# ---- audio_pwm_out ----
**audio_pwm_out: clock network drawn from the DEF**

Bar = 20 um.
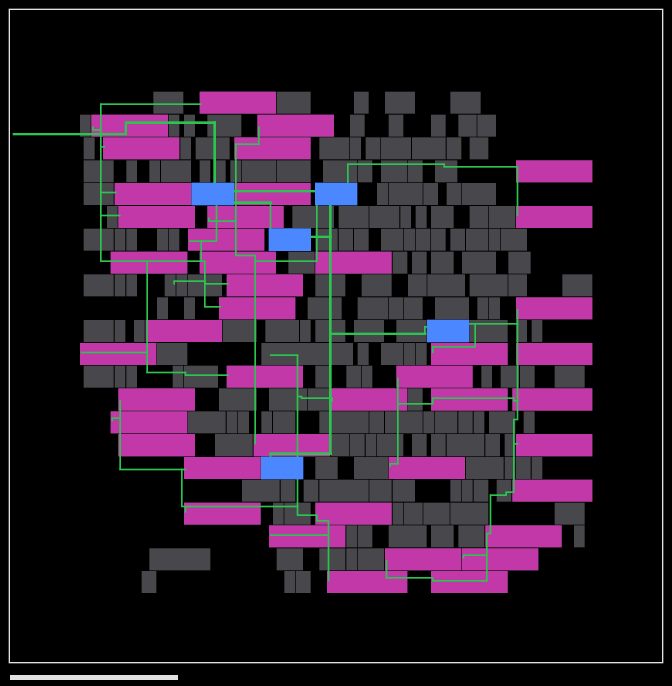

`config.mk`:
```
export PLATFORM = sky130hd
export DESIGN_NAME = audio_pwm_out
export DESIGN_NICKNAME = d
export VERILOG_FILES = /design/src/rtl/sdr_audio_pkg.sv /design/src/rtl/dc_block.sv /design/src/rtl/audio_pwm_out.sv
export SDC_FILE = /design/constraint.sdc
export NUM_CORES = 1
export LEC_CHECK = 0
export CAP_MARGIN = 20
export CORE_MARGIN = 8
export CORE_UTILIZATION = 57
export DETAILED_ROUTE_END_ITERATION = 6
export GPL_TIMING_DRIVEN = 0
export PLACE_DENSITY = 0.85
export REMOVE_ABC_BUFFERS = 1
export SYNTH_ARGS = -nofsm -noshare
export SYNTH_HDL_FRONTEND = slang
export SYNTH_SLANG_ARGS = --single-unit
```
`constraint.sdc`:
```
create_clock -name clk -period 2.2 [get_ports clk]
set_input_delay 0.44 -clock clk [delete_from_list [all_inputs] [get_ports clk]]
set_output_delay 0.44 -clock clk [all_outputs]
set_load 0.02 [all_outputs]
```
`src/rtl/sdr_audio_pkg.sv`:
```
// sdr_audio_pkg: shared widths, defaults and helpers for the AM SDR audio path.
package sdr_audio_pkg;
  localparam int AUDIO_W      = 8;
  localparam int GAIN_W       = 3;
  localparam int PWM_BITS_DEF = 8;
  localparam int DC_K_DEF     = 8;

  function automatic int mid(input int pwm_bits);
    return 1 << (pwm_bits - 1);
  endfunction
endpackage

```
`src/rtl/dc_block.sv`:
```
// dc_block: first-order DC tracker; y = x - (dc_acc >>> DC_K), dc_acc integrates y on each enable strobe.
module dc_block
  import sdr_audio_pkg::*;
#(
  parameter int DC_K = DC_K_DEF
) (
  input  logic                      clk,
  input  logic                      RSTb,
  input  logic                      en,
  input  logic                      hold,
  input  logic signed [AUDIO_W-1:0] x_q,
  output logic signed [AUDIO_W:0]   y
);
  localparam int AW = AUDIO_W + DC_K + 1;

  logic signed [AW-1:0]    dc_acc_q, dc_acc_d, diff;
  logic signed [AUDIO_W:0] dc;

  // The accumulator settles at 2**DC_K times the input mean, so dc always fits in AUDIO_W+1 bits
  always_comb begin
    dc       = (AUDIO_W + 1)'(dc_acc_q >>> DC_K);
    diff     = AW'(x_q) - AW'(dc);
    y        = diff[AUDIO_W:0];
    dc_acc_d = (en && !hold) ? dc_acc_q + diff : dc_acc_q;
  end

  always_ff @(posedge clk or negedge RSTb)
    if (!RSTb) dc_acc_q <= '0;
    else       dc_acc_q <= dc_acc_d;
endmodule

```
`src/rtl/audio_pwm_out.sv`:
```
// audio_pwm_out: AM SDR audio back end -- optional DC block, power-of-two gain, saturating PWM DAC.
// Define AUDIO_DC_BLOCK_EN to place the dc_block high-pass ahead of the gain stage.
module audio_pwm_out
  import sdr_audio_pkg::*;
#(
  parameter int PWM_BITS = PWM_BITS_DEF,
  parameter int DC_K     = DC_K_DEF
) (
  input  logic                      clk,
  input  logic                      RSTb,
  input  logic signed [AUDIO_W-1:0] env_in,
  input  logic        [GAIN_W-1:0]  gain,
  input  logic                      mute,
  output logic                      pwm_out,
  output logic                      sample_tick,
  output logic                      clip
);
  localparam int VW = PWM_BITS + 2 ** GAIN_W;
  localparam logic [PWM_BITS-1:0] MID = PWM_BITS'(mid(PWM_BITS));
  localparam logic [PWM_BITS-1:0] C1  = PWM_BITS'(1);
  localparam logic [PWM_BITS-1:0] C2  = PWM_BITS'(2);

  if (PWM_BITS < 8 || PWM_BITS > 12 || DC_K < 1) begin : g_param_check
    $error("audio_pwm_out: PWM_BITS must be 8..12 and DC_K >= 1");
  end

  logic [PWM_BITS-1:0]       cnt_q, cnt_d, duty_q, duty_d, duty_next_q, duty_next_d;
  logic signed [AUDIO_W-1:0] x_q, x_d;
  logic signed [AUDIO_W:0]   y_q, y_d, y_hp;
  logic signed [VW-1:0]      v;
  logic                      ovf, pwm_q, pwm_d, tick_q, tick_d, clip_q, clip_d;

`ifdef AUDIO_DC_BLOCK_EN
  dc_block #(.DC_K(DC_K)) u_dc_block (
    .clk  (clk),
    .RSTb (RSTb),
    .en   (cnt_q == C1),
    .hold (mute),
    .x_q  (x_q),
    .y    (y_hp)
  );
`else
  assign y_hp = {x_q[AUDIO_W-1], x_q};
`endif

  // Saturation is detected as the bits above the PWM sign bit disagreeing with it
  always_comb begin
    v           = VW'(y_q) <<< (gain + (PWM_BITS - AUDIO_W));
    ovf         = (v[VW-1:PWM_BITS-1] != '0) && (v[VW-1:PWM_BITS-1] != '1);
    cnt_d       = cnt_q + 1'b1;
    x_d         = (cnt_q == '0) ? env_in : x_q;
    y_d         = (cnt_q == C1) ? y_hp : y_q;
    duty_next_d = (cnt_q != C2) ? duty_next_q :
                  mute          ? MID :
                  !ovf          ? {~v[PWM_BITS-1], v[PWM_BITS-2:0]} :
                  v[VW-1]       ? {PWM_BITS{1'b0}} : {PWM_BITS{1'b1}};
    duty_d      = (cnt_q == '1) ? duty_next_q : duty_q;
    pwm_d       = cnt_q < duty_q;
    tick_d      = cnt_q == '0;
    clip_d      = (cnt_q == C2) && !mute && ovf;
  end

  always_ff @(posedge clk or negedge RSTb)
    if (!RSTb) begin
      cnt_q       <= '0;
      x_q         <= '0;
      y_q         <= '0;
      duty_q      <= MID;
      duty_next_q <= MID;
      pwm_q       <= 1'b0;
      tick_q      <= 1'b0;
      clip_q      <= 1'b0;
    end else begin
      cnt_q       <= cnt_d;
      x_q         <= x_d;
      y_q         <= y_d;
      duty_q      <= duty_d;
      duty_next_q <= duty_next_d;
      pwm_q       <= pwm_d;
      tick_q      <= tick_d;
      clip_q      <= clip_d;
    end

  assign pwm_out     = pwm_q;
  assign sample_tick = tick_q;
  assign clip        = clip_q;
endmodule

```
# ---- write_to_register ----
File: config.mk
export PLATFORM = sky130hd
export DESIGN_NAME = write_to_register
export DESIGN_NICKNAME = d
export VERILOG_FILES = /design/src/rtl/write_to_register.sv
export SDC_FILE = /design/constraint.sdc
export NUM_CORES = 1
export LEC_CHECK = 0
export ABC_AREA = 0
export ABC_CLOCK_PERIOD_IN_PS = 12250
export CAP_MARGIN = 25
export CORE_ASPECT_RATIO = 1.75
export CORE_MARGIN = 5
export CORE_UTILIZATION = 50
export DETAILED_ROUTE_END_ITERATION = 8
export PLACE_DENSITY = 0.79
export SETUP_SLACK_MARGIN = 0.3
export SLEW_MARGIN = 25
export SYNTH_ARGS = -nofsm -noshare
export SYNTH_HDL_FRONTEND = slang
export SYNTH_SLANG_ARGS = --single-unit
File: constraint.sdc
create_clock -name SPI_clk -period 12.25 [get_ports SPI_clk]
set_input_delay 3.675 -clock SPI_clk [delete_from_list [all_inputs] [get_ports SPI_clk]]
set_output_delay 3.675 -clock SPI_clk [all_outputs]
set_load 0.02 [all_outputs]
File: src/rtl/write_to_register.sv
// Serial write engine for one AD9951 DDS channel: shifts a left-aligned byte string out MSB-first on SDIO under chip select.
// Optional build macro WRITE_TO_REGISTER_CS_GUARD_EN adds a GUARD state that keeps chip select high for 2 extra periods.
module write_to_register #(
    parameter int LENGTH_BIT_COUNT = 3,
    parameter int MAXLENGTH        = 7,
    parameter int MAXLENGTH8       = MAXLENGTH * 8
) (
    input  logic                        SPI_clk,
    input  logic                        reset,
    input  logic [LENGTH_BIT_COUNT-1:0] registerData_Bytes,
    input  logic [MAXLENGTH8-1:0]       registerData,
    input  logic                        registerDataReady,
    output logic                        busy,
    output logic                        wr_rcsbar,
    output logic                        rsdio
);

    localparam int CW = LENGTH_BIT_COUNT + 3;

`ifdef WRITE_TO_REGISTER_CS_GUARD_EN
    typedef enum logic [1:0] {IDLE, SHIFT, ST_END, GUARD} state_t;
    logic guard_cnt;
`else
    typedef enum logic [1:0] {IDLE, SHIFT, ST_END} state_t;
`endif

    state_t                      state;
    logic                        ready_q;
    logic [MAXLENGTH8-1:0]       shreg;
    logic [CW-1:0]               cnt;
    logic [LENGTH_BIT_COUNT-1:0] bytes_c;
    logic [CW-1:0]               start_cnt;
    logic                        start;

    function automatic logic [LENGTH_BIT_COUNT-1:0] clamp_bytes(input logic [LENGTH_BIT_COUNT-1:0] b);
        int v;
        v = int'(b);
        if (v > MAXLENGTH) v = MAXLENGTH;
        return LENGTH_BIT_COUNT'(v);
    endfunction

    always_comb begin
        bytes_c   = clamp_bytes(registerData_Bytes);
        start_cnt = {bytes_c, 3'b000} - CW'(1);
        // ready_q resets high so a request already high across reset is not a rising edge
        start     = registerDataReady && !ready_q && (state == IDLE);
    end

    // All state advances on the falling edge so SDIO is centred on the DDS rising-edge sample
    always_ff @(negedge SPI_clk) begin
        if (reset) begin
            state     <= IDLE;
            busy      <= 1'b0;
            wr_rcsbar <= 1'b1;
            rsdio     <= 1'b0;
            ready_q   <= 1'b1;
`ifdef WRITE_TO_REGISTER_CS_GUARD_EN
            guard_cnt <= 1'b0;
`endif
        end else begin
            ready_q <= registerDataReady;
            case (state)
                IDLE: begin
                    if (start) begin
                        busy <= 1'b1;
                        if (bytes_c == '0) begin
                            // Empty transfer: no chip-select activity, busy still pulses once
                            state <= ST_END;
                        end else begin
                            shreg     <= registerData;
                            rsdio     <= registerData[MAXLENGTH8-1];
                            wr_rcsbar <= 1'b0;
                            cnt       <= start_cnt;
                            state     <= SHIFT;
                        end
                    end
                end
                SHIFT: begin
                    if (cnt != '0) begin
                        shreg <= shreg << 1;
                        rsdio <= shreg[MAXLENGTH8-2];
                        cnt   <= cnt - CW'(1);
                    end else begin
                        wr_rcsbar <= 1'b1;
                        rsdio     <= 1'b0;
                        state     <= ST_END;
                    end
                end
                ST_END: begin
`ifdef WRITE_TO_REGISTER_CS_GUARD_EN
                    guard_cnt <= 1'b1;
                    state     <= GUARD;
`else
                    busy  <= 1'b0;
                    state <= IDLE;
`endif
                end
`ifdef WRITE_TO_REGISTER_CS_GUARD_EN
                GUARD: begin
                    if (guard_cnt == 1'b0) begin
                        busy  <= 1'b0;
                        state <= IDLE;
                    end else begin
                        guard_cnt <= 1'b0;
                    end
                end
`endif
                default: state <= IDLE;
            endcase
        end
    end

endmodule

# ---- ex_mem_buf ----
## src/rtl/ex_mem_buf.sv

```systemverilog
// Execute-to-memory stage buffer: a 2-entry in-order queue between the ALU
// and the memory stage, plus a forwarding tap, architectural condition codes
// and sticky halt detection.
//
// Handshake: a transfer happens on a rising edge where valid and ready are both
// high (and flush is low). The producer may change its data only after a
// transfer or while valid is low. in_ready comes from registered state only,
// and out_* comes from storage only, so no input reaches an output
// combinationally.
module ex_mem_buf #(
  parameter int DATA_W = 16,
  parameter int REG_W  = 3
) (
  input  logic              clk,
  input  logic              rst,
  input  logic              flush,
  input  logic              in_valid,
  output logic              in_ready,
  input  logic [DATA_W-1:0] in_alu_out,
  input  logic              in_ofl,
  input  logic              in_z,
  input  logic              in_n,
  input  logic              in_p,
  input  logic              in_cout,
  input  logic [DATA_W-1:0] in_st_data,
  input  logic [REG_W-1:0]  in_rd,
  input  logic              in_reg_we,
  input  logic              in_mem_re,
  input  logic              in_mem_we,
  input  logic              in_set_cc,
  input  logic              in_halt,
  output logic              out_valid,
  input  logic              out_ready,
  output logic [DATA_W-1:0] out_alu_out,
  output logic [DATA_W-1:0] out_st_data,
  output logic              out_ofl,
  output logic              out_z,
  output logic              out_n,
  output logic              out_p,
  output logic              out_cout,
  output logic [REG_W-1:0]  out_rd,
  output logic              out_reg_we,
  output logic              out_mem_re,
  output logic              out_mem_we,
  output logic              out_halt,
  output logic              fwd_valid,
  output logic [REG_W-1:0]  fwd_rd,
  output logic [DATA_W-1:0] fwd_data,
  output logic              cc_z,
  output logic              cc_n,
  output logic              cc_p,
  output logic              halted
);

  // Entry layout, LSB first: halt, set_cc, mem_we, mem_re, reg_we, cout, p, n,
  // z, ofl, rd, st_data, alu_out.
  localparam int CTL_W  = 10;
  localparam int RD_LO  = CTL_W;
  localparam int ST_LO  = RD_LO + REG_W;
  localparam int ALU_LO = ST_LO + DATA_W;
  localparam int ENT_W  = ALU_LO + DATA_W;

  logic [ENT_W-1:0] mem_q [2];
  logic [ENT_W-1:0] mem_d [2];
  logic             rd_ptr_q, rd_ptr_d;
  logic             wr_ptr_q, wr_ptr_d;
  logic [1:0]       count_q, count_d;
  logic             cc_z_q, cc_z_d;
  logic             cc_n_q, cc_n_d;
  logic             cc_p_q, cc_p_d;
  logic             halted_q, halted_d;

  logic             push;
  logic             pop;
  logic [ENT_W-1:0] in_entry;
  logic [ENT_W-1:0] head;
  logic [ENT_W-1:0] head_vis;

  // Handshake qualifiers and entry packing.
  always_comb begin
    in_ready  = (count_q != 2'd2) & ~halted_q;
    out_valid = (count_q != 2'd0);
    push      = in_valid & in_ready & ~flush;
    pop       = out_valid & out_ready & ~flush;
    in_entry  = {in_alu_out, in_st_data, in_rd, in_ofl, in_z, in_n, in_p,
                 in_cout, in_reg_we, in_mem_re, in_mem_we, in_set_cc, in_halt};
    head      = mem_q[rd_ptr_q];
  end

  // Next-state: queue pointers/count, storage writes, cc and halt updates on pop.
  always_comb begin
    mem_d    = mem_q;
    rd_ptr_d = rd_ptr_q;
    wr_ptr_d = wr_ptr_q;
    count_d  = count_q;
    cc_z_d   = cc_z_q;
    cc_n_d   = cc_n_q;
    cc_p_d   = cc_p_q;
    halted_d = halted_q;
    if (flush) begin
      // Drop everything; architectural state is left alone.
      rd_ptr_d = 1'b0;
      wr_ptr_d = 1'b0;
      count_d  = 2'd0;
    end else begin
      if (push) begin
        mem_d[wr_ptr_q] = in_entry;
        wr_ptr_d        = ~wr_ptr_q;
      end
      if (pop) begin
        rd_ptr_d = ~rd_ptr_q;
        if (head[1]) begin
          cc_z_d = head[8];
          cc_n_d = head[7];
          cc_p_d = head[6];
        end
        if (head[0]) halted_d = 1'b1;
      end
      case ({push, pop})
        2'b10:   count_d = count_q + 2'd1;
        2'b01:   count_d = count_q - 2'd1;
        default: count_d = count_q;
      endcase
    end
  end

  // State register with synchronous reset.
  always_ff @(posedge clk) begin
    if (rst) begin
      mem_q[0] <= '0;
      mem_q[1] <= '0;
      rd_ptr_q <= 1'b0;
      wr_ptr_q <= 1'b0;
      count_q  <= 2'd0;
      cc_z_q   <= 1'b1;
      cc_n_q   <= 1'b0;
      cc_p_q   <= 1'b0;
      halted_q <= 1'b0;
    end else begin
      mem_q[0] <= mem_d[0];
      mem_q[1] <= mem_d[1];
      rd_ptr_q <= rd_ptr_d;
      wr_ptr_q <= wr_ptr_d;
      count_q  <= count_d;
      cc_z_q   <= cc_z_d;
      cc_n_q   <= cc_n_d;
      cc_p_q   <= cc_p_d;
      halted_q <= halted_d;
    end
  end

  // Head fields, forced to zero when nothing valid is presented.
  always_comb begin
    head_vis    = out_valid ? head : '0;
    out_alu_out = head_vis[ALU_LO +: DATA_W];
    out_st_data = head_vis[ST_LO +: DATA_W];
    out_rd      = head_vis[RD_LO +: REG_W];
    out_ofl     = head_vis[9];
    out_z       = head_vis[8];
    out_n       = head_vis[7];
    out_p       = head_vis[6];
    out_cout    = head_vis[5];
    out_reg_we  = head_vis[4];
    out_mem_re  = head_vis[3];
    out_mem_we  = head_vis[2];
    out_halt    = head_vis[0];
    fwd_valid   = out_valid & head_vis[4];
    fwd_rd      = head_vis[RD_LO +: REG_W];
    fwd_data    = head_vis[ALU_LO +: DATA_W];
    cc_z        = cc_z_q;
    cc_n        = cc_n_q;
    cc_p        = cc_p_q;
    halted      = halted_q;
  end

endmodule

```

## config.mk

```make
export PLATFORM = sky130hd
export DESIGN_NAME = ex_mem_buf
export DESIGN_NICKNAME = d
export VERILOG_FILES = /design/src/rtl/ex_mem_buf.sv
export SDC_FILE = /design/constraint.sdc
export NUM_CORES = 1
export LEC_CHECK = 0
export ABC_AREA = 0
export CAP_MARGIN = 10
export CORE_ASPECT_RATIO = 1.5
export CORE_UTILIZATION = 54
export DETAILED_ROUTE_END_ITERATION = 10
export PLACE_DENSITY_LB_ADDON = 0.15
export RECOVER_POWER = 25
export SLEW_MARGIN = 20
export SYNTH_ARGS = -nofsm -noshare
export SYNTH_HDL_FRONTEND = slang
export SYNTH_SLANG_ARGS = --single-unit
```

## constraint.sdc

```tcl
create_clock -name clk -period 3.2 [get_ports clk]
set_input_delay 0.64 -clock clk [delete_from_list [all_inputs] [get_ports clk]]
set_output_delay 0.64 -clock clk [all_outputs]
set_load 0.03 [all_outputs]
```

# ---- riscv_alu ----
## src/rtl/riscv_alu.sv

```systemverilog
// RV32I integer ALU: a combinational result selected by ALUct1, captured in one
// output register. zero is decoded from that register so it lines up with ALUout.
module riscv_alu #(
    parameter int WIDTH = 32
) (
    input  logic             clk,
    input  logic             rst,
    input  logic [3:0]       ALUct1,
    input  logic [WIDTH-1:0] A,
    input  logic [WIDTH-1:0] B,
    output logic [WIDTH-1:0] ALUout,
    output logic             zero
);

    localparam int SHW = $clog2(WIDTH);

    typedef enum logic [3:0] {
        OP_AND   = 4'b0000,
        OP_OR    = 4'b0001,
        OP_ADD   = 4'b0010,
        OP_XOR   = 4'b0011,
        OP_SLL   = 4'b0100,
        OP_SRL   = 4'b0101,
        OP_SUB   = 4'b0110,
        OP_SLT   = 4'b0111,
        OP_SLTU  = 4'b1000,
        OP_SRA   = 4'b1001,
        OP_PASSB = 4'b1010,
        OP_NOR   = 4'b1100
    } alu_op_e;

    alu_op_e          op;
    logic [SHW-1:0]   shamt;
    logic             shift_fill;
    logic [WIDTH-1:0] a_rev;
    logic [WIDTH-1:0] shift_in;
    logic [WIDTH-1:0] shift_out;
    logic [WIDTH-1:0] shift_out_rev;
    logic [WIDTH-1:0] shift_stage [0:SHW];
    logic [WIDTH-1:0] alu_out_d;
    logic [WIDTH-1:0] alu_out_q;

    assign op    = alu_op_e'(ALUct1);
    assign shamt = B[SHW-1:0];

    // One right-shifting barrel serves all three shifts: SLL runs on the
    // bit-reversed operand and the result is reversed back.
    generate
        for (genvar gi = 0; gi < WIDTH; gi++) begin : g_rev
            assign a_rev[gi]         = A[WIDTH-1-gi];
            assign shift_out_rev[gi] = shift_out[WIDTH-1-gi];
        end
    endgenerate

    assign shift_in       = (op == OP_SLL) ? a_rev : A;
    assign shift_fill     = (op == OP_SRA) & A[WIDTH-1];
    assign shift_stage[0] = shift_in;

    generate
        for (genvar gi = 0; gi < SHW; gi++) begin : g_shift
            localparam int STEP = 1 << gi;
            assign shift_stage[gi+1] = shamt[gi]
                ? {{STEP{shift_fill}}, shift_stage[gi][WIDTH-1:STEP]}
                : shift_stage[gi];
        end
    endgenerate

    assign shift_out = shift_stage[SHW];

    always_comb begin
        alu_out_d = '0;
        case (op)
            OP_AND:   alu_out_d = A & B;
            OP_OR:    alu_out_d = A | B;
            OP_ADD:   alu_out_d = A + B;
            OP_XOR:   alu_out_d = A ^ B;
            OP_SLL:   alu_out_d = shift_out_rev;
            OP_SRL:   alu_out_d = shift_out;
            OP_SUB:   alu_out_d = A - B;
            OP_SLT:   alu_out_d = {{(WIDTH-1){1'b0}}, ($signed(A) < $signed(B))};
            OP_SLTU:  alu_out_d = {{(WIDTH-1){1'b0}}, (A < B)};
            OP_SRA:   alu_out_d = shift_out;
            OP_PASSB: alu_out_d = B;
            OP_NOR:   alu_out_d = ~(A | B);
            default:  alu_out_d = '0;
        endcase
    end

    always_ff @(posedge clk or negedge rst) begin
        if (!rst) begin
            alu_out_q <= '0;
        end else begin
            alu_out_q <= alu_out_d;
        end
    end

    assign ALUout = alu_out_q;
    assign zero   = (alu_out_q == '0);

endmodule

```

## config.mk

```make
export PLATFORM = sky130hd
export DESIGN_NAME = riscv_alu
export DESIGN_NICKNAME = d
export VERILOG_FILES = /design/src/rtl/riscv_alu.sv
export SDC_FILE = /design/constraint.sdc
export NUM_CORES = 1
export LEC_CHECK = 0
export CELL_PAD_IN_SITES_DETAIL_PLACEMENT = 0
export CELL_PAD_IN_SITES_GLOBAL_PLACEMENT = 1
export CORE_MARGIN = 2
export CORE_UTILIZATION = 39
export DETAILED_ROUTE_END_ITERATION = 16
export PLACE_DENSITY_LB_ADDON = 0.2
export RECOVER_POWER = 50
export SETUP_SLACK_MARGIN = 0.02
export SLEW_MARGIN = 20
export SYNTH_ARGS = -nofsm -noshare
export SYNTH_HDL_FRONTEND = slang
export SYNTH_SLANG_ARGS = --single-unit
```

## constraint.sdc

```tcl
create_clock -name clk -period 0.9 [get_ports clk]
set_input_delay 0.09 -clock clk [delete_from_list [all_inputs] [get_ports clk]]
set_output_delay 0.09 -clock clk [all_outputs]
set_load 0.03 [all_outputs]
```

# ---- movavg_frame_stats ----
==> config.mk <==
export PLATFORM = sky130hd
export DESIGN_NAME = movavg_frame_stats
export DESIGN_NICKNAME = d
export VERILOG_FILES = /design/src/rtl/movavg_frame_stats_pkg.sv /design/src/rtl/movavg_frame_stats_frame_accum.sv /design/src/rtl/movavg_frame_stats.sv
export SDC_FILE = /design/constraint.sdc
export NUM_CORES = 1
export LEC_CHECK = 0
export CAP_MARGIN = 20
export CORE_AREA = 2 2 150 298
export DETAILED_ROUTE_END_ITERATION = 7
export DIE_AREA = 0 0 152 300
export PLACE_DENSITY = 0.77
export SKIP_LAST_GASP = 1
export SLEW_MARGIN = 15
export SYNTH_ARGS = -nofsm -noshare
export SYNTH_HDL_FRONTEND = slang
export SYNTH_HIERARCHICAL = 1
export SYNTH_SLANG_ARGS = --single-unit
==> constraint.sdc <==
create_clock -name clk -period 4.4 [get_ports clk]
set_input_delay 1.1 -clock clk [delete_from_list [all_inputs] [get_ports clk]]
set_output_delay 1.1 -clock clk [all_outputs]
set_load 0.05 [all_outputs]
==> src/rtl/movavg_frame_stats_pkg.sv <==
// Shared constants and types for the movavg frame statistics block.
// Word length and tap count mirror the upstream 4-tap moving-sum stage.
package movavg_frame_stats_pkg;

  // Data word of the movavg stage: 64 bits, msb index 63.
  localparam int MOVAVG_WL        = 64;
  localparam int MOVAVG_WL_MSB    = MOVAVG_WL - 1;

  // The moving sum covers 4 taps, so the average is the sum shifted right by 2.
  localparam int MOVAVG_TAPS      = 4;
  localparam int MOVAVG_TAP_SHIFT = 2;

  // Output port state. The state bit is out_valid itself.
  typedef enum logic {
    ST_EMPTY = 1'b0,
    ST_FULL  = 1'b1
  } out_state_e;

  // Unsigned minimum / maximum of two words.
  function automatic logic [MOVAVG_WL-1:0] umin(input logic [MOVAVG_WL-1:0] a,
                                                input logic [MOVAVG_WL-1:0] b);
    return (a < b) ? a : b;
  endfunction

  function automatic logic [MOVAVG_WL-1:0] umax(input logic [MOVAVG_WL-1:0] a,
                                                input logic [MOVAVG_WL-1:0] b);
    return (a > b) ? a : b;
  endfunction

endpackage

==> src/rtl/movavg_frame_stats_frame_accum.sv <==
// Per-frame accumulator: counts valid samples, tracks running min/max and
// the sum of averages. On the last sample of a frame it raises frame_done for
// one cycle together with the final statistics, which already include that
// sample, so the consumer can register them on the same edge.
module frame_accum
  import movavg_frame_stats_pkg::*;
#(
  parameter int WL         = MOVAVG_WL,
  parameter int LOG2_FRAME = 2
) (
  input  logic          clk,
  input  logic          reset,
  input  logic          in_valid,
  input  logic [WL-1:0] din,
  output logic          frame_done,
  output logic [WL-1:0] fin_min,
  output logic [WL-1:0] fin_max,
  output logic [WL-1:0] fin_mean
);

  // A zero-width counter is not legal, so LOG2_FRAME=0 keeps a 1-bit counter
  // whose last value is 0: every sample is both first and last of its frame.
  localparam int              CW       = (LOG2_FRAME > 0) ? LOG2_FRAME : 1;
  localparam int              AW       = WL + LOG2_FRAME;
  localparam logic [CW-1:0]   CNT_LAST = CW'((1 << LOG2_FRAME) - 1);

  logic [CW-1:0] cnt_q, cnt_d;
  logic [WL-1:0] run_min_q, run_max_q;
  logic [AW-1:0] acc_q, acc_d;
  logic [WL-1:0] avg;
  logic [WL-1:0] min_d, max_d;
  logic          first;

  // Scale the moving sum to an average and fold it into the running statistics.
  always_comb begin
    avg        = din >> MOVAVG_TAP_SHIFT;
    first      = (cnt_q == '0);
    min_d      = first ? avg : ((avg < run_min_q) ? avg : run_min_q);
    max_d      = first ? avg : ((avg > run_max_q) ? avg : run_max_q);
    acc_d      = first ? AW'(avg) : (acc_q + AW'(avg));
    cnt_d      = (cnt_q == CNT_LAST) ? '0 : (cnt_q + CW'(1));
    frame_done = in_valid && (cnt_q == CNT_LAST);
    fin_min    = min_d;
    fin_max    = max_d;
    fin_mean   = acc_d[AW-1:LOG2_FRAME];
  end

  // Running state advances only on valid samples; idle cycles hold everything.
  always_ff @(posedge clk or negedge reset) begin
    if (!reset) begin
      cnt_q     <= '0;
      run_min_q <= '0;
      run_max_q <= '0;
      acc_q     <= '0;
    end else if (in_valid) begin
      cnt_q     <= cnt_d;
      run_min_q <= min_d;
      run_max_q <= max_d;
      acc_q     <= acc_d;
    end
  end

endmodule

==> src/rtl/movavg_frame_stats.sv <==
// Frame statistics over averaged movavg sums. One min/max/mean result per
// frame is offered on a valid/ready port; a frame that completes while a
// previous result is still waiting and not being taken is dropped and the
// sticky overrun flag is set.
//
// Handshake: out_valid && out_ready on a rising edge is a transfer. While
// out_valid is high and out_ready low the result outputs hold steady.
// out_valid never depends combinationally on out_ready.
module movavg_frame_stats
  import movavg_frame_stats_pkg::*;
#(
  parameter int WL         = MOVAVG_WL,
  parameter int LOG2_FRAME = 2
) (
  input  logic          clk,
  input  logic          reset,
  input  logic          in_valid,
  input  logic [WL-1:0] din,
  input  logic          out_ready,
  output logic          out_valid,
  output logic [WL-1:0] min_avg,
  output logic [WL-1:0] max_avg,
  output logic [WL-1:0] mean_avg,
  output logic          overrun,
  output out_state_e    fsm_state
);

  logic          frame_done;
  logic [WL-1:0] fin_min, fin_max, fin_mean;

  out_state_e    state_q, state_d;
  logic          load_res;
  logic          set_ovr;
  logic          overrun_q;
  logic [WL-1:0] min_q, max_q, mean_q;

  frame_accum #(
    .WL         (WL),
    .LOG2_FRAME (LOG2_FRAME)
  ) u_frame_accum (
    .clk        (clk),
    .reset      (reset),
    .in_valid   (in_valid),
    .din        (din),
    .frame_done (frame_done),
    .fin_min    (fin_min),
    .fin_max    (fin_max),
    .fin_mean   (fin_mean)
  );

  // Output FSM state register.
  always_ff @(posedge clk or negedge reset) begin
    if (!reset) state_q <= ST_EMPTY;
    else        state_q <= state_d;
  end

  // Next state, result load and overrun decisions.
  always_comb begin
    state_d  = state_q;
    load_res = 1'b0;
    set_ovr  = 1'b0;
    case (state_q)
      ST_EMPTY: begin
        if (frame_done) begin
          load_res = 1'b1;
          state_d  = ST_FULL;
        end
      end
      ST_FULL: begin
        if (frame_done) begin
          // Held result leaves this edge if accepted, so the new one can replace it.
          if (out_ready) load_res = 1'b1;
          else           set_ovr  = 1'b1;
          state_d = ST_FULL;
        end else if (out_ready) begin
          state_d = ST_EMPTY;
        end
      end
      default: state_d = ST_EMPTY;
    endcase
  end

  // Result registers, loaded only when a finished frame is accepted.
  always_ff @(posedge clk or negedge reset) begin
    if (!reset) begin
      min_q  <= '0;
      max_q  <= '0;
      mean_q <= '0;
    end else if (load_res) begin
      min_q  <= fin_min;
      max_q  <= fin_max;
      mean_q <= fin_mean;
    end
  end

  // Sticky overrun, cleared only by reset.
  always_ff @(posedge clk or negedge reset) begin
    if (!reset)       overrun_q <= 1'b0;
    else if (set_ovr) overrun_q <= 1'b1;
  end

  assign out_valid = (state_q == ST_FULL);
  assign min_avg   = min_q;
  assign max_avg   = max_q;
  assign mean_avg  = mean_q;
  assign overrun   = overrun_q;
  assign fsm_state = state_q;

endmodule

**audio_pwm_out: power grid**

Pins as bars on the die edge. Tap cells in gray.
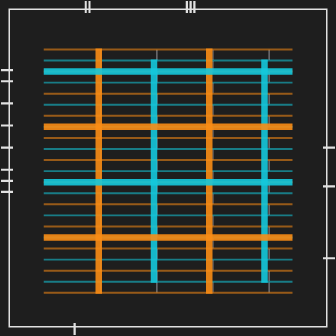
VSS -> orange
VDD -> cyan
tap cells = 48
met4 straps = 4
met1 rails = 23
rows = 22
signal pins = 17

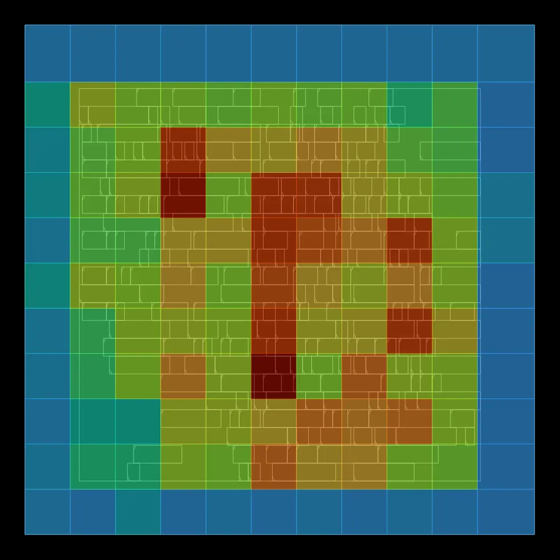
**Above:** audio_pwm_out (routing congestion).
met3 Usage GRT: 3.80%
DR WL/cell: 14.5 um
Final Util: 70.6%
met2 Use GR: 23.5%

## Picture notes: 'clock network drawn from the DEF' of audio_pwm_out
flip-flops -> magenta  # count 43
clock-net drivers -> blue  # count 5
clock wires -> green  # length 498 um
routed clock nets = 6

==> results_dict.tcl, audio_pwm_out <==
# yosys + openroad results
set metrics [dict create \
    area_growth_pct 19.1 \
    clk_share_pct 4.26 \
    buffers 25 \
    instances_no_fill 290 \
    dominant_cells "sequential cells" \
    synthArstFlopShare_pct 100 \
    seq_share_pct 41.8 \
    fin_tns_setup_ns 0 \
    drc 0 \
    ff_latch_area_um2 1080 \
    num_vias 1611 \
    aoi_share_pct 14.0 \
    cp_num_buf_inv 0 \
    die_h_um 77.7 \
    p_int_w 0.00122 \
    ys_cells 214 \
    final_common_cell "nand2_1" \
    cp-start-kind "flop" \
    seqPwrFrac_pct 53.1 \
    dr_wl_met3_um 169 \
    sh_comb_area_pct 41.0 \
    dp.cells 275 \
    hold_ws_ns 0.106 \
    drive_gt1_share_pct 19.0 \
    wl_met1_mm 1.89 \
    clock_latency_ns 0.29 \
    warnings 28 \
    largest_area_cell "dfrtp_1" \
    max_cap_violations 0 \
    port_buffers 16 \
    synthFlopType "dfrtp_1" \
    adder_share_pct 6.34 \
    viasPerCell 5.56 \
    critical_path_required_ns 2.43 \
    powerDensity_nw_per_um2 612 \
    netlist-cell-type-count 40 \
    cts-root-buf "clkbuf_8" \
    status "completed" \
    route.met2.wl_mm 2.11 \
    drt_iter0_drc 144 \
    well_tap_count 48 \
    skew_ns 0.00598 \
    grt_overflow 0 \
    clkSinkCount 43 \
    final-nonclk-buf-share_pct 8.71 \
    power_sequential_w 0.000839 \
    crit_chain "or4_4 -> nor3_4 -> nand2_2 -> or3_4 -> o22ai_2 -> a221o_1" \
    cpPeakStageDelay_ns 0.53 \
    slew_violations 0 \
    coreArea_um2 3660 \
    fin_crit_sh_pct 96.8 \
    clk_path_buf_depth 2 \
    placed_area_um2 2390 \
    synthesis.area_um2 2170 \
    pg_comb_w 0.000135 \
    crit_path_start "cnt_q[4]" \
    top_layer "met4" \
    grt_pass1_wl_mm 7.16 \
]
==> audio_pwm_out: repair_timing <==
item	4_1_cts	5_1_grt
setup buffers	4	3
endpoints found under the setup margin	8	7
resized	11	8
pin swaps	2	0
==> audio_pwm_out: registers in the layout (all words and copies together), names as in the netlist <==
signal,cells
sample_tick,1
pwm_out,1
duty_next_q,8
cnt_q,8
x_q,8
clip,1
y_q,8
duty_q,8
==> audio_pwm_out: kinds of logic after synthesis <==
family,count (synthesis)
compound gates,45
simple gates,71
buf+inv,18
xor+xnor,6
mux,20
flops,43
fa+ha+maj,11
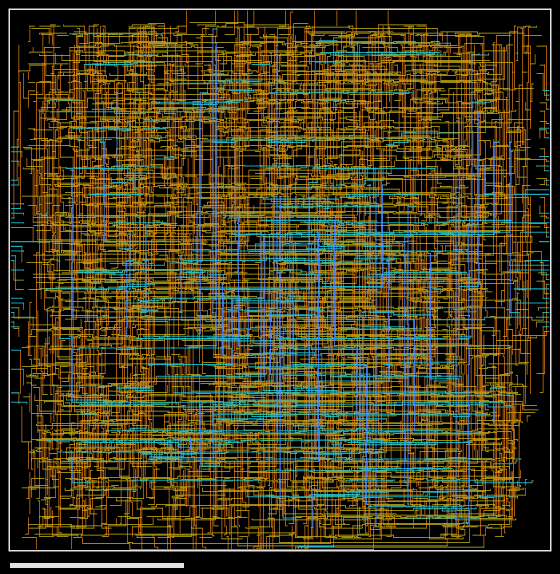
**Above:** riscv_alu (metal layers overlaid).
Bar = 50 um.
M4 -> blue  # wire length 2810 um
M1 -> yellow  # wire length 20000 um
M2 -> orange  # wire length 23.2 mm
M3 -> cyan  # wire length 5710 um

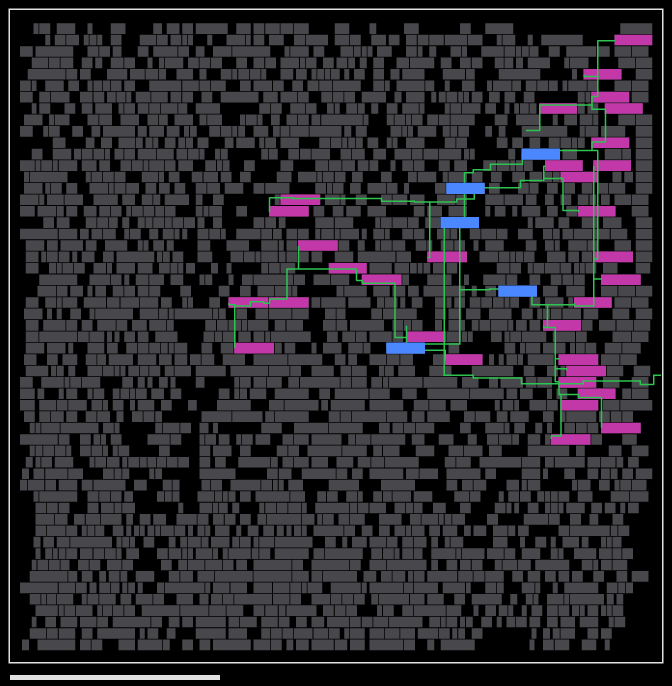
**Above:** riscv_alu (clock network drawn from the DEF).
Bar = 50 um.
clock-net drivers -> blue  # count 5
clock wires -> green  # length 608 um
flip-flops -> magenta  # count 32
routed clock nets = 6

==> results_dict.tcl, riscv_alu <==
# yosys + openroad results
set metrics [dict create \
    top_layer "met4" \
    die_h_um 155 \
    hpwlAfterDp_mm 40.7 \
    final_common_cell "buf_4" \
    hold_buffers 0 \
    drt_iter0_drc 1442 \
    p_clk_share_pct 12.9 \
    worstMarginPinSlew_ns 0.832 \
    boundaryPins 103 \
    fp_util_pct 39.6 \
    port_buffers 102 \
    drive_gt1_share_pct 54.9 \
    cp_common_cell "mux4_2" \
    ys_cells 1228 \
    routed_wl_mm 51.7 \
    fin_crit_sh_pct 302 \
    drc 0 \
    status "complete, but fails checks" \
    area_growth_pct 88.4 \
    critical_path_required_ns 1.07 \
    yosys.area.top_type_share_pct 13.4 \
    setup_viol 65 \
    cp_num_buf_inv 4 \
    violations "negative setup slack" \
    switching_share_pct 44.9 \
    power_sequential_w 0.00204 \
    cpPeakStageDelay_ns 0.51 \
    chip_area_um2 24100 \
    yosys_warnings 0 \
    cts-root-buf "clkbuf_16" \
    gp_congestion 1.06 \
    fin_ws_ns -1.81 \
    max_cap_violations 0 \
    cpMaxStageDelayCell "mux4_2" \
    route.met2.wl_mm 23.2 \
    grt_pass1_vias 12800 \
    pg_comb_w 0.0116 \
]
## riscv_alu: per-stage QoR
| step | util, % | total power (W) | instances | setup slack [ns] | hold WS (ns) |
|---|---|---|---|---|---|
| after global routing | 74.6 | 0.0163 | 2107 | -1.86 | 0.375 |
| after CTS | 71.3 | 0.0146 | 2088 | -1.83 | 0.190 |
| after floorplan | - | 0.00618 | 1228 | -1.77 | -0.206 |
| after detailed placement | 62.0 | 0.0109 | 2030 | -2.86 | 0.486 |
| after global placement | 62.0 | 0.0109 | 2030 | -2.79 | 0.482 |
| final | 74.6 | 0.0156 | 2109 | -1.81 | 0.334 |
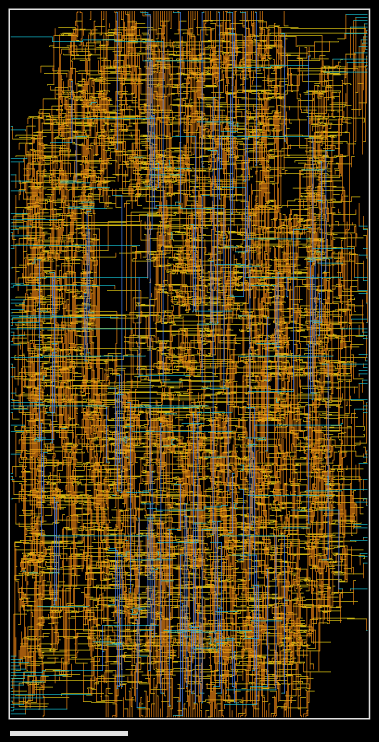
**Above:** movavg_frame_stats (metal layers overlaid).
Bar = 50 um.
M3 -> cyan  # wire length 2650 um
M4 -> blue  # wire length 5750 um
M1 -> yellow  # wire length 25.4 mm
M2 -> orange  # wire length 38.4 mm

==> results_dict.tcl, movavg_frame_stats <==
# yosys + openroad results
set metrics [dict create \
    ff2ff_path_depth 17 \
    synthXorXnorAreaFrac_pct 2.12 \
    use_met1_pct 31.8 \
    coreArea_um2 43400 \
    grt_overflow 0 \
    instances_no_fill 3291 \
    hold_path.class "flop to flop" \
    top_layer "met4" \
    drtAntennaViolNets 0 \
    drc 0 \
    sh_comb_area_pct 43.0 \
    endpoint "u_frame_accum/run_max_q[56]" \
    crit_family "AND-OR/OR-AND gates" \
    synth.area.mux_share_pct 20.2 \
    antenna_found_initial 1 \
    final_nets 2968 \
    logic_gates 1550 \
    aoi_share_pct 14.3 \
    setup_viol 0 \
    max_cap_violations 0 \
    viasPerCell 5.87 \
    slew_headroom_pct 47.4 \
    synth_cells 2272 \
    ys_ff 390 \
    synthesis.area_um2 24800 \
    netlist-cell-type-count 81 \
    r2r_start "u_frame_accum/run_max_q[49]" \
    combGateArea_um2 13400 \
    cp_num_cells 17 \
    ys_cells 2272 \
    nFillCells 3036 \
    fp.dieW_um 152 \
    slew_violations 0 \
    num_antenna_cells 1 \
    cts_resized 0 \
    use_met2_pct 57.2 \
    yosys.area.top_type_share_pct 39.4 \
    ir_drop_uv 630 \
    seq_share_pct 31.4 \
    fin_crit_ns 4.36 \
    dr.pass1.iters 5 \
    final_area_um2 31100 \
    yosys_warnings 6 \
    grt_pass1_vias 21000 \
    rows 108 \
    status "completed" \
    synthArstFlopShare_pct 100 \
    yosysChipArea_um2 24800 \
    edf_count 0 \
    layout_top_cells "390 x dfrtp_1, 294 x buf_4, 254 x clkdlybuf4s50_1" \
    cts-root-buf "clkbuf_16" \
    num_vias 19300 \
    clk_share_pct 4.39 \
    adder_share_pct 9.52 \
    synthFlopType "dfrtp_1" \
]
movavg_frame_stats: power breakdown:
group	leakage (nW)	total, W	switching (W)	internal [W]
clock network	0.656	0.00360	0.00149	0.00211
registers	4.72	0.00662	0.00125	0.00537
logic	9.82	0.0176	0.00970	0.00787
total	15.2	0.0278	0.0124	0.0153
movavg_frame_stats: sequential cells by signal, summed over array words and instances, names as in the netlist:
signal                   count
u_frame_accum/run_min_q     64
min_avg                     64
u_frame_accum/cnt_q          2
mean_avg                    64
u_frame_accum/acc_q         66
max_avg                     64
u_frame_accum/run_max_q     64
fsm_state                    1
overrun                      1
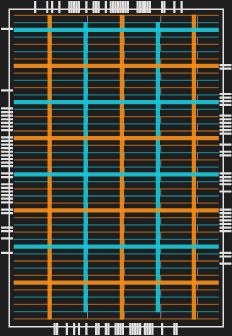
**Above:** ex_mem_buf (power grid).
Pins as bars on the die edge. Tap cells in gray.
VDD -> cyan
VSS -> orange
met1 rails = 43
tap cells = 110

==> results_dict.tcl, ex_mem_buf <==
# yosys + openroad results
set metrics [dict create \
    status "complete, but fails checks" \
    violations "max-capacitance violations, max-slew violations" \
    placed_area_um2 6050 \
    final_common_cell "nand2b_1" \
    crit_path_start "flush" \
    slew_violations 7 \
    cts_resized 0 \
    top_regs "mem_q x90, count_q x2" \
    fin_util_pct 71.8 \
    synth.area.mux_share_pct 28.1 \
    largest_area_cell "dfxtp_1" \
    endpoint "mem_q[45]" \
    clkSinkCount 98 \
    coreArea_um2 8830 \
    synthesis.area_um2 4930 \
    die_h_um 119 \
    fin_crit_sh_pct 90.2 \
    grt.busiest_layer "met2" \
    crit_family "simple AND/OR/NAND/NOR gates" \
    arrival_ns 3.15 \
    ff_latch_area_um2 1960 \
    syn_avg_cell_area_um2 9.72 \
    critPathCaptureType "flop" \
    use_met1_pct 26.8 \
    min_from "mem_q[36]" \
    fp.dieW_um 80.0 \
    hold_path.class "flop to flop" \
    skew_ns 0.00655 \
    largest_reg_flops 90 \
    area_leaders "dfxtp_1 40%, mux2i_1 27%, nand2b_1 17%" \
    max_cap_violations 1 \
    drive_gt1_share_pct 5.71 \
    cp-start-kind "primary input" \
    top_logic_kind "multiplexers" \
    slew_headroom_pct -5.36 \
]
## ex_mem_buf: report_power, final
| part | internal (W) | leakage, nW | switching (W) |
|---|---|---|---|
| Combinational | 0.000153 | 1.38 | 0.000127 |
| Clock | 0.000724 | 0.156 | 0.000427 |
| Sequential | 0.00126 | 0.796 | 0.0000207 |
| Total | 0.00213 | 2.34 | 0.000574 |
## ex_mem_buf: cells by family (layout without fill, tap and decap cells)
family,count (synthesis),in the layout
AND/OR/NAND/NOR,203,203
multiplexers,138,138
flip-flops,98,98
buffers and inverters,58,146
AND-OR/OR-AND,6,6
XOR/XNOR,3,3
adder cells (fa/ha/maj),1,1
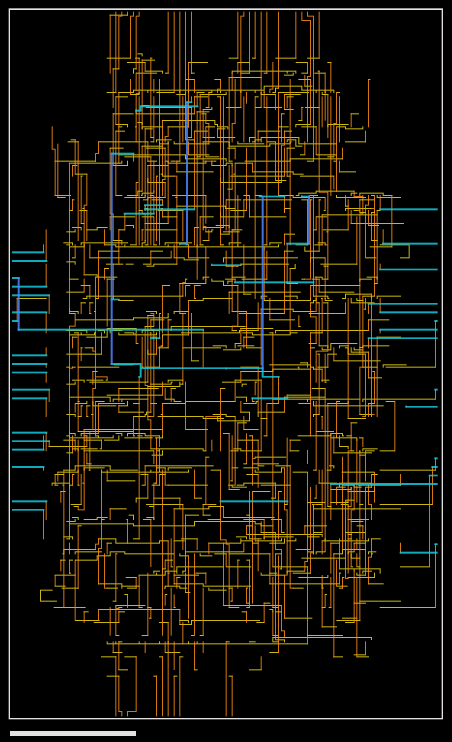
**Above:** write_to_register (metal layers overlaid).
Bar = 20 um.
M1 -> yellow  # wire length 2350 um
M2 -> orange  # wire length 3320 um
M3 -> cyan  # wire length 316 um
M4 -> blue  # wire length 98.6 um

==> results_dict.tcl, write_to_register <==
# yosys + openroad results
set metrics [dict create \
    yosysSeqAreaShare_pct 65.4 \
    use_met2_pct 27.6 \
    placed_area_um2 3780 \
    cts-root-buf "clkbuf_8" \
    synthXorXnorAreaFrac_pct 0.881 \
    cts_resized 0 \
    cp-start-kind "primary input" \
    rows 37 \
    drive_gt1_share_pct 6.93 \
    status "completed" \
    hold_ws_ns 0.487 \
    synth.area.mux_share_pct 0.336 \
    setup_viol 0 \
    edf_count 61 \
    ys_ff 67 \
    sh_comb_area_pct 23.6 \
    hpwlAfterDp_mm 3.92 \
    final_nets 494 \
    clkSinkCount 67 \
    flop-count 67 \
    num_antenna_cells 0 \
    antenna_found_initial 0 \
    top_logic_kind "simple AND/OR/NAND/NOR gates" \
    route.met2.wl_mm 3.32 \
    top_regs "shreg x55, cnt x6, state x2" \
    wl_met1_mm 2.35 \
    final_hold_viol_count 0 \
    grt_pass1_wl_mm 10.0 \
    buffers 67 \
    synthesis.area_um2 2980 \
    path_class "primary input to flop" \
    clk_path_buf_depth 2 \
    drtAntennaViolNets 0 \
    cpPeakStageDelay_ns 0.62 \
    arrival_ns 5.64 \
    skew_ns 0.0248 \
    instances_no_fill 511 \
    nFillCells 450 \
    logic_gates 209 \
    coreArea_um2 5830 \
    fin_tns_setup_ns 0 \
    slew_violations 0 \
    dr.pass1.iters 4 \
    chip_area_um2 7670 \
    use_met1_pct 17.8 \
    routed_wl_mm 6.09 \
    netlist-cell-type-count 31 \
    combGateArea_um2 1000 \
]
==> write_to_register: critical path: cells and delay by family <==
kind | cells | cell delay [ns]
buffers and inverters | 3 | 0.89
adder cells (fa/ha/maj) | 2 | 0.33
AND-OR/OR-AND | 1 | 0.23
AND/OR/NAND/NOR | 1 | 0.50
==> write_to_register: report_power, final <==
group	switching, W	internal [W]	total, W
clock network	0.000140	0.000142	0.000282
logic	0.0000259	0.0000304	0.0000563
registers	0.00000364	0.000263	0.000267
total	0.000170	0.000436	0.000606

# ---- ifetch_flat ----
**ifetch_flat: clock network drawn from the DEF**

Bar = 50 um.
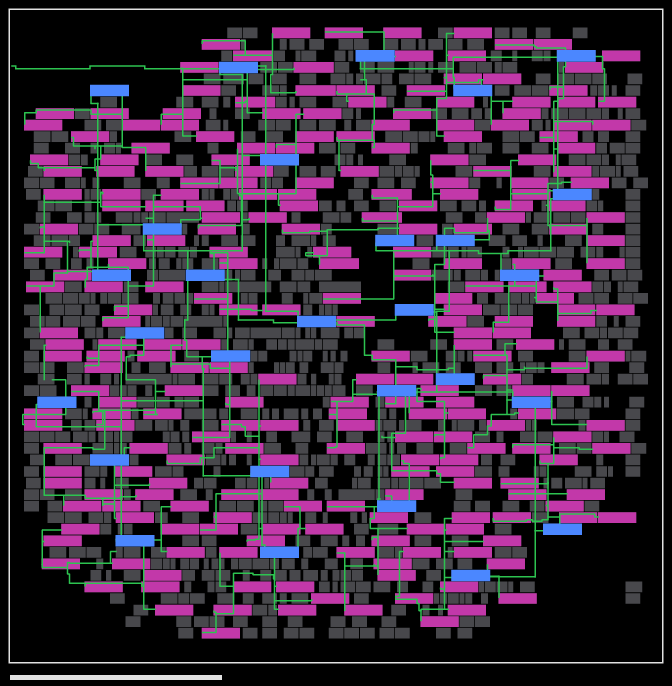

File: config.mk
export PLATFORM = sky130hd
export DESIGN_NAME = ifetch_flat
export DESIGN_NICKNAME = d
export VERILOG_FILES = /design/src/rtl/ifetch_pkg.sv /design/src/rtl/ifetch_if.sv /design/src/rtl/ifetch_fetch_queue.sv /design/src/rtl/ifetch.sv /design/src/flat_wrapper.sv
export SDC_FILE = /design/constraint.sdc
export NUM_CORES = 1
export LEC_CHECK = 0
export ABC_CLOCK_PERIOD_IN_PS = 11500
export CAP_MARGIN = 20
export CORE_MARGIN = 3
export CORE_UTILIZATION = 55
export CTS_CLUSTER_SIZE = 28
export DETAILED_ROUTE_END_ITERATION = 8
export PLACE_DENSITY = 0.8
export SLEW_MARGIN = 5
export SYNTH_ARGS = -nofsm -noshare
export SYNTH_HDL_FRONTEND = slang
export SYNTH_SLANG_ARGS = --single-unit
export TNS_END_PERCENT = 20
File: constraint.sdc
create_clock -name clk -period 11.5 [get_ports clk]
set_clock_uncertainty 0.05 [all_clocks]
set_input_delay 1.15 -clock clk [delete_from_list [all_inputs] [get_ports clk]]
set_output_delay 1.15 -clock clk [all_outputs]
set_load 0.03 [all_outputs]
File: src/rtl/ifetch_pkg.sv
// Shared types and constants for the instruction-fetch stage.
// Imported by the fetch queue and the ifetch top.
package ifetch_pkg;

   typedef enum logic [1:0] {
      FS_REQ,
      FS_GAP,
      FS_HOLD
   } fetch_state_t;

   // Fill value for empty queue slots; never driven toward decode.
   localparam logic [31:0] INSTR_NOP = 32'h0000_0013;

   // Redirect targets are forced onto a word boundary.
   localparam logic [31:0] PC_ALIGN_MASK = 32'hFFFF_FFFC;

   typedef struct packed {
      logic [31:0] pc;
      logic [31:0] instr;
   } fetch_entry_t;

endpackage

File: src/rtl/ifetch_if.sv
// Bundle of icache, execute-redirect and decode signals seen by ifetch.
// master = fetch stage, slave = its environment.
interface ifetch_if;

   logic        pc_valid;
   logic [31:0] pc_addr;
   logic        instr_valid;
   logic [31:0] instr_data;
   logic        redirect_valid;
   logic [31:0] redirect_pc;
   logic        if_valid;
   logic [31:0] if_instr;
   logic [31:0] if_pc;
   logic        id_ready;

   modport master (
      output pc_valid, pc_addr, if_valid, if_instr, if_pc,
      input  instr_valid, instr_data, redirect_valid, redirect_pc, id_ready
   );

   modport slave (
      input  pc_valid, pc_addr, if_valid, if_instr, if_pc,
      output instr_valid, instr_data, redirect_valid, redirect_pc, id_ready
   );

endinterface

File: src/rtl/ifetch_fetch_queue.sv
// Small synchronous FIFO of {pc, instr} with flush and registered head.
// Head registers are updated on the same edge as the push/pop.
module fetch_queue
   import ifetch_pkg::*;
#(
   parameter int DEPTH = 2
) (
   input  logic                     clk,
   input  logic                     rst,
   input  logic                     i_push,
   input  logic                     i_pop,
   input  logic                     i_flush,
   input  fetch_entry_t             i_data,
   output logic                     o_valid,
   output fetch_entry_t             o_head,
   output logic [$clog2(DEPTH):0]   o_count
);

   localparam int AW = $clog2(DEPTH);
   localparam int CW = AW + 1;

   fetch_entry_t   r_mem [DEPTH];
   logic [AW-1:0]  r_rd;
   logic [AW-1:0]  r_wr;
   logic [CW-1:0]  r_count;
   logic           r_valid;
   fetch_entry_t   r_head;

   logic           w_pop;
   logic [CW-1:0]  w_after_pop;
   logic [CW-1:0]  w_cnt_nxt;
   logic [AW-1:0]  w_rd_nxt;
   logic [AW-1:0]  w_wr_nxt;
   fetch_entry_t   w_head_nxt;

   assign w_pop   = i_pop && r_valid;
   assign o_valid = r_valid;
   assign o_head  = r_head;
   assign o_count = r_count;

   // Pointer and occupancy update; flush empties everything.
   always_comb begin
      w_after_pop = r_count - CW'(w_pop);
      w_cnt_nxt   = w_after_pop + CW'(i_push);
      w_rd_nxt    = r_rd + AW'(w_pop);
      w_wr_nxt    = r_wr + AW'(i_push);
      if (i_flush) begin
         w_cnt_nxt = '0;
         w_rd_nxt  = '0;
         w_wr_nxt  = '0;
      end
   end

   // Next head: bypass the pushed entry when it lands in an empty queue.
   always_comb begin
      w_head_nxt = r_head;
      if (!i_flush) begin
         if (w_after_pop != '0) begin
            w_head_nxt = r_mem[w_rd_nxt];
         end else if (i_push) begin
            w_head_nxt = i_data;
         end
      end
   end

   // Storage, pointers and registered head.
   always_ff @(posedge clk or posedge rst) begin
      if (rst) begin
         for (int i = 0; i < DEPTH; i++) begin
            r_mem[i] <= '{pc: 32'h0, instr: INSTR_NOP};
         end
         r_rd    <= '0;
         r_wr    <= '0;
         r_count <= '0;
         r_valid <= 1'b0;
         r_head  <= '0;
      end else begin
         if (i_push && !i_flush) begin
            r_mem[r_wr] <= i_data;
         end
         r_rd    <= w_rd_nxt;
         r_wr    <= w_wr_nxt;
         r_count <= w_cnt_nxt;
         r_valid <= (w_cnt_nxt != '0);
         r_head  <= w_head_nxt;
      end
   end

endmodule

File: src/rtl/ifetch.sv
// Instruction fetch: PC, one-at-a-time icache requests, redirect handling.
// A response already in flight at redirect time is marked stale and dropped.
module ifetch
   import ifetch_pkg::*;
#(
   parameter logic [31:0] RESET_PC = 32'h0000_0000,
   parameter int          QDEPTH   = 2
) (
   input  logic     clk,
   input  logic     rst,
   ifetch_if.master bus
);

   localparam int CW = $clog2(QDEPTH) + 1;

   fetch_state_t  r_state;
   fetch_state_t  w_state_nxt;
   logic [31:0]   r_pc;
   logic [31:0]   w_pc_nxt;
   logic [31:0]   r_addr;
   logic [31:0]   w_addr_nxt;
   logic          r_stale;
   logic          w_stale_nxt;
   logic          w_push;
   logic          w_pop;
   logic          w_credit;
   logic          w_q_valid;
   logic [CW-1:0] w_count;
   logic [CW-1:0] w_occ;
   logic [31:0]   w_target;
   fetch_entry_t  w_push_data;
   fetch_entry_t  w_head;

   assign w_target    = bus.redirect_pc & PC_ALIGN_MASK;
   assign w_pop       = bus.id_ready && w_q_valid;
   assign w_occ       = w_count - CW'(w_pop);
   assign w_credit    = w_occ < CW'(QDEPTH);
   assign w_push_data = '{pc: r_addr, instr: bus.instr_data};

   assign bus.pc_valid = (r_state == FS_REQ);
   assign bus.pc_addr  = r_addr;
   assign bus.if_valid = w_q_valid;
   assign bus.if_instr = w_head.instr;
   assign bus.if_pc    = w_head.pc;

   fetch_queue #(
      .DEPTH (QDEPTH)
   ) u_queue (
      .clk     (clk),
      .rst     (rst),
      .i_push  (w_push),
      .i_pop   (bus.id_ready),
      .i_flush (bus.redirect_valid),
      .i_data  (w_push_data),
      .o_valid (w_q_valid),
      .o_head  (w_head),
      .o_count (w_count)
   );

   // Fetch FSM: request, mandatory gap, and hold while the queue is full.
   always_comb begin
      w_state_nxt = r_state;
      w_pc_nxt    = r_pc;
      w_addr_nxt  = r_addr;
      w_stale_nxt = r_stale;
      w_push      = 1'b0;
      unique case (r_state)
         FS_REQ: begin
            if (bus.instr_valid) begin
               w_state_nxt = FS_GAP;
               w_stale_nxt = 1'b0;
               if (bus.redirect_valid) begin
                  w_pc_nxt = w_target;
               end else if (!r_stale) begin
                  w_push   = 1'b1;
                  w_pc_nxt = r_addr + 32'd4;
               end
            end else if (bus.redirect_valid) begin
               w_stale_nxt = 1'b1;
               w_pc_nxt    = w_target;
            end
         end
         FS_GAP, FS_HOLD: begin
            if (bus.redirect_valid) begin
               w_state_nxt = FS_GAP;
               w_pc_nxt    = w_target;
            end else if (w_credit) begin
               w_state_nxt = FS_REQ;
               w_addr_nxt  = r_pc;
            end else begin
               w_state_nxt = FS_HOLD;
            end
         end
         default: w_state_nxt = FS_GAP;
      endcase
   end

   // State, PC, request address and stale flag registers.
   always_ff @(posedge clk or posedge rst) begin
      if (rst) begin
         r_state <= FS_GAP;
         r_pc    <= RESET_PC;
         r_addr  <= RESET_PC;
         r_stale <= 1'b0;
      end else begin
         r_state <= w_state_nxt;
         r_pc    <= w_pc_nxt;
         r_addr  <= w_addr_nxt;
         r_stale <= w_stale_nxt;
      end
   end

endmodule

File: src/flat_wrapper.sv
// flat-port wrapper written by rule: the top's interface ports become plain ports
module ifetch_flat import ifetch_pkg::*;
#(
   parameter logic [31:0] RESET_PC = 32'h0000_0000,
   parameter int          QDEPTH   = 2
)
  (clk, rst, bus_pc_valid, bus_pc_addr, bus_if_valid, bus_if_instr, bus_if_pc, bus_instr_valid, bus_instr_data, bus_redirect_valid, bus_redirect_pc, bus_id_ready);
  ifetch_if bus_i ();
  input  logic clk;
  input  logic rst;
  output wire logic [$bits(bus_i.pc_valid)-1:0] bus_pc_valid;
  output wire logic [$bits(bus_i.pc_addr)-1:0] bus_pc_addr;
  output wire logic [$bits(bus_i.if_valid)-1:0] bus_if_valid;
  output wire logic [$bits(bus_i.if_instr)-1:0] bus_if_instr;
  output wire logic [$bits(bus_i.if_pc)-1:0] bus_if_pc;
  input wire logic [$bits(bus_i.instr_valid)-1:0] bus_instr_valid;
  input wire logic [$bits(bus_i.instr_data)-1:0] bus_instr_data;
  input wire logic [$bits(bus_i.redirect_valid)-1:0] bus_redirect_valid;
  input wire logic [$bits(bus_i.redirect_pc)-1:0] bus_redirect_pc;
  input wire logic [$bits(bus_i.id_ready)-1:0] bus_id_ready;
  assign bus_pc_valid = bus_i.pc_valid;
  assign bus_pc_addr = bus_i.pc_addr;
  assign bus_if_valid = bus_i.if_valid;
  assign bus_if_instr = bus_i.if_instr;
  assign bus_if_pc = bus_i.if_pc;
  assign bus_i.instr_valid = bus_instr_valid;
  assign bus_i.instr_data = bus_instr_data;
  assign bus_i.redirect_valid = bus_redirect_valid;
  assign bus_i.redirect_pc = bus_redirect_pc;
  assign bus_i.id_ready = bus_id_ready;
  ifetch #(.RESET_PC(RESET_PC), .QDEPTH(QDEPTH)) u_core (.clk(clk), .rst(rst), .bus(bus_i));
endmodule
# ---- dma_axi_rd_if ----
## config.mk

```make
export PLATFORM = sky130hd
export DESIGN_NAME = dma_axi_rd_if
export DESIGN_NICKNAME = d
export VERILOG_FILES = /design/src/rtl/dma_utils_pkg.sv /design/src/rtl/dma_fifo.sv /design/src/rtl/dma_axi_rd_if.sv
export SDC_FILE = /design/constraint.sdc
export NUM_CORES = 1
export LEC_CHECK = 0
export ABC_AREA = 1
export CORE_MARGIN = 2
export CORE_UTILIZATION = 40
export DETAILED_ROUTE_END_ITERATION = 10
export DONT_BUFFER_PORTS = 1
export GPL_TIMING_DRIVEN = 0
export HOLD_SLACK_MARGIN = 0.05
export PLACE_DENSITY = 0.51
export SYNTH_ARGS = -nofsm -noshare
export SYNTH_HDL_FRONTEND = slang
export SYNTH_SLANG_ARGS = --single-unit
```

## constraint.sdc

```tcl
create_clock -name clk -period 4.1 [get_ports clk]
set_input_delay 1.025 -clock clk [delete_from_list [all_inputs] [get_ports clk]]
set_output_delay 1.025 -clock clk [all_outputs]
set_load 0.01 [all_outputs]
```

## src/rtl/dma_utils_pkg.sv

```systemverilog
// Shared DMA types: streamer request/response payloads, burst mode and AXI enums.
package dma_utils_pkg;

  localparam int unsigned DMA_ADDR_WIDTH = 32;
  localparam int unsigned DMA_DATA_WIDTH = 32;
  localparam int unsigned DMA_STRB_WIDTH = DMA_DATA_WIDTH / 8;

  typedef enum logic {
    DMA_MODE_FIXED = 1'b0,
    DMA_MODE_INCR  = 1'b1
  } dma_mode_t;

  typedef enum logic [1:0] {
    AXI_OKAY   = 2'b00,
    AXI_EXOKAY = 2'b01,
    AXI_SLVERR = 2'b10,
    AXI_DECERR = 2'b11
  } axi_resp_t;

  typedef enum logic [1:0] {
    AXI_BURST_FIXED = 2'b00,
    AXI_BURST_INCR  = 2'b01,
    AXI_BURST_WRAP  = 2'b10
  } axi_burst_t;

  typedef struct packed {
    logic                      valid;
    logic [DMA_ADDR_WIDTH-1:0] addr;
    logic [7:0]                alen;
    logic [2:0]                size;
    logic [DMA_STRB_WIDTH-1:0] strb;
  } s_dma_axi_req_t;

  typedef struct packed {
    logic ready;
    logic error;
  } s_dma_axi_resp_t;

  function automatic axi_burst_t dma_mode_to_burst(input dma_mode_t mode);
    return (mode == DMA_MODE_INCR) ? AXI_BURST_INCR : AXI_BURST_FIXED;
  endfunction

endpackage

```

## src/rtl/dma_fifo.sv

```systemverilog
// First-word-fall-through FIFO with wrap-bit pointers; DEPTH must be a power of two >= 2.
module dma_fifo #(
  parameter int unsigned WIDTH = 32,
  parameter int unsigned DEPTH = 16
) (
  input  logic             clk,
  input  logic             rst,
  input  logic             push_i,
  input  logic [WIDTH-1:0] data_i,
  input  logic             pop_i,
  output logic [WIDTH-1:0] data_o,
  output logic             full_o,
  output logic             empty_o
);

  localparam int unsigned AW = $clog2(DEPTH);
  localparam int unsigned PW = AW + 1;

  logic [WIDTH-1:0] mem_q [DEPTH];
  logic [PW-1:0]    wr_ptr_q, wr_ptr_d;
  logic [PW-1:0]    rd_ptr_q, rd_ptr_d;
  logic             push_c, pop_c;

  assign full_o  = (wr_ptr_q[AW] != rd_ptr_q[AW]) && (wr_ptr_q[AW-1:0] == rd_ptr_q[AW-1:0]);
  assign empty_o = (wr_ptr_q == rd_ptr_q);
  assign push_c  = push_i && !full_o;
  assign pop_c   = pop_i && !empty_o;
  assign data_o  = mem_q[rd_ptr_q[AW-1:0]];

  always_comb begin
    wr_ptr_d = wr_ptr_q;
    rd_ptr_d = rd_ptr_q;
    if (push_c) wr_ptr_d = wr_ptr_q + PW'(1);
    if (pop_c)  rd_ptr_d = rd_ptr_q + PW'(1);
  end

  always_ff @(posedge clk or negedge rst) begin
    if (!rst) begin
      wr_ptr_q <= '0;
      rd_ptr_q <= '0;
    end else begin
      wr_ptr_q <= wr_ptr_d;
      rd_ptr_q <= rd_ptr_d;
    end
  end

  // Storage needs no reset: contents are only visible behind valid pointers.
  always_ff @(posedge clk) begin
    if (push_c) mem_q[wr_ptr_q[AW-1:0]] <= data_i;
  end

endmodule

```

## src/rtl/dma_axi_rd_if.sv

```systemverilog
// AXI read-channel front end for the DMA: issues AR bursts from streamer requests,
// tracks outstanding bursts and buffers R data towards the write side.
module dma_axi_rd_if
  import dma_utils_pkg::*;
#(
  parameter int unsigned OUTSTANDING = 4,
  parameter int unsigned FIFO_DEPTH  = 16
) (
  input  logic                      clk,
  input  logic                      rst,
  input  s_dma_axi_req_t            dma_axi_req_i,
  output s_dma_axi_resp_t           dma_axi_resp_o,
  input  dma_mode_t                 dma_mode_i,
  input  logic                      dma_abort_i,
  output logic                      arvalid_o,
  input  logic                      arready_i,
  output logic [DMA_ADDR_WIDTH-1:0] araddr_o,
  output logic [7:0]                arlen_o,
  output logic [2:0]                arsize_o,
  output logic [1:0]                arburst_o,
  input  logic                      rvalid_i,
  output logic                      rready_o,
  input  logic [DMA_DATA_WIDTH-1:0] rdata_i,
  input  logic [1:0]                rresp_i,
  input  logic                      rlast_i,
  output logic                      rd_valid_o,
  input  logic                      rd_ready_i,
  output logic [DMA_DATA_WIDTH-1:0] rd_data_o,
  output logic                      err_o,
  input  logic                      err_clr_i,
  output logic                      idle_o
);

  localparam int unsigned CNT_W = $clog2(OUTSTANDING + 1);
  localparam int unsigned SUM_W = CNT_W + 1;

  logic                      arvalid_q, arvalid_d;
  logic [DMA_ADDR_WIDTH-1:0] ar_addr_q, ar_addr_d;
  logic [7:0]                ar_len_q, ar_len_d;
  logic [2:0]                ar_size_q, ar_size_d;
  logic [1:0]                ar_burst_q, ar_burst_d;
  logic [CNT_W-1:0]          out_cnt_q, out_cnt_d;
  logic                      err_q, err_d;

  logic ready_c, req_acc_c, ar_hs_c, r_hs_c, r_last_hs_c, r_err_c;
  logic fifo_full, fifo_empty;
  logic unused_strb;

  assign unused_strb = ^dma_axi_req_i.strb;

  // Pending AR counts against the limit so an accepted request can never overshoot it.
  assign ready_c = !dma_abort_i
                && ((SUM_W'(out_cnt_q) + SUM_W'(arvalid_q)) < SUM_W'(OUTSTANDING))
                && (!arvalid_q || arready_i);

  assign req_acc_c   = dma_axi_req_i.valid && ready_c;
  assign ar_hs_c     = arvalid_q && arready_i;
  assign r_hs_c      = rvalid_i && rready_o;
  assign r_last_hs_c = r_hs_c && rlast_i;
  assign r_err_c     = r_hs_c && ((rresp_i == AXI_SLVERR) || (rresp_i == AXI_DECERR));

  always_comb begin
    arvalid_d  = arvalid_q;
    ar_addr_d  = ar_addr_q;
    ar_len_d   = ar_len_q;
    ar_size_d  = ar_size_q;
    ar_burst_d = ar_burst_q;
    if (req_acc_c) begin
      arvalid_d  = 1'b1;
      ar_addr_d  = dma_axi_req_i.addr;
      ar_len_d   = dma_axi_req_i.alen;
      ar_size_d  = dma_axi_req_i.size;
      ar_burst_d = dma_mode_to_burst(dma_mode_i);
    end else if (ar_hs_c) begin
      arvalid_d = 1'b0;
    end
  end

  always_comb begin
    out_cnt_d = out_cnt_q;
    if (ar_hs_c && !r_last_hs_c) begin
      out_cnt_d = out_cnt_q + CNT_W'(1);
    end else if (!ar_hs_c && r_last_hs_c && (out_cnt_q != '0)) begin
      out_cnt_d = out_cnt_q - CNT_W'(1);
    end
  end

  // A new error outranks a clear arriving in the same cycle.
  always_comb begin
    err_d = err_q;
    if (err_clr_i) err_d = 1'b0;
    if (r_err_c)   err_d = 1'b1;
  end

  always_ff @(posedge clk or negedge rst) begin
    if (!rst) begin
      arvalid_q  <= 1'b0;
      ar_addr_q  <= '0;
      ar_len_q   <= '0;
      ar_size_q  <= '0;
      ar_burst_q <= '0;
      out_cnt_q  <= '0;
      err_q      <= 1'b0;
    end else begin
      arvalid_q  <= arvalid_d;
      ar_addr_q  <= ar_addr_d;
      ar_len_q   <= ar_len_d;
      ar_size_q  <= ar_size_d;
      ar_burst_q <= ar_burst_d;
      out_cnt_q  <= out_cnt_d;
      err_q      <= err_d;
    end
  end

  dma_fifo #(
    .WIDTH (DMA_DATA_WIDTH),
    .DEPTH (FIFO_DEPTH)
  ) u_rd_fifo (
    .clk     (clk),
    .rst     (rst),
    .push_i  (r_hs_c),
    .data_i  (rdata_i),
    .pop_i   (rd_ready_i),
    .data_o  (rd_data_o),
    .full_o  (fifo_full),
    .empty_o (fifo_empty)
  );

  always_comb begin
    dma_axi_resp_o       = '0;
    dma_axi_resp_o.ready = ready_c;
  end

  assign arvalid_o  = arvalid_q;
  assign araddr_o   = ar_addr_q;
  assign arlen_o    = ar_len_q;
  assign arsize_o   = ar_size_q;
  assign arburst_o  = ar_burst_q;
  assign rready_o   = !fifo_full;
  assign rd_valid_o = !fifo_empty;
  assign err_o      = err_q;
  assign idle_o     = !arvalid_q && (out_cnt_q == '0) && fifo_empty;

endmodule
```

# ---- param_fifo_flat ----
[config.mk]
export PLATFORM = sky130hd
export DESIGN_NAME = param_fifo_flat
export DESIGN_NICKNAME = d
export VERILOG_FILES = /design/src/rtl/param_fifo_if.sv /design/src/rtl/param_fifo.sv /design/src/flat_wrapper.sv
export SDC_FILE = /design/constraint.sdc
export NUM_CORES = 1
export LEC_CHECK = 0
export CAP_MARGIN = 10
export CORE_MARGIN = 8
export CORE_UTILIZATION = 55
export DETAILED_ROUTE_END_ITERATION = 10
export PLACE_DENSITY_LB_ADDON = 0.05
export SLEW_MARGIN = 30
export SYNTH_ARGS = -nofsm -noshare
export SYNTH_HDL_FRONTEND = slang
export SYNTH_SLANG_ARGS = --single-unit
[constraint.sdc]
create_clock -name param_fifo_clk -period 3.14 [get_ports param_fifo_clk]
set_input_delay 0.628 -clock param_fifo_clk [delete_from_list [all_inputs] [get_ports param_fifo_clk]]
set_output_delay 0.628 -clock param_fifo_clk [all_outputs]
set_load 0.005 [all_outputs]
[src/rtl/param_fifo_if.sv]
// param_fifo_if: write/read handshake bundle between a FIFO user (master) and param_fifo (slave).
interface param_fifo_if #(
    parameter int DATA_W = 4,
    parameter int DEPTH  = 16,
    parameter int HIST_N = 6
);
    localparam int CW = $clog2(DEPTH) + 1;

    logic                     param_fifo_wr_en;
    logic [DATA_W-1:0]        param_fifo_din;
    logic                     param_fifo_rd_en;
    logic [DATA_W-1:0]        param_fifo_dout;
    logic                     param_fifo_valid;
    logic                     param_fifo_wr_ack;
    logic                     param_fifo_full;
    logic                     param_fifo_empty;
    logic                     param_fifo_afull;
    logic                     param_fifo_aempty;
    logic                     param_fifo_overflow;
    logic                     param_fifo_underflow;
    logic [CW-1:0]            param_fifo_count;
    logic [HIST_N*DATA_W-1:0] param_fifo_hist;

    modport master (
        output param_fifo_wr_en, param_fifo_din, param_fifo_rd_en,
        input  param_fifo_dout, param_fifo_valid, param_fifo_wr_ack,
        input  param_fifo_full, param_fifo_empty, param_fifo_afull,
        input  param_fifo_aempty, param_fifo_overflow, param_fifo_underflow,
        input  param_fifo_count, param_fifo_hist
    );

    modport slave (
        input  param_fifo_wr_en, param_fifo_din, param_fifo_rd_en,
        output param_fifo_dout, param_fifo_valid, param_fifo_wr_ack,
        output param_fifo_full, param_fifo_empty, param_fifo_afull,
        output param_fifo_aempty, param_fifo_overflow, param_fifo_underflow,
        output param_fifo_count, param_fifo_hist
    );
endinterface

[src/rtl/param_fifo.sv]
// param_fifo: single-clock FIFO with occupancy flags, error pulses and accepted-write history.
// Define PARAM_FIFO_FWFT_EN for first-word-fall-through reads; default is 1-cycle registered read.
module param_fifo #(
    parameter int DATA_W   = 4,
    parameter int DEPTH    = 16,
    parameter int HIST_N   = 6,
    parameter int AFULL_TH = 14,
    parameter int AEMPT_TH = 2
) (
    input logic          param_fifo_clk,
    input logic          param_fifo_rst,
    param_fifo_if.slave  bus
);
    localparam int AW = $clog2(DEPTH);
    localparam int CW = AW + 1;
    localparam int HW = HIST_N * DATA_W;
    localparam logic [CW-1:0] DEPTH_C = CW'(DEPTH);
    localparam logic [CW-1:0] AF_C    = CW'(AFULL_TH);
    localparam logic [CW-1:0] AE_C    = CW'(AEMPT_TH);

    logic [DATA_W-1:0] mem [DEPTH];
    logic [AW-1:0]     wr_ptr;
    logic [AW-1:0]     rd_ptr;
    logic [CW-1:0]     count;
    logic [HW-1:0]     hist;
    logic              wr_ack;
    logic              overflow;
    logic              underflow;
    logic              full;
    logic              empty;
    logic              wr_ok;
    logic              rd_ok;

    assign full  = (count == DEPTH_C);
    assign empty = (count == '0);
    // Acceptance uses the pre-edge flags, so a read never frees room for a same-cycle write.
    assign wr_ok = bus.param_fifo_wr_en & ~full;
    assign rd_ok = bus.param_fifo_rd_en & ~empty;

    always_ff @(posedge param_fifo_clk) begin
        if (wr_ok) begin
            mem[wr_ptr] <= bus.param_fifo_din;
        end
    end

    always_ff @(posedge param_fifo_clk or posedge param_fifo_rst) begin
        if (param_fifo_rst) begin
            wr_ptr    <= '0;
            rd_ptr    <= '0;
            count     <= '0;
            hist      <= '0;
            wr_ack    <= 1'b0;
            overflow  <= 1'b0;
            underflow <= 1'b0;
        end else begin
            wr_ack    <= wr_ok;
            overflow  <= bus.param_fifo_wr_en & full;
            underflow <= bus.param_fifo_rd_en & empty;
            if (wr_ok) begin
                wr_ptr <= wr_ptr + 1'b1;
                hist   <= {hist[HW-DATA_W-1:0], bus.param_fifo_din};
            end
            if (rd_ok) begin
                rd_ptr <= rd_ptr + 1'b1;
            end
            if (wr_ok && !rd_ok) begin
                count <= count + 1'b1;
            end else if (rd_ok && !wr_ok) begin
                count <= count - 1'b1;
            end
        end
    end

`ifdef PARAM_FIFO_FWFT_EN
    // Head word is shown whenever data is present; zero while empty keeps reset output clean.
    assign bus.param_fifo_dout  = empty ? '0 : mem[rd_ptr];
    assign bus.param_fifo_valid = ~empty;
`else
    logic [DATA_W-1:0] dout_q;
    logic              valid_q;

    always_ff @(posedge param_fifo_clk or posedge param_fifo_rst) begin
        if (param_fifo_rst) begin
            dout_q  <= '0;
            valid_q <= 1'b0;
        end else begin
            valid_q <= rd_ok;
            if (rd_ok) begin
                dout_q <= mem[rd_ptr];
            end
        end
    end

    assign bus.param_fifo_dout  = dout_q;
    assign bus.param_fifo_valid = valid_q;
`endif

    assign bus.param_fifo_wr_ack    = wr_ack;
    assign bus.param_fifo_full      = full;
    assign bus.param_fifo_empty     = empty;
    assign bus.param_fifo_afull     = (count >= AF_C);
    assign bus.param_fifo_aempty    = (count <= AE_C);
    assign bus.param_fifo_overflow  = overflow;
    assign bus.param_fifo_underflow = underflow;
    assign bus.param_fifo_count     = count;
    assign bus.param_fifo_hist      = hist;
endmodule
[src/flat_wrapper.sv]
// flat-port wrapper written by rule: the top's interface ports become plain ports
module param_fifo_flat 
#(
    parameter int DATA_W   = 4,
    parameter int DEPTH    = 16,
    parameter int HIST_N   = 6,
    parameter int AFULL_TH = 14,
    parameter int AEMPT_TH = 2
)
  (param_fifo_clk, param_fifo_rst, bus_param_fifo_wr_en, bus_param_fifo_din, bus_param_fifo_rd_en, bus_param_fifo_dout, bus_param_fifo_valid, bus_param_fifo_wr_ack, bus_param_fifo_full, bus_param_fifo_empty, bus_param_fifo_afull, bus_param_fifo_aempty, bus_param_fifo_overflow, bus_param_fifo_underflow, bus_param_fifo_count, bus_param_fifo_hist);
  param_fifo_if #(.DATA_W(DATA_W), .DEPTH(DEPTH), .HIST_N(HIST_N)) bus_i ();
  input logic param_fifo_clk;
  input logic param_fifo_rst;
  input wire logic [$bits(bus_i.param_fifo_wr_en)-1:0] bus_param_fifo_wr_en;
  input wire logic [$bits(bus_i.param_fifo_din)-1:0] bus_param_fifo_din;
  input wire logic [$bits(bus_i.param_fifo_rd_en)-1:0] bus_param_fifo_rd_en;
  output wire logic [$bits(bus_i.param_fifo_dout)-1:0] bus_param_fifo_dout;
  output wire logic [$bits(bus_i.param_fifo_valid)-1:0] bus_param_fifo_valid;
  output wire logic [$bits(bus_i.param_fifo_wr_ack)-1:0] bus_param_fifo_wr_ack;
  output wire logic [$bits(bus_i.param_fifo_full)-1:0] bus_param_fifo_full;
  output wire logic [$bits(bus_i.param_fifo_empty)-1:0] bus_param_fifo_empty;
  output wire logic [$bits(bus_i.param_fifo_afull)-1:0] bus_param_fifo_afull;
  output wire logic [$bits(bus_i.param_fifo_aempty)-1:0] bus_param_fifo_aempty;
  output wire logic [$bits(bus_i.param_fifo_overflow)-1:0] bus_param_fifo_overflow;
  output wire logic [$bits(bus_i.param_fifo_underflow)-1:0] bus_param_fifo_underflow;
  output wire logic [$bits(bus_i.param_fifo_count)-1:0] bus_param_fifo_count;
  output wire logic [$bits(bus_i.param_fifo_hist)-1:0] bus_param_fifo_hist;
  assign bus_i.param_fifo_wr_en = bus_param_fifo_wr_en;
  assign bus_i.param_fifo_din = bus_param_fifo_din;
  assign bus_i.param_fifo_rd_en = bus_param_fifo_rd_en;
  assign bus_param_fifo_dout = bus_i.param_fifo_dout;
  assign bus_param_fifo_valid = bus_i.param_fifo_valid;
  assign bus_param_fifo_wr_ack = bus_i.param_fifo_wr_ack;
  assign bus_param_fifo_full = bus_i.param_fifo_full;
  assign bus_param_fifo_empty = bus_i.param_fifo_empty;
  assign bus_param_fifo_afull = bus_i.param_fifo_afull;
  assign bus_param_fifo_aempty = bus_i.param_fifo_aempty;
  assign bus_param_fifo_overflow = bus_i.param_fifo_overflow;
  assign bus_param_fifo_underflow = bus_i.param_fifo_underflow;
  assign bus_param_fifo_count = bus_i.param_fifo_count;
  assign bus_param_fifo_hist = bus_i.param_fifo_hist;
  param_fifo #(.DATA_W(DATA_W), .DEPTH(DEPTH), .HIST_N(HIST_N), .AFULL_TH(AFULL_TH), .AEMPT_TH(AEMPT_TH)) u_core (.param_fifo_clk(param_fifo_clk), .param_fifo_rst(param_fifo_rst), .bus(bus_i));
endmodule
**dma_axi_rd_if: clock network drawn from the DEF**

Bar = 50 um.
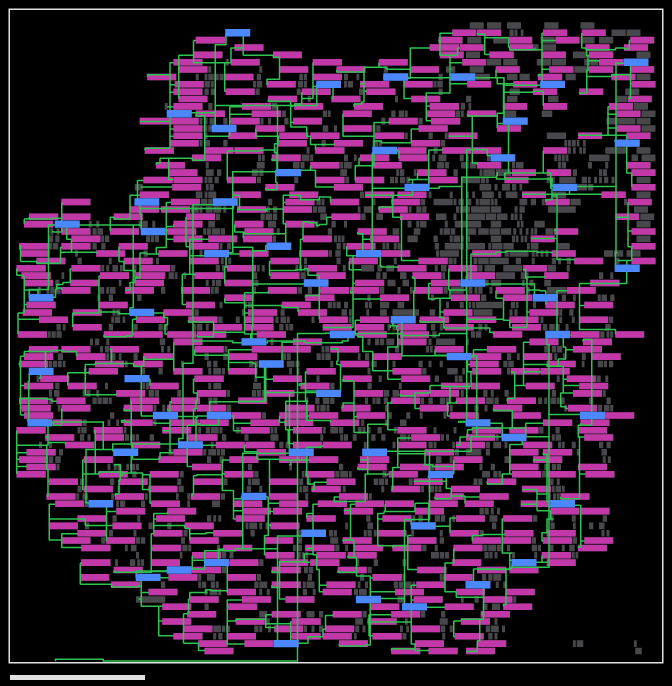
clock wires -> green  # length 7190 um
clock-net drivers -> blue  # count 61
flip-flops -> magenta  # count 571
routed clock nets = 62

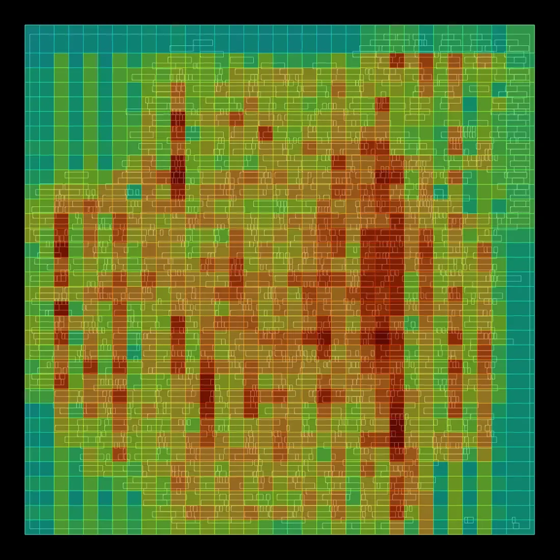
**Above:** dma_axi_rd_if (routing congestion).
routing usage on met1: 32.3%
GRT Total Usage: 22.8%
met3 Usage GRT: 4.29%

==> results_dict.tcl, dma_axi_rd_if <==
# yosys + openroad results
set metrics [dict create \
    status "completed" \
    cpPeakStageDelay_ns 0.67 \
    fp.dieW_um 241 \
    post_cts_buffers 0 \
    yosysChipArea_um2 22500 \
    ff_latch_area_um2 16900 \
    slew_violations 0 \
    synthXorXnorAreaFrac_pct 0.351 \
    drt_iter0_drc 1547 \
    final_area_um2 25800 \
    chip_area_um2 58100 \
    aoi_share_pct 10.5 \
    final_common_cell "edfxtp_1" \
    area_growth_pct 14.7 \
    switching_share_pct 38.8 \
    power_leader "registers" \
    ys_cells 1608 \
    yosys_warnings 0 \
    routed_wl_mm 66.2 \
    tritoncts "built" \
]
[dma_axi_rd_if: layout make-up]
class | instances | area share, %
clock buffers | 78 | 6.33
well taps | 748 | 3.63
flip-flops and latches | 571 | 65.4
plain buffers | 107 | 2.16
inverters | 19 | 0.277
repair buffers | 18 | 1.41
clock inverters | 34 | 0.884
multi-input cells | 912 | 19.9
[dma_axi_rd_if: routing by layer]
| metal | vias to the layer above | wire length, um |
|---|---|---|
| met2 | 550 | 30900 |
| met5 | - | 0 |
| li1 | 6174 | - |
| met4 | 0 | 1540 |
| met1 | 7127 | 28700 |
| met3 | 97 | 5050 |
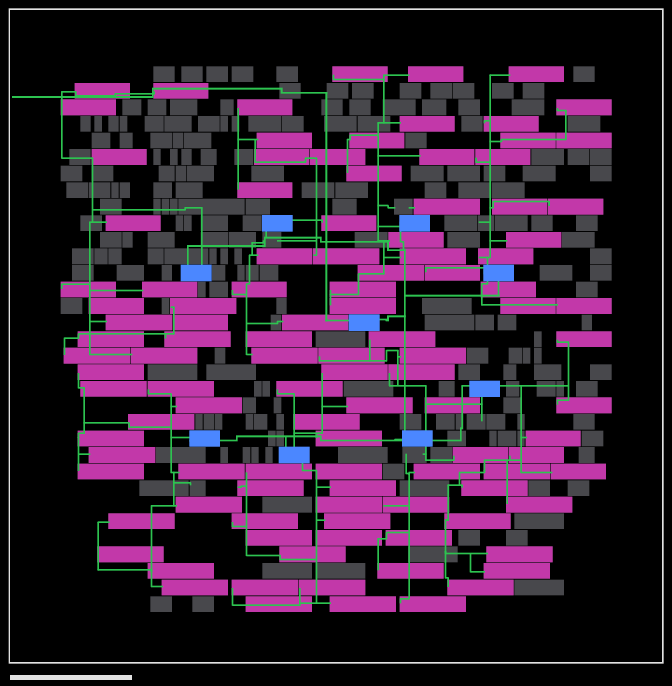
**Above:** param_fifo_flat (clock network drawn from the DEF).
Bar = 20 um.
clock wires -> green  # length 1150 um
flip-flops -> magenta  # count 109
clock-net drivers -> blue  # count 9
flops lie = widely spread
routed clock nets = 10

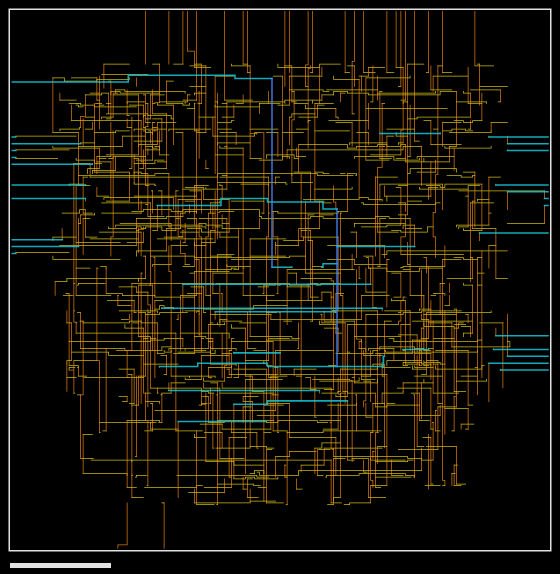
**Above:** param_fifo_flat (metal layers overlaid).
Bar = 20 um.
M1 -> yellow  # wire length 3670 um
M3 -> cyan  # wire length 561 um
M2 -> orange  # wire length 4000 um
M4 -> blue  # wire length 68.7 um

==> results_dict.tcl, param_fifo_flat <==
# yosys + openroad results
set metrics [dict create \
    path_class "flop to flop" \
    sh_comb_area_pct 25.8 \
    fp_util_pct 56.1 \
    drive_gt1_share_pct 21.6 \
    inv_count 9 \
    critPathCaptureType "flop" \
    crit_fanout 7 \
    synth.net_count 285 \
    final_common_cell "edfxtp_1" \
    arrival_ns 2.92 \
    cp_num_cells 10 \
    synthFlopType "edfxtp_1" \
    chip_area_um2 11500 \
    grt_overflow 0 \
    warnings 30 \
    rsz0062_at_grt "false" \
    clk_path_buf_depth 2 \
    final-nonclk-buf-share_pct 9.63 \
    grt_pass1_wl_mm 13.5 \
    dp_slack_ns 0.401 \
    well_tap_count 105 \
    cts-root-buf "clkbuf_8" \
    cp-start-kind "flop" \
    dr_wl_met3_um 560 \
    simple_gate_share_pct 5.43 \
    seq_share_pct 57.5 \
    antenna_found_initial 0 \
    top_layer "met4" \
    synthArstFlopShare_pct 41.3 \
    clkSinkCount 109 \
    largest_reg_flops 64 \
    use_met1_pct 20.5 \
    port_buffers 48 \
    flop-count 109 \
    holdPathEnd "u_core.bus.param_fifo_dout[3]" \
    worstMarginPinSlew_ns 0.783 \
    fp.dieW_um 107 \
    area_growth_pct 16.1 \
    reg2reg_to "u_core.bus.param_fifo_count[4]" \
    ys_ff 109 \
    drt_iter0_drc 148 \
    edf_count 64 \
    final_nets 334 \
    crit_family "simple AND/OR/NAND/NOR gates" \
    wl_met1_mm 3.67 \
    synthesis.area_um2 4570 \
    die_h_um 107 \
    synth_cells 266 \
    yosysChipArea_um2 4570 \
    cpMaxStageDelayCell "dfrtp_1" \
    use_met2_pct 23.8 \
    yosysSeqAreaShare_pct 66.8 \
    endpoint "u_core.bus.param_fifo_count[4]" \
    fin_crit_sh_pct 83.3 \
    use_met3_pct 4.92 \
    powerDensity_nw_per_um2 909 \
    grt.total_usage_pct 15.3 \
    num_antenna_cells 0 \
    status "completed" \
    buffers 52 \
    gp_congestion 0.836 \
    setup_viol 0 \
    skew_ns 0.00998 \
    drc 0 \
    routed_wl_mm 8.30 \
    adder_share_pct 3.18 \
    numCtsBuffers 9 \
    placed_area_um2 5090 \
]
## param_fifo_flat: per-stage QoR
step / utilization, % / cells / hold WS, ns
5_1_grt: 65.2 / 425 / 0.536
2_1_floorplan: - / 266 / 0.478
4_1_cts: 65.1 / 425 / 0.507
3_5_place_dp: 62.6 / 409 / 0.477
6_report: 65.2 / 425 / 0.510
3_3_place_gp: 62.6 / 409 / 0.478
## param_fifo_flat: report_power, final
part	total, W	leakage, nW	internal [W]	switching (W)
combinational	0.00169	0.811	0.00107	0.000627
sequential	0.00225	1.12	0.00186	0.000392
clock	0.000870	0.0984	0.000381	0.000489
total	0.00482	2.02	0.00331	0.00151
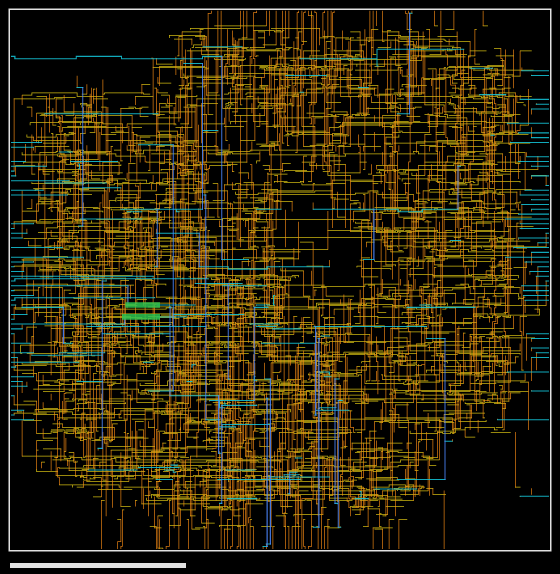
**Above:** ifetch_flat (metal layers overlaid).
Bar = 50 um.
M2 -> orange  # wire length 13800 um
M4 -> blue  # wire length 828 um
M1 -> yellow  # wire length 12600 um
M5 -> green  # wire length 17.5 um
M3 -> cyan  # wire length 1670 um

## Picture notes: 'clock network drawn from the DEF' of ifetch_flat
clock-net drivers -> blue  # count 28
clock wires -> green  # length 3100 um
flip-flops -> magenta  # count 264
routed clock nets = 29

==> results_dict.tcl, ifetch_flat <==
# yosys + openroad results
set metrics [dict create \
    status "completed" \
    edf_count 0 \
    hold_depth 1 \
    critPathCaptureType "flop" \
    fp.dieW_um 154 \
    crit_fanout 67 \
    cp_num_buf_inv 3 \
    numCtsBuffers 28 \
    dp_slack_ns 6.30 \
    cpMaxStageDelayCell "nor2_4" \
    hpwlAfterDp_mm 17.2 \
    rows 53 \
    htreeDepth 1 \
    aoi_share_pct 9.21 \
    crit_chain "clkdlybuf4s50_1 -> buf_4 -> and2b_1 -> nand3b_4 -> nor2_4 -> buf_4 -> mux2_2" \
    final_hold_viol_count 0 \
    logic_gates 634 \
    chip_area_um2 23600 \
    clock_latency_ns 0.54 \
    antenna_found_initial 2 \
    route.met2.wl_mm 13.8 \
    dr.pass1.iters 5 \
    die_h_um 154 \
    yosys.area.top_type_share_pct 53.7 \
    netlist-cell-type-count 57 \
    grt.total_usage_pct 24.0 \
    yosys_warnings 0 \
    use_met1_pct 34.0 \
    cts-root-buf "clkbuf_16" \
    cts_resized 0 \
    min_from "u_core.u_queue.r_mem[89]" \
    warnings 31 \
    synth.area.mux_share_pct 19.4 \
    synthArstFlopShare_pct 100 \
    dr_wl_met3_mm 1.67 \
    max_freq_ghz 0.216 \
    post_cts_buffers 0 \
    worstMarginPinSlew_ns 1.03 \
    coreArea_um2 21200 \
    final-nonclk-buf-share_pct 12.0 \
    seq_share_pct 45.2 \
    grt.busiest_layer "met2" \
    slew_headroom_pct 31.4 \
    crit_family "simple AND/OR/NAND/NOR gates" \
    leakagePower_nw 6.10 \
    grt_pass1_vias 8676 \
    drc 0 \
    port_buffers 164 \
    well_tap_count 275 \
    top_logic_kind "multiplexers" \
    setup_viol 0 \
    arrival_ns 5.00 \
    area_growth_pct 22.0 \
    slew_violations 0 \
    simple_gate_share_pct 9.54 \
    gp_congestion 0.831 \
    synthFlopType "dfrtp_1" \
    cpPeakStageDelay_ns 0.98 \
    drt_iter0_drc 445 \
    cp_common_cell "buf_4" \
]
## ifetch_flat: state kept, by name, summed over array words and instances, names as in the netlist
register,flops
u_core.bus.pc_addr,32
u_core.r_pc,32
u_core.r_stale,1
u_core.r_state,2
u_core.u_queue.o_count,2
u_core.u_queue.o_head,64
u_core.u_queue.o_valid,1
u_core.u_queue.r_mem,128
u_core.u_queue.r_rd,1
u_core.u_queue.r_wr,1
## ifetch_flat: where the power goes
part,total (W),internal (W),switching [W]
logic,0.00176,0.000765,0.000992
clock network,0.000903,0.000539,0.000364
registers,0.00164,0.00132,0.000323

## Gallery

Power grid.
Pins as bars on the die edge. Tap cells in gray.
image #1
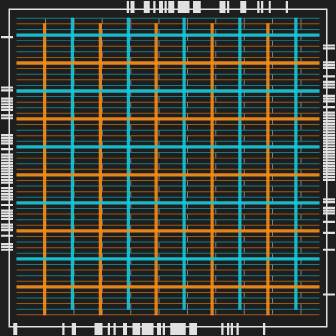
image #2
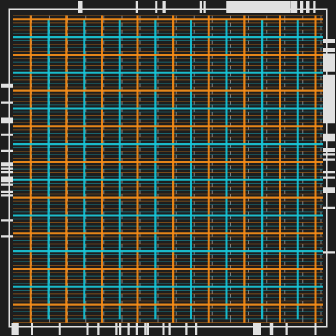
image #3
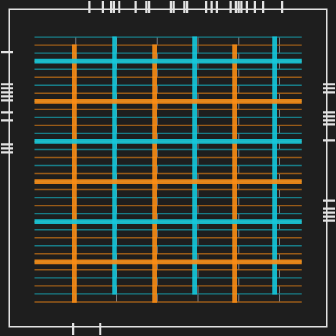
| picture | from |
|---|---|
| image #1 | ifetch_flat |
| image #2 | dma_axi_rd_if |
| image #3 | param_fifo_flat |

Key to image #3:
VDD -> cyan
VSS -> orange
met4 straps = 6
met1 rails = 34
tap cells = 105


# ---- ssg_scan_ctrl ----
**ssg_scan_ctrl: cells colored by class**

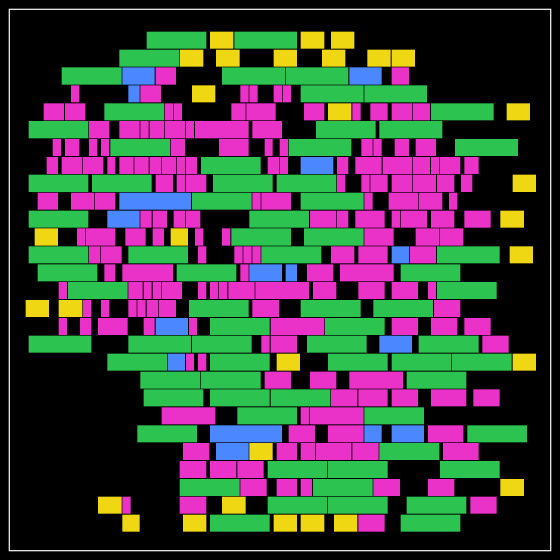

===== src/rtl/ssg_scan_ctrl.sv =====
// Four-digit seven-segment scan controller with blanking dead-time and a frame-aligned
// double-buffered digit store. Define SSG_LEADING_ZERO_BLANK_EN to blank leading zeros.
module ssg_scan_ctrl #(
   parameter int REFRESH_DIV  = 25000,
   parameter int BLANK_CYCLES = 250
) (
   input  logic       clk,
   input  logic       greset,
   input  logic       wr_valid,
   output logic       wr_ready,
   input  logic [1:0] wr_addr,
   input  logic [4:0] wr_data,
   input  logic       wr_commit,
   output logic       commit_busy,
   input  logic [3:0] digit_en,
   output logic [7:0] sseg_cathode,
   output logic [3:0] sseg_anode
);

   localparam int               CNT_W      = (REFRESH_DIV > 1) ? $clog2(REFRESH_DIV) : 1;
   localparam logic [CNT_W-1:0] CNT_LAST   = CNT_W'(REFRESH_DIV - 1);
   localparam logic [CNT_W-1:0] BLANK_LAST = CNT_W'(BLANK_CYCLES - 1);
   localparam logic [CNT_W-1:0] CNT_ONE    = CNT_W'(1);

   typedef enum logic [0:0] {
      ST_BLANK = 1'b0,
      ST_DRIVE = 1'b1
   } state_t;

   state_t           state_r;
   logic [1:0]       dig_r;
   logic [CNT_W-1:0] cnt_r;
   logic [19:0]      pending_r;
   logic [19:0]      display_r;
   logic             wr_ready_r;
   logic             commit_busy_r;
   logic [3:0]       anode_r;
   logic [7:0]       cathode_r;

   logic             wr_fire_s;
   logic             slot_end_s;
   logic             frame_end_s;
   logic             apply_s;
   logic [1:0]       dig_next_s;
   logic [19:0]      pending_next_s;
   logic [19:0]      display_next_s;

   function automatic logic [6:0] hex_glyph(input logic [3:0] v);
      logic [6:0] g;
      case (v)
         4'h0:    g = 7'h40;
         4'h1:    g = 7'h79;
         4'h2:    g = 7'h24;
         4'h3:    g = 7'h30;
         4'h4:    g = 7'h19;
         4'h5:    g = 7'h12;
         4'h6:    g = 7'h02;
         4'h7:    g = 7'h78;
         4'h8:    g = 7'h00;
         4'h9:    g = 7'h10;
         4'hA:    g = 7'h08;
         4'hB:    g = 7'h03;
         4'hC:    g = 7'h46;
         4'hD:    g = 7'h21;
         4'hE:    g = 7'h06;
         4'hF:    g = 7'h0E;
         default: g = 7'h7F;
      endcase
      return g;
   endfunction

   // A digit is a leading zero when it and every higher digit hold value 0 with dp off.
   function automatic logic [7:0] digit_pattern(input logic [19:0] buf_v, input logic [1:0] d);
      logic [4:0] v;
      logic       blank;
      v     = buf_v[5*int'(d) +: 5];
      blank = 1'b0;
`ifdef SSG_LEADING_ZERO_BLANK_EN
      case (d)
         2'd3:    blank = (buf_v[19:15] == 5'd0);
         2'd2:    blank = (buf_v[19:10] == 10'd0);
         2'd1:    blank = (buf_v[19:5] == 15'd0);
         default: blank = 1'b0;
      endcase
`endif
      if (blank) begin
         return 8'hFF;
      end else begin
         return {~v[4], hex_glyph(v[3:0])};
      end
   endfunction

   function automatic logic [3:0] drive_anode(input logic [1:0] d, input logic [3:0] en);
      if (en[d]) begin
         return ~(4'b0001 << d);
      end else begin
         return 4'hF;
      end
   endfunction

   // Next-cycle buffer contents, so a write and a commit on the same edge land together
   always_comb begin
      wr_fire_s      = wr_valid && wr_ready_r;
      slot_end_s     = (state_r == ST_DRIVE) && (cnt_r == CNT_LAST);
      frame_end_s    = slot_end_s && (dig_r == 2'd3);
      apply_s        = frame_end_s && (commit_busy_r || wr_commit);
      dig_next_s     = dig_r + 2'd1;
      pending_next_s = pending_r;
      for (int i = 0; i < 4; i++) begin
         if (wr_fire_s && (wr_addr == 2'(i))) begin
            pending_next_s[5*i +: 5] = wr_data;
         end else begin
            pending_next_s[5*i +: 5] = pending_r[5*i +: 5];
         end
      end
      if (apply_s) begin
         display_next_s = pending_next_s;
      end else begin
         display_next_s = display_r;
      end
   end

   // Slot sequencing, digit store and registered pin drive
   always_ff @(posedge clk or posedge greset) begin
      if (greset) begin
         state_r       <= ST_BLANK;
         dig_r         <= 2'd0;
         cnt_r         <= '0;
         pending_r     <= 20'd0;
         display_r     <= 20'd0;
         wr_ready_r    <= 1'b1;
         commit_busy_r <= 1'b0;
         anode_r       <= 4'hF;
         cathode_r     <= 8'hFF;
      end else begin
         pending_r <= pending_next_s;
         display_r <= display_next_s;

         if (apply_s) begin
            commit_busy_r <= 1'b0;
            wr_ready_r    <= 1'b1;
         end else if (wr_commit && !commit_busy_r) begin
            commit_busy_r <= 1'b1;
            wr_ready_r    <= 1'b0;
         end else begin
            commit_busy_r <= commit_busy_r;
            wr_ready_r    <= wr_ready_r;
         end

         case (state_r)
            ST_BLANK: begin
               cnt_r <= cnt_r + CNT_ONE;
               if (cnt_r == BLANK_LAST) begin
                  state_r <= ST_DRIVE;
                  anode_r <= drive_anode(dig_r, digit_en);
               end else begin
                  anode_r <= 4'hF;
               end
            end
            ST_DRIVE: begin
               if (slot_end_s) begin
                  // Cathode settles during the blank interval, before the anode opens
                  state_r   <= ST_BLANK;
                  dig_r     <= dig_next_s;
                  cnt_r     <= '0;
                  anode_r   <= 4'hF;
                  cathode_r <= digit_pattern(display_next_s, dig_next_s);
               end else begin
                  cnt_r   <= cnt_r + CNT_ONE;
                  anode_r <= drive_anode(dig_r, digit_en);
               end
            end
            default: begin
               state_r <= ST_BLANK;
               cnt_r   <= '0;
               anode_r <= 4'hF;
            end
         endcase
      end
   end

   assign wr_ready     = wr_ready_r;
   assign commit_busy  = commit_busy_r;
   assign sseg_anode   = anode_r;
   assign sseg_cathode = cathode_r;

endmodule


===== config.mk =====
export PLATFORM = sky130hd
export DESIGN_NAME = ssg_scan_ctrl
export DESIGN_NICKNAME = d
export VERILOG_FILES = /design/src/rtl/ssg_scan_ctrl.sv
export SDC_FILE = /design/constraint.sdc
export NUM_CORES = 1
export LEC_CHECK = 0
export CAP_MARGIN = 20
export CORE_MARGIN = 2
export CORE_UTILIZATION = 55
export CTS_BUF_LIST = sky130_fd_sc_hd__clkbuf_4 sky130_fd_sc_hd__clkbuf_8 sky130_fd_sc_hd__clkbuf_16
export DETAILED_ROUTE_END_ITERATION = 12
export MAX_ROUTING_LAYER = met4
export PLACE_DENSITY = 0.84
export SETUP_SLACK_MARGIN = 0.02
export SYNTH_ARGS = -nofsm -noshare
export SYNTH_HDL_FRONTEND = slang
export SYNTH_SLANG_ARGS = --single-unit
export TNS_END_PERCENT = 50

===== constraint.sdc =====
create_clock -name clk -period 8.2 [get_ports clk]
set_input_delay 1.23 -clock clk [delete_from_list [all_inputs] [get_ports clk]]
set_output_delay 1.23 -clock clk [all_outputs]
set_load 0.01 [all_outputs]

# ---- mult_io_ctrl ----
### src/rtl/mult_io_ctrl.sv
// Valid/ready front and back end for the sequential Booth multiplier.
// Optional RUN watchdog is enabled by defining MULT_IO_TIMEOUT_EN.
module mult_io_ctrl #(
    parameter int SIZE = 4
) (
    input  logic              clk,
    input  logic              reset,
    input  logic              in_valid,
    input  logic [SIZE-1:0]   in_a,
    input  logic [SIZE-1:0]   in_b,
    output logic              in_ready,
    output logic              mul_reset,
    output logic [SIZE-1:0]   mul_m,
    output logic [SIZE-1:0]   mul_q,
    input  logic              mul_fin,
    input  logic [2*SIZE-1:0] mul_product,
    output logic              out_valid,
    output logic [2*SIZE-1:0] out_product,
    output logic              out_err,
    input  logic              out_ready,
    output logic [1:0]        dbg_state_o
);

    // Handshakes: a transfer happens on a rising edge where valid and ready are both 1;
    // valid never depends on ready, and offered data holds until the transfer.
    typedef enum logic [1:0] {
        IDLE = 2'd0,
        LOAD = 2'd1,
        RUN  = 2'd2,
        HOLD = 2'd3
    } state_e;

    state_e              state_q, state_d;
    logic [SIZE-1:0]     m_q, m_d;
    logic [SIZE-1:0]     q_q, q_d;
    logic [2*SIZE-1:0]   prod_q, prod_d;
    logic                err_q, err_d;
    logic                timeout;

`ifdef MULT_IO_TIMEOUT_EN
    localparam int WD_W = $clog2(SIZE + 4) + 1;
    // Fires in the last RUN cycle so the timed-out result lands SIZE+4 cycles after RUN entry.
    localparam logic [WD_W-1:0] WD_LAST = WD_W'(SIZE + 3);

    logic [WD_W-1:0] wd_q, wd_d;

    assign wd_d    = (state_q == RUN) ? wd_q + 1'b1 : '0;
    assign timeout = (state_q == RUN) && (wd_q == WD_LAST);

    always_ff @(posedge clk or posedge reset) begin
        if (reset) begin
            wd_q <= '0;
        end else begin
            wd_q <= wd_d;
        end
    end
`else
    assign timeout = 1'b0;
`endif

    always_ff @(posedge clk or posedge reset) begin
        if (reset) begin
            state_q <= IDLE;
            m_q     <= '0;
            q_q     <= '0;
            prod_q  <= '0;
            err_q   <= 1'b0;
        end else begin
            state_q <= state_d;
            m_q     <= m_d;
            q_q     <= q_d;
            prod_q  <= prod_d;
            err_q   <= err_d;
        end
    end

    always_comb begin
        state_d   = state_q;
        m_d       = m_q;
        q_d       = q_q;
        prod_d    = prod_q;
        err_d     = err_q;
        in_ready  = 1'b0;
        mul_reset = 1'b1;
        case (state_q)
            IDLE: begin
                in_ready = 1'b1;
                if (in_valid) begin
                    m_d     = in_a;
                    q_d     = in_b;
                    state_d = LOAD;
                end
            end
            LOAD: begin
                state_d = RUN;
            end
            RUN: begin
                mul_reset = 1'b0;
                // A real Fin takes priority over a watchdog expiry in the same cycle.
                if (mul_fin) begin
                    prod_d  = mul_product;
                    err_d   = 1'b0;
                    state_d = HOLD;
                end else if (timeout) begin
                    prod_d  = '0;
                    err_d   = 1'b1;
                    state_d = HOLD;
                end
            end
            HOLD: begin
                if (out_ready) begin
                    state_d = IDLE;
                end
            end
            default: begin
                state_d = IDLE;
            end
        endcase
    end

    assign mul_m       = m_q;
    assign mul_q       = q_q;
    assign out_valid   = (state_q == HOLD);
    assign out_product = prod_q;
    assign out_err     = err_q;
    assign dbg_state_o = state_q;

endmodule

### config.mk
export PLATFORM = sky130hd
export DESIGN_NAME = mult_io_ctrl
export DESIGN_NICKNAME = d
export VERILOG_FILES = /design/src/rtl/mult_io_ctrl.sv
export SDC_FILE = /design/constraint.sdc
export NUM_CORES = 1
export LEC_CHECK = 0
export ABC_AREA = 1
export CELL_PAD_IN_SITES_DETAIL_PLACEMENT = 1
export CELL_PAD_IN_SITES_GLOBAL_PLACEMENT = 2
export CORE_MARGIN = 2
export CORE_UTILIZATION = 21
export DETAILED_ROUTE_END_ITERATION = 10
export GPL_ROUTABILITY_DRIVEN = 0
export HOLD_SLACK_MARGIN = 0.03
export PLACE_DENSITY = 0.8
export SYNTH_ARGS = -nofsm -noshare
export SYNTH_HDL_FRONTEND = slang
export SYNTH_SLANG_ARGS = --single-unit
### constraint.sdc
create_clock -name clk -period 1.5 [get_ports clk]
set_input_delay 0.3 -clock clk [delete_from_list [all_inputs] [get_ports clk]]
set_output_delay 0.3 -clock clk [all_outputs]
set_load 0.01 [all_outputs]
**mult_io_ctrl: power grid**

Pins as bars on the die edge. Tap cells in gray.
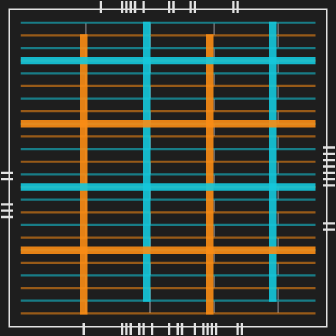
VSS -> orange
VDD -> cyan
rows = 23
signal pins = 43
met5 straps = 4
met4 straps = 4
met1 rails = 24

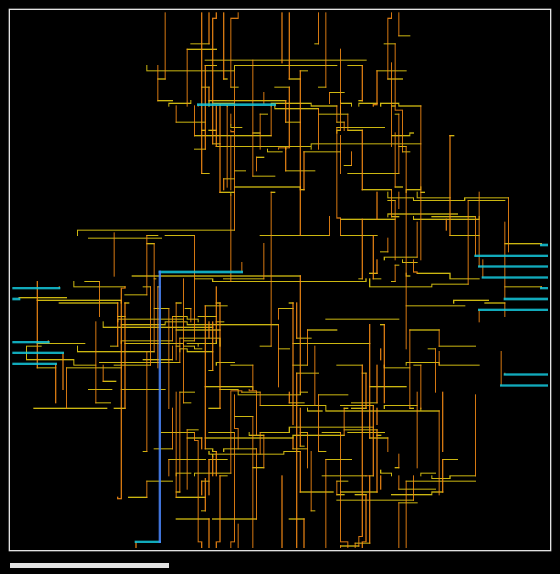
**Above:** mult_io_ctrl (metal layers overlaid).
Bar = 20 um.
M4 -> blue  # wire length 34.0 um
M2 -> orange  # wire length 1310 um
M3 -> cyan  # wire length 97.1 um
M1 -> yellow  # wire length 1010 um

==> results_dict.tcl, mult_io_ctrl <==
# yosys + openroad results
set metrics [dict create \
    fp_util_pct 21.7 \
    post_cts_buffers 1 \
    grt_overflow 0 \
    common_cells "38 x nand2_1, 18 x dfrtp_1, 16 x nand3_1" \
    final_hold_viol_count 0 \
    rsz0062_at_grt "false" \
    nClkBuffers 3 \
    adder_share_pct 5.81 \
    well_tap_count 50 \
    route.met2.wl_mm 1.31 \
    synthArstFlopShare_pct 100 \
    fin_crit_sh_pct 97.6 \
    max_freq_ghz 0.683 \
    synth_cells 97 \
    numCtsBuffers 3 \
    clkSinkCount 18 \
    dp_slack_ns -0.0533 \
    area_leaders "dfrtp_1 52%, nand2_1 17%, nand3_1 9.3%" \
    drc 0 \
    combGateArea_um2 344 \
    yosysChipArea_um2 861 \
    inv_count 8 \
    final_nets 173 \
    seqPwrFrac_pct 31.8 \
    htreeDepth 1 \
    hold_buffers 0 \
    netlist-cell-type-count 14 \
    reg2reg_to "dbg_state_o[1]" \
    ys_ff 18 \
    layout_top_cells "38 x nand2_1, 35 x clkdlybuf4s50_1, 18 x dfrtp_1" \
    yosysSeqAreaShare_pct 52.3 \
    grt_start_max_net_pins 19 \
    simple_gate_share_pct 32.0 \
    largest_area_cell "dfrtp_1" \
    syn_avg_cell_area_um2 8.87 \
    hpwlAfterDp_mm 1.93 \
    placed_area_um2 1350 \
    clock_latency_ns 0.25 \
    power_frac_comb_pct 55.3 \
    flop-count 18 \
    hold_ws_ns 0.371 \
    critPathCaptureType "output pin" \
    fp.dieW_um 68.0 \
    switching_share_pct 37.7 \
    die_h_um 68.0 \
    status "completed" \
    drt_iter0_drc 24 \
    tritoncts "built" \
    seq_share_pct 32.0 \
    crit_path_start "dbg_state_o[1]" \
    cts_resized 13 \
    wl_met1_mm 1.01 \
    wl_per_cell_um 12.5 \
    synthesis.area_um2 861 \
    boundaryPins 43 \
    dominant_cells "buffers" \
    leakagePower_nw 0.715 \
    p_clk_share_pct 12.8 \
    powerDensity_nw_per_um2 1890 \
    num_vias 814 \
    use_met3_pct 0.987 \
    arrival_ns 1.16 \
]
-- mult_io_ctrl: per-stage QoR --
step / util [%] / instances / power [W]
finish: 35.4 / 196 / 0.00265
global route: 35.4 / 196 / 0.00288
CTS: 35.2 / 196 / 0.00269
detailed placement: 34.1 / 192 / 0.00235
global placement: 34.1 / 192 / 0.00228
floorplan: - / 97 / 0.00154
-- mult_io_ctrl: worst max-delay path, stage by stage (launching register included) --
cell	delay, ns
dfrtp_1	0.41
inv_1	0.09
ha_2	0.18
clkdlybuf4s15_2	0.23
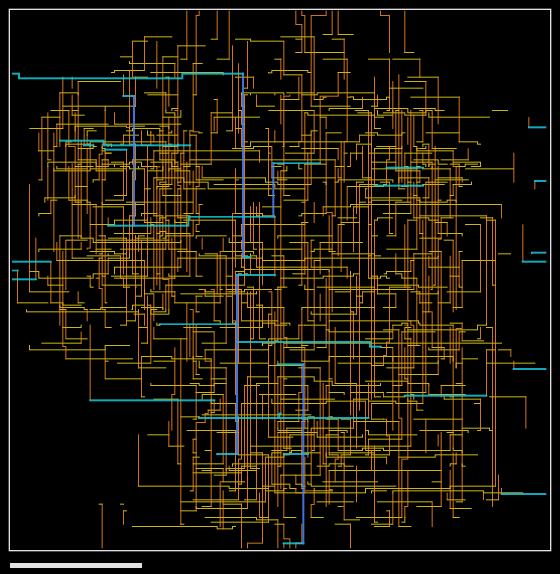
**Above:** ssg_scan_ctrl (metal layers overlaid).
Bar = 20 um.
M4 -> blue  # wire length 110 um
M3 -> cyan  # wire length 253 um
M2 -> orange  # wire length 3420 um
M1 -> yellow  # wire length 2680 um

Notes on 'cells colored by class' of ssg_scan_ctrl above:
registers -> green  # cells 72
remaining buffers and delay cells -> yellow  # cells 30
remaining logic cells -> magenta  # cells 179
clock drivers and dummy loads -> blue  # cells 16

==> results_dict.tcl, ssg_scan_ctrl <==
# yosys + openroad results
set metrics [dict create \
    fin_crit_ns 4.49 \
    warnings 35 \
    grt_pass1_vias 2177 \
    final_common_cell "dfrtp_1" \
    clkTransAtPathRegs_ns 0.07 \
    top_regs "display_r x20, pending_r x20, cnt_r x15" \
    clk_path_buf_depth 2 \
    hold_ws_ns 0.480 \
    cpMaxStageDelayCell "nor3_1" \
    wl_per_cell_um 17.4 \
    fp_util_pct 56.7 \
    largest_area_cell "dfrtp_1" \
    status "completed" \
    drive_gt1_share_pct 22.9 \
    p_clk_share_pct 45.2 \
    critPathCaptureType "flop" \
    yosys.area.top_type_share_pct 44.0 \
    rsz0062_at_grt "false" \
]
[ssg_scan_ctrl: power groups by stage]
stage,clock [W],combinational (W),sequential (W)
floorplan,0,0.00000581,0.000362
global placement,0,0.0000160,0.000362
detailed placement,0,0.0000165,0.000362
CTS,0.000312,0.0000166,0.000355
global route,0.000326,0.0000181,0.000355
finish,0.000306,0.0000160,0.000355
[ssg_scan_ctrl: routing by layer]
layer | routed length, um | global-route usage (%)
met1 | 2680 | 27.2
met2 | 3420 | 37.7
met3 | 253 | 5.00
met4 | 110 | 9.33
met5 | 0 | -

# ---- st7735_bus_arbiter ----
**st7735_bus_arbiter: routing congestion**

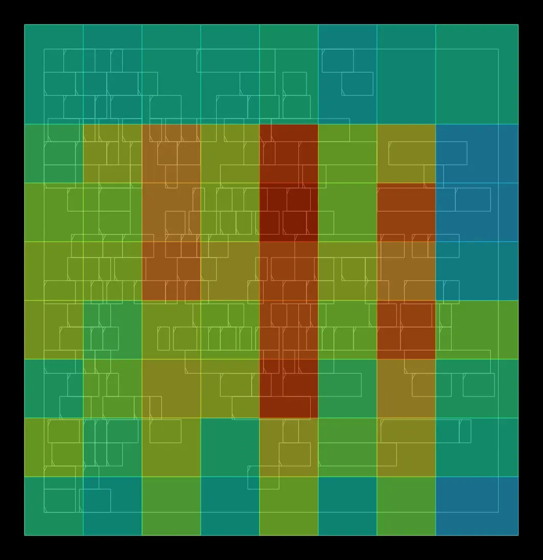

$ cat src/rtl/st7735_bus_arbiter.sv
// Arbitrates the ST7735 SPI byte serializer between a command channel and a pixel stream,
// owning CS framing, per-byte D/C and RAMWR/RAMWRC insertion. Optional macro: ST7735_ARB_BURST_LIMIT_EN.
module st7735_bus_arbiter #(
    parameter int CS_SETUP_CYCLES = 2,
    parameter int CS_HOLD_CYCLES  = 2,
    parameter int CS_GAP_CYCLES   = 4,
    parameter int MAX_PIX_BURST   = 256
) (
    input  logic       SYSTEM_CLK,
    input  logic       RST_N,
    input  logic       cmd_valid,
    input  logic [7:0] cmd_data,
    input  logic       cmd_dc,
    input  logic       cmd_last,
    output logic       cmd_ready,
    input  logic       pix_valid,
    input  logic [7:0] pix_data,
    input  logic       pix_first,
    input  logic       pix_last,
    output logic       pix_ready,
    output logic       tx_valid,
    output logic [7:0] tx_data,
    output logic       tx_dc,
    input  logic       tx_ready,
    input  logic       tx_idle,
    output logic       LCD_CS,
    output logic [1:0] grant,
    output logic       err
);

    localparam int MAX_CS = (CS_SETUP_CYCLES > CS_HOLD_CYCLES)
                          ? ((CS_SETUP_CYCLES > CS_GAP_CYCLES) ? CS_SETUP_CYCLES : CS_GAP_CYCLES)
                          : ((CS_HOLD_CYCLES  > CS_GAP_CYCLES) ? CS_HOLD_CYCLES  : CS_GAP_CYCLES);
    localparam int CW = $clog2(MAX_CS + 1) + 1;

    localparam logic [CW-1:0] SETUP_LAST = CW'((CS_SETUP_CYCLES > 0) ? CS_SETUP_CYCLES - 1 : 0);
    localparam logic [CW-1:0] HOLD_LAST  = CW'((CS_HOLD_CYCLES  > 0) ? CS_HOLD_CYCLES  - 1 : 0);
    localparam logic [CW-1:0] GAP_LAST   = CW'((CS_GAP_CYCLES   > 0) ? CS_GAP_CYCLES   - 1 : 0);

    localparam logic [1:0] GRANT_CMD = 2'b01;
    localparam logic [1:0] GRANT_PIX = 2'b10;

    if ((MAX_PIX_BURST < 2) || ((MAX_PIX_BURST % 2) != 0)) begin : g_bad_burst
        $error("MAX_PIX_BURST must be a positive even number");
    end

    typedef enum logic [2:0] {
        S_IDLE, S_SETUP, S_PREFIX, S_STREAM, S_DRAIN, S_HOLD, S_GAP
    } state_t;

    state_t          r_state;
    state_t          w_next;
    logic [1:0]      r_grant;
    logic            r_frame_open;
    logic            r_pfx_start;
    logic [CW-1:0]   r_cnt;

    logic [1:0]      w_latch;
    logic            w_fo_set;
    logic            w_fo_clr;
    logic            w_pix_acc;
    logic            w_yield;

`ifdef ST7735_ARB_BURST_LIMIT_EN
    localparam int BW = $clog2(MAX_PIX_BURST) + 1;
    localparam logic [BW-1:0] BURST_LAST = BW'(MAX_PIX_BURST - 1);

    logic [BW-1:0] r_burst_cnt;
    logic          r_odd;

    // Yield only after the second byte of a pixel so the resumed stream stays aligned.
    assign w_yield = cmd_valid && r_odd && (r_burst_cnt >= BURST_LAST);

    always_ff @(posedge SYSTEM_CLK or negedge RST_N) begin
        if (!RST_N) begin
            r_burst_cnt <= '0;
            r_odd       <= 1'b0;
        end else if (w_latch != 2'b00) begin
            r_burst_cnt <= '0;
            r_odd       <= 1'b0;
        end else if (w_pix_acc) begin
            r_odd <= ~r_odd;
            if (r_burst_cnt != '1) r_burst_cnt <= r_burst_cnt + BW'(1);
        end
    end
`else
    assign w_yield = 1'b0;
`endif

    assign grant = r_grant;

    always_comb begin
        w_next    = r_state;
        w_latch   = 2'b00;
        w_fo_set  = 1'b0;
        w_fo_clr  = 1'b0;
        w_pix_acc = 1'b0;
        tx_valid  = 1'b0;
        tx_data   = '0;
        tx_dc     = 1'b1;
        cmd_ready = 1'b0;
        pix_ready = 1'b0;
        LCD_CS    = 1'b1;
        err       = 1'b0;
        case (r_state)
            S_IDLE: begin
                if (cmd_valid) begin
                    w_latch = GRANT_CMD;
                    w_next  = S_SETUP;
                end else if (pix_valid) begin
                    if (pix_first || r_frame_open) begin
                        w_latch = GRANT_PIX;
                        w_next  = S_SETUP;
                    end else begin
                        pix_ready = 1'b1;
                        err       = 1'b1;
                    end
                end
            end
            S_SETUP: begin
                LCD_CS = 1'b0;
                if (r_cnt >= SETUP_LAST)
                    w_next = (r_grant == GRANT_CMD) ? S_STREAM : S_PREFIX;
            end
            S_PREFIX: begin
                LCD_CS   = 1'b0;
                tx_valid = 1'b1;
                tx_dc    = 1'b0;
                tx_data  = r_pfx_start ? 8'h2C : 8'h3C;
                if (tx_ready) begin
                    w_fo_set = 1'b1;
                    w_next   = S_STREAM;
                end
            end
            S_STREAM: begin
                LCD_CS = 1'b0;
                if (r_grant == GRANT_CMD) begin
                    tx_valid  = cmd_valid;
                    tx_data   = cmd_data;
                    tx_dc     = cmd_dc;
                    cmd_ready = tx_ready & cmd_valid;
                    if (cmd_ready && cmd_last) w_next = S_DRAIN;
                end else begin
                    tx_valid  = pix_valid;
                    tx_data   = pix_data;
                    tx_dc     = 1'b1;
                    pix_ready = tx_ready & pix_valid;
                    w_pix_acc = pix_ready;
                    if (pix_ready && pix_last) begin
                        w_fo_clr = 1'b1;
                        w_next   = S_DRAIN;
                    end else if (pix_ready && w_yield) begin
                        w_next = S_DRAIN;
                    end
                end
            end
            S_DRAIN: begin
                LCD_CS = 1'b0;
                if (tx_idle) w_next = S_HOLD;
            end
            S_HOLD: begin
                LCD_CS = 1'b0;
                if (r_cnt >= HOLD_LAST) w_next = S_GAP;
            end
            S_GAP: begin
                if (r_cnt >= GAP_LAST) w_next = S_IDLE;
            end
            default: w_next = S_IDLE;
        endcase
    end

    always_ff @(posedge SYSTEM_CLK or negedge RST_N) begin
        if (!RST_N) begin
            r_state      <= S_IDLE;
            r_grant      <= '0;
            r_frame_open <= 1'b0;
            r_pfx_start  <= 1'b0;
            r_cnt        <= '0;
        end else begin
            r_state <= w_next;
            if (r_state != w_next)
                r_cnt <= '0;
            else if (r_cnt != '1)
                r_cnt <= r_cnt + CW'(1);
            if (w_latch != 2'b00)
                r_grant <= w_latch;
            else if ((r_state == S_GAP) && (w_next == S_IDLE))
                r_grant <= '0;
            if (w_latch == GRANT_PIX)
                r_pfx_start <= pix_first;
            if (w_fo_clr)
                r_frame_open <= 1'b0;
            else if (w_fo_set)
                r_frame_open <= 1'b1;
        end
    end

endmodule

$ cat config.mk
export PLATFORM = sky130hd
export DESIGN_NAME = st7735_bus_arbiter
export DESIGN_NICKNAME = d
export VERILOG_FILES = /design/src/rtl/st7735_bus_arbiter.sv
export SDC_FILE = /design/constraint.sdc
export NUM_CORES = 1
export LEC_CHECK = 0
export CAP_MARGIN = 5
export CORE_AREA = 2 2 56 58
export CTS_CLUSTER_DIAMETER = 100
export DETAILED_ROUTE_END_ITERATION = 7
export DIE_AREA = 0 0 58 60
export GPL_TIMING_DRIVEN = 0
export PLACE_DENSITY = 0.69
export RECOVER_POWER = 50
export SETUP_SLACK_MARGIN = 0.2
export SLEW_MARGIN = 20
export SYNTH_ARGS = -nofsm -noshare
export SYNTH_HDL_FRONTEND = slang
export SYNTH_SLANG_ARGS = --single-unit
$ cat constraint.sdc
create_clock -name SYSTEM_CLK -period 5.15 [get_ports SYSTEM_CLK]
set_clock_uncertainty 0.15 [all_clocks]
set_input_delay 1.03 -clock SYSTEM_CLK [delete_from_list [all_inputs] [get_ports SYSTEM_CLK]]
set_output_delay 1.03 -clock SYSTEM_CLK [all_outputs]
set_load 0.03 [all_outputs]
# ---- sequenciador_banco ----
<file path="src/rtl/sequenciador_banco.sv">
// ============================================================================
// sequenciador_banco : command sequencer driving a 4-entry, 2-read-port bank.
// Optional SEQ_FLAGS_EN adds registered zero/carry outputs.  Rev 1.0
// ============================================================================
`default_nettype none

module sequenciador_banco #(
  parameter int Size = 8
) (
  input  logic            clk,
  input  logic            clr,
  input  logic            start,
  input  logic [1:0]      op,
  input  logic [1:0]      dst,
  input  logic [1:0]      src,
  input  logic [Size-1:0] imm,
  output logic            busy,
  output logic            done,
  output logic [1:0]      bank_a1,
  output logic [1:0]      bank_a2,
  output logic            bank_we,
  output logic [Size-1:0] bank_wd,
  input  logic [Size-1:0] bank_rd1,
  input  logic [Size-1:0] bank_rd2
`ifdef SEQ_FLAGS_EN
  ,
  output logic            zero,
  output logic            carry
`endif
);

  localparam logic [1:0] c_OP_LOAD = 2'b00;
  localparam logic [1:0] c_OP_MOV  = 2'b01;
  localparam logic [1:0] c_OP_ADD  = 2'b10;
  localparam logic [1:0] c_OP_SUB  = 2'b11;

  typedef enum logic [2:0] {
    S_IDLE  = 3'd0,
    S_READ  = 3'd1,
    S_EXEC  = 3'd2,
    S_WRITE = 3'd3,
    S_DONE  = 3'd4
  } state_t;

  state_t          r_state;
  state_t          w_state_nxt;
  logic [1:0]      r_op;
  logic [1:0]      r_dst;
  logic [1:0]      r_src;
  logic [Size-1:0] r_imm;
  logic [Size-1:0] r_opa;
  logic [Size-1:0] r_opb;
  logic [Size:0]   r_res;
  logic [Size:0]   w_sum;
  logic [Size:0]   w_diff;
  logic [Size:0]   w_res;

  assign w_sum  = {1'b0, r_opa} + {1'b0, r_opb};
  // The extra top bit of the difference is the borrow (opA < opB).
  assign w_diff = {1'b0, r_opa} - {1'b0, r_opb};

  always_comb begin
    w_res = '0;
    case (r_op)
      c_OP_LOAD: w_res = {1'b0, r_imm};
      c_OP_MOV:  w_res = {1'b0, r_opb};
      c_OP_ADD:  w_res = w_sum;
      c_OP_SUB:  w_res = w_diff;
      default:   w_res = '0;
    endcase
  end

  always_comb begin
    w_state_nxt = r_state;
    busy        = 1'b1;
    done        = 1'b0;
    bank_we     = 1'b0;
    case (r_state)
      S_IDLE: begin
        busy = 1'b0;
        if (start) w_state_nxt = S_READ;
      end
      S_READ:  w_state_nxt = S_EXEC;
      S_EXEC:  w_state_nxt = S_WRITE;
      S_WRITE: begin
        bank_we     = 1'b1;
        w_state_nxt = S_DONE;
      end
      S_DONE: begin
        done        = 1'b1;
        w_state_nxt = S_IDLE;
      end
      default: w_state_nxt = S_IDLE;
    endcase
  end

  // Read and write addresses are both the latched dst/src, so they simply follow them.
  assign bank_a1 = r_dst;
  assign bank_a2 = r_src;
  assign bank_wd = r_res[Size-1:0];

  always_ff @(posedge clk) begin
    if (clr) begin
      r_state <= S_IDLE;
      r_op    <= '0;
      r_dst   <= '0;
      r_src   <= '0;
      r_imm   <= '0;
      r_opa   <= '0;
      r_opb   <= '0;
      r_res   <= '0;
    end else begin
      r_state <= w_state_nxt;
      case (r_state)
        S_IDLE: begin
          if (start) begin
            r_op  <= op;
            r_dst <= dst;
            r_src <= src;
            r_imm <= imm;
          end
        end
        S_READ: begin
          r_opa <= bank_rd1;
          r_opb <= bank_rd2;
        end
        S_EXEC:  r_res <= w_res;
        default: ;
      endcase
    end
  end

`ifdef SEQ_FLAGS_EN
  logic r_zero;
  logic r_carry;

  always_ff @(posedge clk) begin
    if (clr) begin
      r_zero  <= 1'b0;
      r_carry <= 1'b0;
    end else if (r_state == S_EXEC) begin
      r_zero  <= (w_res[Size-1:0] == '0);
      r_carry <= (r_op == c_OP_ADD || r_op == c_OP_SUB) ? w_res[Size] : 1'b0;
    end
  end

  assign zero  = r_zero;
  assign carry = r_carry;
`else
  logic w_unused_res_msb;
  assign w_unused_res_msb = r_res[Size];
`endif

endmodule

`default_nettype wire

</file>
<file path="config.mk">
export PLATFORM = sky130hd
export DESIGN_NAME = sequenciador_banco
export DESIGN_NICKNAME = d
export VERILOG_FILES = /design/src/rtl/sequenciador_banco.sv
export SDC_FILE = /design/constraint.sdc
export NUM_CORES = 1
export LEC_CHECK = 0
export ABC_CLOCK_PERIOD_IN_PS = 4350
export CAP_MARGIN = 15
export CORE_UTILIZATION = 53
export DETAILED_ROUTE_END_ITERATION = 8
export GPL_ROUTABILITY_DRIVEN = 0
export PLACE_DENSITY_LB_ADDON = 0.3
export SYNTH_ARGS = -nofsm -noshare
export SYNTH_HDL_FRONTEND = slang
export SYNTH_SLANG_ARGS = --single-unit
</file>
<file path="constraint.sdc">
create_clock -name clk -period 4.35 [get_ports clk]
set_clock_uncertainty 0.15 [all_clocks]
set_input_delay 0.6525 -clock clk [delete_from_list [all_inputs] [get_ports clk]]
set_output_delay 0.6525 -clock clk [all_outputs]
set_load 0.02 [all_outputs]
</file>
# ---- rgb_pwm_driver ----
**src/rtl/light_pkg.sv**
```systemverilog
// Shared definitions for the lights datapath: colour-word slicing,
// PWM period length and the per-channel duty type.
package light_pkg;
    localparam int R_MSB = 23;
    localparam int R_LSB = 16;
    localparam int G_MSB = 15;
    localparam int G_LSB = 8;
    localparam int B_MSB = 7;
    localparam int B_LSB = 0;

    // Step counter runs 0..PWM_STEPS-1, so duty 0xFF is never reached
    // by the counter and means always on.
    localparam int PWM_STEPS = 255;

    typedef logic [7:0] duty_t;
endpackage

```
**src/rtl/rgb_pwm_driver_channel.sv**
```systemverilog
// One PWM channel: shadowed duty captured at period boundaries and a
// registered compare against the shared step counter.
module pwm_channel
    import light_pkg::*;
(
    input  logic  clk,
    input  logic  rst,
    input  logic  en,
    input  logic  boundary,
    input  duty_t cnt,
    input  duty_t duty,
    output logic  led
);

    duty_t shadow;
    duty_t eff_duty;

    // At a boundary the incoming duty takes effect in the same cycle it is captured.
    always_comb begin
        eff_duty = shadow;
        if (boundary) begin
            eff_duty = duty;
        end
    end

    // Shadow only updates at boundaries so a period in progress never glitches.
    always_ff @(posedge clk or negedge rst) begin
        if (!rst) begin
            shadow <= '0;
        end else if (boundary) begin
            shadow <= duty;
        end
    end

    // Registered compare; forced off while disabled.
    always_ff @(posedge clk or negedge rst) begin
        if (!rst) begin
            led <= 1'b0;
        end else if (en) begin
            led <= (cnt < eff_duty);
        end else begin
            led <= 1'b0;
        end
    end

endmodule

```
**src/rtl/rgb_pwm_driver.sv**
```systemverilog
// Three-channel PWM LED driver. Prescaler and step counter are shared;
// each colour channel owns its shadow register and compare.
module rgb_pwm_driver
    import light_pkg::*;
#(
    parameter int PRESCALE = 4
) (
    input  logic        clk,
    input  logic        rst,
    input  logic        en,
    input  logic [23:0] light,
    output logic        led_r,
    output logic        led_g,
    output logic        led_b,
    output logic        frame_start
);

    localparam int PW = (PRESCALE > 1) ? $clog2(PRESCALE) : 1;

    logic [PW-1:0] pre;
    duty_t         cnt;
    logic          tick;
    logic          boundary;

    // Step strobe and period-start detection.
    always_comb begin
        tick     = (pre == PW'(PRESCALE - 1));
        boundary = en && (pre == '0) && (cnt == '0);
    end

    // Prescaler and step counter; held cleared while disabled so that
    // the first enabled cycle is always a boundary.
    always_ff @(posedge clk or negedge rst) begin
        if (!rst) begin
            pre <= '0;
            cnt <= '0;
        end else if (!en) begin
            pre <= '0;
            cnt <= '0;
        end else if (tick) begin
            pre <= '0;
            cnt <= (cnt == duty_t'(PWM_STEPS - 1)) ? '0 : cnt + 8'd1;
        end else begin
            pre <= pre + PW'(1);
        end
    end

    // Frame marker lines up with the first LED level of each period.
    always_ff @(posedge clk or negedge rst) begin
        if (!rst) begin
            frame_start <= 1'b0;
        end else begin
            frame_start <= boundary;
        end
    end

    pwm_channel u_ch_r (
        .clk      (clk),
        .rst      (rst),
        .en       (en),
        .boundary (boundary),
        .cnt      (cnt),
        .duty     (light[R_MSB:R_LSB]),
        .led      (led_r)
    );

    pwm_channel u_ch_g (
        .clk      (clk),
        .rst      (rst),
        .en       (en),
        .boundary (boundary),
        .cnt      (cnt),
        .duty     (light[G_MSB:G_LSB]),
        .led      (led_g)
    );

    pwm_channel u_ch_b (
        .clk      (clk),
        .rst      (rst),
        .en       (en),
        .boundary (boundary),
        .cnt      (cnt),
        .duty     (light[B_MSB:B_LSB]),
        .led      (led_b)
    );

endmodule

```
**config.mk**
```make
export PLATFORM = sky130hd
export DESIGN_NAME = rgb_pwm_driver
export DESIGN_NICKNAME = d
export VERILOG_FILES = /design/src/rtl/light_pkg.sv /design/src/rtl/rgb_pwm_driver_channel.sv /design/src/rtl/rgb_pwm_driver.sv
export SDC_FILE = /design/constraint.sdc
export NUM_CORES = 1
export LEC_CHECK = 0
export CELL_PAD_IN_SITES_DETAIL_PLACEMENT = 0
export CELL_PAD_IN_SITES_GLOBAL_PLACEMENT = 1
export CORE_ASPECT_RATIO = 0.6
export CORE_UTILIZATION = 43
export CTS_CLUSTER_SIZE = 24
export DETAILED_ROUTE_END_ITERATION = 8
export HOLD_SLACK_MARGIN = 0.08
export PLACE_DENSITY = 0.81
export SYNTH_ARGS = -nofsm -noshare
export SYNTH_HDL_FRONTEND = slang
export SYNTH_HIERARCHICAL = 1
export SYNTH_SLANG_ARGS = --single-unit
```
**constraint.sdc**
```tcl
create_clock -name clk -period 3.33 [get_ports clk]
set_clock_uncertainty 0.15 [all_clocks]
set_input_delay 0.999 -clock clk [delete_from_list [all_inputs] [get_ports clk]]
set_output_delay 0.999 -clock clk [all_outputs]
set_load 0.01 [all_outputs]
```
# ---- fetch_queue_flat ----
File: src/rtl/mips_pkg.sv
// Shared pipeline definitions: fixed instruction encodings and the fetch queue entry layout.
package mips_pkg;

    localparam logic [31:0] NOP_INSTR = 32'h0000_0000;
    localparam logic [31:0] RESET_PC  = 32'h0000_3000;

    typedef struct packed {
        logic [31:0] instr;
        logic [31:0] pc4;
    } fq_entry_t;

endpackage

File: src/rtl/fetch_queue_if.sv
// Fetch/decode handshake bundle around the fetch queue; the queue uses the slave side.
interface fetch_queue_if #(
    parameter int DEPTH = 4
);
    localparam int CW = $clog2(DEPTH) + 1;

    logic [31:0]   instr_IF;
    logic [31:0]   PC_4_IF;
    logic          valid_IF;
    logic          ready_IF;
    logic [31:0]   instr_ID;
    logic [31:0]   PC_4_ID;
    logic          valid_ID;
    logic          stall_ID;
    logic          flush;
    logic [CW-1:0] count;

    modport master (
        output instr_IF, PC_4_IF, valid_IF, stall_ID, flush,
        input  ready_IF, instr_ID, PC_4_ID, valid_ID, count
    );

    modport slave (
        input  instr_IF, PC_4_IF, valid_IF, stall_ID, flush,
        output ready_IF, instr_ID, PC_4_ID, valid_ID, count
    );
endinterface

File: src/rtl/fetch_queue_mem.sv
// DEPTH x 64-bit entry storage: one synchronous write port, one asynchronous read port, no reset.
module fetch_queue_mem
    import mips_pkg::*;
#(
    parameter int DEPTH = 4,
    parameter int AW    = $clog2(DEPTH)
) (
    input  logic          clk,
    input  logic          we,
    input  logic [AW-1:0] waddr,
    input  fq_entry_t     wdata,
    input  logic [AW-1:0] raddr,
    output fq_entry_t     rdata
);

    fq_entry_t mem_reg [DEPTH];

    generate
        for (genvar gi = 0; gi < DEPTH; gi++) begin : g_entry
            always_ff @(posedge clk) begin
                if (we && (waddr == AW'(gi))) begin
                    mem_reg[gi] <= wdata;
                end
            end
        end
    endgenerate

    assign rdata = mem_reg[raddr];

endmodule

File: src/rtl/fetch_queue.sv
// Decoupling queue between fetch and decode; redirects drop everything buffered.
module fetch_queue
    import mips_pkg::*;
#(
    parameter int          DEPTH     = 4,
    parameter logic [31:0] NOP_WORD  = NOP_INSTR
) (
    input  logic        clk,
    input  logic        reset,
    fetch_queue_if.slave fq
);

    localparam int PW = $clog2(DEPTH);
    localparam int CW = PW + 1;

    logic [PW-1:0] rd_ptr_reg;
    logic [PW-1:0] wr_ptr_reg;
    logic [CW-1:0] count_reg;
    logic          push;
    logic          pop;
    logic          not_empty;
    logic          not_full;
    fq_entry_t     wr_entry;
    fq_entry_t     head_entry;

    // Full/empty come only from the registered count, so ready_IF never depends on pop.
    assign not_empty = (count_reg != '0);
    assign not_full  = (count_reg != CW'(DEPTH));
    assign push      = fq.valid_IF & not_full & ~fq.flush;
    assign pop       = not_empty & ~fq.stall_ID & ~fq.flush;

    assign wr_entry.instr = fq.instr_IF;
    assign wr_entry.pc4   = fq.PC_4_IF;

    fetch_queue_mem #(
        .DEPTH (DEPTH),
        .AW    (PW)
    ) u_mem (
        .clk   (clk),
        .we    (push),
        .waddr (wr_ptr_reg),
        .wdata (wr_entry),
        .raddr (rd_ptr_reg),
        .rdata (head_entry)
    );

    always_ff @(posedge clk) begin
        if (reset || fq.flush) begin
            rd_ptr_reg <= '0;
            wr_ptr_reg <= '0;
            count_reg  <= '0;
        end else begin
            if (push) wr_ptr_reg <= wr_ptr_reg + 1'b1;
            if (pop)  rd_ptr_reg <= rd_ptr_reg + 1'b1;
            case ({push, pop})
                2'b10:   count_reg <= count_reg + 1'b1;
                2'b01:   count_reg <= count_reg - 1'b1;
                default: count_reg <= count_reg;
            endcase
        end
    end

    // Empty queue shows a bubble so uninitialised storage never reaches decode.
    assign fq.valid_ID = not_empty;
    assign fq.instr_ID = not_empty ? head_entry.instr : NOP_WORD;
    assign fq.PC_4_ID  = not_empty ? head_entry.pc4   : 32'h0;
    assign fq.ready_IF = not_full;
    assign fq.count    = count_reg;

endmodule

File: src/flat_wrapper.sv
// flat-port wrapper written by rule: the top's interface ports become plain ports
module fetch_queue_flat import mips_pkg::*;
#(
    parameter int          DEPTH     = 4,
    parameter logic [31:0] NOP_WORD  = NOP_INSTR
)
  (clk, reset, fq_instr_IF, fq_PC_4_IF, fq_valid_IF, fq_stall_ID, fq_flush, fq_ready_IF, fq_instr_ID, fq_PC_4_ID, fq_valid_ID, fq_count);
  fetch_queue_if #(.DEPTH(DEPTH)) fq_i ();
  input  logic clk;
  input  logic reset;
  input wire logic [$bits(fq_i.instr_IF)-1:0] fq_instr_IF;
  input wire logic [$bits(fq_i.PC_4_IF)-1:0] fq_PC_4_IF;
  input wire logic [$bits(fq_i.valid_IF)-1:0] fq_valid_IF;
  input wire logic [$bits(fq_i.stall_ID)-1:0] fq_stall_ID;
  input wire logic [$bits(fq_i.flush)-1:0] fq_flush;
  output wire logic [$bits(fq_i.ready_IF)-1:0] fq_ready_IF;
  output wire logic [$bits(fq_i.instr_ID)-1:0] fq_instr_ID;
  output wire logic [$bits(fq_i.PC_4_ID)-1:0] fq_PC_4_ID;
  output wire logic [$bits(fq_i.valid_ID)-1:0] fq_valid_ID;
  output wire logic [$bits(fq_i.count)-1:0] fq_count;
  assign fq_i.instr_IF = fq_instr_IF;
  assign fq_i.PC_4_IF = fq_PC_4_IF;
  assign fq_i.valid_IF = fq_valid_IF;
  assign fq_i.stall_ID = fq_stall_ID;
  assign fq_i.flush = fq_flush;
  assign fq_ready_IF = fq_i.ready_IF;
  assign fq_instr_ID = fq_i.instr_ID;
  assign fq_PC_4_ID = fq_i.PC_4_ID;
  assign fq_valid_ID = fq_i.valid_ID;
  assign fq_count = fq_i.count;
  fetch_queue #(.DEPTH(DEPTH), .NOP_WORD(NOP_WORD)) u_core (.clk(clk), .reset(reset), .fq(fq_i));
endmodule
File: config.mk
export PLATFORM = sky130hd
export DESIGN_NAME = fetch_queue_flat
export DESIGN_NICKNAME = d
export VERILOG_FILES = /design/src/rtl/mips_pkg.sv /design/src/rtl/fetch_queue_if.sv /design/src/rtl/fetch_queue_mem.sv /design/src/rtl/fetch_queue.sv /design/src/flat_wrapper.sv
export SDC_FILE = /design/constraint.sdc
export NUM_CORES = 1
export LEC_CHECK = 0
export CORE_MARGIN = 5
export CORE_UTILIZATION = 55
export DETAILED_ROUTE_END_ITERATION = 10
export MAX_ROUTING_LAYER = met4
export PLACE_DENSITY_LB_ADDON = 0.2
export SYNTH_ARGS = -nofsm -noshare
export SYNTH_HDL_FRONTEND = slang
export SYNTH_SLANG_ARGS = --single-unit
File: constraint.sdc
create_clock -name clk -period 5.9 [get_ports clk]
set_input_delay 1.18 -clock clk [delete_from_list [all_inputs] [get_ports clk]]
set_output_delay 1.18 -clock clk [all_outputs]
set_load 0.005 [all_outputs]
**rgb_pwm_driver: power grid**

Pins as bars on the die edge. Tap cells in gray.
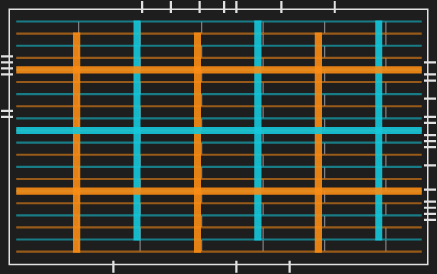
VSS -> orange
VDD -> cyan
rows = 19
met5 straps = 3
met4 straps = 6

==> results_dict.tcl, rgb_pwm_driver <==
# yosys + openroad results
set metrics [dict create \
    status "completed" \
    yosysChipArea_um2 2170 \
    num_antenna_cells 0 \
    antenna_found_initial 0 \
    max_cap_violations 0 \
    grt.total_usage_pct 19.4 \
    synthesis.area_um2 2170 \
    numCtsBuffers 5 \
    final_area_um2 2850 \
    grt_pass1_vias 1619 \
    powerDensity_nw_per_um2 518 \
    ff2ff_path_depth 10 \
    cp-start-kind "primary input" \
    pg_clk_w 0.000490 \
    area_growth_pct 31.4 \
    common_cells "38 x dfrtp_1, 29 x inv_1, 26 x ha_1" \
    leakagePower_nw 1.32 \
    tritoncts "built" \
    hold_depth 1 \
    wl_per_cell_um 14.1 \
    cts-root-buf "clkbuf_8" \
    synth_cells 199 \
    final_nets 303 \
    hold_path.class "flop to flop" \
    warnings 29 \
    path_class "primary input to flop" \
    cp_num_cells 11 \
    area_leaders "dfrtp_1 44%, ha_1 15%, mux2i_1 9.7%" \
    cts_resized 11 \
    dr.pass1.iters 4 \
    fin_crit_ns 3.08 \
    reg2reg_to "u_ch_b/led" \
    layout_top_cells "38 x dfrtp_1, 29 x inv_1, 28 x clkdlybuf4s50_1" \
    drt_iter0_drc 76 \
    rows 19 \
    holdPathEnd "pre[0]" \
]
-- rgb_pwm_driver: layout make-up --
cell class              count  area [um^2]  area share, %
repair buffers             48          450           15.8
inverters                  29          109           3.83
clock buffers               6         82.6           2.90
clock inverters             2         60.1           2.11
flip-flops and latches     38          951           33.4
well taps                  63         78.8           2.77
multi-input cells         128         1110           39.1
-- rgb_pwm_driver: metal layers --
layer  wire length (um)  global-route usage [%]  share of wire, %
met5                  0                       0                 0
met4                 54                    6.81               1.2
met3                260                    4.67               5.9
met2               1750                    27.6                40
met1               2360                    28.9                53
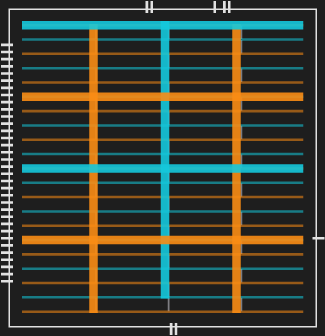
**Above:** st7735_bus_arbiter (power grid).
Pins as bars on the die edge. Tap cells in gray.
VDD -> cyan
VSS -> orange
rows = 20
signal pins = 42
met5 straps = 4
tap cells = 33
met4 straps = 3

About 'routing congestion' of st7735_bus_arbiter:
routing usage on met1: 21.4%
GRT Total Usage: 17.2%
met3 Usage GRT: 3.90%
GR peak layer: met2

==> results_dict.tcl, st7735_bus_arbiter <==
# yosys + openroad results
set metrics [dict create \
    common_cells "22 x nand2_1, 11 x dfrtp_1, 7 x o21ai_0" \
    rrSetupSlack_ns 3.20 \
    status "completed" \
    clkSinkCount 11 \
    grt_start_max_net_pins 12 \
    hold_ws_ns 0.387 \
    ys_cells 116 \
    holdPathEnd "r_pfx_start" \
    max_freq_ghz 0.236 \
    reg2reg_to "r_cnt[2]" \
    seq_share_pct 19.4 \
    chip_area_um2 3480 \
    final_hold_viol_count 0 \
    hpwlAfterDp_mm 2.20 \
    path_class "primary input to output pin" \
    area_leaders "dfrtp_1 29%, nand2_1 8.7%, o41ai_4 5.8%" \
    dr_wl_met3_um 212 \
    ir_drop_uv 343 \
    max_cap_violations 0 \
    layout_top_cells "37 x clkdlybuf4s50_1, 22 x nand2_1, 11 x dfrtp_1" \
    p_int_w 0.000426 \
    route.met2.wl_mm 1.32 \
]
## st7735_bus_arbiter: worst max-delay path, delay by kind of cell
| kind | cells | cell delay [ns] |
|---|---|---|
| buffers and inverters | 2 | 1.35 |
| and+or+nand+nor | 2 | 0.49 |
| AOI/OAI and AO/OA | 1 | 0.18 |
## st7735_bus_arbiter: state kept, by name, summed over array words and instances, names as in the netlist
name and cells:
r_cnt 4, r_state 3, grant 2, r_frame_open 1, r_pfx_start 1
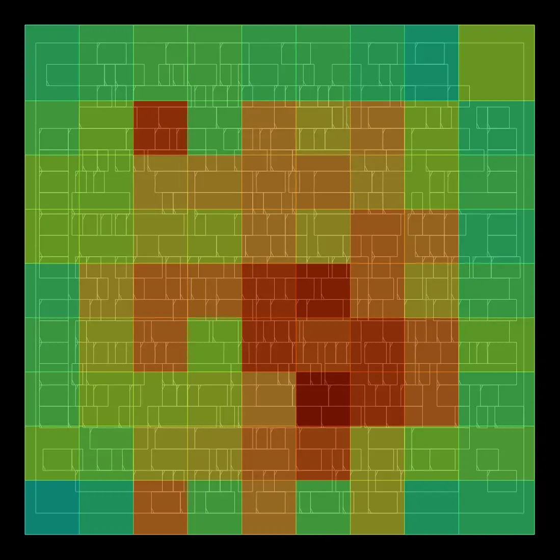
**Above:** sequenciador_banco (routing congestion).
met3 Usage GRT: 5.99%
GR peak layer: met2

==> results_dict.tcl, sequenciador_banco <==
# yosys + openroad results
set metrics [dict create \
    status "completed" \
    max_cap_violations 0 \
    clkSinkCount 41 \
    reg2reg_to "r_res[5]" \
    yosysSeqAreaShare_pct 39.2 \
    cts_resized 0 \
    final_area_um2 2670 \
    ff_latch_area_um2 821 \
    yosysChipArea_um2 2090 \
    drt_iter0_drc 126 \
    rsz0062_at_grt "false" \
    endpoint "r_res[5]" \
    final_hold_viol_count 0 \
    routed_wl_mm 4.90 \
    nFillCells 332 \
    chip_area_um2 4200 \
    fin_util_pct 72.0 \
    pg_clk_w 0.000304 \
    grt.total_usage_pct 25.6 \
    final-nonclk-buf-share_pct 18.2 \
    holdPathEnd "r_imm[7]" \
    slew_violations 0 \
    yosys.area.top_type_share_pct 39.2 \
    worstMarginPinSlew_ns 0.844 \
    simple_gate_share_pct 25.5 \
    fp_util_pct 56.3 \
    adder_share_pct 5.74 \
    use_met1_pct 31.7 \
]
-- sequenciador_banco: sequential cells by signal (all words and copies together) (netlist names) --
name,count
bank_a1,2
bank_a2,2
r_imm,8
r_op,2
r_opa,8
r_opb,8
r_res,8
r_state,3
-- sequenciador_banco: critical path, cell delays in order, from the launching register on --
cell	delay, ns
dfxtp_1	0.64
nand2_1	0.19
o21ai_0	0.32
inv_1	0.08
ha_1	0.28
nor2b_1	0.15
o31ai_1	0.34
a21boi_0	0.17
or4_1	0.40
and3_1	0.18
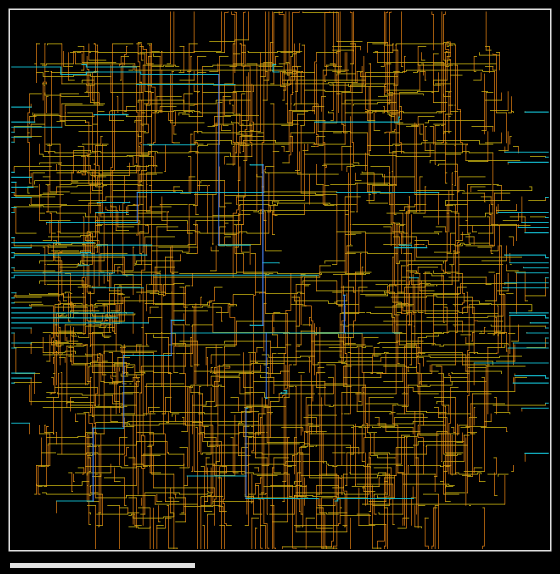
**Above:** fetch_queue_flat (metal layers overlaid).
Bar = 50 um.
M2 -> orange  # wire length 9630 um
M4 -> blue  # wire length 199 um
M1 -> yellow  # wire length 7760 um
M3 -> cyan  # wire length 1080 um

==> results_dict.tcl, fetch_queue_flat <==
# yosys + openroad results
set metrics [dict create \
    status "completed" \
    grt_pass1_vias 5306 \
    boundaryPins 138 \
    path_class "flop to output pin" \
    slew_violations 0 \
    num_vias 4786 \
    dr_wl_met3_mm 1.08 \
    clkTransAtPathRegs_ns 0.06 \
    antenna_found_initial 1 \
    cpPeakStageDelay_ns 0.79 \
    placed_area_um2 11700 \
    num_antenna_cells 1 \
    dp_slack_ns 2.20 \
    numCtsBuffers 27 \
    synthXorXnorAreaFrac_pct 0.171 \
    combGateArea_um2 2150 \
    grt.total_usage_pct 18.0 \
    nClkBuffers 32 \
    yosysMostFrequentCell "edfxtp_1" \
    yosysChipArea_um2 10200 \
    fin_ws_ns 1.77 \
    slew_headroom_pct 24.9 \
    final_common_cell "edfxtp_1" \
    hold_path.class "flop to flop" \
]
fetch_queue_flat: worst paths after layout:
check | to | slack, ns | depth (start not counted)
setup / recovery | fq_PC_4_ID[28] | 1.77 | 4
hold / removal | flop | 0.50 | 2
setup reg to reg | u_core.fq.count[2] | 3.44 | 9
hold reg to reg | flop | 0.50 | 2
fetch_queue_flat: report_power, final:
part / switching (W) / leakage [nW] / internal [W] / total (W)
clock: 0.000634 / 0.365 / 0.000826 / 0.00146
sequential: 0.00000820 / 2.40 / 0.00209 / 0.00210
combinational: 0.0000701 / 1.14 / 0.0000979 / 0.000168

# ---- window_gen_3x3_stream ----
**window_gen_3x3_stream: routing congestion**

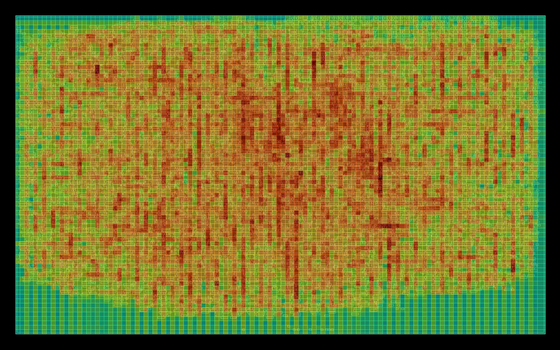

File: src/rtl/window_gen_3x3_stream.sv
// window_gen_3x3_stream
// Builds 3x3 neighbourhoods from a raster pixel stream. Two line buffers hold
// the previous two rows. A two-column tap register holds the older window columns.
// A window is emitted, registered, for every accepted pixel at row>=2, col>=2.
module window_gen_3x3_stream #(
  parameter  int DATA_W = 8,
  parameter  int IMG_W  = 256,
  parameter  int IMG_H  = 256,
  localparam int CW     = $clog2(IMG_W),
  localparam int RW     = $clog2(IMG_H)
) (
  input  logic              clk,
  input  logic              rst,
  input  logic              in_valid,
  input  logic              sof,
  input  logic [DATA_W-1:0] pixel_in,
  output logic              out_valid,
  output logic [DATA_W-1:0] win1,
  output logic [DATA_W-1:0] win2,
  output logic [DATA_W-1:0] win3,
  output logic [DATA_W-1:0] win4,
  output logic [DATA_W-1:0] win5,
  output logic [DATA_W-1:0] win6,
  output logic [DATA_W-1:0] win7,
  output logic [DATA_W-1:0] win8,
  output logic [DATA_W-1:0] win9,
  output logic [RW-1:0]     out_row,
  output logic [CW-1:0]     out_col,
  output logic              frame_done
);

  localparam logic [CW-1:0] COL_LAST = CW'(IMG_W - 1);
  localparam logic [RW-1:0] ROW_LAST = RW'(IMG_H - 1);

  // lb0 holds row r-1, lb1 holds row r-2, both addressed by column
  logic [DATA_W-1:0] lb0_mem [IMG_W];
  logic [DATA_W-1:0] lb1_mem [IMG_W];

  logic [CW-1:0]     col_q, col_d, cur_col;
  logic [RW-1:0]     row_q, row_d, cur_row;
  logic [DATA_W-1:0] lb0_rd, lb1_rd;
  logic              emit;

  // tap_q[0] is column c-2, tap_q[1] is column c-1; inner index 0=top .. 2=bottom
  logic [DATA_W-1:0] tap_q [2][3];
  logic [DATA_W-1:0] tap_d [2][3];

  logic [DATA_W-1:0] win_q [9];
  logic [DATA_W-1:0] win_d [9];
  logic              out_valid_q, out_valid_d;
  logic              frame_done_q, frame_done_d;
  logic [RW-1:0]     out_row_q, out_row_d;
  logic [CW-1:0]     out_col_q, out_col_d;

  // Position of the incoming pixel, line-buffer reads and counter advance
  always_comb begin
    cur_col = sof ? '0 : col_q;
    cur_row = sof ? '0 : row_q;
    lb0_rd  = lb0_mem[cur_col];
    lb1_rd  = lb1_mem[cur_col];
    emit    = in_valid && (cur_row >= RW'(2)) && (cur_col >= CW'(2));
    col_d   = col_q;
    row_d   = row_q;
    if (in_valid) begin
      if (cur_col == COL_LAST) begin
        col_d = '0;
        row_d = (cur_row == ROW_LAST) ? '0 : cur_row + RW'(1);
      end else begin
        col_d = cur_col + CW'(1);
        row_d = cur_row;
      end
    end
  end

  // Tap shift and the registered window image (zero when nothing is emitted)
  always_comb begin
    tap_d        = tap_q;
    win_d        = '{default: '0};
    out_valid_d  = 1'b0;
    frame_done_d = 1'b0;
    out_row_d    = '0;
    out_col_d    = '0;
    if (in_valid) begin
      tap_d[0]    = tap_q[1];
      tap_d[1][0] = lb1_rd;
      tap_d[1][1] = lb0_rd;
      tap_d[1][2] = pixel_in;
    end
    if (emit) begin
      win_d[0]     = tap_q[0][0];
      win_d[1]     = tap_q[1][0];
      win_d[2]     = lb1_rd;
      win_d[3]     = tap_q[0][1];
      win_d[4]     = tap_q[1][1];
      win_d[5]     = lb0_rd;
      win_d[6]     = tap_q[0][2];
      win_d[7]     = tap_q[1][2];
      win_d[8]     = pixel_in;
      out_valid_d  = 1'b1;
      out_row_d    = cur_row - RW'(1);
      out_col_d    = cur_col - CW'(1);
      frame_done_d = (cur_row == ROW_LAST) && (cur_col == COL_LAST);
    end
  end

  // Counters and output registers, synchronous reset
  always_ff @(posedge clk) begin
    if (rst) begin
      col_q        <= '0;
      row_q        <= '0;
      out_valid_q  <= 1'b0;
      frame_done_q <= 1'b0;
      out_row_q    <= '0;
      out_col_q    <= '0;
      for (int unsigned i = 0; i < 9; i++) win_q[i] <= '0;
    end else begin
      col_q        <= col_d;
      row_q        <= row_d;
      out_valid_q  <= out_valid_d;
      frame_done_q <= frame_done_d;
      out_row_q    <= out_row_d;
      out_col_q    <= out_col_d;
      for (int unsigned i = 0; i < 9; i++) win_q[i] <= win_d[i];
    end
  end

  // Unreset datapath storage: taps and line buffers (read-before-write per column)
  always_ff @(posedge clk) begin
    tap_q <= tap_d;
    if (in_valid) begin
      lb1_mem[cur_col] <= lb0_rd;
      lb0_mem[cur_col] <= pixel_in;
    end
  end

  assign out_valid  = out_valid_q;
  assign frame_done = frame_done_q;
  assign out_row    = out_row_q;
  assign out_col    = out_col_q;
  assign win1 = win_q[0];
  assign win2 = win_q[1];
  assign win3 = win_q[2];
  assign win4 = win_q[3];
  assign win5 = win_q[4];
  assign win6 = win_q[5];
  assign win7 = win_q[6];
  assign win8 = win_q[7];
  assign win9 = win_q[8];

endmodule

File: config.mk
export PLATFORM = sky130hd
export DESIGN_NAME = window_gen_3x3_stream
export DESIGN_NICKNAME = d
export VERILOG_FILES = /design/src/rtl/window_gen_3x3_stream.sv
export SDC_FILE = /design/constraint.sdc
export NUM_CORES = 2
export LEC_CHECK = 0
export CAP_MARGIN = 20
export CELL_PAD_IN_SITES_DETAIL_PLACEMENT = 0
export CELL_PAD_IN_SITES_GLOBAL_PLACEMENT = 1
export CORE_ASPECT_RATIO = 0.6
export CORE_MARGIN = 2
export CORE_UTILIZATION = 41
export DETAILED_ROUTE_END_ITERATION = 10
export PLACE_DENSITY_LB_ADDON = 0.1
export SLEW_MARGIN = 10
export SYNTH_ARGS = -nofsm -noshare
export SYNTH_HDL_FRONTEND = slang
export SYNTH_MEMORY_MAX_BITS = 65536
export SYNTH_SLANG_ARGS = --single-unit
File: constraint.sdc
create_clock -name clk -period 25.8 [get_ports clk]
set_clock_uncertainty 0.2 [all_clocks]
set_input_delay 5.16 -clock clk [delete_from_list [all_inputs] [get_ports clk]]
set_output_delay 5.16 -clock clk [all_outputs]
set_load 0.005 [all_outputs]
# ---- seven_seg_scan_flat ----
### config.mk
export PLATFORM = sky130hd
export DESIGN_NAME = seven_seg_scan_flat
export DESIGN_NICKNAME = d
export VERILOG_FILES = /design/src/rtl/seven_seg_scan_if.sv /design/src/rtl/seven_seg_scan.sv /design/src/flat_wrapper.sv
export SDC_FILE = /design/constraint.sdc
export NUM_CORES = 1
export LEC_CHECK = 0
export ABC_AREA = 1
export CAP_MARGIN = 10
export CORE_MARGIN = 8
export CORE_UTILIZATION = 49
export DETAILED_ROUTE_END_ITERATION = 12
export PLACE_DENSITY = 0.79
export SYNTH_ARGS = -nofsm -noshare
export SYNTH_HDL_FRONTEND = slang
export SYNTH_SLANG_ARGS = --single-unit
### constraint.sdc
create_clock -name clk -period 4.7 [get_ports clk]
set_clock_uncertainty 0.15 [all_clocks]
set_input_delay 0.94 -clock clk [delete_from_list [all_inputs] [get_ports clk]]
set_output_delay 0.94 -clock clk [all_outputs]
set_load 0.02 [all_outputs]
### src/rtl/seven_seg_scan_if.sv
// Display-side bus for the multiplexed seven-segment scanner.
// The master drives the value/control side; the slave (the scanner) drives the pins.
interface seven_seg_scan_if #(
  parameter int NUM_DIGITS = 4
);
  logic                    enable;
  logic                    load;
  logic [4*NUM_DIGITS-1:0] value;
  logic [NUM_DIGITS-1:0]   dp_in;
  logic                    lz_suppress;
  logic [6:0]              seg;
  logic                    dp;
  logic [NUM_DIGITS-1:0]   an;
  logic                    frame_start;

  modport master (
    output enable, load, value, dp_in, lz_suppress,
    input  seg, dp, an, frame_start
  );

  modport slave (
    input  enable, load, value, dp_in, lz_suppress,
    output seg, dp, an, frame_start
  );
endinterface

### src/rtl/seven_seg_scan.sv
// Multiplexed N-digit seven-segment driver: prescaled digit scan, anti-ghost
// blanking at the start of every slot, tear-free value update at frame
// boundaries, leading-zero suppression and per-digit decimal points.
module seven_seg_scan #(
  parameter int NUM_DIGITS   = 4,
  parameter int REFRESH_DIV  = 50000,
  parameter int BLANK_CYCLES = 2
) (
  input  logic                clk,
  input  logic                reset_n,
  seven_seg_scan_if.slave     bus
);

  localparam int PW = (REFRESH_DIV > 1) ? $clog2(REFRESH_DIV) : 1;
  localparam int IW = (NUM_DIGITS > 1) ? $clog2(NUM_DIGITS) : 1;
  localparam logic [PW-1:0] PRESC_LAST = PW'(REFRESH_DIV - 1);
  localparam logic [IW-1:0] IDX_LAST   = IW'(NUM_DIGITS - 1);
  localparam logic [PW-1:0] BLANK_LIM  = PW'(BLANK_CYCLES);

  // Hex nibble to active-low {g,f,e,d,c,b,a}.
  function automatic logic [6:0] hex_to_seg(input logic [3:0] nib);
    logic [6:0] s;
    case (nib)
      4'h0: s = 7'h40;
      4'h1: s = 7'h79;
      4'h2: s = 7'h24;
      4'h3: s = 7'h30;
      4'h4: s = 7'h19;
      4'h5: s = 7'h12;
      4'h6: s = 7'h02;
      4'h7: s = 7'h78;
      4'h8: s = 7'h00;
      4'h9: s = 7'h18;
      4'hA: s = 7'h08;
      4'hB: s = 7'h03;
      4'hC: s = 7'h46;
      4'hD: s = 7'h21;
      4'hE: s = 7'h06;
      default: s = 7'h0E;
    endcase
    return s;
  endfunction

  logic [PW-1:0]           r_presc;
  logic [IW-1:0]           r_idx;
  logic [4*NUM_DIGITS-1:0] r_shadow_val;
  logic [NUM_DIGITS-1:0]   r_shadow_dp;
  logic [4*NUM_DIGITS-1:0] r_active_val;
  logic [NUM_DIGITS-1:0]   r_active_dp;
  logic                    r_pending;
  logic                    r_en_q;
  logic                    r_frame_start;
  logic [6:0]              r_seg;
  logic                    r_dp;
  logic [NUM_DIGITS-1:0]   r_an;

  logic                    w_presc_last;
  logic                    w_idx_last;
  logic                    w_boundary;
  logic                    w_in_blank;
  logic [NUM_DIGITS-1:0]   w_an_sel;
  logic [NUM_DIGITS-1:0]   w_hi_zero;
  logic [NUM_DIGITS-1:0]   w_blank_digit;
  logic [6:0]              w_seg_digit [NUM_DIGITS];

  assign w_presc_last = (r_presc == PRESC_LAST);
  assign w_idx_last   = (r_idx == IDX_LAST);
  // Last cycle of the last digit slot; the active image may only change here.
  assign w_boundary   = bus.enable & w_presc_last & w_idx_last;
  // Anodes stay off while disabled and for the first cycles of each slot.
  assign w_in_blank   = ~bus.enable | (r_presc < BLANK_LIM);

  // Per-digit decode, leading-zero detection and anode pattern.
  genvar gi;
  generate
    for (gi = 0; gi < NUM_DIGITS; gi++) begin : g_digit
      // Digit gi and everything to its left are zero.
      assign w_hi_zero[gi] = (r_active_val[4*NUM_DIGITS-1:4*gi] == '0);
      if (gi == 0) begin : g_lsd
        // The rightmost digit always shows, so zero reads as "0".
        assign w_blank_digit[gi] = 1'b0;
      end else begin : g_upper
        assign w_blank_digit[gi] = bus.lz_suppress & w_hi_zero[gi];
      end
      assign w_seg_digit[gi] = w_blank_digit[gi] ? 7'h7F
                                                 : hex_to_seg(r_active_val[4*gi +: 4]);
      assign w_an_sel[gi]    = (r_idx != IW'(gi));
    end
  endgenerate

  // Slot prescaler and digit index; disable parks both at zero.
  always_ff @(posedge clk or negedge reset_n) begin
    if (!reset_n) begin
      r_presc <= '0;
      r_idx   <= '0;
    end else if (!bus.enable) begin
      r_presc <= '0;
      r_idx   <= '0;
    end else if (w_presc_last) begin
      r_presc <= '0;
      r_idx   <= w_idx_last ? '0 : r_idx + 1'b1;
    end else begin
      r_presc <= r_presc + 1'b1;
    end
  end

  // Shadow capture on load; shadow moves to active only at a frame boundary.
  always_ff @(posedge clk or negedge reset_n) begin
    if (!reset_n) begin
      r_shadow_val <= '0;
      r_shadow_dp  <= '0;
      r_active_val <= '0;
      r_active_dp  <= '0;
      r_pending    <= 1'b0;
    end else begin
      if (bus.load) begin
        r_shadow_val <= bus.value;
        r_shadow_dp  <= bus.dp_in;
      end
      if (w_boundary && r_pending) begin
        r_active_val <= r_shadow_val;
        r_active_dp  <= r_shadow_dp;
      end
      // A load on the boundary itself stays pending for the next frame.
      if (bus.load) begin
        r_pending <= 1'b1;
      end else if (w_boundary) begin
        r_pending <= 1'b0;
      end
    end
  end

  // Frame pulse: after each last-slot wrap, and once when scanning restarts.
  always_ff @(posedge clk or negedge reset_n) begin
    if (!reset_n) begin
      r_en_q        <= 1'b0;
      r_frame_start <= 1'b0;
    end else begin
      r_en_q        <= bus.enable;
      r_frame_start <= bus.enable & (w_boundary | ~r_en_q);
    end
  end

  // Registered pin drive from the current (idx, presc) state.
  always_ff @(posedge clk or negedge reset_n) begin
    if (!reset_n) begin
      r_an  <= '1;
      r_seg <= 7'h7F;
      r_dp  <= 1'b1;
    end else if (w_in_blank) begin
      r_an  <= '1;
      r_seg <= 7'h7F;
      r_dp  <= 1'b1;
    end else begin
      r_an  <= w_an_sel;
      r_seg <= w_seg_digit[r_idx];
      r_dp  <= ~r_active_dp[r_idx];
    end
  end

  assign bus.seg         = r_seg;
  assign bus.dp          = r_dp;
  assign bus.an          = r_an;
  assign bus.frame_start = r_frame_start;

endmodule

### src/flat_wrapper.sv
// flat-port wrapper written by rule: the top's interface ports become plain ports
module seven_seg_scan_flat 
#(
  parameter int NUM_DIGITS   = 4,
  parameter int REFRESH_DIV  = 50000,
  parameter int BLANK_CYCLES = 2
)
  (clk, reset_n, bus_enable, bus_load, bus_value, bus_dp_in, bus_lz_suppress, bus_seg, bus_dp, bus_an, bus_frame_start);
  seven_seg_scan_if #(.NUM_DIGITS(NUM_DIGITS)) bus_i ();
  input  logic clk;
  input  logic reset_n;
  input wire logic [$bits(bus_i.enable)-1:0] bus_enable;
  input wire logic [$bits(bus_i.load)-1:0] bus_load;
  input wire logic [$bits(bus_i.value)-1:0] bus_value;
  input wire logic [$bits(bus_i.dp_in)-1:0] bus_dp_in;
  input wire logic [$bits(bus_i.lz_suppress)-1:0] bus_lz_suppress;
  output wire logic [$bits(bus_i.seg)-1:0] bus_seg;
  output wire logic [$bits(bus_i.dp)-1:0] bus_dp;
  output wire logic [$bits(bus_i.an)-1:0] bus_an;
  output wire logic [$bits(bus_i.frame_start)-1:0] bus_frame_start;
  assign bus_i.enable = bus_enable;
  assign bus_i.load = bus_load;
  assign bus_i.value = bus_value;
  assign bus_i.dp_in = bus_dp_in;
  assign bus_i.lz_suppress = bus_lz_suppress;
  assign bus_seg = bus_i.seg;
  assign bus_dp = bus_i.dp;
  assign bus_an = bus_i.an;
  assign bus_frame_start = bus_i.frame_start;
  seven_seg_scan #(.NUM_DIGITS(NUM_DIGITS), .REFRESH_DIV(REFRESH_DIV), .BLANK_CYCLES(BLANK_CYCLES)) u_core (.clk(clk), .reset_n(reset_n), .bus(bus_i));
endmodule
# ---- clock_set_ctrl_flat ----
**src/rtl/vericlock_pkg.sv**
```systemverilog
// Shared definitions for the clock/calendar setting logic: field encoding,
// digit blink masks and small helpers used by the edit controller.
package vericlock_pkg;

  localparam logic [2:0] ST_RUN  = 3'd0;
  localparam logic [2:0] ST_HOUR = 3'd1;
  localparam logic [2:0] ST_MIN  = 3'd2;
  localparam logic [2:0] ST_SEC  = 3'd3;
  localparam logic [2:0] ST_DAY  = 3'd4;
  localparam logic [2:0] ST_MON  = 3'd5;
  localparam logic [2:0] ST_YEAR = 3'd6;

  localparam logic [7:0] MASK_HOUR_DAY = 8'h03;
  localparam logic [7:0] MASK_MIN_MON  = 8'h0C;
  localparam logic [7:0] MASK_SEC      = 8'h30;
  localparam logic [7:0] MASK_YEAR     = 8'hC0;

  typedef enum logic [2:0] {
    RUN    = ST_RUN,
    E_HOUR = ST_HOUR,
    E_MIN  = ST_MIN,
    E_SEC  = ST_SEC,
    E_DAY  = ST_DAY,
    E_MON  = ST_MON,
    E_YEAR = ST_YEAR
  } state_t;

  typedef enum logic [1:0] {
    REP_IDLE  = 2'd0,
    REP_DELAY = 2'd1,
    REP_RATE  = 2'd2
  } rep_state_t;

  // Counter width able to hold 0..n-1; never narrower than one bit.
  function automatic int cnt_width(input int unsigned n);
    return (n < 2) ? 1 : $clog2(n);
  endfunction

  function automatic logic [7:0] field_mask(input state_t s);
    case (s)
      E_HOUR, E_DAY: return MASK_HOUR_DAY;
      E_MIN, E_MON:  return MASK_MIN_MON;
      E_SEC:         return MASK_SEC;
      E_YEAR:        return MASK_YEAR;
      default:       return 8'h00;
    endcase
  endfunction

  function automatic logic is_time_field(input state_t s);
    return (s == E_HOUR) || (s == E_MIN) || (s == E_SEC);
  endfunction

  function automatic state_t advance(input state_t s);
    case (s)
      RUN:     return E_HOUR;
      E_HOUR:  return E_MIN;
      E_MIN:   return E_SEC;
      E_SEC:   return E_DAY;
      E_DAY:   return E_MON;
      E_MON:   return E_YEAR;
      default: return RUN;
    endcase
  endfunction

endpackage

```
**src/rtl/clock_set_ctrl_if.sv**
```systemverilog
// Signal bundle between the debouncers/timer, the edit controller and the
// clock, calendar and display blocks.
interface clock_set_ctrl_if;
  import vericlock_pkg::*;

  // Handshake: there is no valid/ready pair here. Every strobe (tick_*, inc_*)
  // is a single-cycle pulse with no backpressure; levels (btn_*, page_sel) are
  // sampled every cycle and outputs are registered.
  logic       btn_mode;
  logic       btn_inc;
  logic       page_sel;
  logic       tick_1Hz_in;
  logic       tick_1Hz_out;
  logic       inc_hour;
  logic       inc_min;
  logic       inc_sec;
  logic       inc_day;
  logic       inc_month;
  logic       inc_year;
  logic       page_datetime;
  logic [7:0] blink_mask;
  logic       editing;
  logic [2:0] field;
  rep_state_t repeat_state;

  modport slave (
    input  btn_mode, btn_inc, page_sel, tick_1Hz_in,
    output tick_1Hz_out, inc_hour, inc_min, inc_sec, inc_day, inc_month,
           inc_year, page_datetime, blink_mask, editing, field, repeat_state
  );

  modport master (
    output btn_mode, btn_inc, page_sel, tick_1Hz_in,
    input  tick_1Hz_out, inc_hour, inc_min, inc_sec, inc_day, inc_month,
           inc_year, page_datetime, blink_mask, editing, field, repeat_state
  );

endinterface

```
**src/rtl/btn_autorepeat.sv**
```systemverilog
// Rising-edge detector with hold-to-repeat: one pulse on press, then a pulse
// after DELAY_CYC cycles and every RATE_CYC cycles while the button stays down.
module btn_autorepeat
  import vericlock_pkg::*;
#(
  parameter int unsigned DELAY_CYC = 50_000_000,
  parameter int unsigned RATE_CYC  = 10_000_000
) (
  input  logic       clk,
  input  logic       rst,
  input  logic       btn,
  input  logic       enable,
  input  logic       clear,
  output logic       rise,
  output logic       pulse,
  output rep_state_t rep_state
);

  localparam int CNT_W = cnt_width((DELAY_CYC > RATE_CYC) ? DELAY_CYC : RATE_CYC);
  localparam logic [CNT_W-1:0] DELAY_LAST = CNT_W'(DELAY_CYC - 1);
  localparam logic [CNT_W-1:0] RATE_LAST  = CNT_W'(RATE_CYC - 1);

  logic             btn_q;
  logic [CNT_W-1:0] cnt;
  logic [CNT_W-1:0] cnt_next;
  rep_state_t       state_next;

  // Kept outside the next-state block so the parent can use it to build clear.
  assign rise = btn & ~btn_q;

  always_ff @(posedge clk or posedge rst) begin
    if (rst) begin
      btn_q     <= 1'b0;
      rep_state <= REP_IDLE;
      cnt       <= '0;
    end else begin
      btn_q     <= btn;
      rep_state <= state_next;
      cnt       <= cnt_next;
    end
  end

  always_comb begin
    pulse      = 1'b0;
    state_next = rep_state;
    cnt_next   = cnt;
    if (clear || !enable || !btn) begin
      state_next = REP_IDLE;
      cnt_next   = '0;
    end else if (rise) begin
      pulse      = 1'b1;
      state_next = REP_DELAY;
      cnt_next   = '0;
    end else begin
      case (rep_state)
        REP_DELAY: begin
          if (cnt == DELAY_LAST) begin
            pulse      = 1'b1;
            state_next = REP_RATE;
            cnt_next   = '0;
          end else begin
            cnt_next = cnt + CNT_W'(1);
          end
        end
        REP_RATE: begin
          if (cnt == RATE_LAST) begin
            pulse    = 1'b1;
            cnt_next = '0;
          end else begin
            cnt_next = cnt + CNT_W'(1);
          end
        end
        default: begin
          // A button still held from before a clear never restarts repeating.
          state_next = REP_IDLE;
          cnt_next   = '0;
        end
      endcase
    end
  end

endmodule

```
**src/rtl/clock_set_ctrl.sv**
```systemverilog
// Edit-mode controller: steps through the time/date fields on mode presses,
// issues field increment pulses, freezes time while edited, drives blink/page.
module clock_set_ctrl
  import vericlock_pkg::*;
#(
  parameter int unsigned REPEAT_DELAY_CYC = 50_000_000,
  parameter int unsigned REPEAT_RATE_CYC  = 10_000_000,
  parameter int unsigned BLINK_HALF_CYC   = 25_000_000,
  parameter int unsigned TIMEOUT_CYC      = 1_000_000_000
) (
  input  logic              clk_100MHz,
  input  logic              reset,
  clock_set_ctrl_if.slave   bus
);

  localparam int BLINK_W = cnt_width(BLINK_HALF_CYC);
  localparam int IDLE_W  = cnt_width(TIMEOUT_CYC);
  localparam logic [BLINK_W-1:0] BLINK_LAST = BLINK_W'(BLINK_HALF_CYC - 1);
  localparam logic [IDLE_W-1:0]  IDLE_LAST  = IDLE_W'(TIMEOUT_CYC - 1);

  state_t             state;
  state_t             state_next;
  logic               btn_mode_q;
  logic               mode_rise;
  logic               in_edit;
  logic               inc_rise;
  logic               inc_pulse;
  logic               timeout_hit;
  logic               rep_clear;
  logic [IDLE_W-1:0]  idle_cnt;
  logic [IDLE_W-1:0]  idle_next;
  logic [BLINK_W-1:0] blink_cnt;
  logic [BLINK_W-1:0] blink_cnt_next;
  logic               blink_phase;
  logic               blink_phase_next;

  assign mode_rise = bus.btn_mode & ~btn_mode_q;
  assign in_edit   = (state != RUN);
  // An inc press counts as activity, so it beats an expiring idle count.
  assign timeout_hit = in_edit && !mode_rise && !inc_rise && (idle_cnt == IDLE_LAST);
  assign rep_clear   = mode_rise | timeout_hit;
  assign bus.field   = state;

  btn_autorepeat #(
    .DELAY_CYC (REPEAT_DELAY_CYC),
    .RATE_CYC  (REPEAT_RATE_CYC)
  ) u_inc_rep (
    .clk       (clk_100MHz),
    .rst       (reset),
    .btn       (bus.btn_inc),
    .enable    (in_edit),
    .clear     (rep_clear),
    .rise      (inc_rise),
    .pulse     (inc_pulse),
    .rep_state (bus.repeat_state)
  );

  always_ff @(posedge clk_100MHz or posedge reset) begin
    if (reset) begin
      state       <= RUN;
      btn_mode_q  <= 1'b0;
      idle_cnt    <= '0;
      blink_cnt   <= '0;
      blink_phase <= 1'b0;
    end else begin
      state       <= state_next;
      btn_mode_q  <= bus.btn_mode;
      idle_cnt    <= idle_next;
      blink_cnt   <= blink_cnt_next;
      blink_phase <= blink_phase_next;
    end
  end

  always_comb begin : fsm_next
    state_next = state;
    if (mode_rise) begin
      state_next = advance(state);
    end else if (timeout_hit) begin
      state_next = RUN;
    end
  end

  // Idle and blink counters restart on every field change and rest in RUN.
  always_comb begin : counters_next
    idle_next        = '0;
    blink_cnt_next   = '0;
    blink_phase_next = 1'b0;
    if (in_edit && (state_next == state)) begin
      if (!(inc_rise || inc_pulse)) begin
        idle_next = idle_cnt + IDLE_W'(1);
      end
      if (blink_cnt == BLINK_LAST) begin
        blink_phase_next = ~blink_phase;
      end else begin
        blink_cnt_next   = blink_cnt + BLINK_W'(1);
        blink_phase_next = blink_phase;
      end
    end
  end

  // Outputs follow the field being entered so they switch together with field.
  always_ff @(posedge clk_100MHz or posedge reset) begin
    if (reset) begin
      bus.tick_1Hz_out  <= 1'b0;
      bus.page_datetime <= 1'b1;
      bus.editing       <= 1'b0;
      bus.blink_mask    <= 8'h00;
      bus.inc_hour      <= 1'b0;
      bus.inc_min       <= 1'b0;
      bus.inc_sec       <= 1'b0;
      bus.inc_day       <= 1'b0;
      bus.inc_month     <= 1'b0;
      bus.inc_year      <= 1'b0;
    end else begin
      bus.tick_1Hz_out  <= bus.tick_1Hz_in & ~is_time_field(state_next);
      bus.page_datetime <= (state_next == RUN) ? bus.page_sel : is_time_field(state_next);
      bus.editing       <= (state_next != RUN);
      bus.blink_mask    <= ((state_next != RUN) && blink_phase_next && !bus.btn_inc)
                           ? field_mask(state_next) : 8'h00;
      bus.inc_hour      <= inc_pulse && (state == E_HOUR);
      bus.inc_min       <= inc_pulse && (state == E_MIN);
      bus.inc_sec       <= inc_pulse && (state == E_SEC);
      bus.inc_day       <= inc_pulse && (state == E_DAY);
      bus.inc_month     <= inc_pulse && (state == E_MON);
      bus.inc_year      <= inc_pulse && (state == E_YEAR);
    end
  end

endmodule

```
**src/flat_wrapper.sv**
```systemverilog
// flat-port wrapper written by rule: the top's interface ports become plain ports
module clock_set_ctrl_flat import vericlock_pkg::*;
#(
  parameter int unsigned REPEAT_DELAY_CYC = 50_000_000,
  parameter int unsigned REPEAT_RATE_CYC  = 10_000_000,
  parameter int unsigned BLINK_HALF_CYC   = 25_000_000,
  parameter int unsigned TIMEOUT_CYC      = 1_000_000_000
)
  (clk_100MHz, reset, bus_btn_mode, bus_btn_inc, bus_page_sel, bus_tick_1Hz_in, bus_tick_1Hz_out, bus_inc_hour, bus_inc_min, bus_inc_sec, bus_inc_day, bus_inc_month, bus_inc_year, bus_page_datetime, bus_blink_mask, bus_editing, bus_field, bus_repeat_state);
  clock_set_ctrl_if bus_i ();
  input  logic clk_100MHz;
  input  logic reset;
  input wire logic [$bits(bus_i.btn_mode)-1:0] bus_btn_mode;
  input wire logic [$bits(bus_i.btn_inc)-1:0] bus_btn_inc;
  input wire logic [$bits(bus_i.page_sel)-1:0] bus_page_sel;
  input wire logic [$bits(bus_i.tick_1Hz_in)-1:0] bus_tick_1Hz_in;
  output wire logic [$bits(bus_i.tick_1Hz_out)-1:0] bus_tick_1Hz_out;
  output wire logic [$bits(bus_i.inc_hour)-1:0] bus_inc_hour;
  output wire logic [$bits(bus_i.inc_min)-1:0] bus_inc_min;
  output wire logic [$bits(bus_i.inc_sec)-1:0] bus_inc_sec;
  output wire logic [$bits(bus_i.inc_day)-1:0] bus_inc_day;
  output wire logic [$bits(bus_i.inc_month)-1:0] bus_inc_month;
  output wire logic [$bits(bus_i.inc_year)-1:0] bus_inc_year;
  output wire logic [$bits(bus_i.page_datetime)-1:0] bus_page_datetime;
  output wire logic [$bits(bus_i.blink_mask)-1:0] bus_blink_mask;
  output wire logic [$bits(bus_i.editing)-1:0] bus_editing;
  output wire logic [$bits(bus_i.field)-1:0] bus_field;
  output wire logic [$bits(bus_i.repeat_state)-1:0] bus_repeat_state;
  assign bus_i.btn_mode = bus_btn_mode;
  assign bus_i.btn_inc = bus_btn_inc;
  assign bus_i.page_sel = bus_page_sel;
  assign bus_i.tick_1Hz_in = bus_tick_1Hz_in;
  assign bus_tick_1Hz_out = bus_i.tick_1Hz_out;
  assign bus_inc_hour = bus_i.inc_hour;
  assign bus_inc_min = bus_i.inc_min;
  assign bus_inc_sec = bus_i.inc_sec;
  assign bus_inc_day = bus_i.inc_day;
  assign bus_inc_month = bus_i.inc_month;
  assign bus_inc_year = bus_i.inc_year;
  assign bus_page_datetime = bus_i.page_datetime;
  assign bus_blink_mask = bus_i.blink_mask;
  assign bus_editing = bus_i.editing;
  assign bus_field = bus_i.field;
  assign bus_repeat_state = bus_i.repeat_state;
  clock_set_ctrl #(.REPEAT_DELAY_CYC(REPEAT_DELAY_CYC), .REPEAT_RATE_CYC(REPEAT_RATE_CYC), .BLINK_HALF_CYC(BLINK_HALF_CYC), .TIMEOUT_CYC(TIMEOUT_CYC)) u_core (.clk_100MHz(clk_100MHz), .reset(reset), .bus(bus_i));
endmodule
```
**config.mk**
```make
export PLATFORM = sky130hd
export DESIGN_NAME = clock_set_ctrl_flat
export DESIGN_NICKNAME = d
export VERILOG_FILES = /design/src/rtl/vericlock_pkg.sv /design/src/rtl/clock_set_ctrl_if.sv /design/src/rtl/btn_autorepeat.sv /design/src/rtl/clock_set_ctrl.sv /design/src/flat_wrapper.sv
export SDC_FILE = /design/constraint.sdc
export NUM_CORES = 1
export LEC_CHECK = 0
export CAP_MARGIN = 30
export CORE_MARGIN = 1.5
export CORE_UTILIZATION = 25
export DETAILED_ROUTE_END_ITERATION = 6
export REMOVE_ABC_BUFFERS = 1
export SLEW_MARGIN = 0
export SYNTH_ARGS = -nofsm -noshare
export SYNTH_HDL_FRONTEND = slang
export SYNTH_SLANG_ARGS = --single-unit
export TNS_END_PERCENT = 20
```
**constraint.sdc**
```tcl
create_clock -name clk_100MHz -period 7.9 [get_ports clk_100MHz]
set_clock_uncertainty 0.05 [all_clocks]
set_input_delay 1.185 -clock clk_100MHz [delete_from_list [all_inputs] [get_ports clk_100MHz]]
set_output_delay 1.185 -clock clk_100MHz [all_outputs]
set_load 0.005 [all_outputs]
```
**seven_seg_scan_flat: routing congestion**

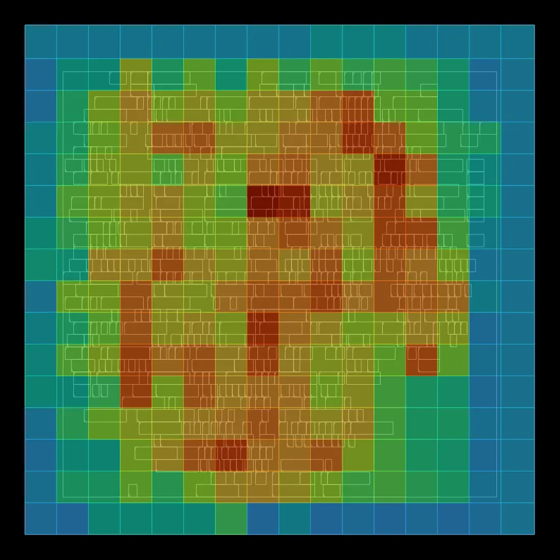
met3 Usage GRT: 2.54%
GR peak layer: met2

==> results_dict.tcl, seven_seg_scan_flat <==
# yosys + openroad results
set metrics [dict create \
    cpPeakStageDelay_ns 0.90 \
    power_frac_comb_pct 7.7 \
    clock_latency_ns 0.35 \
    dp.cells 715 \
    area_leaders "dfrtp_1 35%, nand2_1 18%, dfstp_2 7.2%" \
    well_tap_count 108 \
    coreArea_um2 8720 \
    top_regs "u_core.r_active_val x16, u_core.r_presc x16, u_core.r_shadow_val x16" \
    grt_start_max_net_pins 46 \
    synth.net_count 644 \
    crit_path_start "bus_enable" \
    yosys_warnings 0 \
    layout_top_cells "206 x nand2_1, 62 x nor2_1, 61 x dfrtp_1" \
    fin_ws_ns 1.85 \
    path_class "primary input to flop" \
    drtAntennaViolNets 0 \
    netlist-cell-type-count 32 \
    aoi_share_pct 4.80 \
    reg2reg_to "u_core.r_active_val[13]" \
    fin_crit_ns 2.85 \
    common_cells "206 x nand2_1, 62 x nor2_1, 61 x dfrtp_1" \
    cp-start-kind "primary input" \
    nFillCells 794 \
    clk_share_pct 3.63 \
    rsz0062_at_grt "false" \
    endpoint "u_core.r_active_val[11]" \
    pg_comb_w 0.0000937 \
    seq_share_pct 37.1 \
    sh_comb_area_pct 45.4 \
    placed_area_um2 4780 \
    gp_congestion 0.907 \
    post_cts_buffers 0 \
    crit_chain "clkdlybuf4s50_1 -> inv_2 -> nor2_1 -> nand4_1 -> nand2_1" \
    chip_area_um2 12300 \
    max_freq_ghz 0.351 \
    synthArstFlopShare_pct 100 \
    final_common_cell "nand2_1" \
    powerDensity_nw_per_um2 245 \
    hold_path.class "flop to flop" \
    power_switching_w 0.000312 \
    logic_gates 449 \
    boundaryPins 38 \
    top_logic_kind "simple AND/OR/NAND/NOR gates" \
    slew_violations 0 \
    power_leader "registers" \
    nClkBuffers 10 \
    drt_iter0_drc 246 \
    setup_viol 0 \
    power_sequential_w 0.000669 \
    status "completed" \
    r2r_start "u_core.r_idx[1]" \
    instances_no_fill 731 \
    cp_num_cells 5 \
    num_vias 3927 \
    fin_tns_setup_ns 0 \
    grt.total_usage_pct 16.2 \
    final_area_um2 4960 \
    hpwlAfterDp_mm 7.38 \
    pg_clk_w 0.000453 \
    yosysChipArea_um2 4400 \
    grt_pass1_vias 3675 \
    max_cap_violations 0 \
]
## seven_seg_scan_flat: metal layers
layer	routed length (um)	GRT usage, %	vias up
li1	-	-	1959
met1	4610	21.6	1804
met2	4380	25.2	147
met3	664	2.54	17
met4	228	7.57	0
met5	0	0	-
## seven_seg_scan_flat: logic make-up after synthesis
kind of cell / after synthesis
AND/OR/NAND/NOR: 379
flip-flops: 73
buffers and inverters: 72
AND-OR/OR-AND: 39
adder cells (fa/ha/maj): 25
XOR/XNOR: 6
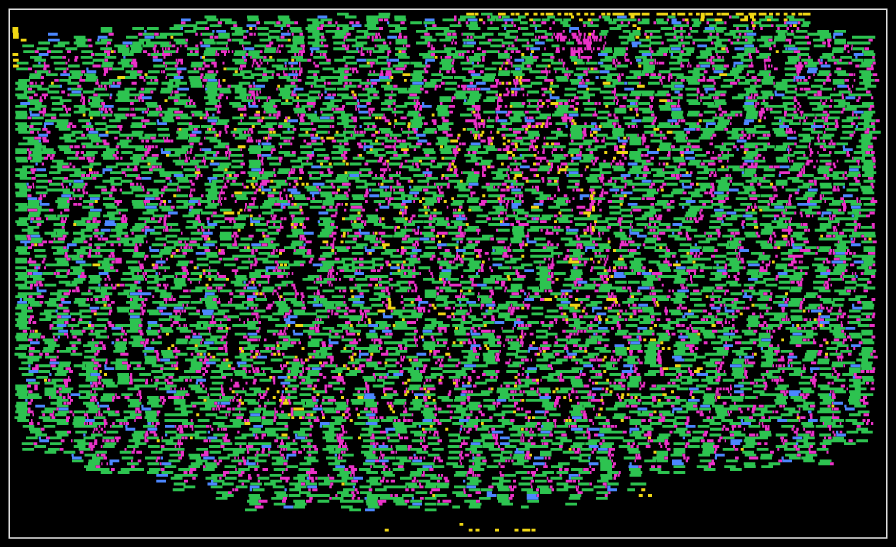
**Above:** window_gen_3x3_stream (cells colored by class).
registers -> green  # cells 4250
remaining logic cells -> magenta  # cells 5642
remaining buffers and delay cells -> yellow  # cells 666
clock drivers and dummy loads -> blue  # cells 732

Notes on 'routing congestion' of window_gen_3x3_stream above:
GR peak layer: met1
DR WL/cell: 36.9 um
Final Util: 46.7%
GRT Total Usage: 29.2%
met2 Use GR: 41.0%

==> results_dict.tcl, window_gen_3x3_stream <==
# yosys + openroad results
set metrics [dict create \
    common_cells "4144 x edfxtp_1, 1199 x nand2_1, 600 x mux2i_1" \
    power_switching_w 0.00325 \
    seqPwrFrac_pct 53.2 \
    fin_ws_ns 13.72 \
    htreeDepth 5 \
    cts_resized 0 \
    warnings 71 \
    grt_pass1_vias 96900 \
    cp_num_buf_inv 8 \
    boundaryPins 102 \
    leakagePower_nw 59.6 \
    cpPeakStageDelay_ns 0.90 \
    use_met3_pct 5.64 \
    power_sequential_w 0.00766 \
    fin_crit_sh_pct 46.8 \
    clkSinkCount 4250 \
    simple_gate_share_pct 6.04 \
    dp_slack_ns 12.85 \
    yosysChipArea_um2 166000 \
    dr_wl_met3_mm 63.6 \
    tritoncts "built" \
    netlist-cell-type-count 81 \
    final_hold_viol_count 0 \
    power_frac_comb_pct 5.3 \
    crit_chain "buf_4 -> nand2b_4 -> buf_4 -> buf_4 -> buf_4 -> buf_4 -> a211oi_1 -> a311oi_1 -> nor3_1 -> o22ai_1 -> buf_4 -> nor4_1 -> nand2_4 -> buf_4 -> buf_4" \
    drt_iter0_drc 15900 \
    edf_count 4144 \
    crit_path_start "sof" \
    num_vias 105000 \
    wl_met1_mm 282 \
    clock_latency_ns 0.98 \
    post_cts_buffers 0 \
    crit_family "buffers and inverters" \
    rows 181 \
    fp.dieW_um 827 \
    status "completed" \
    pg_comb_w 0.000759 \
    top_logic_kind "AND-OR/OR-AND gates" \
    ir_drop_uv 58.2 \
    chip_area_um2 411000 \
    die_h_um 498 \
]
window_gen_3x3_stream: through the flow:
step	cell area, um^2	std cells	hold slack, ns
finish	189000	16700	0.231
global route	189000	16700	0.245
CTS	189000	16700	0.228
detailed placement	176000	15900	0.228
global placement	176000	15900	0.223
floorplan	166000	10700	0.217
window_gen_3x3_stream: cell type report:
cell class | instances | area, um^2
Multi-Input combinational cell | 5623 | 37100
Timing Repair Buffer | 666 | 5760
Tap cell | 5398 | 6750
Clock buffer | 519 | 10900
Clock inverter | 213 | 1870
Inverter | 19 | 113
Antenna cell | 19 | 47.5
Fill cell | 34700 | 216000
Sequential cell | 4250 | 127000
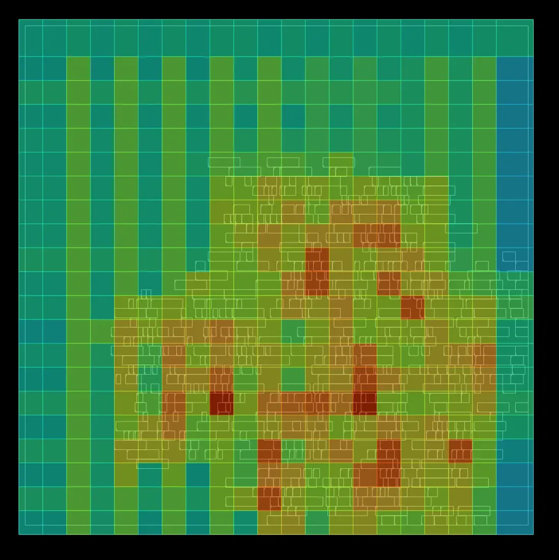
**Above:** clock_set_ctrl_flat (routing congestion).
GR peak layer: met2
DR WL/cell: 12.8 um

==> results_dict.tcl, clock_set_ctrl_flat <==
# yosys + openroad results
set metrics [dict create \
    status "completed" \
    crit_fanout 61 \
    reg2reg_to "u_core.u_inc_rep.cnt[23]" \
    worstMarginPinSlew_ns 0.865 \
    critPathCaptureType "flop" \
    rows 53 \
    yosysChipArea_um2 5310 \
    drt_iter0_drc 220 \
    layout_top_cells "101 x dfrtp_1, 60 x xnor2_1, 57 x nor3_1" \
    rsz0062_at_grt "false" \
    yosys.area.top_type_share_pct 47.6 \
    setup_viol 0 \
    routed_wl_mm 10.8 \
    coreArea_um2 21000 \
    synth_cells 552 \
    arrival_ns 4.35 \
    endpoint "u_core.u_inc_rep.cnt[23]" \
    common_cells "101 x dfrtp_1, 60 x xnor2_1, 57 x nor3_1, 57 x nor4_1, 45 x nor2_1" \
    dr_wl_met3_um 387 \
    use_met1_pct 14.5 \
    grt.total_usage_pct 10.5 \
    num_vias 3977 \
    top_register "u_core.idle_cnt" \
    dp.cells 825 \
    power_frac_comb_pct 14.9 \
]
==> clock_set_ctrl_flat: final cells by class <==
| type | instances | area (um^2) | share of cell area [%] |
|---|---|---|---|
| well taps | 275 | 344 | 5.66 |
| clock buffers | 13 | 260 | 4.28 |
| repair buffers | 33 | 343 | 5.64 |
| multi-input cells | 391 | 2470 | 40.6 |
| clock inverters | 3 | 20.0 | 0.329 |
| inverters | 24 | 92.6 | 1.52 |
| flip-flops and latches | 102 | 2550 | 42.0 |

# ---- sync_fifo_fwft ----
**sync_fifo_fwft: power grid**

Pins as bars on the die edge. Tap cells in gray.
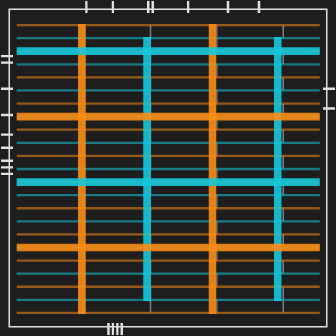

## src/rtl/sync_fifo_fwft_pkg.sv

```systemverilog
// Shared constants and helpers for the single-clock FIFO: address-width calculation,
// default flag thresholds and the per-cycle operation encoding.
package sync_fifo_fwft_pkg;

    localparam int AEMPTY_DEFAULT = 1;

    typedef enum logic [1:0] {
        OP_IDLE = 2'b00,
        OP_RD   = 2'b01,
        OP_WR   = 2'b10,
        OP_RW   = 2'b11
    } fifo_op_e;

    function automatic int clog2(input int value);
        int result;
        result = 0;
        for (int v = value - 1; v > 0; v = v >> 1) begin
            result = result + 1;
        end
        return result;
    endfunction

    // Almost-full fires one word short of full unless overridden.
    function automatic int afull_default(input int depth);
        return depth - 1;
    endfunction

endpackage

```

## src/rtl/sync_fifo_mem.sv

```systemverilog
// DEPTH x DATA_WIDTH register array with one synchronous write port and one
// asynchronous read port. Contents are deliberately left unreset.
module sync_fifo_mem
    import sync_fifo_fwft_pkg::*;
#(
    parameter int DATA_WIDTH = 4,
    parameter int FIFO_DEPTH = 8,
    parameter int AW         = clog2(FIFO_DEPTH)
) (
    input  logic                  clk,
    input  logic                  wr_en,
    input  logic [AW-1:0]         wr_addr,
    input  logic [DATA_WIDTH-1:0] wr_data,
    input  logic [AW-1:0]         rd_addr,
    output logic [DATA_WIDTH-1:0] rd_data
);

    logic [DATA_WIDTH-1:0] mem_q [FIFO_DEPTH];

    // Storage write: one word per accepted write.
    always_ff @(posedge clk) begin
        if (wr_en) begin
            mem_q[wr_addr] <= wr_data;
        end
    end

    assign rd_data = mem_q[rd_addr];

endmodule

```

## src/rtl/sync_fifo_fwft.sv

```systemverilog
// Single-clock FIFO with occupancy count, registered flags, overflow/underflow pulses
// and a choice of registered-read or first-word-fall-through output.
module sync_fifo_fwft
    import sync_fifo_fwft_pkg::*;
#(
    parameter int DATA_WIDTH  = 4,
    parameter int FIFO_DEPTH  = 8,
    parameter int FIFO_AFULL  = afull_default(FIFO_DEPTH),
    parameter int FIFO_AEMPTY = AEMPTY_DEFAULT,
    parameter int FWFT        = 0
) (
    input  logic                          clk,
    input  logic                          rst_n,
    input  logic                          wr_en,
    input  logic [DATA_WIDTH-1:0]         wr_data,
    input  logic                          rd_en,
    output logic [DATA_WIDTH-1:0]         rd_data,
    output logic                          full,
    output logic                          afull,
    output logic                          aempty,
    output logic                          empty,
    output logic [clog2(FIFO_DEPTH):0]    data_cnt,
    output logic                          overflow,
    output logic                          underflow
);

    localparam int              AW       = clog2(FIFO_DEPTH);
    localparam logic [AW:0]     DEPTH_C  = FIFO_DEPTH[AW:0];
    localparam logic [AW:0]     AFULL_C  = FIFO_AFULL[AW:0];
    localparam logic [AW:0]     AEMPTY_C = FIFO_AEMPTY[AW:0];
    localparam logic [AW:0]     CNT_ONE  = (AW+1)'(1'b1);
    localparam logic [AW-1:0]   PTR_ONE  = AW'(1'b1);

    logic [AW-1:0]         wr_ptr_q, wr_ptr_d;
    logic [AW-1:0]         rd_ptr_q, rd_ptr_d;
    logic [AW:0]           cnt_q, cnt_d;
    logic                  full_q, full_d;
    logic                  afull_q, afull_d;
    logic                  aempty_q, aempty_d;
    logic                  empty_q, empty_d;
    logic                  overflow_q, overflow_d;
    logic                  underflow_q, underflow_d;
    logic                  wr_acc_s;
    logic                  rd_acc_s;
    fifo_op_e              op_s;
    logic [DATA_WIDTH-1:0] mem_rd_s;

    // Acceptance uses the registered flags, so a write on full is dropped even if a read pops.
    always_comb begin
        wr_acc_s = wr_en & ~full_q;
        rd_acc_s = rd_en & ~empty_q;
        op_s     = fifo_op_e'({wr_acc_s, rd_acc_s});
    end

    // Next pointers, count and flags; flags derive from the next count so they move with it.
    always_comb begin
        if (wr_acc_s) begin
            wr_ptr_d = wr_ptr_q + PTR_ONE;
        end else begin
            wr_ptr_d = wr_ptr_q;
        end

        if (rd_acc_s) begin
            rd_ptr_d = rd_ptr_q + PTR_ONE;
        end else begin
            rd_ptr_d = rd_ptr_q;
        end

        case (op_s)
            OP_WR:   cnt_d = cnt_q + CNT_ONE;
            OP_RD:   cnt_d = cnt_q - CNT_ONE;
            OP_RW:   cnt_d = cnt_q;
            OP_IDLE: cnt_d = cnt_q;
            default: cnt_d = cnt_q;
        endcase

        full_d      = (cnt_d == DEPTH_C);
        afull_d     = (cnt_d >= AFULL_C);
        aempty_d    = (cnt_d <= AEMPTY_C);
        empty_d     = (cnt_d == {(AW+1){1'b0}});
        overflow_d  = wr_en & full_q;
        underflow_d = rd_en & empty_q;
    end

    // Control state registers.
    always_ff @(posedge clk or negedge rst_n) begin
        if (!rst_n) begin
            wr_ptr_q    <= {AW{1'b0}};
            rd_ptr_q    <= {AW{1'b0}};
            cnt_q       <= {(AW+1){1'b0}};
            full_q      <= 1'b0;
            afull_q     <= 1'b0;
            aempty_q    <= 1'b1;
            empty_q     <= 1'b1;
            overflow_q  <= 1'b0;
            underflow_q <= 1'b0;
        end else begin
            wr_ptr_q    <= wr_ptr_d;
            rd_ptr_q    <= rd_ptr_d;
            cnt_q       <= cnt_d;
            full_q      <= full_d;
            afull_q     <= afull_d;
            aempty_q    <= aempty_d;
            empty_q     <= empty_d;
            overflow_q  <= overflow_d;
            underflow_q <= underflow_d;
        end
    end

    sync_fifo_mem #(
        .DATA_WIDTH (DATA_WIDTH),
        .FIFO_DEPTH (FIFO_DEPTH),
        .AW         (AW)
    ) u_mem (
        .clk     (clk),
        .wr_en   (wr_acc_s),
        .wr_addr (wr_ptr_q),
        .wr_data (wr_data),
        .rd_addr (rd_ptr_q),
        .rd_data (mem_rd_s)
    );

    generate
        if (FWFT != 0) begin : g_fwft
            // Head word is visible straight from the array read port.
            assign rd_data = mem_rd_s;
        end else begin : g_reg
            logic [DATA_WIDTH-1:0] rd_data_q, rd_data_d;

            // Capture the head word only when a read is accepted; hold otherwise.
            always_comb begin
                if (rd_acc_s) begin
                    rd_data_d = mem_rd_s;
                end else begin
                    rd_data_d = rd_data_q;
                end
            end

            // Registered read data.
            always_ff @(posedge clk or negedge rst_n) begin
                if (!rst_n) begin
                    rd_data_q <= {DATA_WIDTH{1'b0}};
                end else begin
                    rd_data_q <= rd_data_d;
                end
            end

            assign rd_data = rd_data_q;
        end
    endgenerate

    assign full      = full_q;
    assign afull     = afull_q;
    assign aempty    = aempty_q;
    assign empty     = empty_q;
    assign data_cnt  = cnt_q;
    assign overflow  = overflow_q;
    assign underflow = underflow_q;

endmodule

```

## config.mk

```make
export PLATFORM = sky130hd
export DESIGN_NAME = sync_fifo_fwft
export DESIGN_NICKNAME = d
export VERILOG_FILES = /design/src/rtl/sync_fifo_fwft_pkg.sv /design/src/rtl/sync_fifo_mem.sv /design/src/rtl/sync_fifo_fwft.sv
export SDC_FILE = /design/constraint.sdc
export NUM_CORES = 1
export LEC_CHECK = 0
export ABC_AREA = 1
export ABC_CLOCK_PERIOD_IN_PS = 3100
export CORE_MARGIN = 1
export CORE_UTILIZATION = 60
export CTS_CLUSTER_SIZE = 30
export DETAILED_ROUTE_END_ITERATION = 8
export PLACE_DENSITY = 0.92
export SYNTH_ARGS = -nofsm -noshare
export SYNTH_HDL_FRONTEND = slang
export SYNTH_HIERARCHICAL = 1
export SYNTH_SLANG_ARGS = --single-unit
```

## constraint.sdc

```tcl
create_clock -name clk -period 3.1 [get_ports clk]
set_input_delay 0.93 -clock clk [delete_from_list [all_inputs] [get_ports clk]]
set_output_delay 0.93 -clock clk [all_outputs]
set_load 0.01 [all_outputs]
```

# ---- pipelined_addsub ----
===== src/rtl/addsub_pkg.sv =====
// Shared types and constant helpers for the pipelined adder/subtractor.
package addsub_pkg;

    typedef enum logic {
        OP_ADD = 1'b0,
        OP_SUB = 1'b1
    } addsub_op_e;

    // Widest datapath the limit helpers can describe; callers truncate to WIDTH.
    localparam int unsigned LIMIT_W = 64;

    function automatic logic [LIMIT_W-1:0] signed_min(input int unsigned w);
        return LIMIT_W'(1) << (w - 1);
    endfunction

    function automatic logic [LIMIT_W-1:0] signed_max(input int unsigned w);
        return signed_min(w) - LIMIT_W'(1);
    endfunction

endpackage


===== src/rtl/addsub_chunk.sv =====
// One CW-bit ripple-carry slice built from full-adder cells; also exposes the
// carry into its top bit so the most significant slice can report overflow.
module addsub_chunk #(
    parameter int CW = 4
) (
    input  logic [CW-1:0] a,
    input  logic [CW-1:0] b,
    input  logic          cin,
    output logic [CW-1:0] sum,
    output logic          cout,
    output logic          c_msb
);

    logic [CW:0] c;

    always_comb begin
        c    = '0;
        sum  = '0;
        c[0] = cin;
        for (int i = 0; i < CW; i++) begin
            sum[i]   = a[i] ^ b[i] ^ c[i];
            c[i+1]   = (a[i] & b[i]) | (c[i] & (a[i] ^ b[i]));
        end
    end

    assign cout  = c[CW];
    assign c_msb = c[CW-1];

endmodule


===== src/rtl/pipelined_addsub.sv =====
// Pipelined add/subtract with a registered carry between STAGES ripple chunks
// and a global valid/ready stall. Define ADDSUB_SAT_EN to clamp on signed overflow.
module pipelined_addsub
    import addsub_pkg::*;
#(
    parameter int WIDTH  = 16,
    parameter int STAGES = 4
) (
    input  logic             i_clk,
    input  logic             i_rst_n,
    input  logic             i_valid,
    output logic             o_ready,
    input  logic             i_op,
    input  logic [WIDTH-1:0] i_a,
    input  logic [WIDTH-1:0] i_b,
    input  logic             i_cin,
    output logic             o_valid,
    input  logic             i_ready,
    output logic [WIDTH-1:0] o_sum,
    output logic             o_carry,
    output logic             o_ovf,
    output logic             o_zero
);

    localparam int CW = WIDTH / STAGES;

    addsub_op_e       op;
    logic [WIDTH-1:0] b_cond;
    logic             c0;
    logic             adv;

    // Per-stage pipeline registers: skewed operands, partial sum, chunk carry.
    logic             v_r [STAGES];
    logic [WIDTH-1:0] a_r [STAGES];
    logic [WIDTH-1:0] b_r [STAGES];
    logic [WIDTH-1:0] s_r [STAGES];
    logic             c_r [STAGES];

    logic [WIDTH-1:0] sum_q;
    logic             carry_q;
    logic             ovf_q;
    logic             zero_q;

    assign op     = addsub_op_e'(i_op);
    assign b_cond = (op == OP_SUB) ? ~i_b : i_b;
    assign c0     = (op == OP_SUB) ? ~i_cin : i_cin;

    assign o_valid = v_r[STAGES-1];
    assign adv     = ~o_valid | i_ready;
    assign o_ready = adv;

    for (genvar k = 0; k < STAGES; k++) begin : g_stage
        logic [WIDTH-1:0] a_cur;
        logic [WIDTH-1:0] b_cur;
        logic [WIDTH-1:0] s_cur;
        logic [WIDTH-1:0] s_nxt;
        logic             c_cur;
        logic             v_cur;
        logic [CW-1:0]    ch_sum;
        logic             ch_cout;
        logic             ch_cmsb;

        if (k == 0) begin : g_first
            assign a_cur = i_a;
            assign b_cur = b_cond;
            assign s_cur = '0;
            assign c_cur = c0;
            assign v_cur = i_valid;
        end else begin : g_next
            assign a_cur = a_r[k-1];
            assign b_cur = b_r[k-1];
            assign s_cur = s_r[k-1];
            assign c_cur = c_r[k-1];
            assign v_cur = v_r[k-1];
        end

        addsub_chunk #(.CW(CW)) u_chunk (
            .a     (a_cur[k*CW +: CW]),
            .b     (b_cur[k*CW +: CW]),
            .cin   (c_cur),
            .sum   (ch_sum),
            .cout  (ch_cout),
            .c_msb (ch_cmsb)
        );

        // Only chunks below k are ever nonzero in s_cur, so OR-ing in chunk k is exact.
        assign s_nxt = s_cur | (WIDTH'(ch_sum) << (k * CW));

        always_ff @(posedge i_clk or negedge i_rst_n) begin
            if (!i_rst_n) begin
                v_r[k] <= 1'b0;
                a_r[k] <= '0;
                b_r[k] <= '0;
                s_r[k] <= '0;
                c_r[k] <= 1'b0;
            end else if (adv) begin
                v_r[k] <= v_cur;
                a_r[k] <= a_cur;
                b_r[k] <= b_cur;
                s_r[k] <= s_nxt;
                c_r[k] <= ch_cout;
            end
        end

        if (k == STAGES - 1) begin : g_last
            logic             ovf;
            logic [WIDTH-1:0] s_fin;

            assign ovf = ch_cout ^ ch_cmsb;
`ifdef ADDSUB_SAT_EN
            assign s_fin = !ovf            ? s_nxt :
                           a_cur[WIDTH-1]  ? WIDTH'(signed_min(WIDTH)) :
                                             WIDTH'(signed_max(WIDTH));
`else
            assign s_fin = s_nxt;
`endif

            always_ff @(posedge i_clk or negedge i_rst_n) begin
                if (!i_rst_n) begin
                    sum_q   <= '0;
                    carry_q <= 1'b0;
                    ovf_q   <= 1'b0;
                    zero_q  <= 1'b0;
                end else if (adv) begin
                    sum_q   <= s_fin;
                    carry_q <= ch_cout;
                    ovf_q   <= ovf;
                    zero_q  <= (s_fin == '0);
                end
            end
        end
    end

    assign o_sum   = sum_q;
    assign o_carry = carry_q;
    assign o_ovf   = ovf_q;
    assign o_zero  = zero_q;

endmodule


===== config.mk =====
export PLATFORM = sky130hd
export DESIGN_NAME = pipelined_addsub
export DESIGN_NICKNAME = d
export VERILOG_FILES = /design/src/rtl/addsub_pkg.sv /design/src/rtl/addsub_chunk.sv /design/src/rtl/pipelined_addsub.sv
export SDC_FILE = /design/constraint.sdc
export NUM_CORES = 1
export LEC_CHECK = 0
export CAP_MARGIN = 20
export CELL_PAD_IN_SITES_DETAIL_PLACEMENT = 0
export CELL_PAD_IN_SITES_GLOBAL_PLACEMENT = 1
export CORE_UTILIZATION = 45
export CTS_BUF_LIST = sky130_fd_sc_hd__clkbuf_16
export DETAILED_ROUTE_END_ITERATION = 6
export PLACE_DENSITY_LB_ADDON = 0.1
export SLEW_MARGIN = 30
export SYNTH_ARGS = -nofsm -noshare
export SYNTH_HDL_FRONTEND = slang
export SYNTH_SLANG_ARGS = --single-unit
export TNS_END_PERCENT = 30

===== constraint.sdc =====
create_clock -name i_clk -period 6.6 [get_ports i_clk]
set_clock_uncertainty 0.15 [all_clocks]
set_input_delay 1.32 -clock i_clk [delete_from_list [all_inputs] [get_ports i_clk]]
set_output_delay 1.32 -clock i_clk [all_outputs]
set_load 0.01 [all_outputs]


==> screenshots <==
Clock network drawn from the DEF.
Bar = 20 um.
shot_01.png
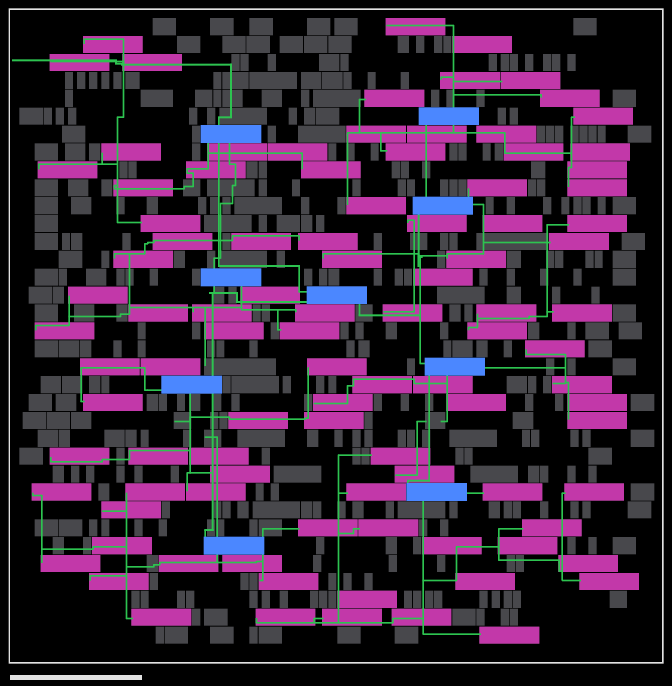
shot_02.png
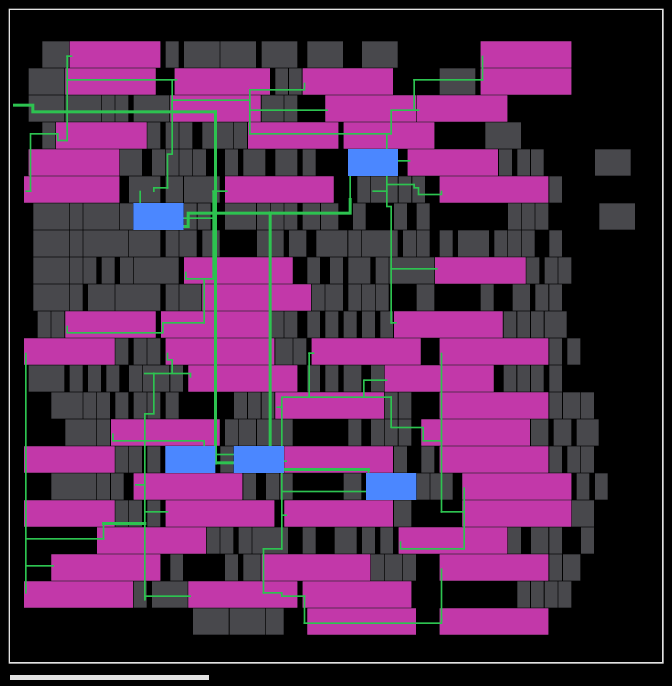
Of these, most sequential cells: shot_01.png
Of these, largest die: shot_01.png
pipelined_addsub is shot_01.png.
sync_fifo_fwft is shot_02.png.

Key to shot_01.png:
flip-flops -> magenta  # count 98
clock wires -> green  # length 1150 um
clock-net drivers -> blue  # count 9
routed clock nets = 10

**pipelined_addsub: cells colored by class**

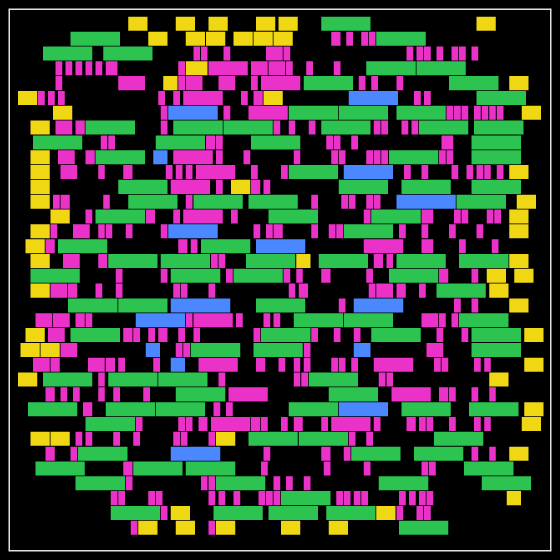
registers -> green  # cells 98
remaining buffers and delay cells -> yellow  # cells 61
remaining logic cells -> magenta  # cells 324
clock drivers and dummy loads -> blue  # cells 15

==> results_dict.tcl, pipelined_addsub <==
# yosys + openroad results
set metrics [dict create \
    holdPathEnd "o_sum[9]" \
    final-nonclk-buf-share_pct 11.7 \
    numCtsBuffers 9 \
    power_leader "registers" \
    warnings 28 \
    drt_iter0_drc 112 \
    worstMarginPinSlew_ns 0.910 \
    hold_depth 2 \
    adder_share_pct 7.55 \
    status "completed" \
    die_h_um 99.1 \
    dominant_cells "sequential cells" \
    power_w 0.00236 \
    fin_ws_ns 2.43 \
    fin_util_pct 56.0 \
    logic_gates 297 \
    ff_latch_area_um2 2450 \
    synth_cells 445 \
    antenna_found_initial 0 \
    cts_resized 0 \
    port_buffers 58 \
    cpPeakStageDelay_ns 1.07 \
    reg2reg_to "o_zero" \
    cp_num_cells 11 \
    fin_tns_setup_ns 0 \
    clkTransAtPathRegs_ns 0.06 \
    seq_share_pct 47.6 \
    clk_share_pct 6.14 \
    top_layer "met4" \
    wl_met1_mm 3.85 \
    hold_buffers 0 \
    path_class "primary input to flop" \
    cts-root-buf "clkbuf_16" \
    grt.busiest_layer "met1" \
    num_antenna_cells 0 \
    dr.pass1.iters 4 \
    dr_wl_met3_um 211 \
    grt_pass1_vias 2720 \
    drtAntennaViolNets 0 \
    ir_drop_uv 156 \
]
pipelined_addsub: cell usage after synthesis:
master    number  share of area, %
buf_4          7               1.2
nand2b_1       1              0.15
a21oi_1       12               1.4
inv_2          1             0.088
fa_1          16               7.5
nand4_1        1              0.15
buf_2         10               1.2
nor2_1        12               1.1
nand2_1      209                18
nor2b_2        1              0.21
xor2_1         5               1.0
o21ai_1        5              0.59
xnor2_1       13               2.7
dfrtp_1       98                58
buf_6          4               1.1
inv_1         26               2.3
nor4b_1        2              0.41
o21ai_0       18               2.1
clkbuf_1       2              0.18
nor4_1         2              0.29
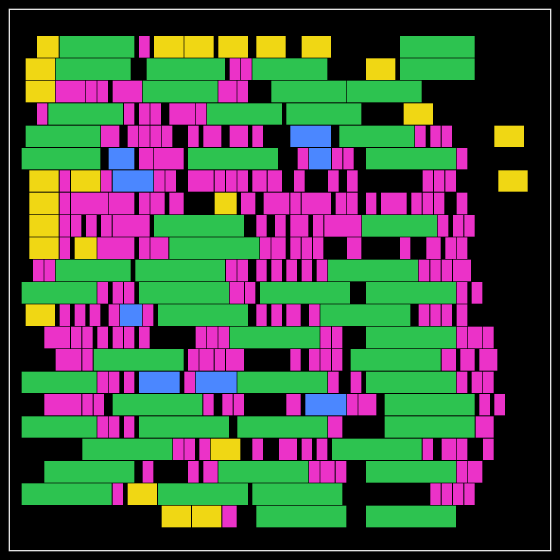
**Above:** sync_fifo_fwft (cells colored by class).
remaining logic cells -> magenta  # cells 205
remaining buffers and delay cells -> yellow  # cells 24
registers -> green  # cells 52
clock drivers and dummy loads -> blue  # cells 8

Notes on 'power grid' of sync_fifo_fwft above:
VDD -> cyan
VSS -> orange
tap cells = 48
met5 straps = 4
met1 rails = 23

==> results_dict.tcl, sync_fifo_fwft <==
# yosys + openroad results
set metrics [dict create \
    crit_fanout 4 \
    coreArea_um2 3770 \
    grt_pass1_vias 1680 \
    cpPeakStageDelay_ns 0.48 \
    cp_num_buf_inv 5 \
    synthXorXnorAreaFrac_pct 2.16 \
    sh_comb_area_pct 26.1 \
    drt_iter0_drc 119 \
    largest_area_cell "edfxtp_1" \
    top_logic_kind "simple AND/OR/NAND/NOR gates" \
    num_vias 1732 \
    rsz0062_at_grt "false" \
    drive_gt1_share_pct 11.1 \
    crit_chain "clkdlybuf4s50_1 -> inv_1 -> nor2_1 -> inv_1 -> ha_1 -> nor2_1 -> nor2_2 -> ha_1 -> a21oi_1 -> inv_1 -> nand2_1 -> nand3_1 -> nand2_1 -> clkinv_1 -> nand3_2 -> nand2_1" \
    flop-count 52 \
    port_buffers 21 \
    final_area_um2 2780 \
    endpoint "afull" \
    gp_congestion 0.919 \
    inv_count 54 \
    clkTransAtPathRegs_ns 0.09 \
    die_h_um 65.7 \
    wl_met1_mm 1.94 \
    grt_start_max_net_pins 21 \
    leakagePower_nw 1.35 \
    rrSetupSlack_ns 0.93 \
    area_growth_pct 14.2 \
    seq_share_pct 52.7 \
    drtAntennaViolNets 0 \
    fp.dieW_um 65.7 \
    fin_util_pct 73.7 \
    seqPwrFrac_pct 42.3 \
    dr_wl_met3_um 257 \
    yosys.area.top_type_share_pct 39.5 \
    reg2reg_to "afull" \
    fin_crit_ns 2.85 \
    grt_overflow 0 \
    grt.total_usage_pct 25.9 \
    boundaryPins 22 \
    grt.busiest_layer "met2" \
    numCtsBuffers 5 \
    hold_depth 2 \
    ff_latch_area_um2 1460 \
    buffers 24 \
    nClkBuffers 5 \
    well_tap_count 48 \
    cts_resized 0 \
    use_met1_pct 31.9 \
    drc 0 \
    grt_pass1_wl_mm 7.91 \
    power_sequential_w 0.00112 \
    synth_cells 261 \
    min_from "rd_data[3]" \
    rows 22 \
    critical_path_required_ns 3.30 \
    clk_path_buf_depth 2 \
    fin_tns_setup_ns 0 \
    status "completed" \
]
-- sync_fifo_fwft: flip-flops by register name, indices dropped and copies added, names as in the netlist --
name,cells
aempty,1
afull,1
data_cnt,4
empty,1
full,1
overflow,1
rd_data,4
rd_ptr_q,3
u_mem/mem_q,32
underflow,1
wr_ptr_q,3
-- sync_fifo_fwft: logic make-up (layout without fill, tap and decap cells) --
group / count (synthesis) / in the layout
compound gates: 3 / 3
xor+xnor: 6 / 6
fa+ha+maj: 5 / 5
buf+inv: 58 / 86
flops: 52 / 52
simple gates: 137 / 137

# ---- nou_w_data_fifo ----
## config.mk

```make
export PLATFORM = sky130hd
export DESIGN_NAME = nou_w_data_fifo
export DESIGN_NICKNAME = d
export VERILOG_FILES = /design/src/rtl/nou_w_data_fifo_pkg.sv /design/src/rtl/nou_w_fifo_mem.sv /design/src/rtl/nou_w_data_fifo.sv
export SDC_FILE = /design/constraint.sdc
export NUM_CORES = 1
export LEC_CHECK = 0
export ABC_AREA = 1
export CAP_MARGIN = 20
export CORE_ASPECT_RATIO = 0.8
export CORE_MARGIN = 2
export CORE_UTILIZATION = 41
export DETAILED_ROUTE_END_ITERATION = 16
export PLACE_DENSITY_LB_ADDON = 0.15
export SKIP_LAST_GASP = 1
export SYNTH_ARGS = -nofsm -noshare
export SYNTH_HDL_FRONTEND = slang
export SYNTH_SLANG_ARGS = --single-unit
```

## constraint.sdc

```tcl
create_clock -name clk -period 3.98 [get_ports clk]
set_input_delay 1.194 -clock clk [delete_from_list [all_inputs] [get_ports clk]]
set_output_delay 1.194 -clock clk [all_outputs]
set_load 0.03 [all_outputs]
```

## src/rtl/nou_w_data_fifo_pkg.sv

```systemverilog
// Shared widths and defaults for the NoC W-data FIFO.
`ifndef NOU_NOC_DATA_WIDTH
`define NOU_NOC_DATA_WIDTH 64
`endif
`ifndef NOU_W_FIFO_DEPTH
`define NOU_W_FIFO_DEPTH 16
`endif

package nou_w_data_fifo_pkg;
   localparam int NOC_DW       = `NOU_NOC_DATA_WIDTH;
   localparam int W_FIFO_DEPTH = `NOU_W_FIFO_DEPTH;
endpackage

```

## src/rtl/nou_w_fifo_mem.sv

```systemverilog
// Register-array storage: one synchronous write port, one async read port.
// Not reset, so contents are don't-care until written.
module nou_w_fifo_mem #(
   parameter int DEPTH = 16,
   parameter int W     = 64,
   parameter int AW    = $clog2(DEPTH)
) (
   input  logic          clk,
   input  logic          we,
   input  logic [AW-1:0] waddr,
   input  logic [W-1:0]  wdata,
   input  logic [AW-1:0] raddr,
   output logic [W-1:0]  rdata
);

   logic [W-1:0] mem [DEPTH];

   // write port
   always_ff @(posedge clk) begin
      if (we) mem[waddr] <= wdata;
   end

   assign rdata = mem[raddr];

endmodule

```

## src/rtl/nou_w_data_fifo.sv

```systemverilog
// Show-ahead FIFO buffering NoC write-data flits for the AXI W master.
// Pointer, occupancy and flag logic live here; storage is nou_w_fifo_mem.
module nou_w_data_fifo
   import nou_w_data_fifo_pkg::*;
#(
   parameter int DEPTH     = W_FIFO_DEPTH,
   parameter int AFULL_LVL = 14,
   localparam int AW       = $clog2(DEPTH),
   localparam int CW       = AW + 1
) (
   input  logic              clk,
   input  logic              rst_n,
   input  logic              wr_en,
   input  logic [NOC_DW-1:0] wr_data,
   output logic              full,
   output logic              afull,
   output logic [NOC_DW-1:0] data,
   output logic              empty,
   input  logic              rd_en,
   output logic [CW-1:0]     count,
   output logic              ovf_err
);

   logic [AW-1:0] wr_ptr, rd_ptr;
   logic          push, pop;

   // Flags decode only from the registered count.
   assign full  = (count == CW'(DEPTH));
   assign empty = (count == '0);
   assign afull = (count >= CW'(AFULL_LVL));

   // Full blocks a push even if a pop happens the same cycle; empty blocks
   // pops, so rd_en can be driven straight from the AXI ready.
   assign push = wr_en & ~full;
   assign pop  = rd_en & ~empty;

   // Pointers wrap naturally since DEPTH is a power of two.
   always_ff @(posedge clk or negedge rst_n) begin
      if (!rst_n) begin
         wr_ptr  <= '0;
         rd_ptr  <= '0;
         count   <= '0;
         ovf_err <= 1'b0;
      end else begin
         if (push) wr_ptr <= wr_ptr + 1'b1;
         if (pop)  rd_ptr <= rd_ptr + 1'b1;
         if (push && !pop)      count <= count + 1'b1;
         else if (pop && !push) count <= count - 1'b1;
         if (wr_en && full) ovf_err <= 1'b1;
      end
   end

   nou_w_fifo_mem #(
      .DEPTH (DEPTH),
      .W     (NOC_DW),
      .AW    (AW)
   ) u_mem (
      .clk   (clk),
      .we    (push),
      .waddr (wr_ptr),
      .wdata (wr_data),
      .raddr (rd_ptr),
      .rdata (data)
   );

endmodule

```

# ---- quiescence_slot_gate ----
<file path="src/rtl/quiescence_slot_gate_pkg.sv">
// rtl/quiescence_slot_gate_pkg.sv - shared types and constants for the slot quiescence gate
package AOSF1Types;

  typedef enum logic [1:0] {
    QSG_RUNNING  = 2'b00,
    QSG_DRAINING = 2'b01,
    QSG_QUIESCED = 2'b10
  } QSG_STATE;

  localparam int QRESP_QUIESCED_BIT    = 0;
  localparam int QRESP_DRAINING_BIT    = 1;
  localparam int QRESP_TIMEOUT_BIT     = 2;
  localparam int QRESP_UNDERFLOW_BIT   = 3;
  localparam int QRESP_OUTSTANDING_LSB = 16;

  localparam int QUIESCE_CMD_BIT = 0;

  localparam int QSG_DEFAULT_OUTSTANDING_BITS = 8;
  localparam int QSG_DEFAULT_DRAIN_TIMEOUT    = 4096;

  typedef struct packed {
    logic        valid;
    logic        isRequest;
    logic [63:0] data;
  } QuiescenceReq;

  typedef struct packed {
    logic        valid;
    logic [63:0] data;
  } QuiescenceResp;

endpackage

</file>
<file path="src/rtl/quiescence_slot_gate_outstanding_counter.sv">
// rtl/quiescence_slot_gate_outstanding_counter.sv - saturating in-flight request counter with underflow detect
module quiescence_outstanding_counter #(
  parameter int OUTSTANDING_BITS = 8
) (
  input  logic                        clk,
  input  logic                        rst,
  input  logic                        inc,
  input  logic                        dec,
  output logic [OUTSTANDING_BITS-1:0] count,
  output logic                        is_zero,
  output logic                        is_max,
  output logic                        underflow
);

  always_comb begin
    is_zero   = (count == '0);
    is_max    = &count;
    // A response with nothing in flight is reported rather than wrapping.
    underflow = dec && !inc && is_zero;
  end

  always_ff @(posedge clk) begin
    if (rst) begin
      count <= '0;
    end else if (inc && !dec && !is_max) begin
      count <= count + 1'b1;
    end else if (dec && !inc && !is_zero) begin
      count <= count - 1'b1;
    end
  end

endmodule

</file>
<file path="src/rtl/quiescence_slot_gate.sv">
// rtl/quiescence_slot_gate.sv - per-slot request gate that drains and reports quiescence
module quiescence_slot_gate
  import AOSF1Types::*;
#(
  parameter int OUTSTANDING_BITS = QSG_DEFAULT_OUTSTANDING_BITS,
  parameter int DRAIN_TIMEOUT    = QSG_DEFAULT_DRAIN_TIMEOUT
) (
  input  logic          clk,
  input  logic          rst,
  input  QuiescenceReq  quiescence_req,
  output QuiescenceResp quiescence_resp,
  input  logic          app_req_valid,
  output logic          app_req_grant,
  output logic          mem_req_valid,
  input  logic          mem_req_grant,
  input  logic          mem_resp_valid,
  output logic          quiesced
);

  localparam int DCW = (DRAIN_TIMEOUT > 0) ? $clog2(DRAIN_TIMEOUT + 1) : 1;
  localparam logic [DCW-1:0] DRAIN_LIMIT = DCW'(DRAIN_TIMEOUT);

  QSG_STATE                    state, state_nxt;
  logic [DCW-1:0]              drain_cnt, drain_cnt_nxt;
  logic                        timeout_flag, timeout_flag_nxt;
  logic                        underflow_err, underflow_err_nxt;
  logic [63:0]                 resp_data, resp_data_nxt;
  logic [OUTSTANDING_BITS-1:0] outstanding;
  logic                        cnt_zero, cnt_max, cnt_underflow;
  logic                        gate_open, accept, cmd_quiesce, cmd_resume;
  logic                        unused_cmd_bits;

  assign unused_cmd_bits = ^quiescence_req.data[63:1];

  always_comb begin
    cmd_quiesce   = quiescence_req.valid && quiescence_req.isRequest &&
                    quiescence_req.data[QUIESCE_CMD_BIT];
    cmd_resume    = quiescence_req.valid && quiescence_req.isRequest &&
                    !quiescence_req.data[QUIESCE_CMD_BIT];
    gate_open     = (state == QSG_RUNNING) && !cnt_max;
    mem_req_valid = gate_open && app_req_valid;
    app_req_grant = mem_req_valid && mem_req_grant;
    accept        = app_req_grant;
    quiesced      = (state == QSG_QUIESCED);
  end

  quiescence_outstanding_counter #(
    .OUTSTANDING_BITS(OUTSTANDING_BITS)
  ) u_counter (
    .clk      (clk),
    .rst      (rst),
    .inc      (accept),
    .dec      (mem_resp_valid),
    .count    (outstanding),
    .is_zero  (cnt_zero),
    .is_max   (cnt_max),
    .underflow(cnt_underflow)
  );

  always_comb begin
    state_nxt         = state;
    drain_cnt_nxt     = drain_cnt;
    timeout_flag_nxt  = timeout_flag;
    underflow_err_nxt = underflow_err;
    if (cmd_resume) begin
      state_nxt         = QSG_RUNNING;
      drain_cnt_nxt     = '0;
      timeout_flag_nxt  = 1'b0;
      underflow_err_nxt = 1'b0;
    end else begin
      case (state)
        QSG_RUNNING: begin
          if (cmd_quiesce) begin
            state_nxt     = QSG_DRAINING;
            drain_cnt_nxt = '0;
          end
        end
        QSG_DRAINING: begin
          if (cnt_zero) begin
            state_nxt = QSG_QUIESCED;
          end else begin
            if (drain_cnt != DRAIN_LIMIT) drain_cnt_nxt = drain_cnt + 1'b1;
            if (DRAIN_TIMEOUT != 0 && drain_cnt_nxt == DRAIN_LIMIT) timeout_flag_nxt = 1'b1;
          end
        end
        QSG_QUIESCED: ;
        default: state_nxt = QSG_RUNNING;
      endcase
    end
    if (cnt_underflow) underflow_err_nxt = 1'b1;
  end

  // Status snapshot is taken from registered values, so it trails the state by one cycle.
  always_comb begin
    resp_data_nxt                                              = '0;
    resp_data_nxt[QRESP_QUIESCED_BIT]                          = (state == QSG_QUIESCED);
    resp_data_nxt[QRESP_DRAINING_BIT]                          = (state == QSG_DRAINING);
    resp_data_nxt[QRESP_TIMEOUT_BIT]                           = timeout_flag;
    resp_data_nxt[QRESP_UNDERFLOW_BIT]                         = underflow_err;
    resp_data_nxt[QRESP_OUTSTANDING_LSB +: OUTSTANDING_BITS]   = outstanding;
    quiescence_resp.valid                                      = 1'b1;
    quiescence_resp.data                                       = resp_data;
  end

  always_ff @(posedge clk) begin
    if (rst) begin
      state         <= QSG_RUNNING;
      drain_cnt     <= '0;
      timeout_flag  <= 1'b0;
      underflow_err <= 1'b0;
      resp_data     <= '0;
    end else begin
      state         <= state_nxt;
      drain_cnt     <= drain_cnt_nxt;
      timeout_flag  <= timeout_flag_nxt;
      underflow_err <= underflow_err_nxt;
      resp_data     <= resp_data_nxt;
    end
  end

endmodule

</file>
<file path="config.mk">
export PLATFORM = sky130hd
export DESIGN_NAME = quiescence_slot_gate
export DESIGN_NICKNAME = d
export VERILOG_FILES = /design/src/rtl/quiescence_slot_gate_pkg.sv /design/src/rtl/quiescence_slot_gate_outstanding_counter.sv /design/src/rtl/quiescence_slot_gate.sv
export SDC_FILE = /design/constraint.sdc
export NUM_CORES = 1
export LEC_CHECK = 0
export ABC_CLOCK_PERIOD_IN_PS = 3620
export CAP_MARGIN = 20
export CORE_MARGIN = 1.5
export CORE_UTILIZATION = 39
export CTS_CLUSTER_DIAMETER = 120
export DETAILED_ROUTE_END_ITERATION = 10
export PLACE_DENSITY = 0.88
export SLEW_MARGIN = 10
export SYNTH_ARGS = -nofsm -noshare
export SYNTH_HDL_FRONTEND = slang
export SYNTH_SLANG_ARGS = --single-unit
</file>
<file path="constraint.sdc">
create_clock -name clk -period 3.62 [get_ports clk]
set_clock_uncertainty 0.2 [all_clocks]
set_input_delay 0.724 -clock clk [delete_from_list [all_inputs] [get_ports clk]]
set_output_delay 0.724 -clock clk [all_outputs]
set_load 0.005 [all_outputs]
</file>
**nou_w_data_fifo: routing congestion**

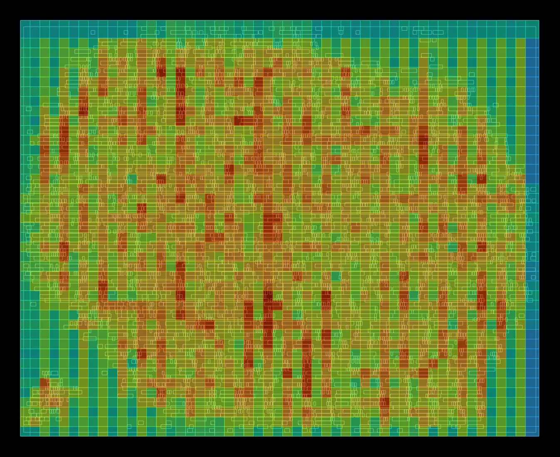
met2 Use GR: 33.1%
routing usage on met1: 30.6%

==> results_dict.tcl, nou_w_data_fifo <==
# yosys + openroad results
set metrics [dict create \
    status "completed" \
    arrival_ns 2.69 \
    rrSetupSlack_ns 1.35 \
    switching_share_pct 38.9 \
    fin_crit_sh_pct 97.6 \
    holdPathEnd "ovf_err" \
    synth_cells 4106 \
    flop-count 1038 \
    cp_common_cell "nand2_1" \
    synthArstFlopShare_pct 1.35 \
    use_met3_pct 3.04 \
    boundaryPins 141 \
    numCtsBuffers 106 \
    grt.total_usage_pct 20.8 \
    grt.busiest_layer "met2" \
    reg2reg_to "count[4]" \
    wl_per_cell_um 19.9 \
    drive_gt1_share_pct 7.45 \
    buffers 241 \
    fin_util_pct 48.5 \
    p_int_w 0.0234 \
    seqPwrFrac_pct 35.0 \
    top_regs "u_mem.mem x1024, count x5" \
    synth.area.mux_share_pct 0 \
    tritoncts "built" \
    inv_count 409 \
    endpoint "data[32]" \
]
nou_w_data_fifo: stage by stage:
step                      worst slack, ns  instance area, um^2  TNS [ns]
after floorplan                    -0.775                43600   -794.08
after global placement              0.420                47100         0
after detailed placement            0.387                47100         0
after CTS                         -0.0456                50700   -0.0456
after global routing              -0.0251                50900   -0.0542
final                              0.0972                50900         0
nou_w_data_fifo: power groups by stage:
stage               logic, W  clock network [W]  registers, W
global route          0.0171            0.00989        0.0135
finish                0.0156            0.00928        0.0134
CTS                   0.0156            0.00946        0.0134
global placement      0.0147                  0        0.0136
floorplan            0.00882                  0        0.0136
detailed placement    0.0148                  0        0.0136
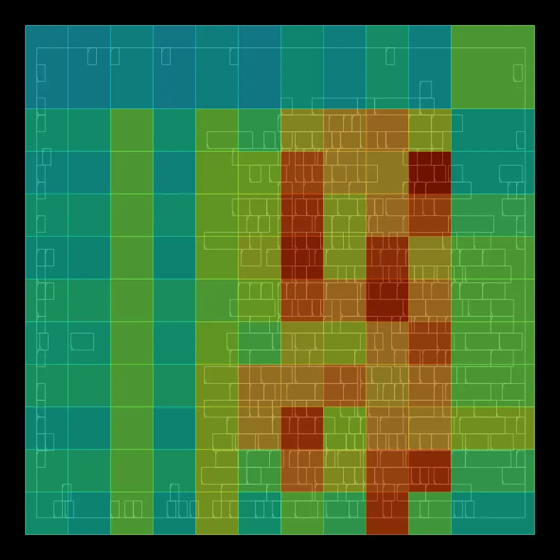
**Above:** quiescence_slot_gate (routing congestion).
GRT Total Usage: 15.0%
met3 Usage GRT: 2.86%

==> results_dict.tcl, quiescence_slot_gate <==
# yosys + openroad results
set metrics [dict create \
    routed_wl_mm 4.97 \
    hpwlAfterDp_mm 3.50 \
    dominant_cells "multi-input combinational cells" \
    final_area_um2 2660 \
    cp_num_cells 9 \
    synthesis.area_um2 2460 \
    cpPeakStageDelay_ns 0.50 \
    well_tap_count 75 \
    leakagePower_nw 1.11 \
    hold_depth 1 \
    final_common_cell "conb_1" \
    gp_congestion 0.918 \
    cts_resized 0 \
    slew_violations 0 \
    cp_num_buf_inv 2 \
    instances_no_fill 397 \
    fin_crit_sh_pct 86.0 \
    inv_count 14 \
    antenna_found_initial 0 \
    power_sequential_w 0.000553 \
    coreArea_um2 6030 \
    die_h_um 82.5 \
    final_hold_viol_count 0 \
    r2r_start "u_counter.count[0]" \
    top_layer "met4" \
    numCtsBuffers 5 \
    cp_common_cell "a211o_1" \
    fp_util_pct 40.9 \
    cpMaxStageDelayCell "clkdlybuf4s50_1" \
    clkSinkCount 37 \
    rsz0062_at_grt "false" \
    max_cap_violations 0 \
    crit_family "AND-OR/OR-AND gates" \
    powerDensity_nw_per_um2 556 \
    setup_viol 0 \
    slew_headroom_pct 54.0 \
    synthFlopType "dfxtp_1" \
    critPathCaptureType "flop" \
    boundaryPins 139 \
    pg_comb_w 0.000624 \
    sh_comb_area_pct 53.6 \
    final-nonclk-buf-share_pct 9.42 \
    arrival_ns 3.14 \
    buffers 26 \
    fp.dieW_um 82.5 \
    status "completed" \
    wl_per_cell_um 12.5 \
    yosys.area.top_type_share_pct 30.1 \
    reg2reg_to "u_counter.count[5]" \
]
==> quiescence_slot_gate: logic make-up (layout without fill, tap and decap cells) <==
kind of cell	count (synthesis)	count (layout)	synth area share, %
compound gates	68	68	18.4
xor+xnor	11	11	3.91
fa+ha+maj	9	9	4.87
buf+inv	79	48	20.3
flops	37	37	30.1
mux	4	4	1.62
other cells	2	53	0.305
simple gates	92	92	20.6
==> quiescence_slot_gate: flip-flops by register name, indices dropped and copies added, names as in the netlist <==
| register | count |
|---|---|
| drain_cnt | 13 |
| resp_data | 12 |
| state | 2 |
| timeout_flag | 1 |
| u_counter.count | 8 |
| underflow_err | 1 |

==> gallery <==
Metal layers overlaid.
Plate I
Bar = 20 um.
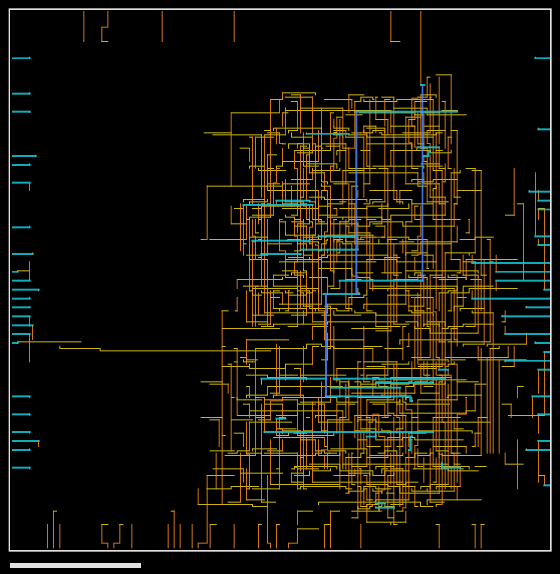
Plate II
Bar = 100 um.
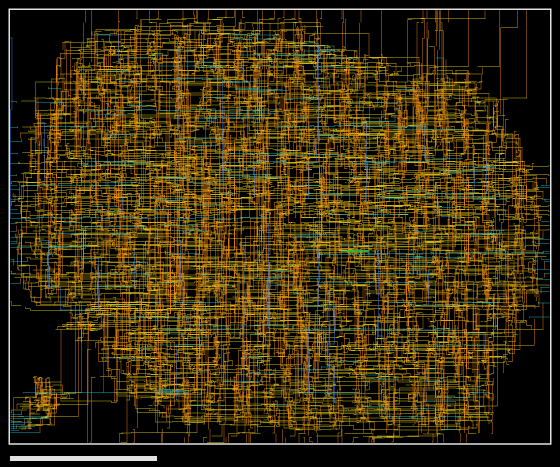
- most wire: Plate II
quiescence_slot_gate -> Plate I
nou_w_data_fifo -> Plate II

Key to Plate I:
M3 -> cyan  # wire length 340 um
M1 -> yellow  # wire length 2080 um
M2 -> orange  # wire length 2480 um
M4 -> blue  # wire length 73.4 um


# ---- exe_ctrl_sequencer ----
<file path="config.mk">
export PLATFORM = sky130hd
export DESIGN_NAME = exe_ctrl_sequencer
export DESIGN_NICKNAME = d
export VERILOG_FILES = /design/src/rtl/core_pkg.sv /design/src/rtl/next_pc_decode.sv /design/src/rtl/exe_ctrl_sequencer.sv
export SDC_FILE = /design/constraint.sdc
export NUM_CORES = 1
export LEC_CHECK = 0
export CAP_MARGIN = 25
export CORE_MARGIN = 10
export CORE_UTILIZATION = 47
export DETAILED_ROUTE_END_ITERATION = 8
export PLACE_DENSITY_LB_ADDON = 0.12
export SYNTH_ARGS = -nofsm -noshare
export SYNTH_HDL_FRONTEND = slang
export SYNTH_SLANG_ARGS = --single-unit
export TNS_END_PERCENT = 5
</file>
<file path="constraint.sdc">
create_clock -name clk_i -period 5.2 [get_ports clk_i]
set_input_delay 0.52 -clock clk_i [delete_from_list [all_inputs] [get_ports clk_i]]
set_output_delay 0.52 -clock clk_i [all_outputs]
set_load 0.005 [all_outputs]
</file>
<file path="src/rtl/core_pkg.sv">
// Shared types and constants for the EXE->CTRL interface and the pipeline
// controller sequencer.
package core_pkg;

  localparam int ADDR_WIDTH     = 32;
  localparam int DATA_WIDTH     = 32;
  localparam int RF_ADDR_WIDTH  = 5;
  localparam int CSR_ADDR_WIDTH = 12;

  typedef enum logic [1:0] {
    PC_INC  = 2'd0,
    PC_SET  = 2'd1,
    PC_ADD  = 2'd2,
    PC_COND = 2'd3
  } pc_ctrl_t;

  typedef enum logic [1:0] {
    CSR_IDLE  = 2'd0,
    CSR_WRITE = 2'd1,
    CSR_SET   = 2'd2,
    CSR_CLEAR = 2'd3
  } csr_ctrl_t;

  typedef struct packed {
    logic [ADDR_WIDTH-1:0]     pc;
    logic [RF_ADDR_WIDTH-1:0]  rd;
    logic [CSR_ADDR_WIDTH-1:0] csr_waddr;
    logic [DATA_WIDTH-1:0]     exe_out;
    logic [DATA_WIDTH-1:0]     op3;
    pc_ctrl_t                  pc_ctrl;
    csr_ctrl_t                 csr_ctrl;
  } exe2ctrl_t;

  // Sequencer states kept as plain constants so legacy netlists can match
  // the encodings directly.
  typedef logic [1:0] exe_ctrl_state_t;
  localparam exe_ctrl_state_t RESET    = 2'd0;
  localparam exe_ctrl_state_t RUN      = 2'd1;
  localparam exe_ctrl_state_t CSR_WAIT = 2'd2;

  function automatic logic [ADDR_WIDTH-1:0] pc_add(
    input logic [ADDR_WIDTH-1:0] a,
    input logic [ADDR_WIDTH-1:0] b
  );
    return a + b;
  endfunction

endpackage

</file>
<file path="src/rtl/next_pc_decode.sv">
// Combinational decode of an EXE pc_ctrl field into a redirect request and
// its target address.
module next_pc_decode
  import core_pkg::*;
(
  input  logic                  i_valid,
  input  logic [1:0]            i_pc_ctrl,
  input  logic [ADDR_WIDTH-1:0] i_pc,
  input  logic [DATA_WIDTH-1:0] i_exe_out,
  input  logic [DATA_WIDTH-1:0] i_op3,
  output logic                  o_redirect,
  output logic [ADDR_WIDTH-1:0] o_target
);

  logic [ADDR_WIDTH-1:0] w_rel_target;

  // op3 is truncated to the address width; the sum wraps naturally.
  assign w_rel_target = pc_add(i_pc, i_op3[ADDR_WIDTH-1:0]);

  // NOTE: every always_comb output gets a default first so no path can
  // leave it unassigned and infer a latch.
  always_comb begin
    o_redirect = 1'b0;
    o_target   = w_rel_target;
    case (i_pc_ctrl)
      PC_SET: begin
        o_redirect = i_valid;
        o_target   = {i_exe_out[ADDR_WIDTH-1:1], 1'b0};
      end
      PC_ADD:  o_redirect = i_valid;
      PC_COND: o_redirect = i_valid & i_exe_out[0];
      default: o_redirect = 1'b0;
    endcase
  end

endmodule

</file>
<file path="src/rtl/exe_ctrl_sequencer.sv">
// Pipeline controller sequencer: owns the fetch PC, applies EXE redirects and
// resolves load-use / CSR read-after-write hazards with stall and bubble.
module exe_ctrl_sequencer
  import core_pkg::*;
#(
  parameter logic [ADDR_WIDTH-1:0] RESET_ADDR = '0
) (
  input  logic                     clk_i,
  input  logic                     rst_i,
  input  exe2ctrl_t                exe2ctrl_i,
  input  logic                     exe_valid_i,
  input  logic                     exe_is_load_i,
  input  logic                     id_valid_i,
  input  logic [RF_ADDR_WIDTH-1:0] id_rs1_i,
  input  logic [RF_ADDR_WIDTH-1:0] id_rs2_i,
  input  logic [1:0]               id_rs_use_i,
  input  logic                     id_csr_use_i,
  input  logic                     wb_csr_done_i,
  input  logic                     fetch_ready_i,
  output logic [ADDR_WIDTH-1:0]    pc_o,
  output logic                     pc_valid_o,
  output logic                     stall_o,
  output logic                     bubble_o,
  output logic                     flush_o
);

  exe_ctrl_state_t       r_state;
  exe_ctrl_state_t       w_state_next;
  logic [ADDR_WIDTH-1:0] r_pc;
  logic                  r_pc_valid;

  logic                  w_redirect;
  logic [ADDR_WIDTH-1:0] w_target;
  logic                  w_active;
  logic                  w_redirect_taken;
  logic                  w_load_use;
  logic                  w_csr_hazard;
  logic                  w_stall;
  logic                  w_advance;
  logic                  w_unused_payload;

  // The controller does not need the CSR address or the EXE pc beyond decode.
  assign w_unused_payload = ^exe2ctrl_i.csr_waddr;

  next_pc_decode u_next_pc_decode (
    .i_valid    (exe_valid_i),
    .i_pc_ctrl  (exe2ctrl_i.pc_ctrl),
    .i_pc       (exe2ctrl_i.pc),
    .i_exe_out  (exe2ctrl_i.exe_out),
    .i_op3      (exe2ctrl_i.op3),
    .o_redirect (w_redirect),
    .o_target   (w_target)
  );

  // Nothing acts while reset is asserted or during the post-reset cycle.
  assign w_active         = !rst_i && (r_state != RESET);
  assign w_redirect_taken = w_active && w_redirect;

  assign w_load_use = exe_valid_i && exe_is_load_i && id_valid_i &&
                      (exe2ctrl_i.rd != '0) &&
                      ((id_rs_use_i[0] && (id_rs1_i == exe2ctrl_i.rd)) ||
                       (id_rs_use_i[1] && (id_rs2_i == exe2ctrl_i.rd)));

  assign w_csr_hazard = exe_valid_i && (exe2ctrl_i.csr_ctrl != CSR_IDLE) &&
                        id_valid_i && id_csr_use_i;

  assign w_stall = w_active && !w_redirect &&
                   ((r_state == CSR_WAIT) || w_csr_hazard || w_load_use);

  assign w_advance = r_pc_valid && fetch_ready_i && !w_stall;

  always_comb begin
    w_state_next = RUN;
    if (r_state == RESET) begin
      w_state_next = RUN;
    end else if (w_redirect) begin
      w_state_next = RUN;
    end else if (r_state == CSR_WAIT) begin
      w_state_next = wb_csr_done_i ? RUN : CSR_WAIT;
    end else if (w_csr_hazard) begin
      w_state_next = CSR_WAIT;
    end
  end

  // NOTE: state registers use non-blocking assignments so every flop samples
  // pre-edge values regardless of statement order.
  always_ff @(posedge clk_i) begin
    if (rst_i) begin
      r_state    <= RESET;
      r_pc       <= RESET_ADDR;
      r_pc_valid <= 1'b0;
    end else begin
      r_state <= w_state_next;
      if (r_state == RESET) begin
        r_pc_valid <= 1'b1;
      end else if (w_redirect_taken) begin
        r_pc <= w_target;
      end else if (w_advance) begin
        r_pc <= pc_add(r_pc, ADDR_WIDTH'(4));
      end
    end
  end

  assign pc_o       = r_pc;
  assign pc_valid_o = r_pc_valid;
  assign stall_o    = w_stall;
  assign bubble_o   = w_stall;
  assign flush_o    = w_redirect_taken;

endmodule

</file>
# ---- led_write_arbiter ----
--- config.mk ---
export PLATFORM = sky130hd
export DESIGN_NAME = led_write_arbiter
export DESIGN_NICKNAME = d
export VERILOG_FILES = /design/src/rtl/led_write_arbiter.sv
export SDC_FILE = /design/constraint.sdc
export NUM_CORES = 1
export LEC_CHECK = 0
export CORE_UTILIZATION = 43
export CTS_CLUSTER_SIZE = 28
export DETAILED_ROUTE_END_ITERATION = 6
export HOLD_SLACK_MARGIN = 0.02
export PLACE_DENSITY = 0.85
export SLEW_MARGIN = 0
export SYNTH_ARGS = -nofsm -noshare
export SYNTH_HDL_FRONTEND = slang
export SYNTH_SLANG_ARGS = --single-unit
export TNS_END_PERCENT = 30
--- constraint.sdc ---
create_clock -name clk -period 4.15 [get_ports clk]
set_input_delay 0.6225 -clock clk [delete_from_list [all_inputs] [get_ports clk]]
set_output_delay 0.6225 -clock clk [all_outputs]
set_load 0.05 [all_outputs]
--- src/rtl/led_write_arbiter.sv ---
`default_nettype none
// ============================================================================
//  Module      : led_write_arbiter
//  Description : Arbitrates LED register writes between two level-handshake
//                requesters (A = CPU MMIO, B = debug/test pattern). The
//                winner's 24-bit value is split into a low-half strobe
//                (bits [15:0]) and a high-half strobe (bits [23:16]). A
//                one-cycle ack then goes back to the winner.
//  Revision    : 1.0  initial release
// ============================================================================
module led_write_arbiter #(
    parameter bit RR_EN = 1'b1     // 1: round-robin, 0: A has fixed priority
) (
    input  logic        clk,
    input  logic        rst,

    input  logic        a_req,
    input  logic [1:0]  a_mode,
    input  logic [23:0] a_data,

    input  logic        b_req,
    input  logic [1:0]  b_mode,
    input  logic [23:0] b_data,

    output logic        a_ack,
    output logic        b_ack,

    output logic        led_ctrl_low,
    output logic        led_ctrl_high,
    output logic [15:0] led_wdata,

    output logic        busy,
    output logic        owner
);

    typedef enum logic [1:0] {
        IDLE  = 2'd0,
        WR_LO = 2'd1,
        WR_HI = 2'd2,
        DONE  = 2'd3
    } state_t;

    localparam logic c_ID_A = 1'b0;
    localparam logic c_ID_B = 1'b1;

    state_t      r_state;
    state_t      w_state_next;

    logic [1:0]  r_mode;      // mode of the transaction in flight
    logic [23:0] r_data;      // data of the transaction in flight
    logic        r_owner;     // id of the current/last granted requester
    logic        r_last;      // round-robin history: id that completed last

    logic        w_any_req;
    logic        w_pick_b;
    logic        w_grant;
    logic [1:0]  w_sel_mode;
    logic [23:0] w_sel_data;

    // Arbitration: B wins alone, or on contention when round-robin is on and
    // A was the last one served. History resets to B so A wins first.
    always_comb begin
        w_any_req  = a_req | b_req;
        w_pick_b   = b_req & (~a_req | (RR_EN & (r_last == c_ID_A)));
        w_grant    = (r_state == IDLE) & w_any_req;
        w_sel_mode = w_pick_b ? b_mode : a_mode;
        w_sel_data = w_pick_b ? b_data : a_data;
    end

    // Next-state logic; transitions out of IDLE use the winner's live mode,
    // later states only look at the latched copy.
    always_comb begin
        w_state_next = r_state;
        case (r_state)
            IDLE: begin
                if (w_any_req) begin
                    if (w_sel_mode[0]) begin
                        w_state_next = WR_LO;
                    end else if (w_sel_mode[1]) begin
                        w_state_next = WR_HI;
                    end else begin
                        w_state_next = DONE;
                    end
                end
            end
            WR_LO:   w_state_next = r_mode[1] ? WR_HI : DONE;
            WR_HI:   w_state_next = DONE;
            DONE:    w_state_next = IDLE;
            default: w_state_next = IDLE;
        endcase
    end

    // State register plus transaction latches; reset aborts anything in flight.
    always_ff @(posedge clk) begin
        if (rst) begin
            r_state <= IDLE;
            r_mode  <= 2'b00;
            r_data  <= 24'h000000;
            r_owner <= c_ID_B;
            r_last  <= c_ID_B;
        end else begin
            r_state <= w_state_next;
            if (w_grant) begin
                r_mode  <= w_sel_mode;
                r_data  <= w_sel_data;
                r_owner <= w_pick_b ? c_ID_B : c_ID_A;
            end
            if (r_state == DONE) begin
                r_last <= r_owner;
            end
        end
    end

    // Output decode from registered state and latches only, so no request
    // input can ripple through to an output in the same cycle.
    always_comb begin
        led_ctrl_low  = 1'b0;
        led_ctrl_high = 1'b0;
        led_wdata     = 16'h0000;
        a_ack         = 1'b0;
        b_ack         = 1'b0;
        case (r_state)
            WR_LO: begin
                led_ctrl_low = 1'b1;
                led_wdata    = r_data[15:0];
            end
            WR_HI: begin
                led_ctrl_high = 1'b1;
                led_wdata     = {8'h00, r_data[23:16]};
            end
            DONE: begin
                a_ack = (r_owner == c_ID_A);
                b_ack = (r_owner == c_ID_B);
            end
            default: begin
                led_wdata = 16'h0000;
            end
        endcase
        busy  = (r_state != IDLE);
        owner = r_owner;
    end

endmodule
`default_nettype wire

# ---- uart_rx_basic ----
File: config.mk
export PLATFORM = sky130hd
export DESIGN_NAME = uart_rx_basic
export DESIGN_NICKNAME = d
export VERILOG_FILES = /design/src/rtl/uart_rx_basic.sv
export SDC_FILE = /design/constraint.sdc
export NUM_CORES = 1
export LEC_CHECK = 0
export CORE_MARGIN = 2
export CORE_UTILIZATION = 29
export DETAILED_ROUTE_END_ITERATION = 10
export HOLD_SLACK_MARGIN = 0.03
export MAX_ROUTING_LAYER = met4
export PLACE_DENSITY = 0.43
export SLEW_MARGIN = 20
export SYNTH_ARGS = -nofsm -noshare
export SYNTH_HDL_FRONTEND = slang
export SYNTH_SLANG_ARGS = --single-unit
File: constraint.sdc
create_clock -name clk -period 2 [get_ports clk]
set_input_delay 0.4 -clock clk [delete_from_list [all_inputs] [get_ports clk]]
set_output_delay 0.4 -clock clk [all_outputs]
set_load 0.02 [all_outputs]
File: src/rtl/uart_rx_basic.sv
// 8N1 UART receiver, LSB first, with mid-bit sampling and a one-entry valid/ready
// holding register that reports framing errors and overruns as one-cycle pulses.
module uart_rx_basic #(
  parameter int CLK_FREQ  = 50000000,
  parameter int BAUD_RATE = 115200
) (
  input  logic       clk,
  input  logic       rst,
  input  logic       rx,
  output logic [7:0] data_out,
  output logic       data_valid,
  input  logic       data_ready,
  output logic       busy,
  output logic       frame_err,
  output logic       overrun
);

  localparam int CLKS_PER_BIT = CLK_FREQ / BAUD_RATE;
  localparam int HALF_BIT     = CLKS_PER_BIT / 2;
  localparam int CNT_W        = $clog2(CLKS_PER_BIT);
  localparam logic [CNT_W-1:0] CNT_HALF = CNT_W'(HALF_BIT - 1);
  localparam logic [CNT_W-1:0] CNT_LAST = CNT_W'(CLKS_PER_BIT - 1);

  generate
    if (CLKS_PER_BIT < 4) begin : g_bad_rate
      $error("uart_rx_basic: CLK_FREQ/BAUD_RATE must be at least 4");
    end
  endgenerate

  typedef enum logic [2:0] {
    IDLE,
    START,
    DATA,
    STOP,
    WAIT_IDLE
  } state_t;

  state_t           state;
  logic             rx_p0;
  logic             rx_s;
  logic [CNT_W-1:0] clk_counter;
  logic [2:0]       bit_index;
  logic [7:0]       shift_reg;

  // Stage p0 -> rx_s: two-flop synchroniser, idles high so reset never looks like a start bit
  always_ff @(posedge clk) begin
    if (rst) begin
      rx_p0 <= 1'b1;
      rx_s  <= 1'b1;
    end else begin
      rx_p0 <= rx;
      rx_s  <= rx_p0;
    end
  end

  // Frame FSM, bit timer and holding register share one register block
  always_ff @(posedge clk) begin
    if (rst) begin
      state       <= IDLE;
      clk_counter <= '0;
      bit_index   <= '0;
      shift_reg   <= '0;
      data_out    <= '0;
      data_valid  <= 1'b0;
      busy        <= 1'b0;
      frame_err   <= 1'b0;
      overrun     <= 1'b0;
    end else begin
      frame_err <= 1'b0;
      overrun   <= 1'b0;
      if (data_valid && data_ready) begin
        data_valid <= 1'b0;
      end

      case (state)
        IDLE: begin
          if (!rx_s) begin
            state       <= START;
            busy        <= 1'b1;
            clk_counter <= '0;
          end else begin
            clk_counter <= clk_counter + CNT_W'(1);
          end
        end

        START: begin
          if (clk_counter == CNT_HALF) begin
            clk_counter <= '0;
            bit_index   <= '0;
            if (!rx_s) begin
              state <= DATA;
            end else begin
              state <= IDLE;
              busy  <= 1'b0;
            end
          end else begin
            clk_counter <= clk_counter + CNT_W'(1);
          end
        end

        DATA: begin
          if (clk_counter == CNT_LAST) begin
            clk_counter            <= '0;
            shift_reg[bit_index]   <= rx_s;
            if (bit_index == 3'd7) begin
              state <= STOP;
            end else begin
              bit_index <= bit_index + 3'd1;
            end
          end else begin
            clk_counter <= clk_counter + CNT_W'(1);
          end
        end

        STOP: begin
          if (clk_counter == CNT_LAST) begin
            clk_counter <= '0;
            if (rx_s) begin
              state <= IDLE;
              busy  <= 1'b0;
              // A byte leaving the holding register this cycle frees the slot for the new one
              if (!data_valid || data_ready) begin
                data_out   <= shift_reg;
                data_valid <= 1'b1;
              end else begin
                overrun <= 1'b1;
              end
            end else begin
              state     <= WAIT_IDLE;
              frame_err <= 1'b1;
            end
          end else begin
            clk_counter <= clk_counter + CNT_W'(1);
          end
        end

        WAIT_IDLE: begin
          if (rx_s) begin
            state       <= IDLE;
            busy        <= 1'b0;
            clk_counter <= '0;
          end else begin
            clk_counter <= clk_counter + CNT_W'(1);
          end
        end

        default: begin
          state       <= IDLE;
          busy        <= 1'b0;
          clk_counter <= '0;
        end
      endcase
    end
  end

endmodule

**uart_rx_basic: routing congestion**

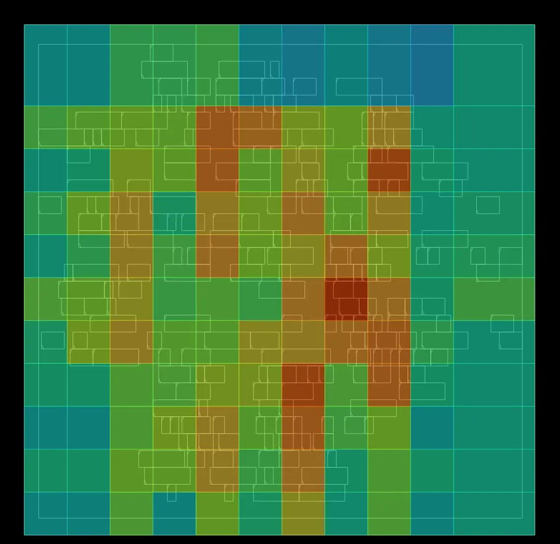
routing usage on met1: 16.3%
GRT Total Usage: 12.6%
met3 Usage GRT: 3.30%
met2 Use GR: 18.7%
Final Util: 37.2%

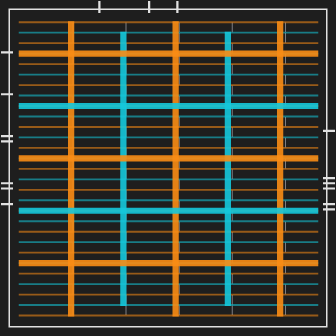
**Above:** uart_rx_basic (power grid).
Pins as bars on the die edge. Tap cells in gray.
VSS -> orange
VDD -> cyan
met1 rails = 29
tap cells = 75
met4 straps = 5
met5 straps = 5

==> results_dict.tcl, uart_rx_basic <==
# yosys + openroad results
set metrics [dict create \
    status "completed" \
    tritoncts "built" \
    syn_avg_cell_area_um2 9.55 \
    crit_chain "inv_2 -> ha_2 -> and4bb_2 -> nand4_4 -> buf_6 -> nor4_2 -> mux2i_1 -> nor2_1" \
    nClkBuffers 6 \
    boundaryPins 16 \
    clock_latency_ns 0.29 \
    grt_overflow 0 \
    final_area_um2 2200 \
    dominant_cells "multi-input combinational cells" \
    well_tap_count 75 \
    synth_cells 185 \
    coreArea_um2 5920 \
    warnings 28 \
    logic_gates 135 \
    layout_top_cells "37 x dfxtp_1, 32 x nor2_1, 17 x mux2i_1" \
    gp_congestion 0.796 \
    path_class "flop to flop" \
    final_nets 220 \
    crit_family "simple AND/OR/NAND/NOR gates" \
    route.met2.wl_mm 1.71 \
    area_growth_pct 24.8 \
    fin_crit_sh_pct 93.9 \
    yosys.area.top_type_share_pct 41.9 \
    hold_buffers 0 \
    top_layer "met4" \
    clk_share_pct 4.37 \
    fin_ws_ns 0.121 \
    max_cap_violations 0 \
    fp_util_pct 29.8 \
    yosysSeqAreaShare_pct 41.9 \
    die_h_um 82.1 \
    adder_share_pct 3.54 \
    cpPeakStageDelay_ns 0.33 \
    num_antenna_cells 0 \
    placed_area_um2 2050 \
    cp_num_buf_inv 2 \
    final-nonclk-buf-share_pct 12.0 \
    aoi_share_pct 6.37 \
    grt_pass1_wl_mm 6.25 \
    yosysChipArea_um2 1770 \
    setup_viol 0 \
    num_vias 1381 \
    dr_wl_met3_um 140 \
    dp.cells 277 \
    viasPerCell 4.81 \
    clkTransAtPathRegs_ns 0.08 \
    slew_violations 0 \
    drive_gt1_share_pct 19.3 \
    ys_cells 185 \
    cpMaxStageDelayCell "dfxtp_1" \
    worstMarginPinSlew_ns 0.397 \
    grt_start_max_net_pins 15 \
    numCtsBuffers 5 \
    chip_area_um2 6730 \
]
-- uart_rx_basic: power breakdown --
part	internal (W)	switching [W]
sequential	0.000747	0.00000926
combinational	0.0000371	0.0000468
clock	0.000279	0.000281
total	0.00106	0.000337
-- uart_rx_basic: worst paths after layout --
kind                  start           end  slack (ns)  cells past startpoint
max reg2reg  clk_counter[1]  shift_reg[2]        0.12                      8
min                   rx_p0          rx_s        0.42                      1
min reg2reg           rx_p0          rx_s        0.42                      1
max          clk_counter[1]  shift_reg[2]        0.12                      8
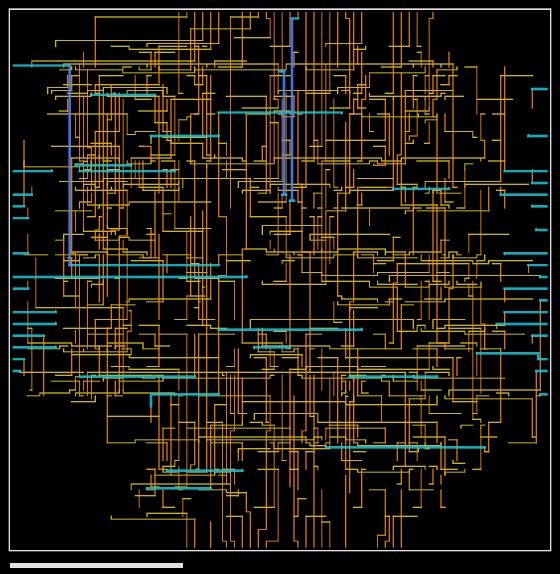
**Above:** led_write_arbiter (metal layers overlaid).
Bar = 20 um.
M2 -> orange  # wire length 2150 um
M4 -> blue  # wire length 58.5 um
M1 -> yellow  # wire length 1860 um
M3 -> cyan  # wire length 279 um

==> results_dict.tcl, led_write_arbiter <==
# yosys + openroad results
set metrics [dict create \
    status "completed" \
    hold_path.class "flop to flop" \
    htreeDepth 2 \
    final_area_um2 2390 \
    use_met3_pct 5.84 \
    final_nets 336 \
    yosysMostFrequentCell "nand2_1" \
    yosysSeqAreaShare_pct 36.9 \
    max_freq_ghz 0.329 \
    syn_avg_cell_area_um2 7.72 \
    crit_fanout 16 \
    drc 0 \
    seqPwrFrac_pct 30.6 \
    fin_util_pct 69.9 \
    synth_cells 204 \
    logic_gates 153 \
    cpPeakStageDelay_ns 0.80 \
    wl_per_cell_um 13.5 \
    ff2ff_path_depth 6 \
    drtAntennaViolNets 0 \
    power_switching_w 0.000691 \
    netlist-cell-type-count 26 \
    instances_no_fill 321 \
    dominant_cells "multi-input combinational cells" \
    grt_pass1_vias 1539 \
    wl_met1_mm 1.86 \
    inv_count 6 \
    r2r_start "r_state[1]" \
    synthFlopType "dfxtp_1" \
    fp_util_pct 46.1 \
    ys_ff 29 \
    ys_cells 204 \
    min_from "r_mode[1]" \
    hold_buffers 0 \
    drive_gt1_share_pct 4.00 \
    gp_congestion 0.800 \
    use_met2_pct 37.1 \
    common_cells "53 x nand2_1, 29 x dfxtp_1, 28 x nor2_1" \
    grt_start_max_net_pins 52 \
    rsz0062_at_grt "false" \
]
led_write_arbiter: worst max-delay path: cells and delay by family (launching register included):
family                     cells  cell delay (ns)
buffers and inverters          2             0.95
AOI/OAI and AO/OA              1             0.14
adders and majority gates      1             0.54
DFF                            1             0.33
and+or+nand+nor                1             0.14
led_write_arbiter: cells by family (layout without fill, tap and decap cells):
family,count (synthesis),after routing,synth area share [%]
buffers and inverters,22,93,6.67
DFF,29,29,36.9
AOI/OAI and AO/OA,44,44,23.7
and+or+nand+nor,103,103,28.0
adders and majority gates,6,6,4.77
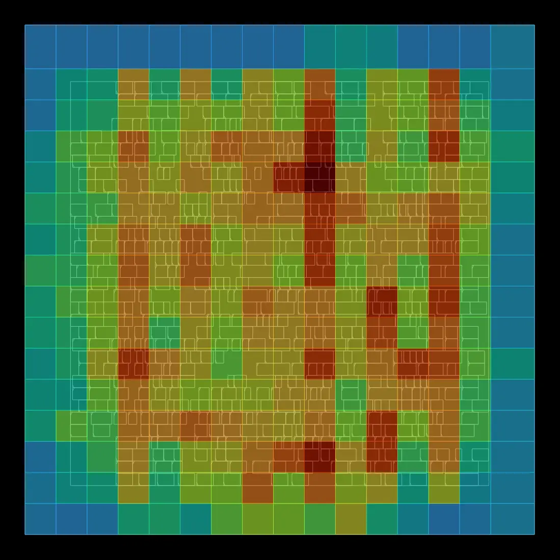
**Above:** exe_ctrl_sequencer (routing congestion).
Final Util: 69.9%
GR peak layer: met2
DR WL/cell: 17.5 um
GRT Total Usage: 20.3%
met2 Use GR: 34.1%

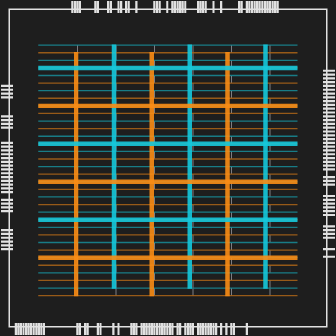
**Above:** exe_ctrl_sequencer (power grid).
Pins as bars on the die edge. Tap cells in gray.
VDD -> cyan
VSS -> orange
tap cells = 105
met4 straps = 6
rows = 33

==> results_dict.tcl, exe_ctrl_sequencer <==
# yosys + openroad results
set metrics [dict create \
    cts-root-buf "clkbuf_8" \
    dr.pass1.iters 5 \
    dominant_cells "multi-input combinational cells" \
    hold_ws_ns 0.496 \
    seq_share_pct 12.0 \
    grt_pass1_vias 4637 \
    ff2ff_path_depth 8 \
    largest_reg_flops 32 \
    ys_ff 35 \
    ys_cells 556 \
    power_w 0.000972 \
    edf_count 0 \
    final_hold_viol_count 0 \
    status "completed" \
    cp-start-kind "primary input" \
    layout_top_cells "160 x clkdlybuf4s50_1, 59 x nor2_1, 42 x a21oi_1" \
    netlist-cell-type-count 60 \
    combGateArea_um2 3200 \
    yosys_warnings 0 \
    powerDensity_nw_per_um2 167 \
    ir_drop_uv 92.3 \
    simple_gate_share_pct 24.7 \
    clkSinkCount 35 \
    rows 33 \
    pg_clk_w 0.000204 \
    slew_headroom_pct 54.9 \
]
## exe_ctrl_sequencer: synth_stat cells (7+ instances only)
cell type  number  area share, %
a21o_1         11            2.0
xor2_1         20            4.3
ha_1           35             11
o21ai_0        30            3.7
xnor2_1        36            7.7
nor2b_1         7            1.1
and3_1          9            1.4
nor2_1         59            5.4
a21oi_1        42            5.1
dfxtp_1        35             17
a211oi_1       23            4.2
inv_1          20            1.8
nand2_1        41            3.8
nor3_1         10            1.2
nand4_1        16            2.5
clkbuf_1       27            2.5
nand3_1        22            2.7
nand2b_1       11            1.7


==> layout pictures side by side <==
Clock network drawn from the DEF.
picture 1
Bar = 200 um.
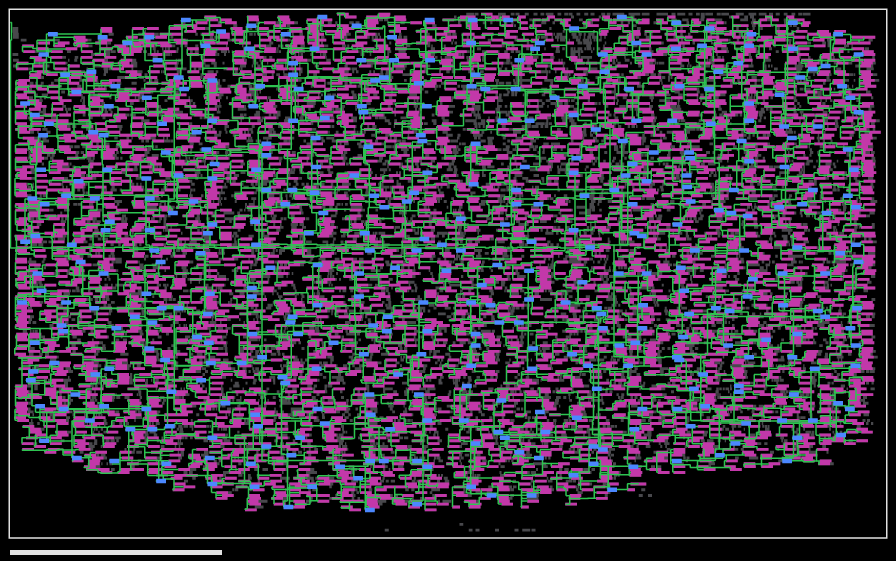
picture 2
Bar = 20 um.
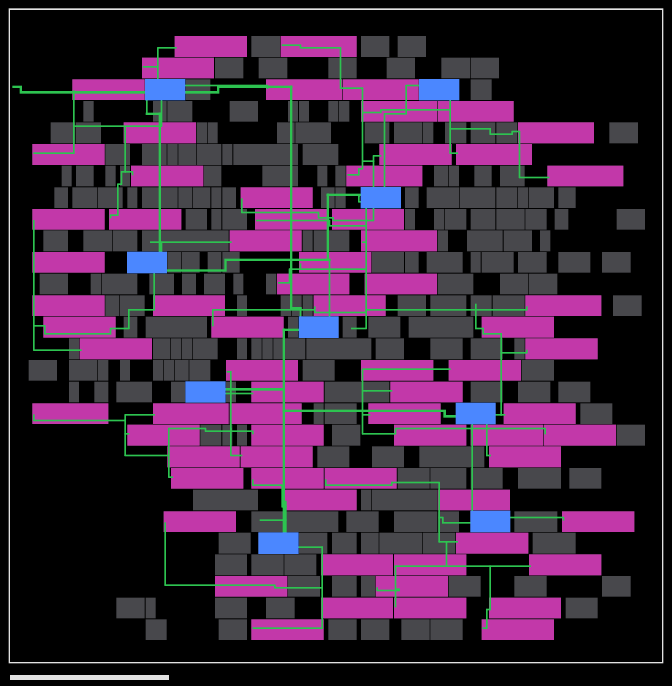
picture 3
Bar = 20 um.
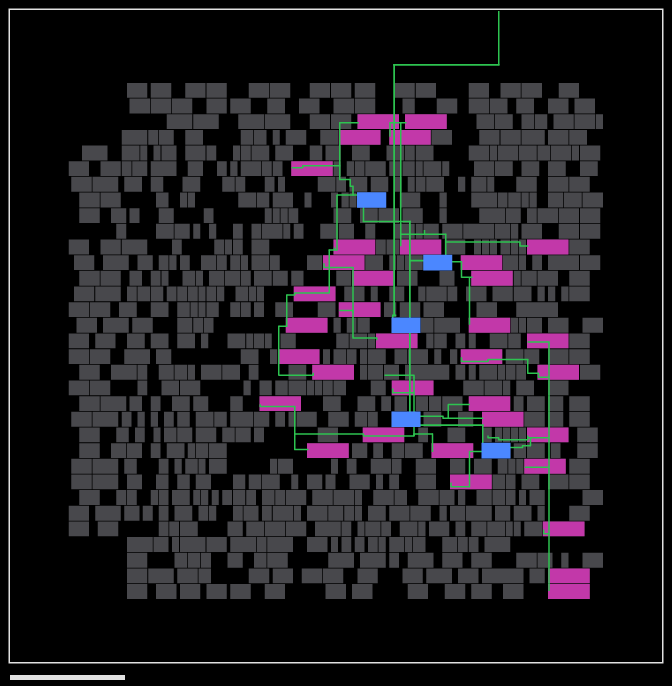
picture 4
Bar = 50 um.
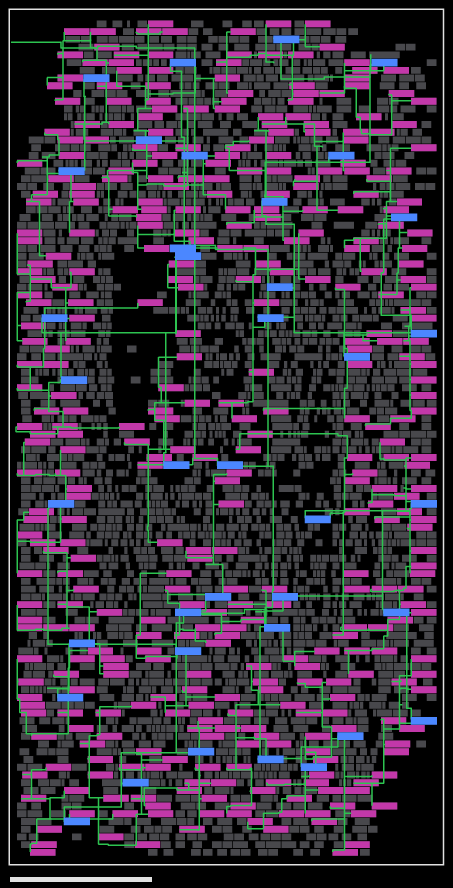
picture 5
Bar = 20 um.
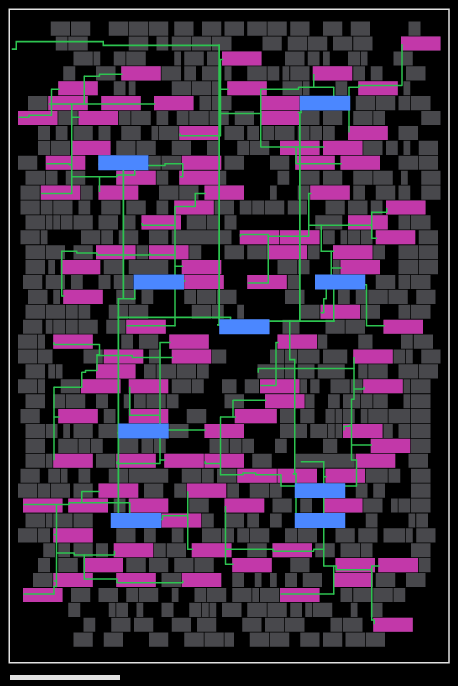
picture 6
Bar = 50 um.
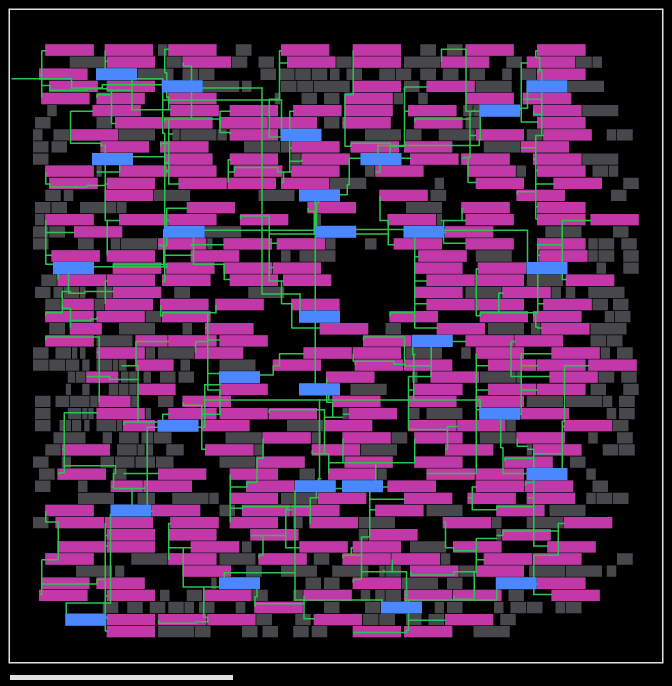
The one with the largest die is picture 1.
- picture 4 = movavg_frame_stats
- picture 5 = ex_mem_buf
- picture 3 = exe_ctrl_sequencer
- picture 1 = window_gen_3x3_stream
- picture 6 = fetch_queue_flat
- picture 2 = ssg_scan_ctrl


==> gallery <==
Cells colored by class.
panel A
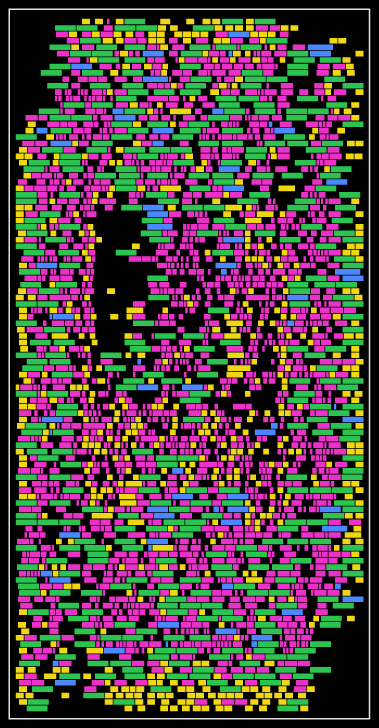
panel B
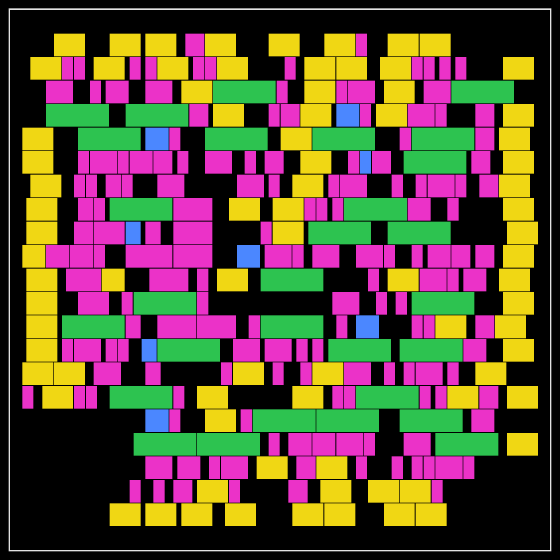
panel C
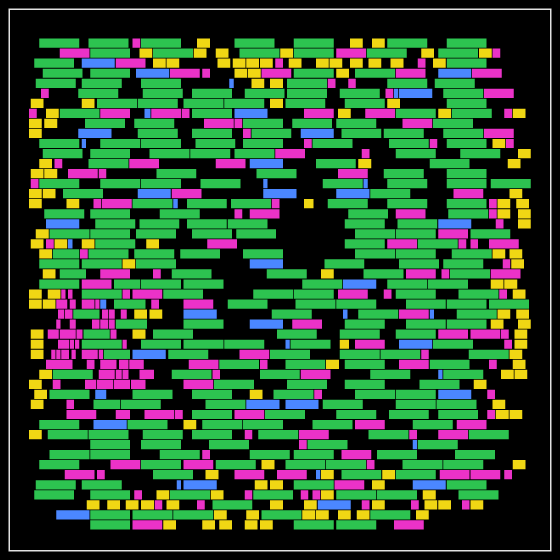
panel D
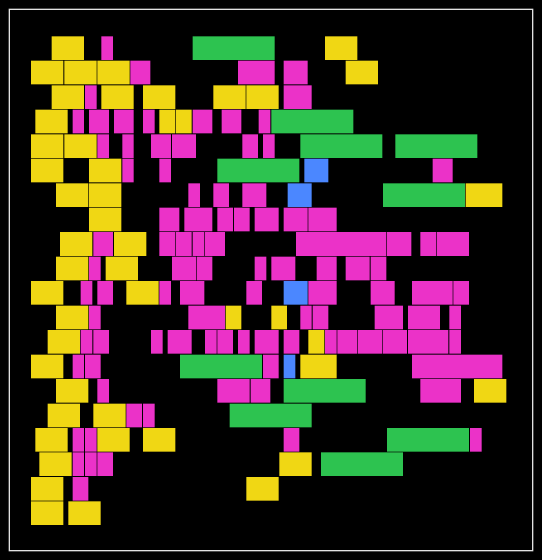
panel E
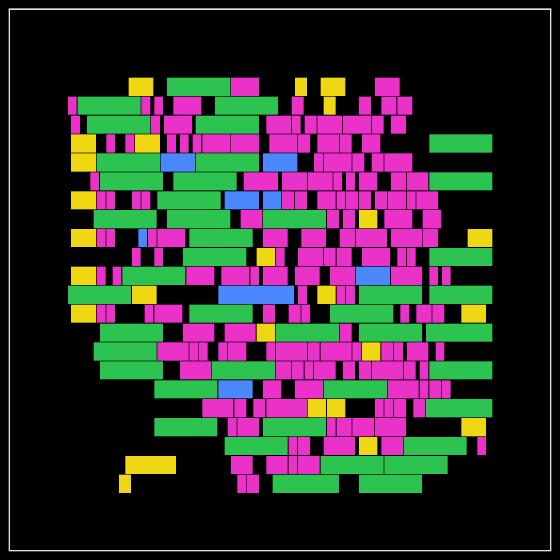
panel F
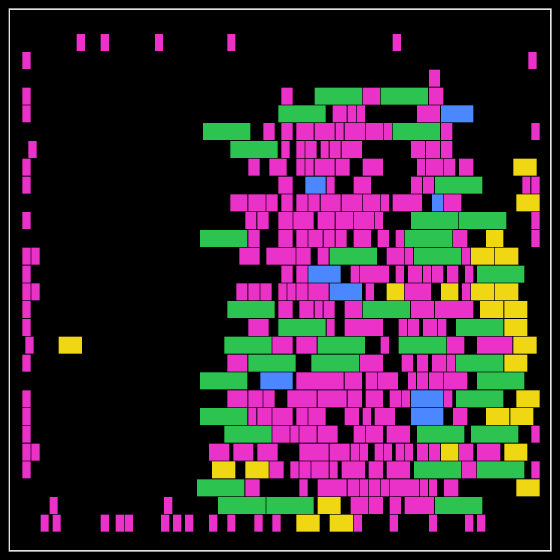
- panel B = led_write_arbiter
- panel E = audio_pwm_out
- panel F = quiescence_slot_gate
- panel A = movavg_frame_stats
- panel C = fetch_queue_flat
- panel D = st7735_bus_arbiter
- most sequential cells: panel A
- fewest sequential cells: panel D

Key to panel C:
registers -> green  # cells 265
clock drivers and dummy loads -> blue  # cells 44
remaining logic cells -> magenta  # cells 174
remaining buffers and delay cells -> yellow  # cells 139

Power figures rest on the tool's default switching activity, not on a simulated workload.
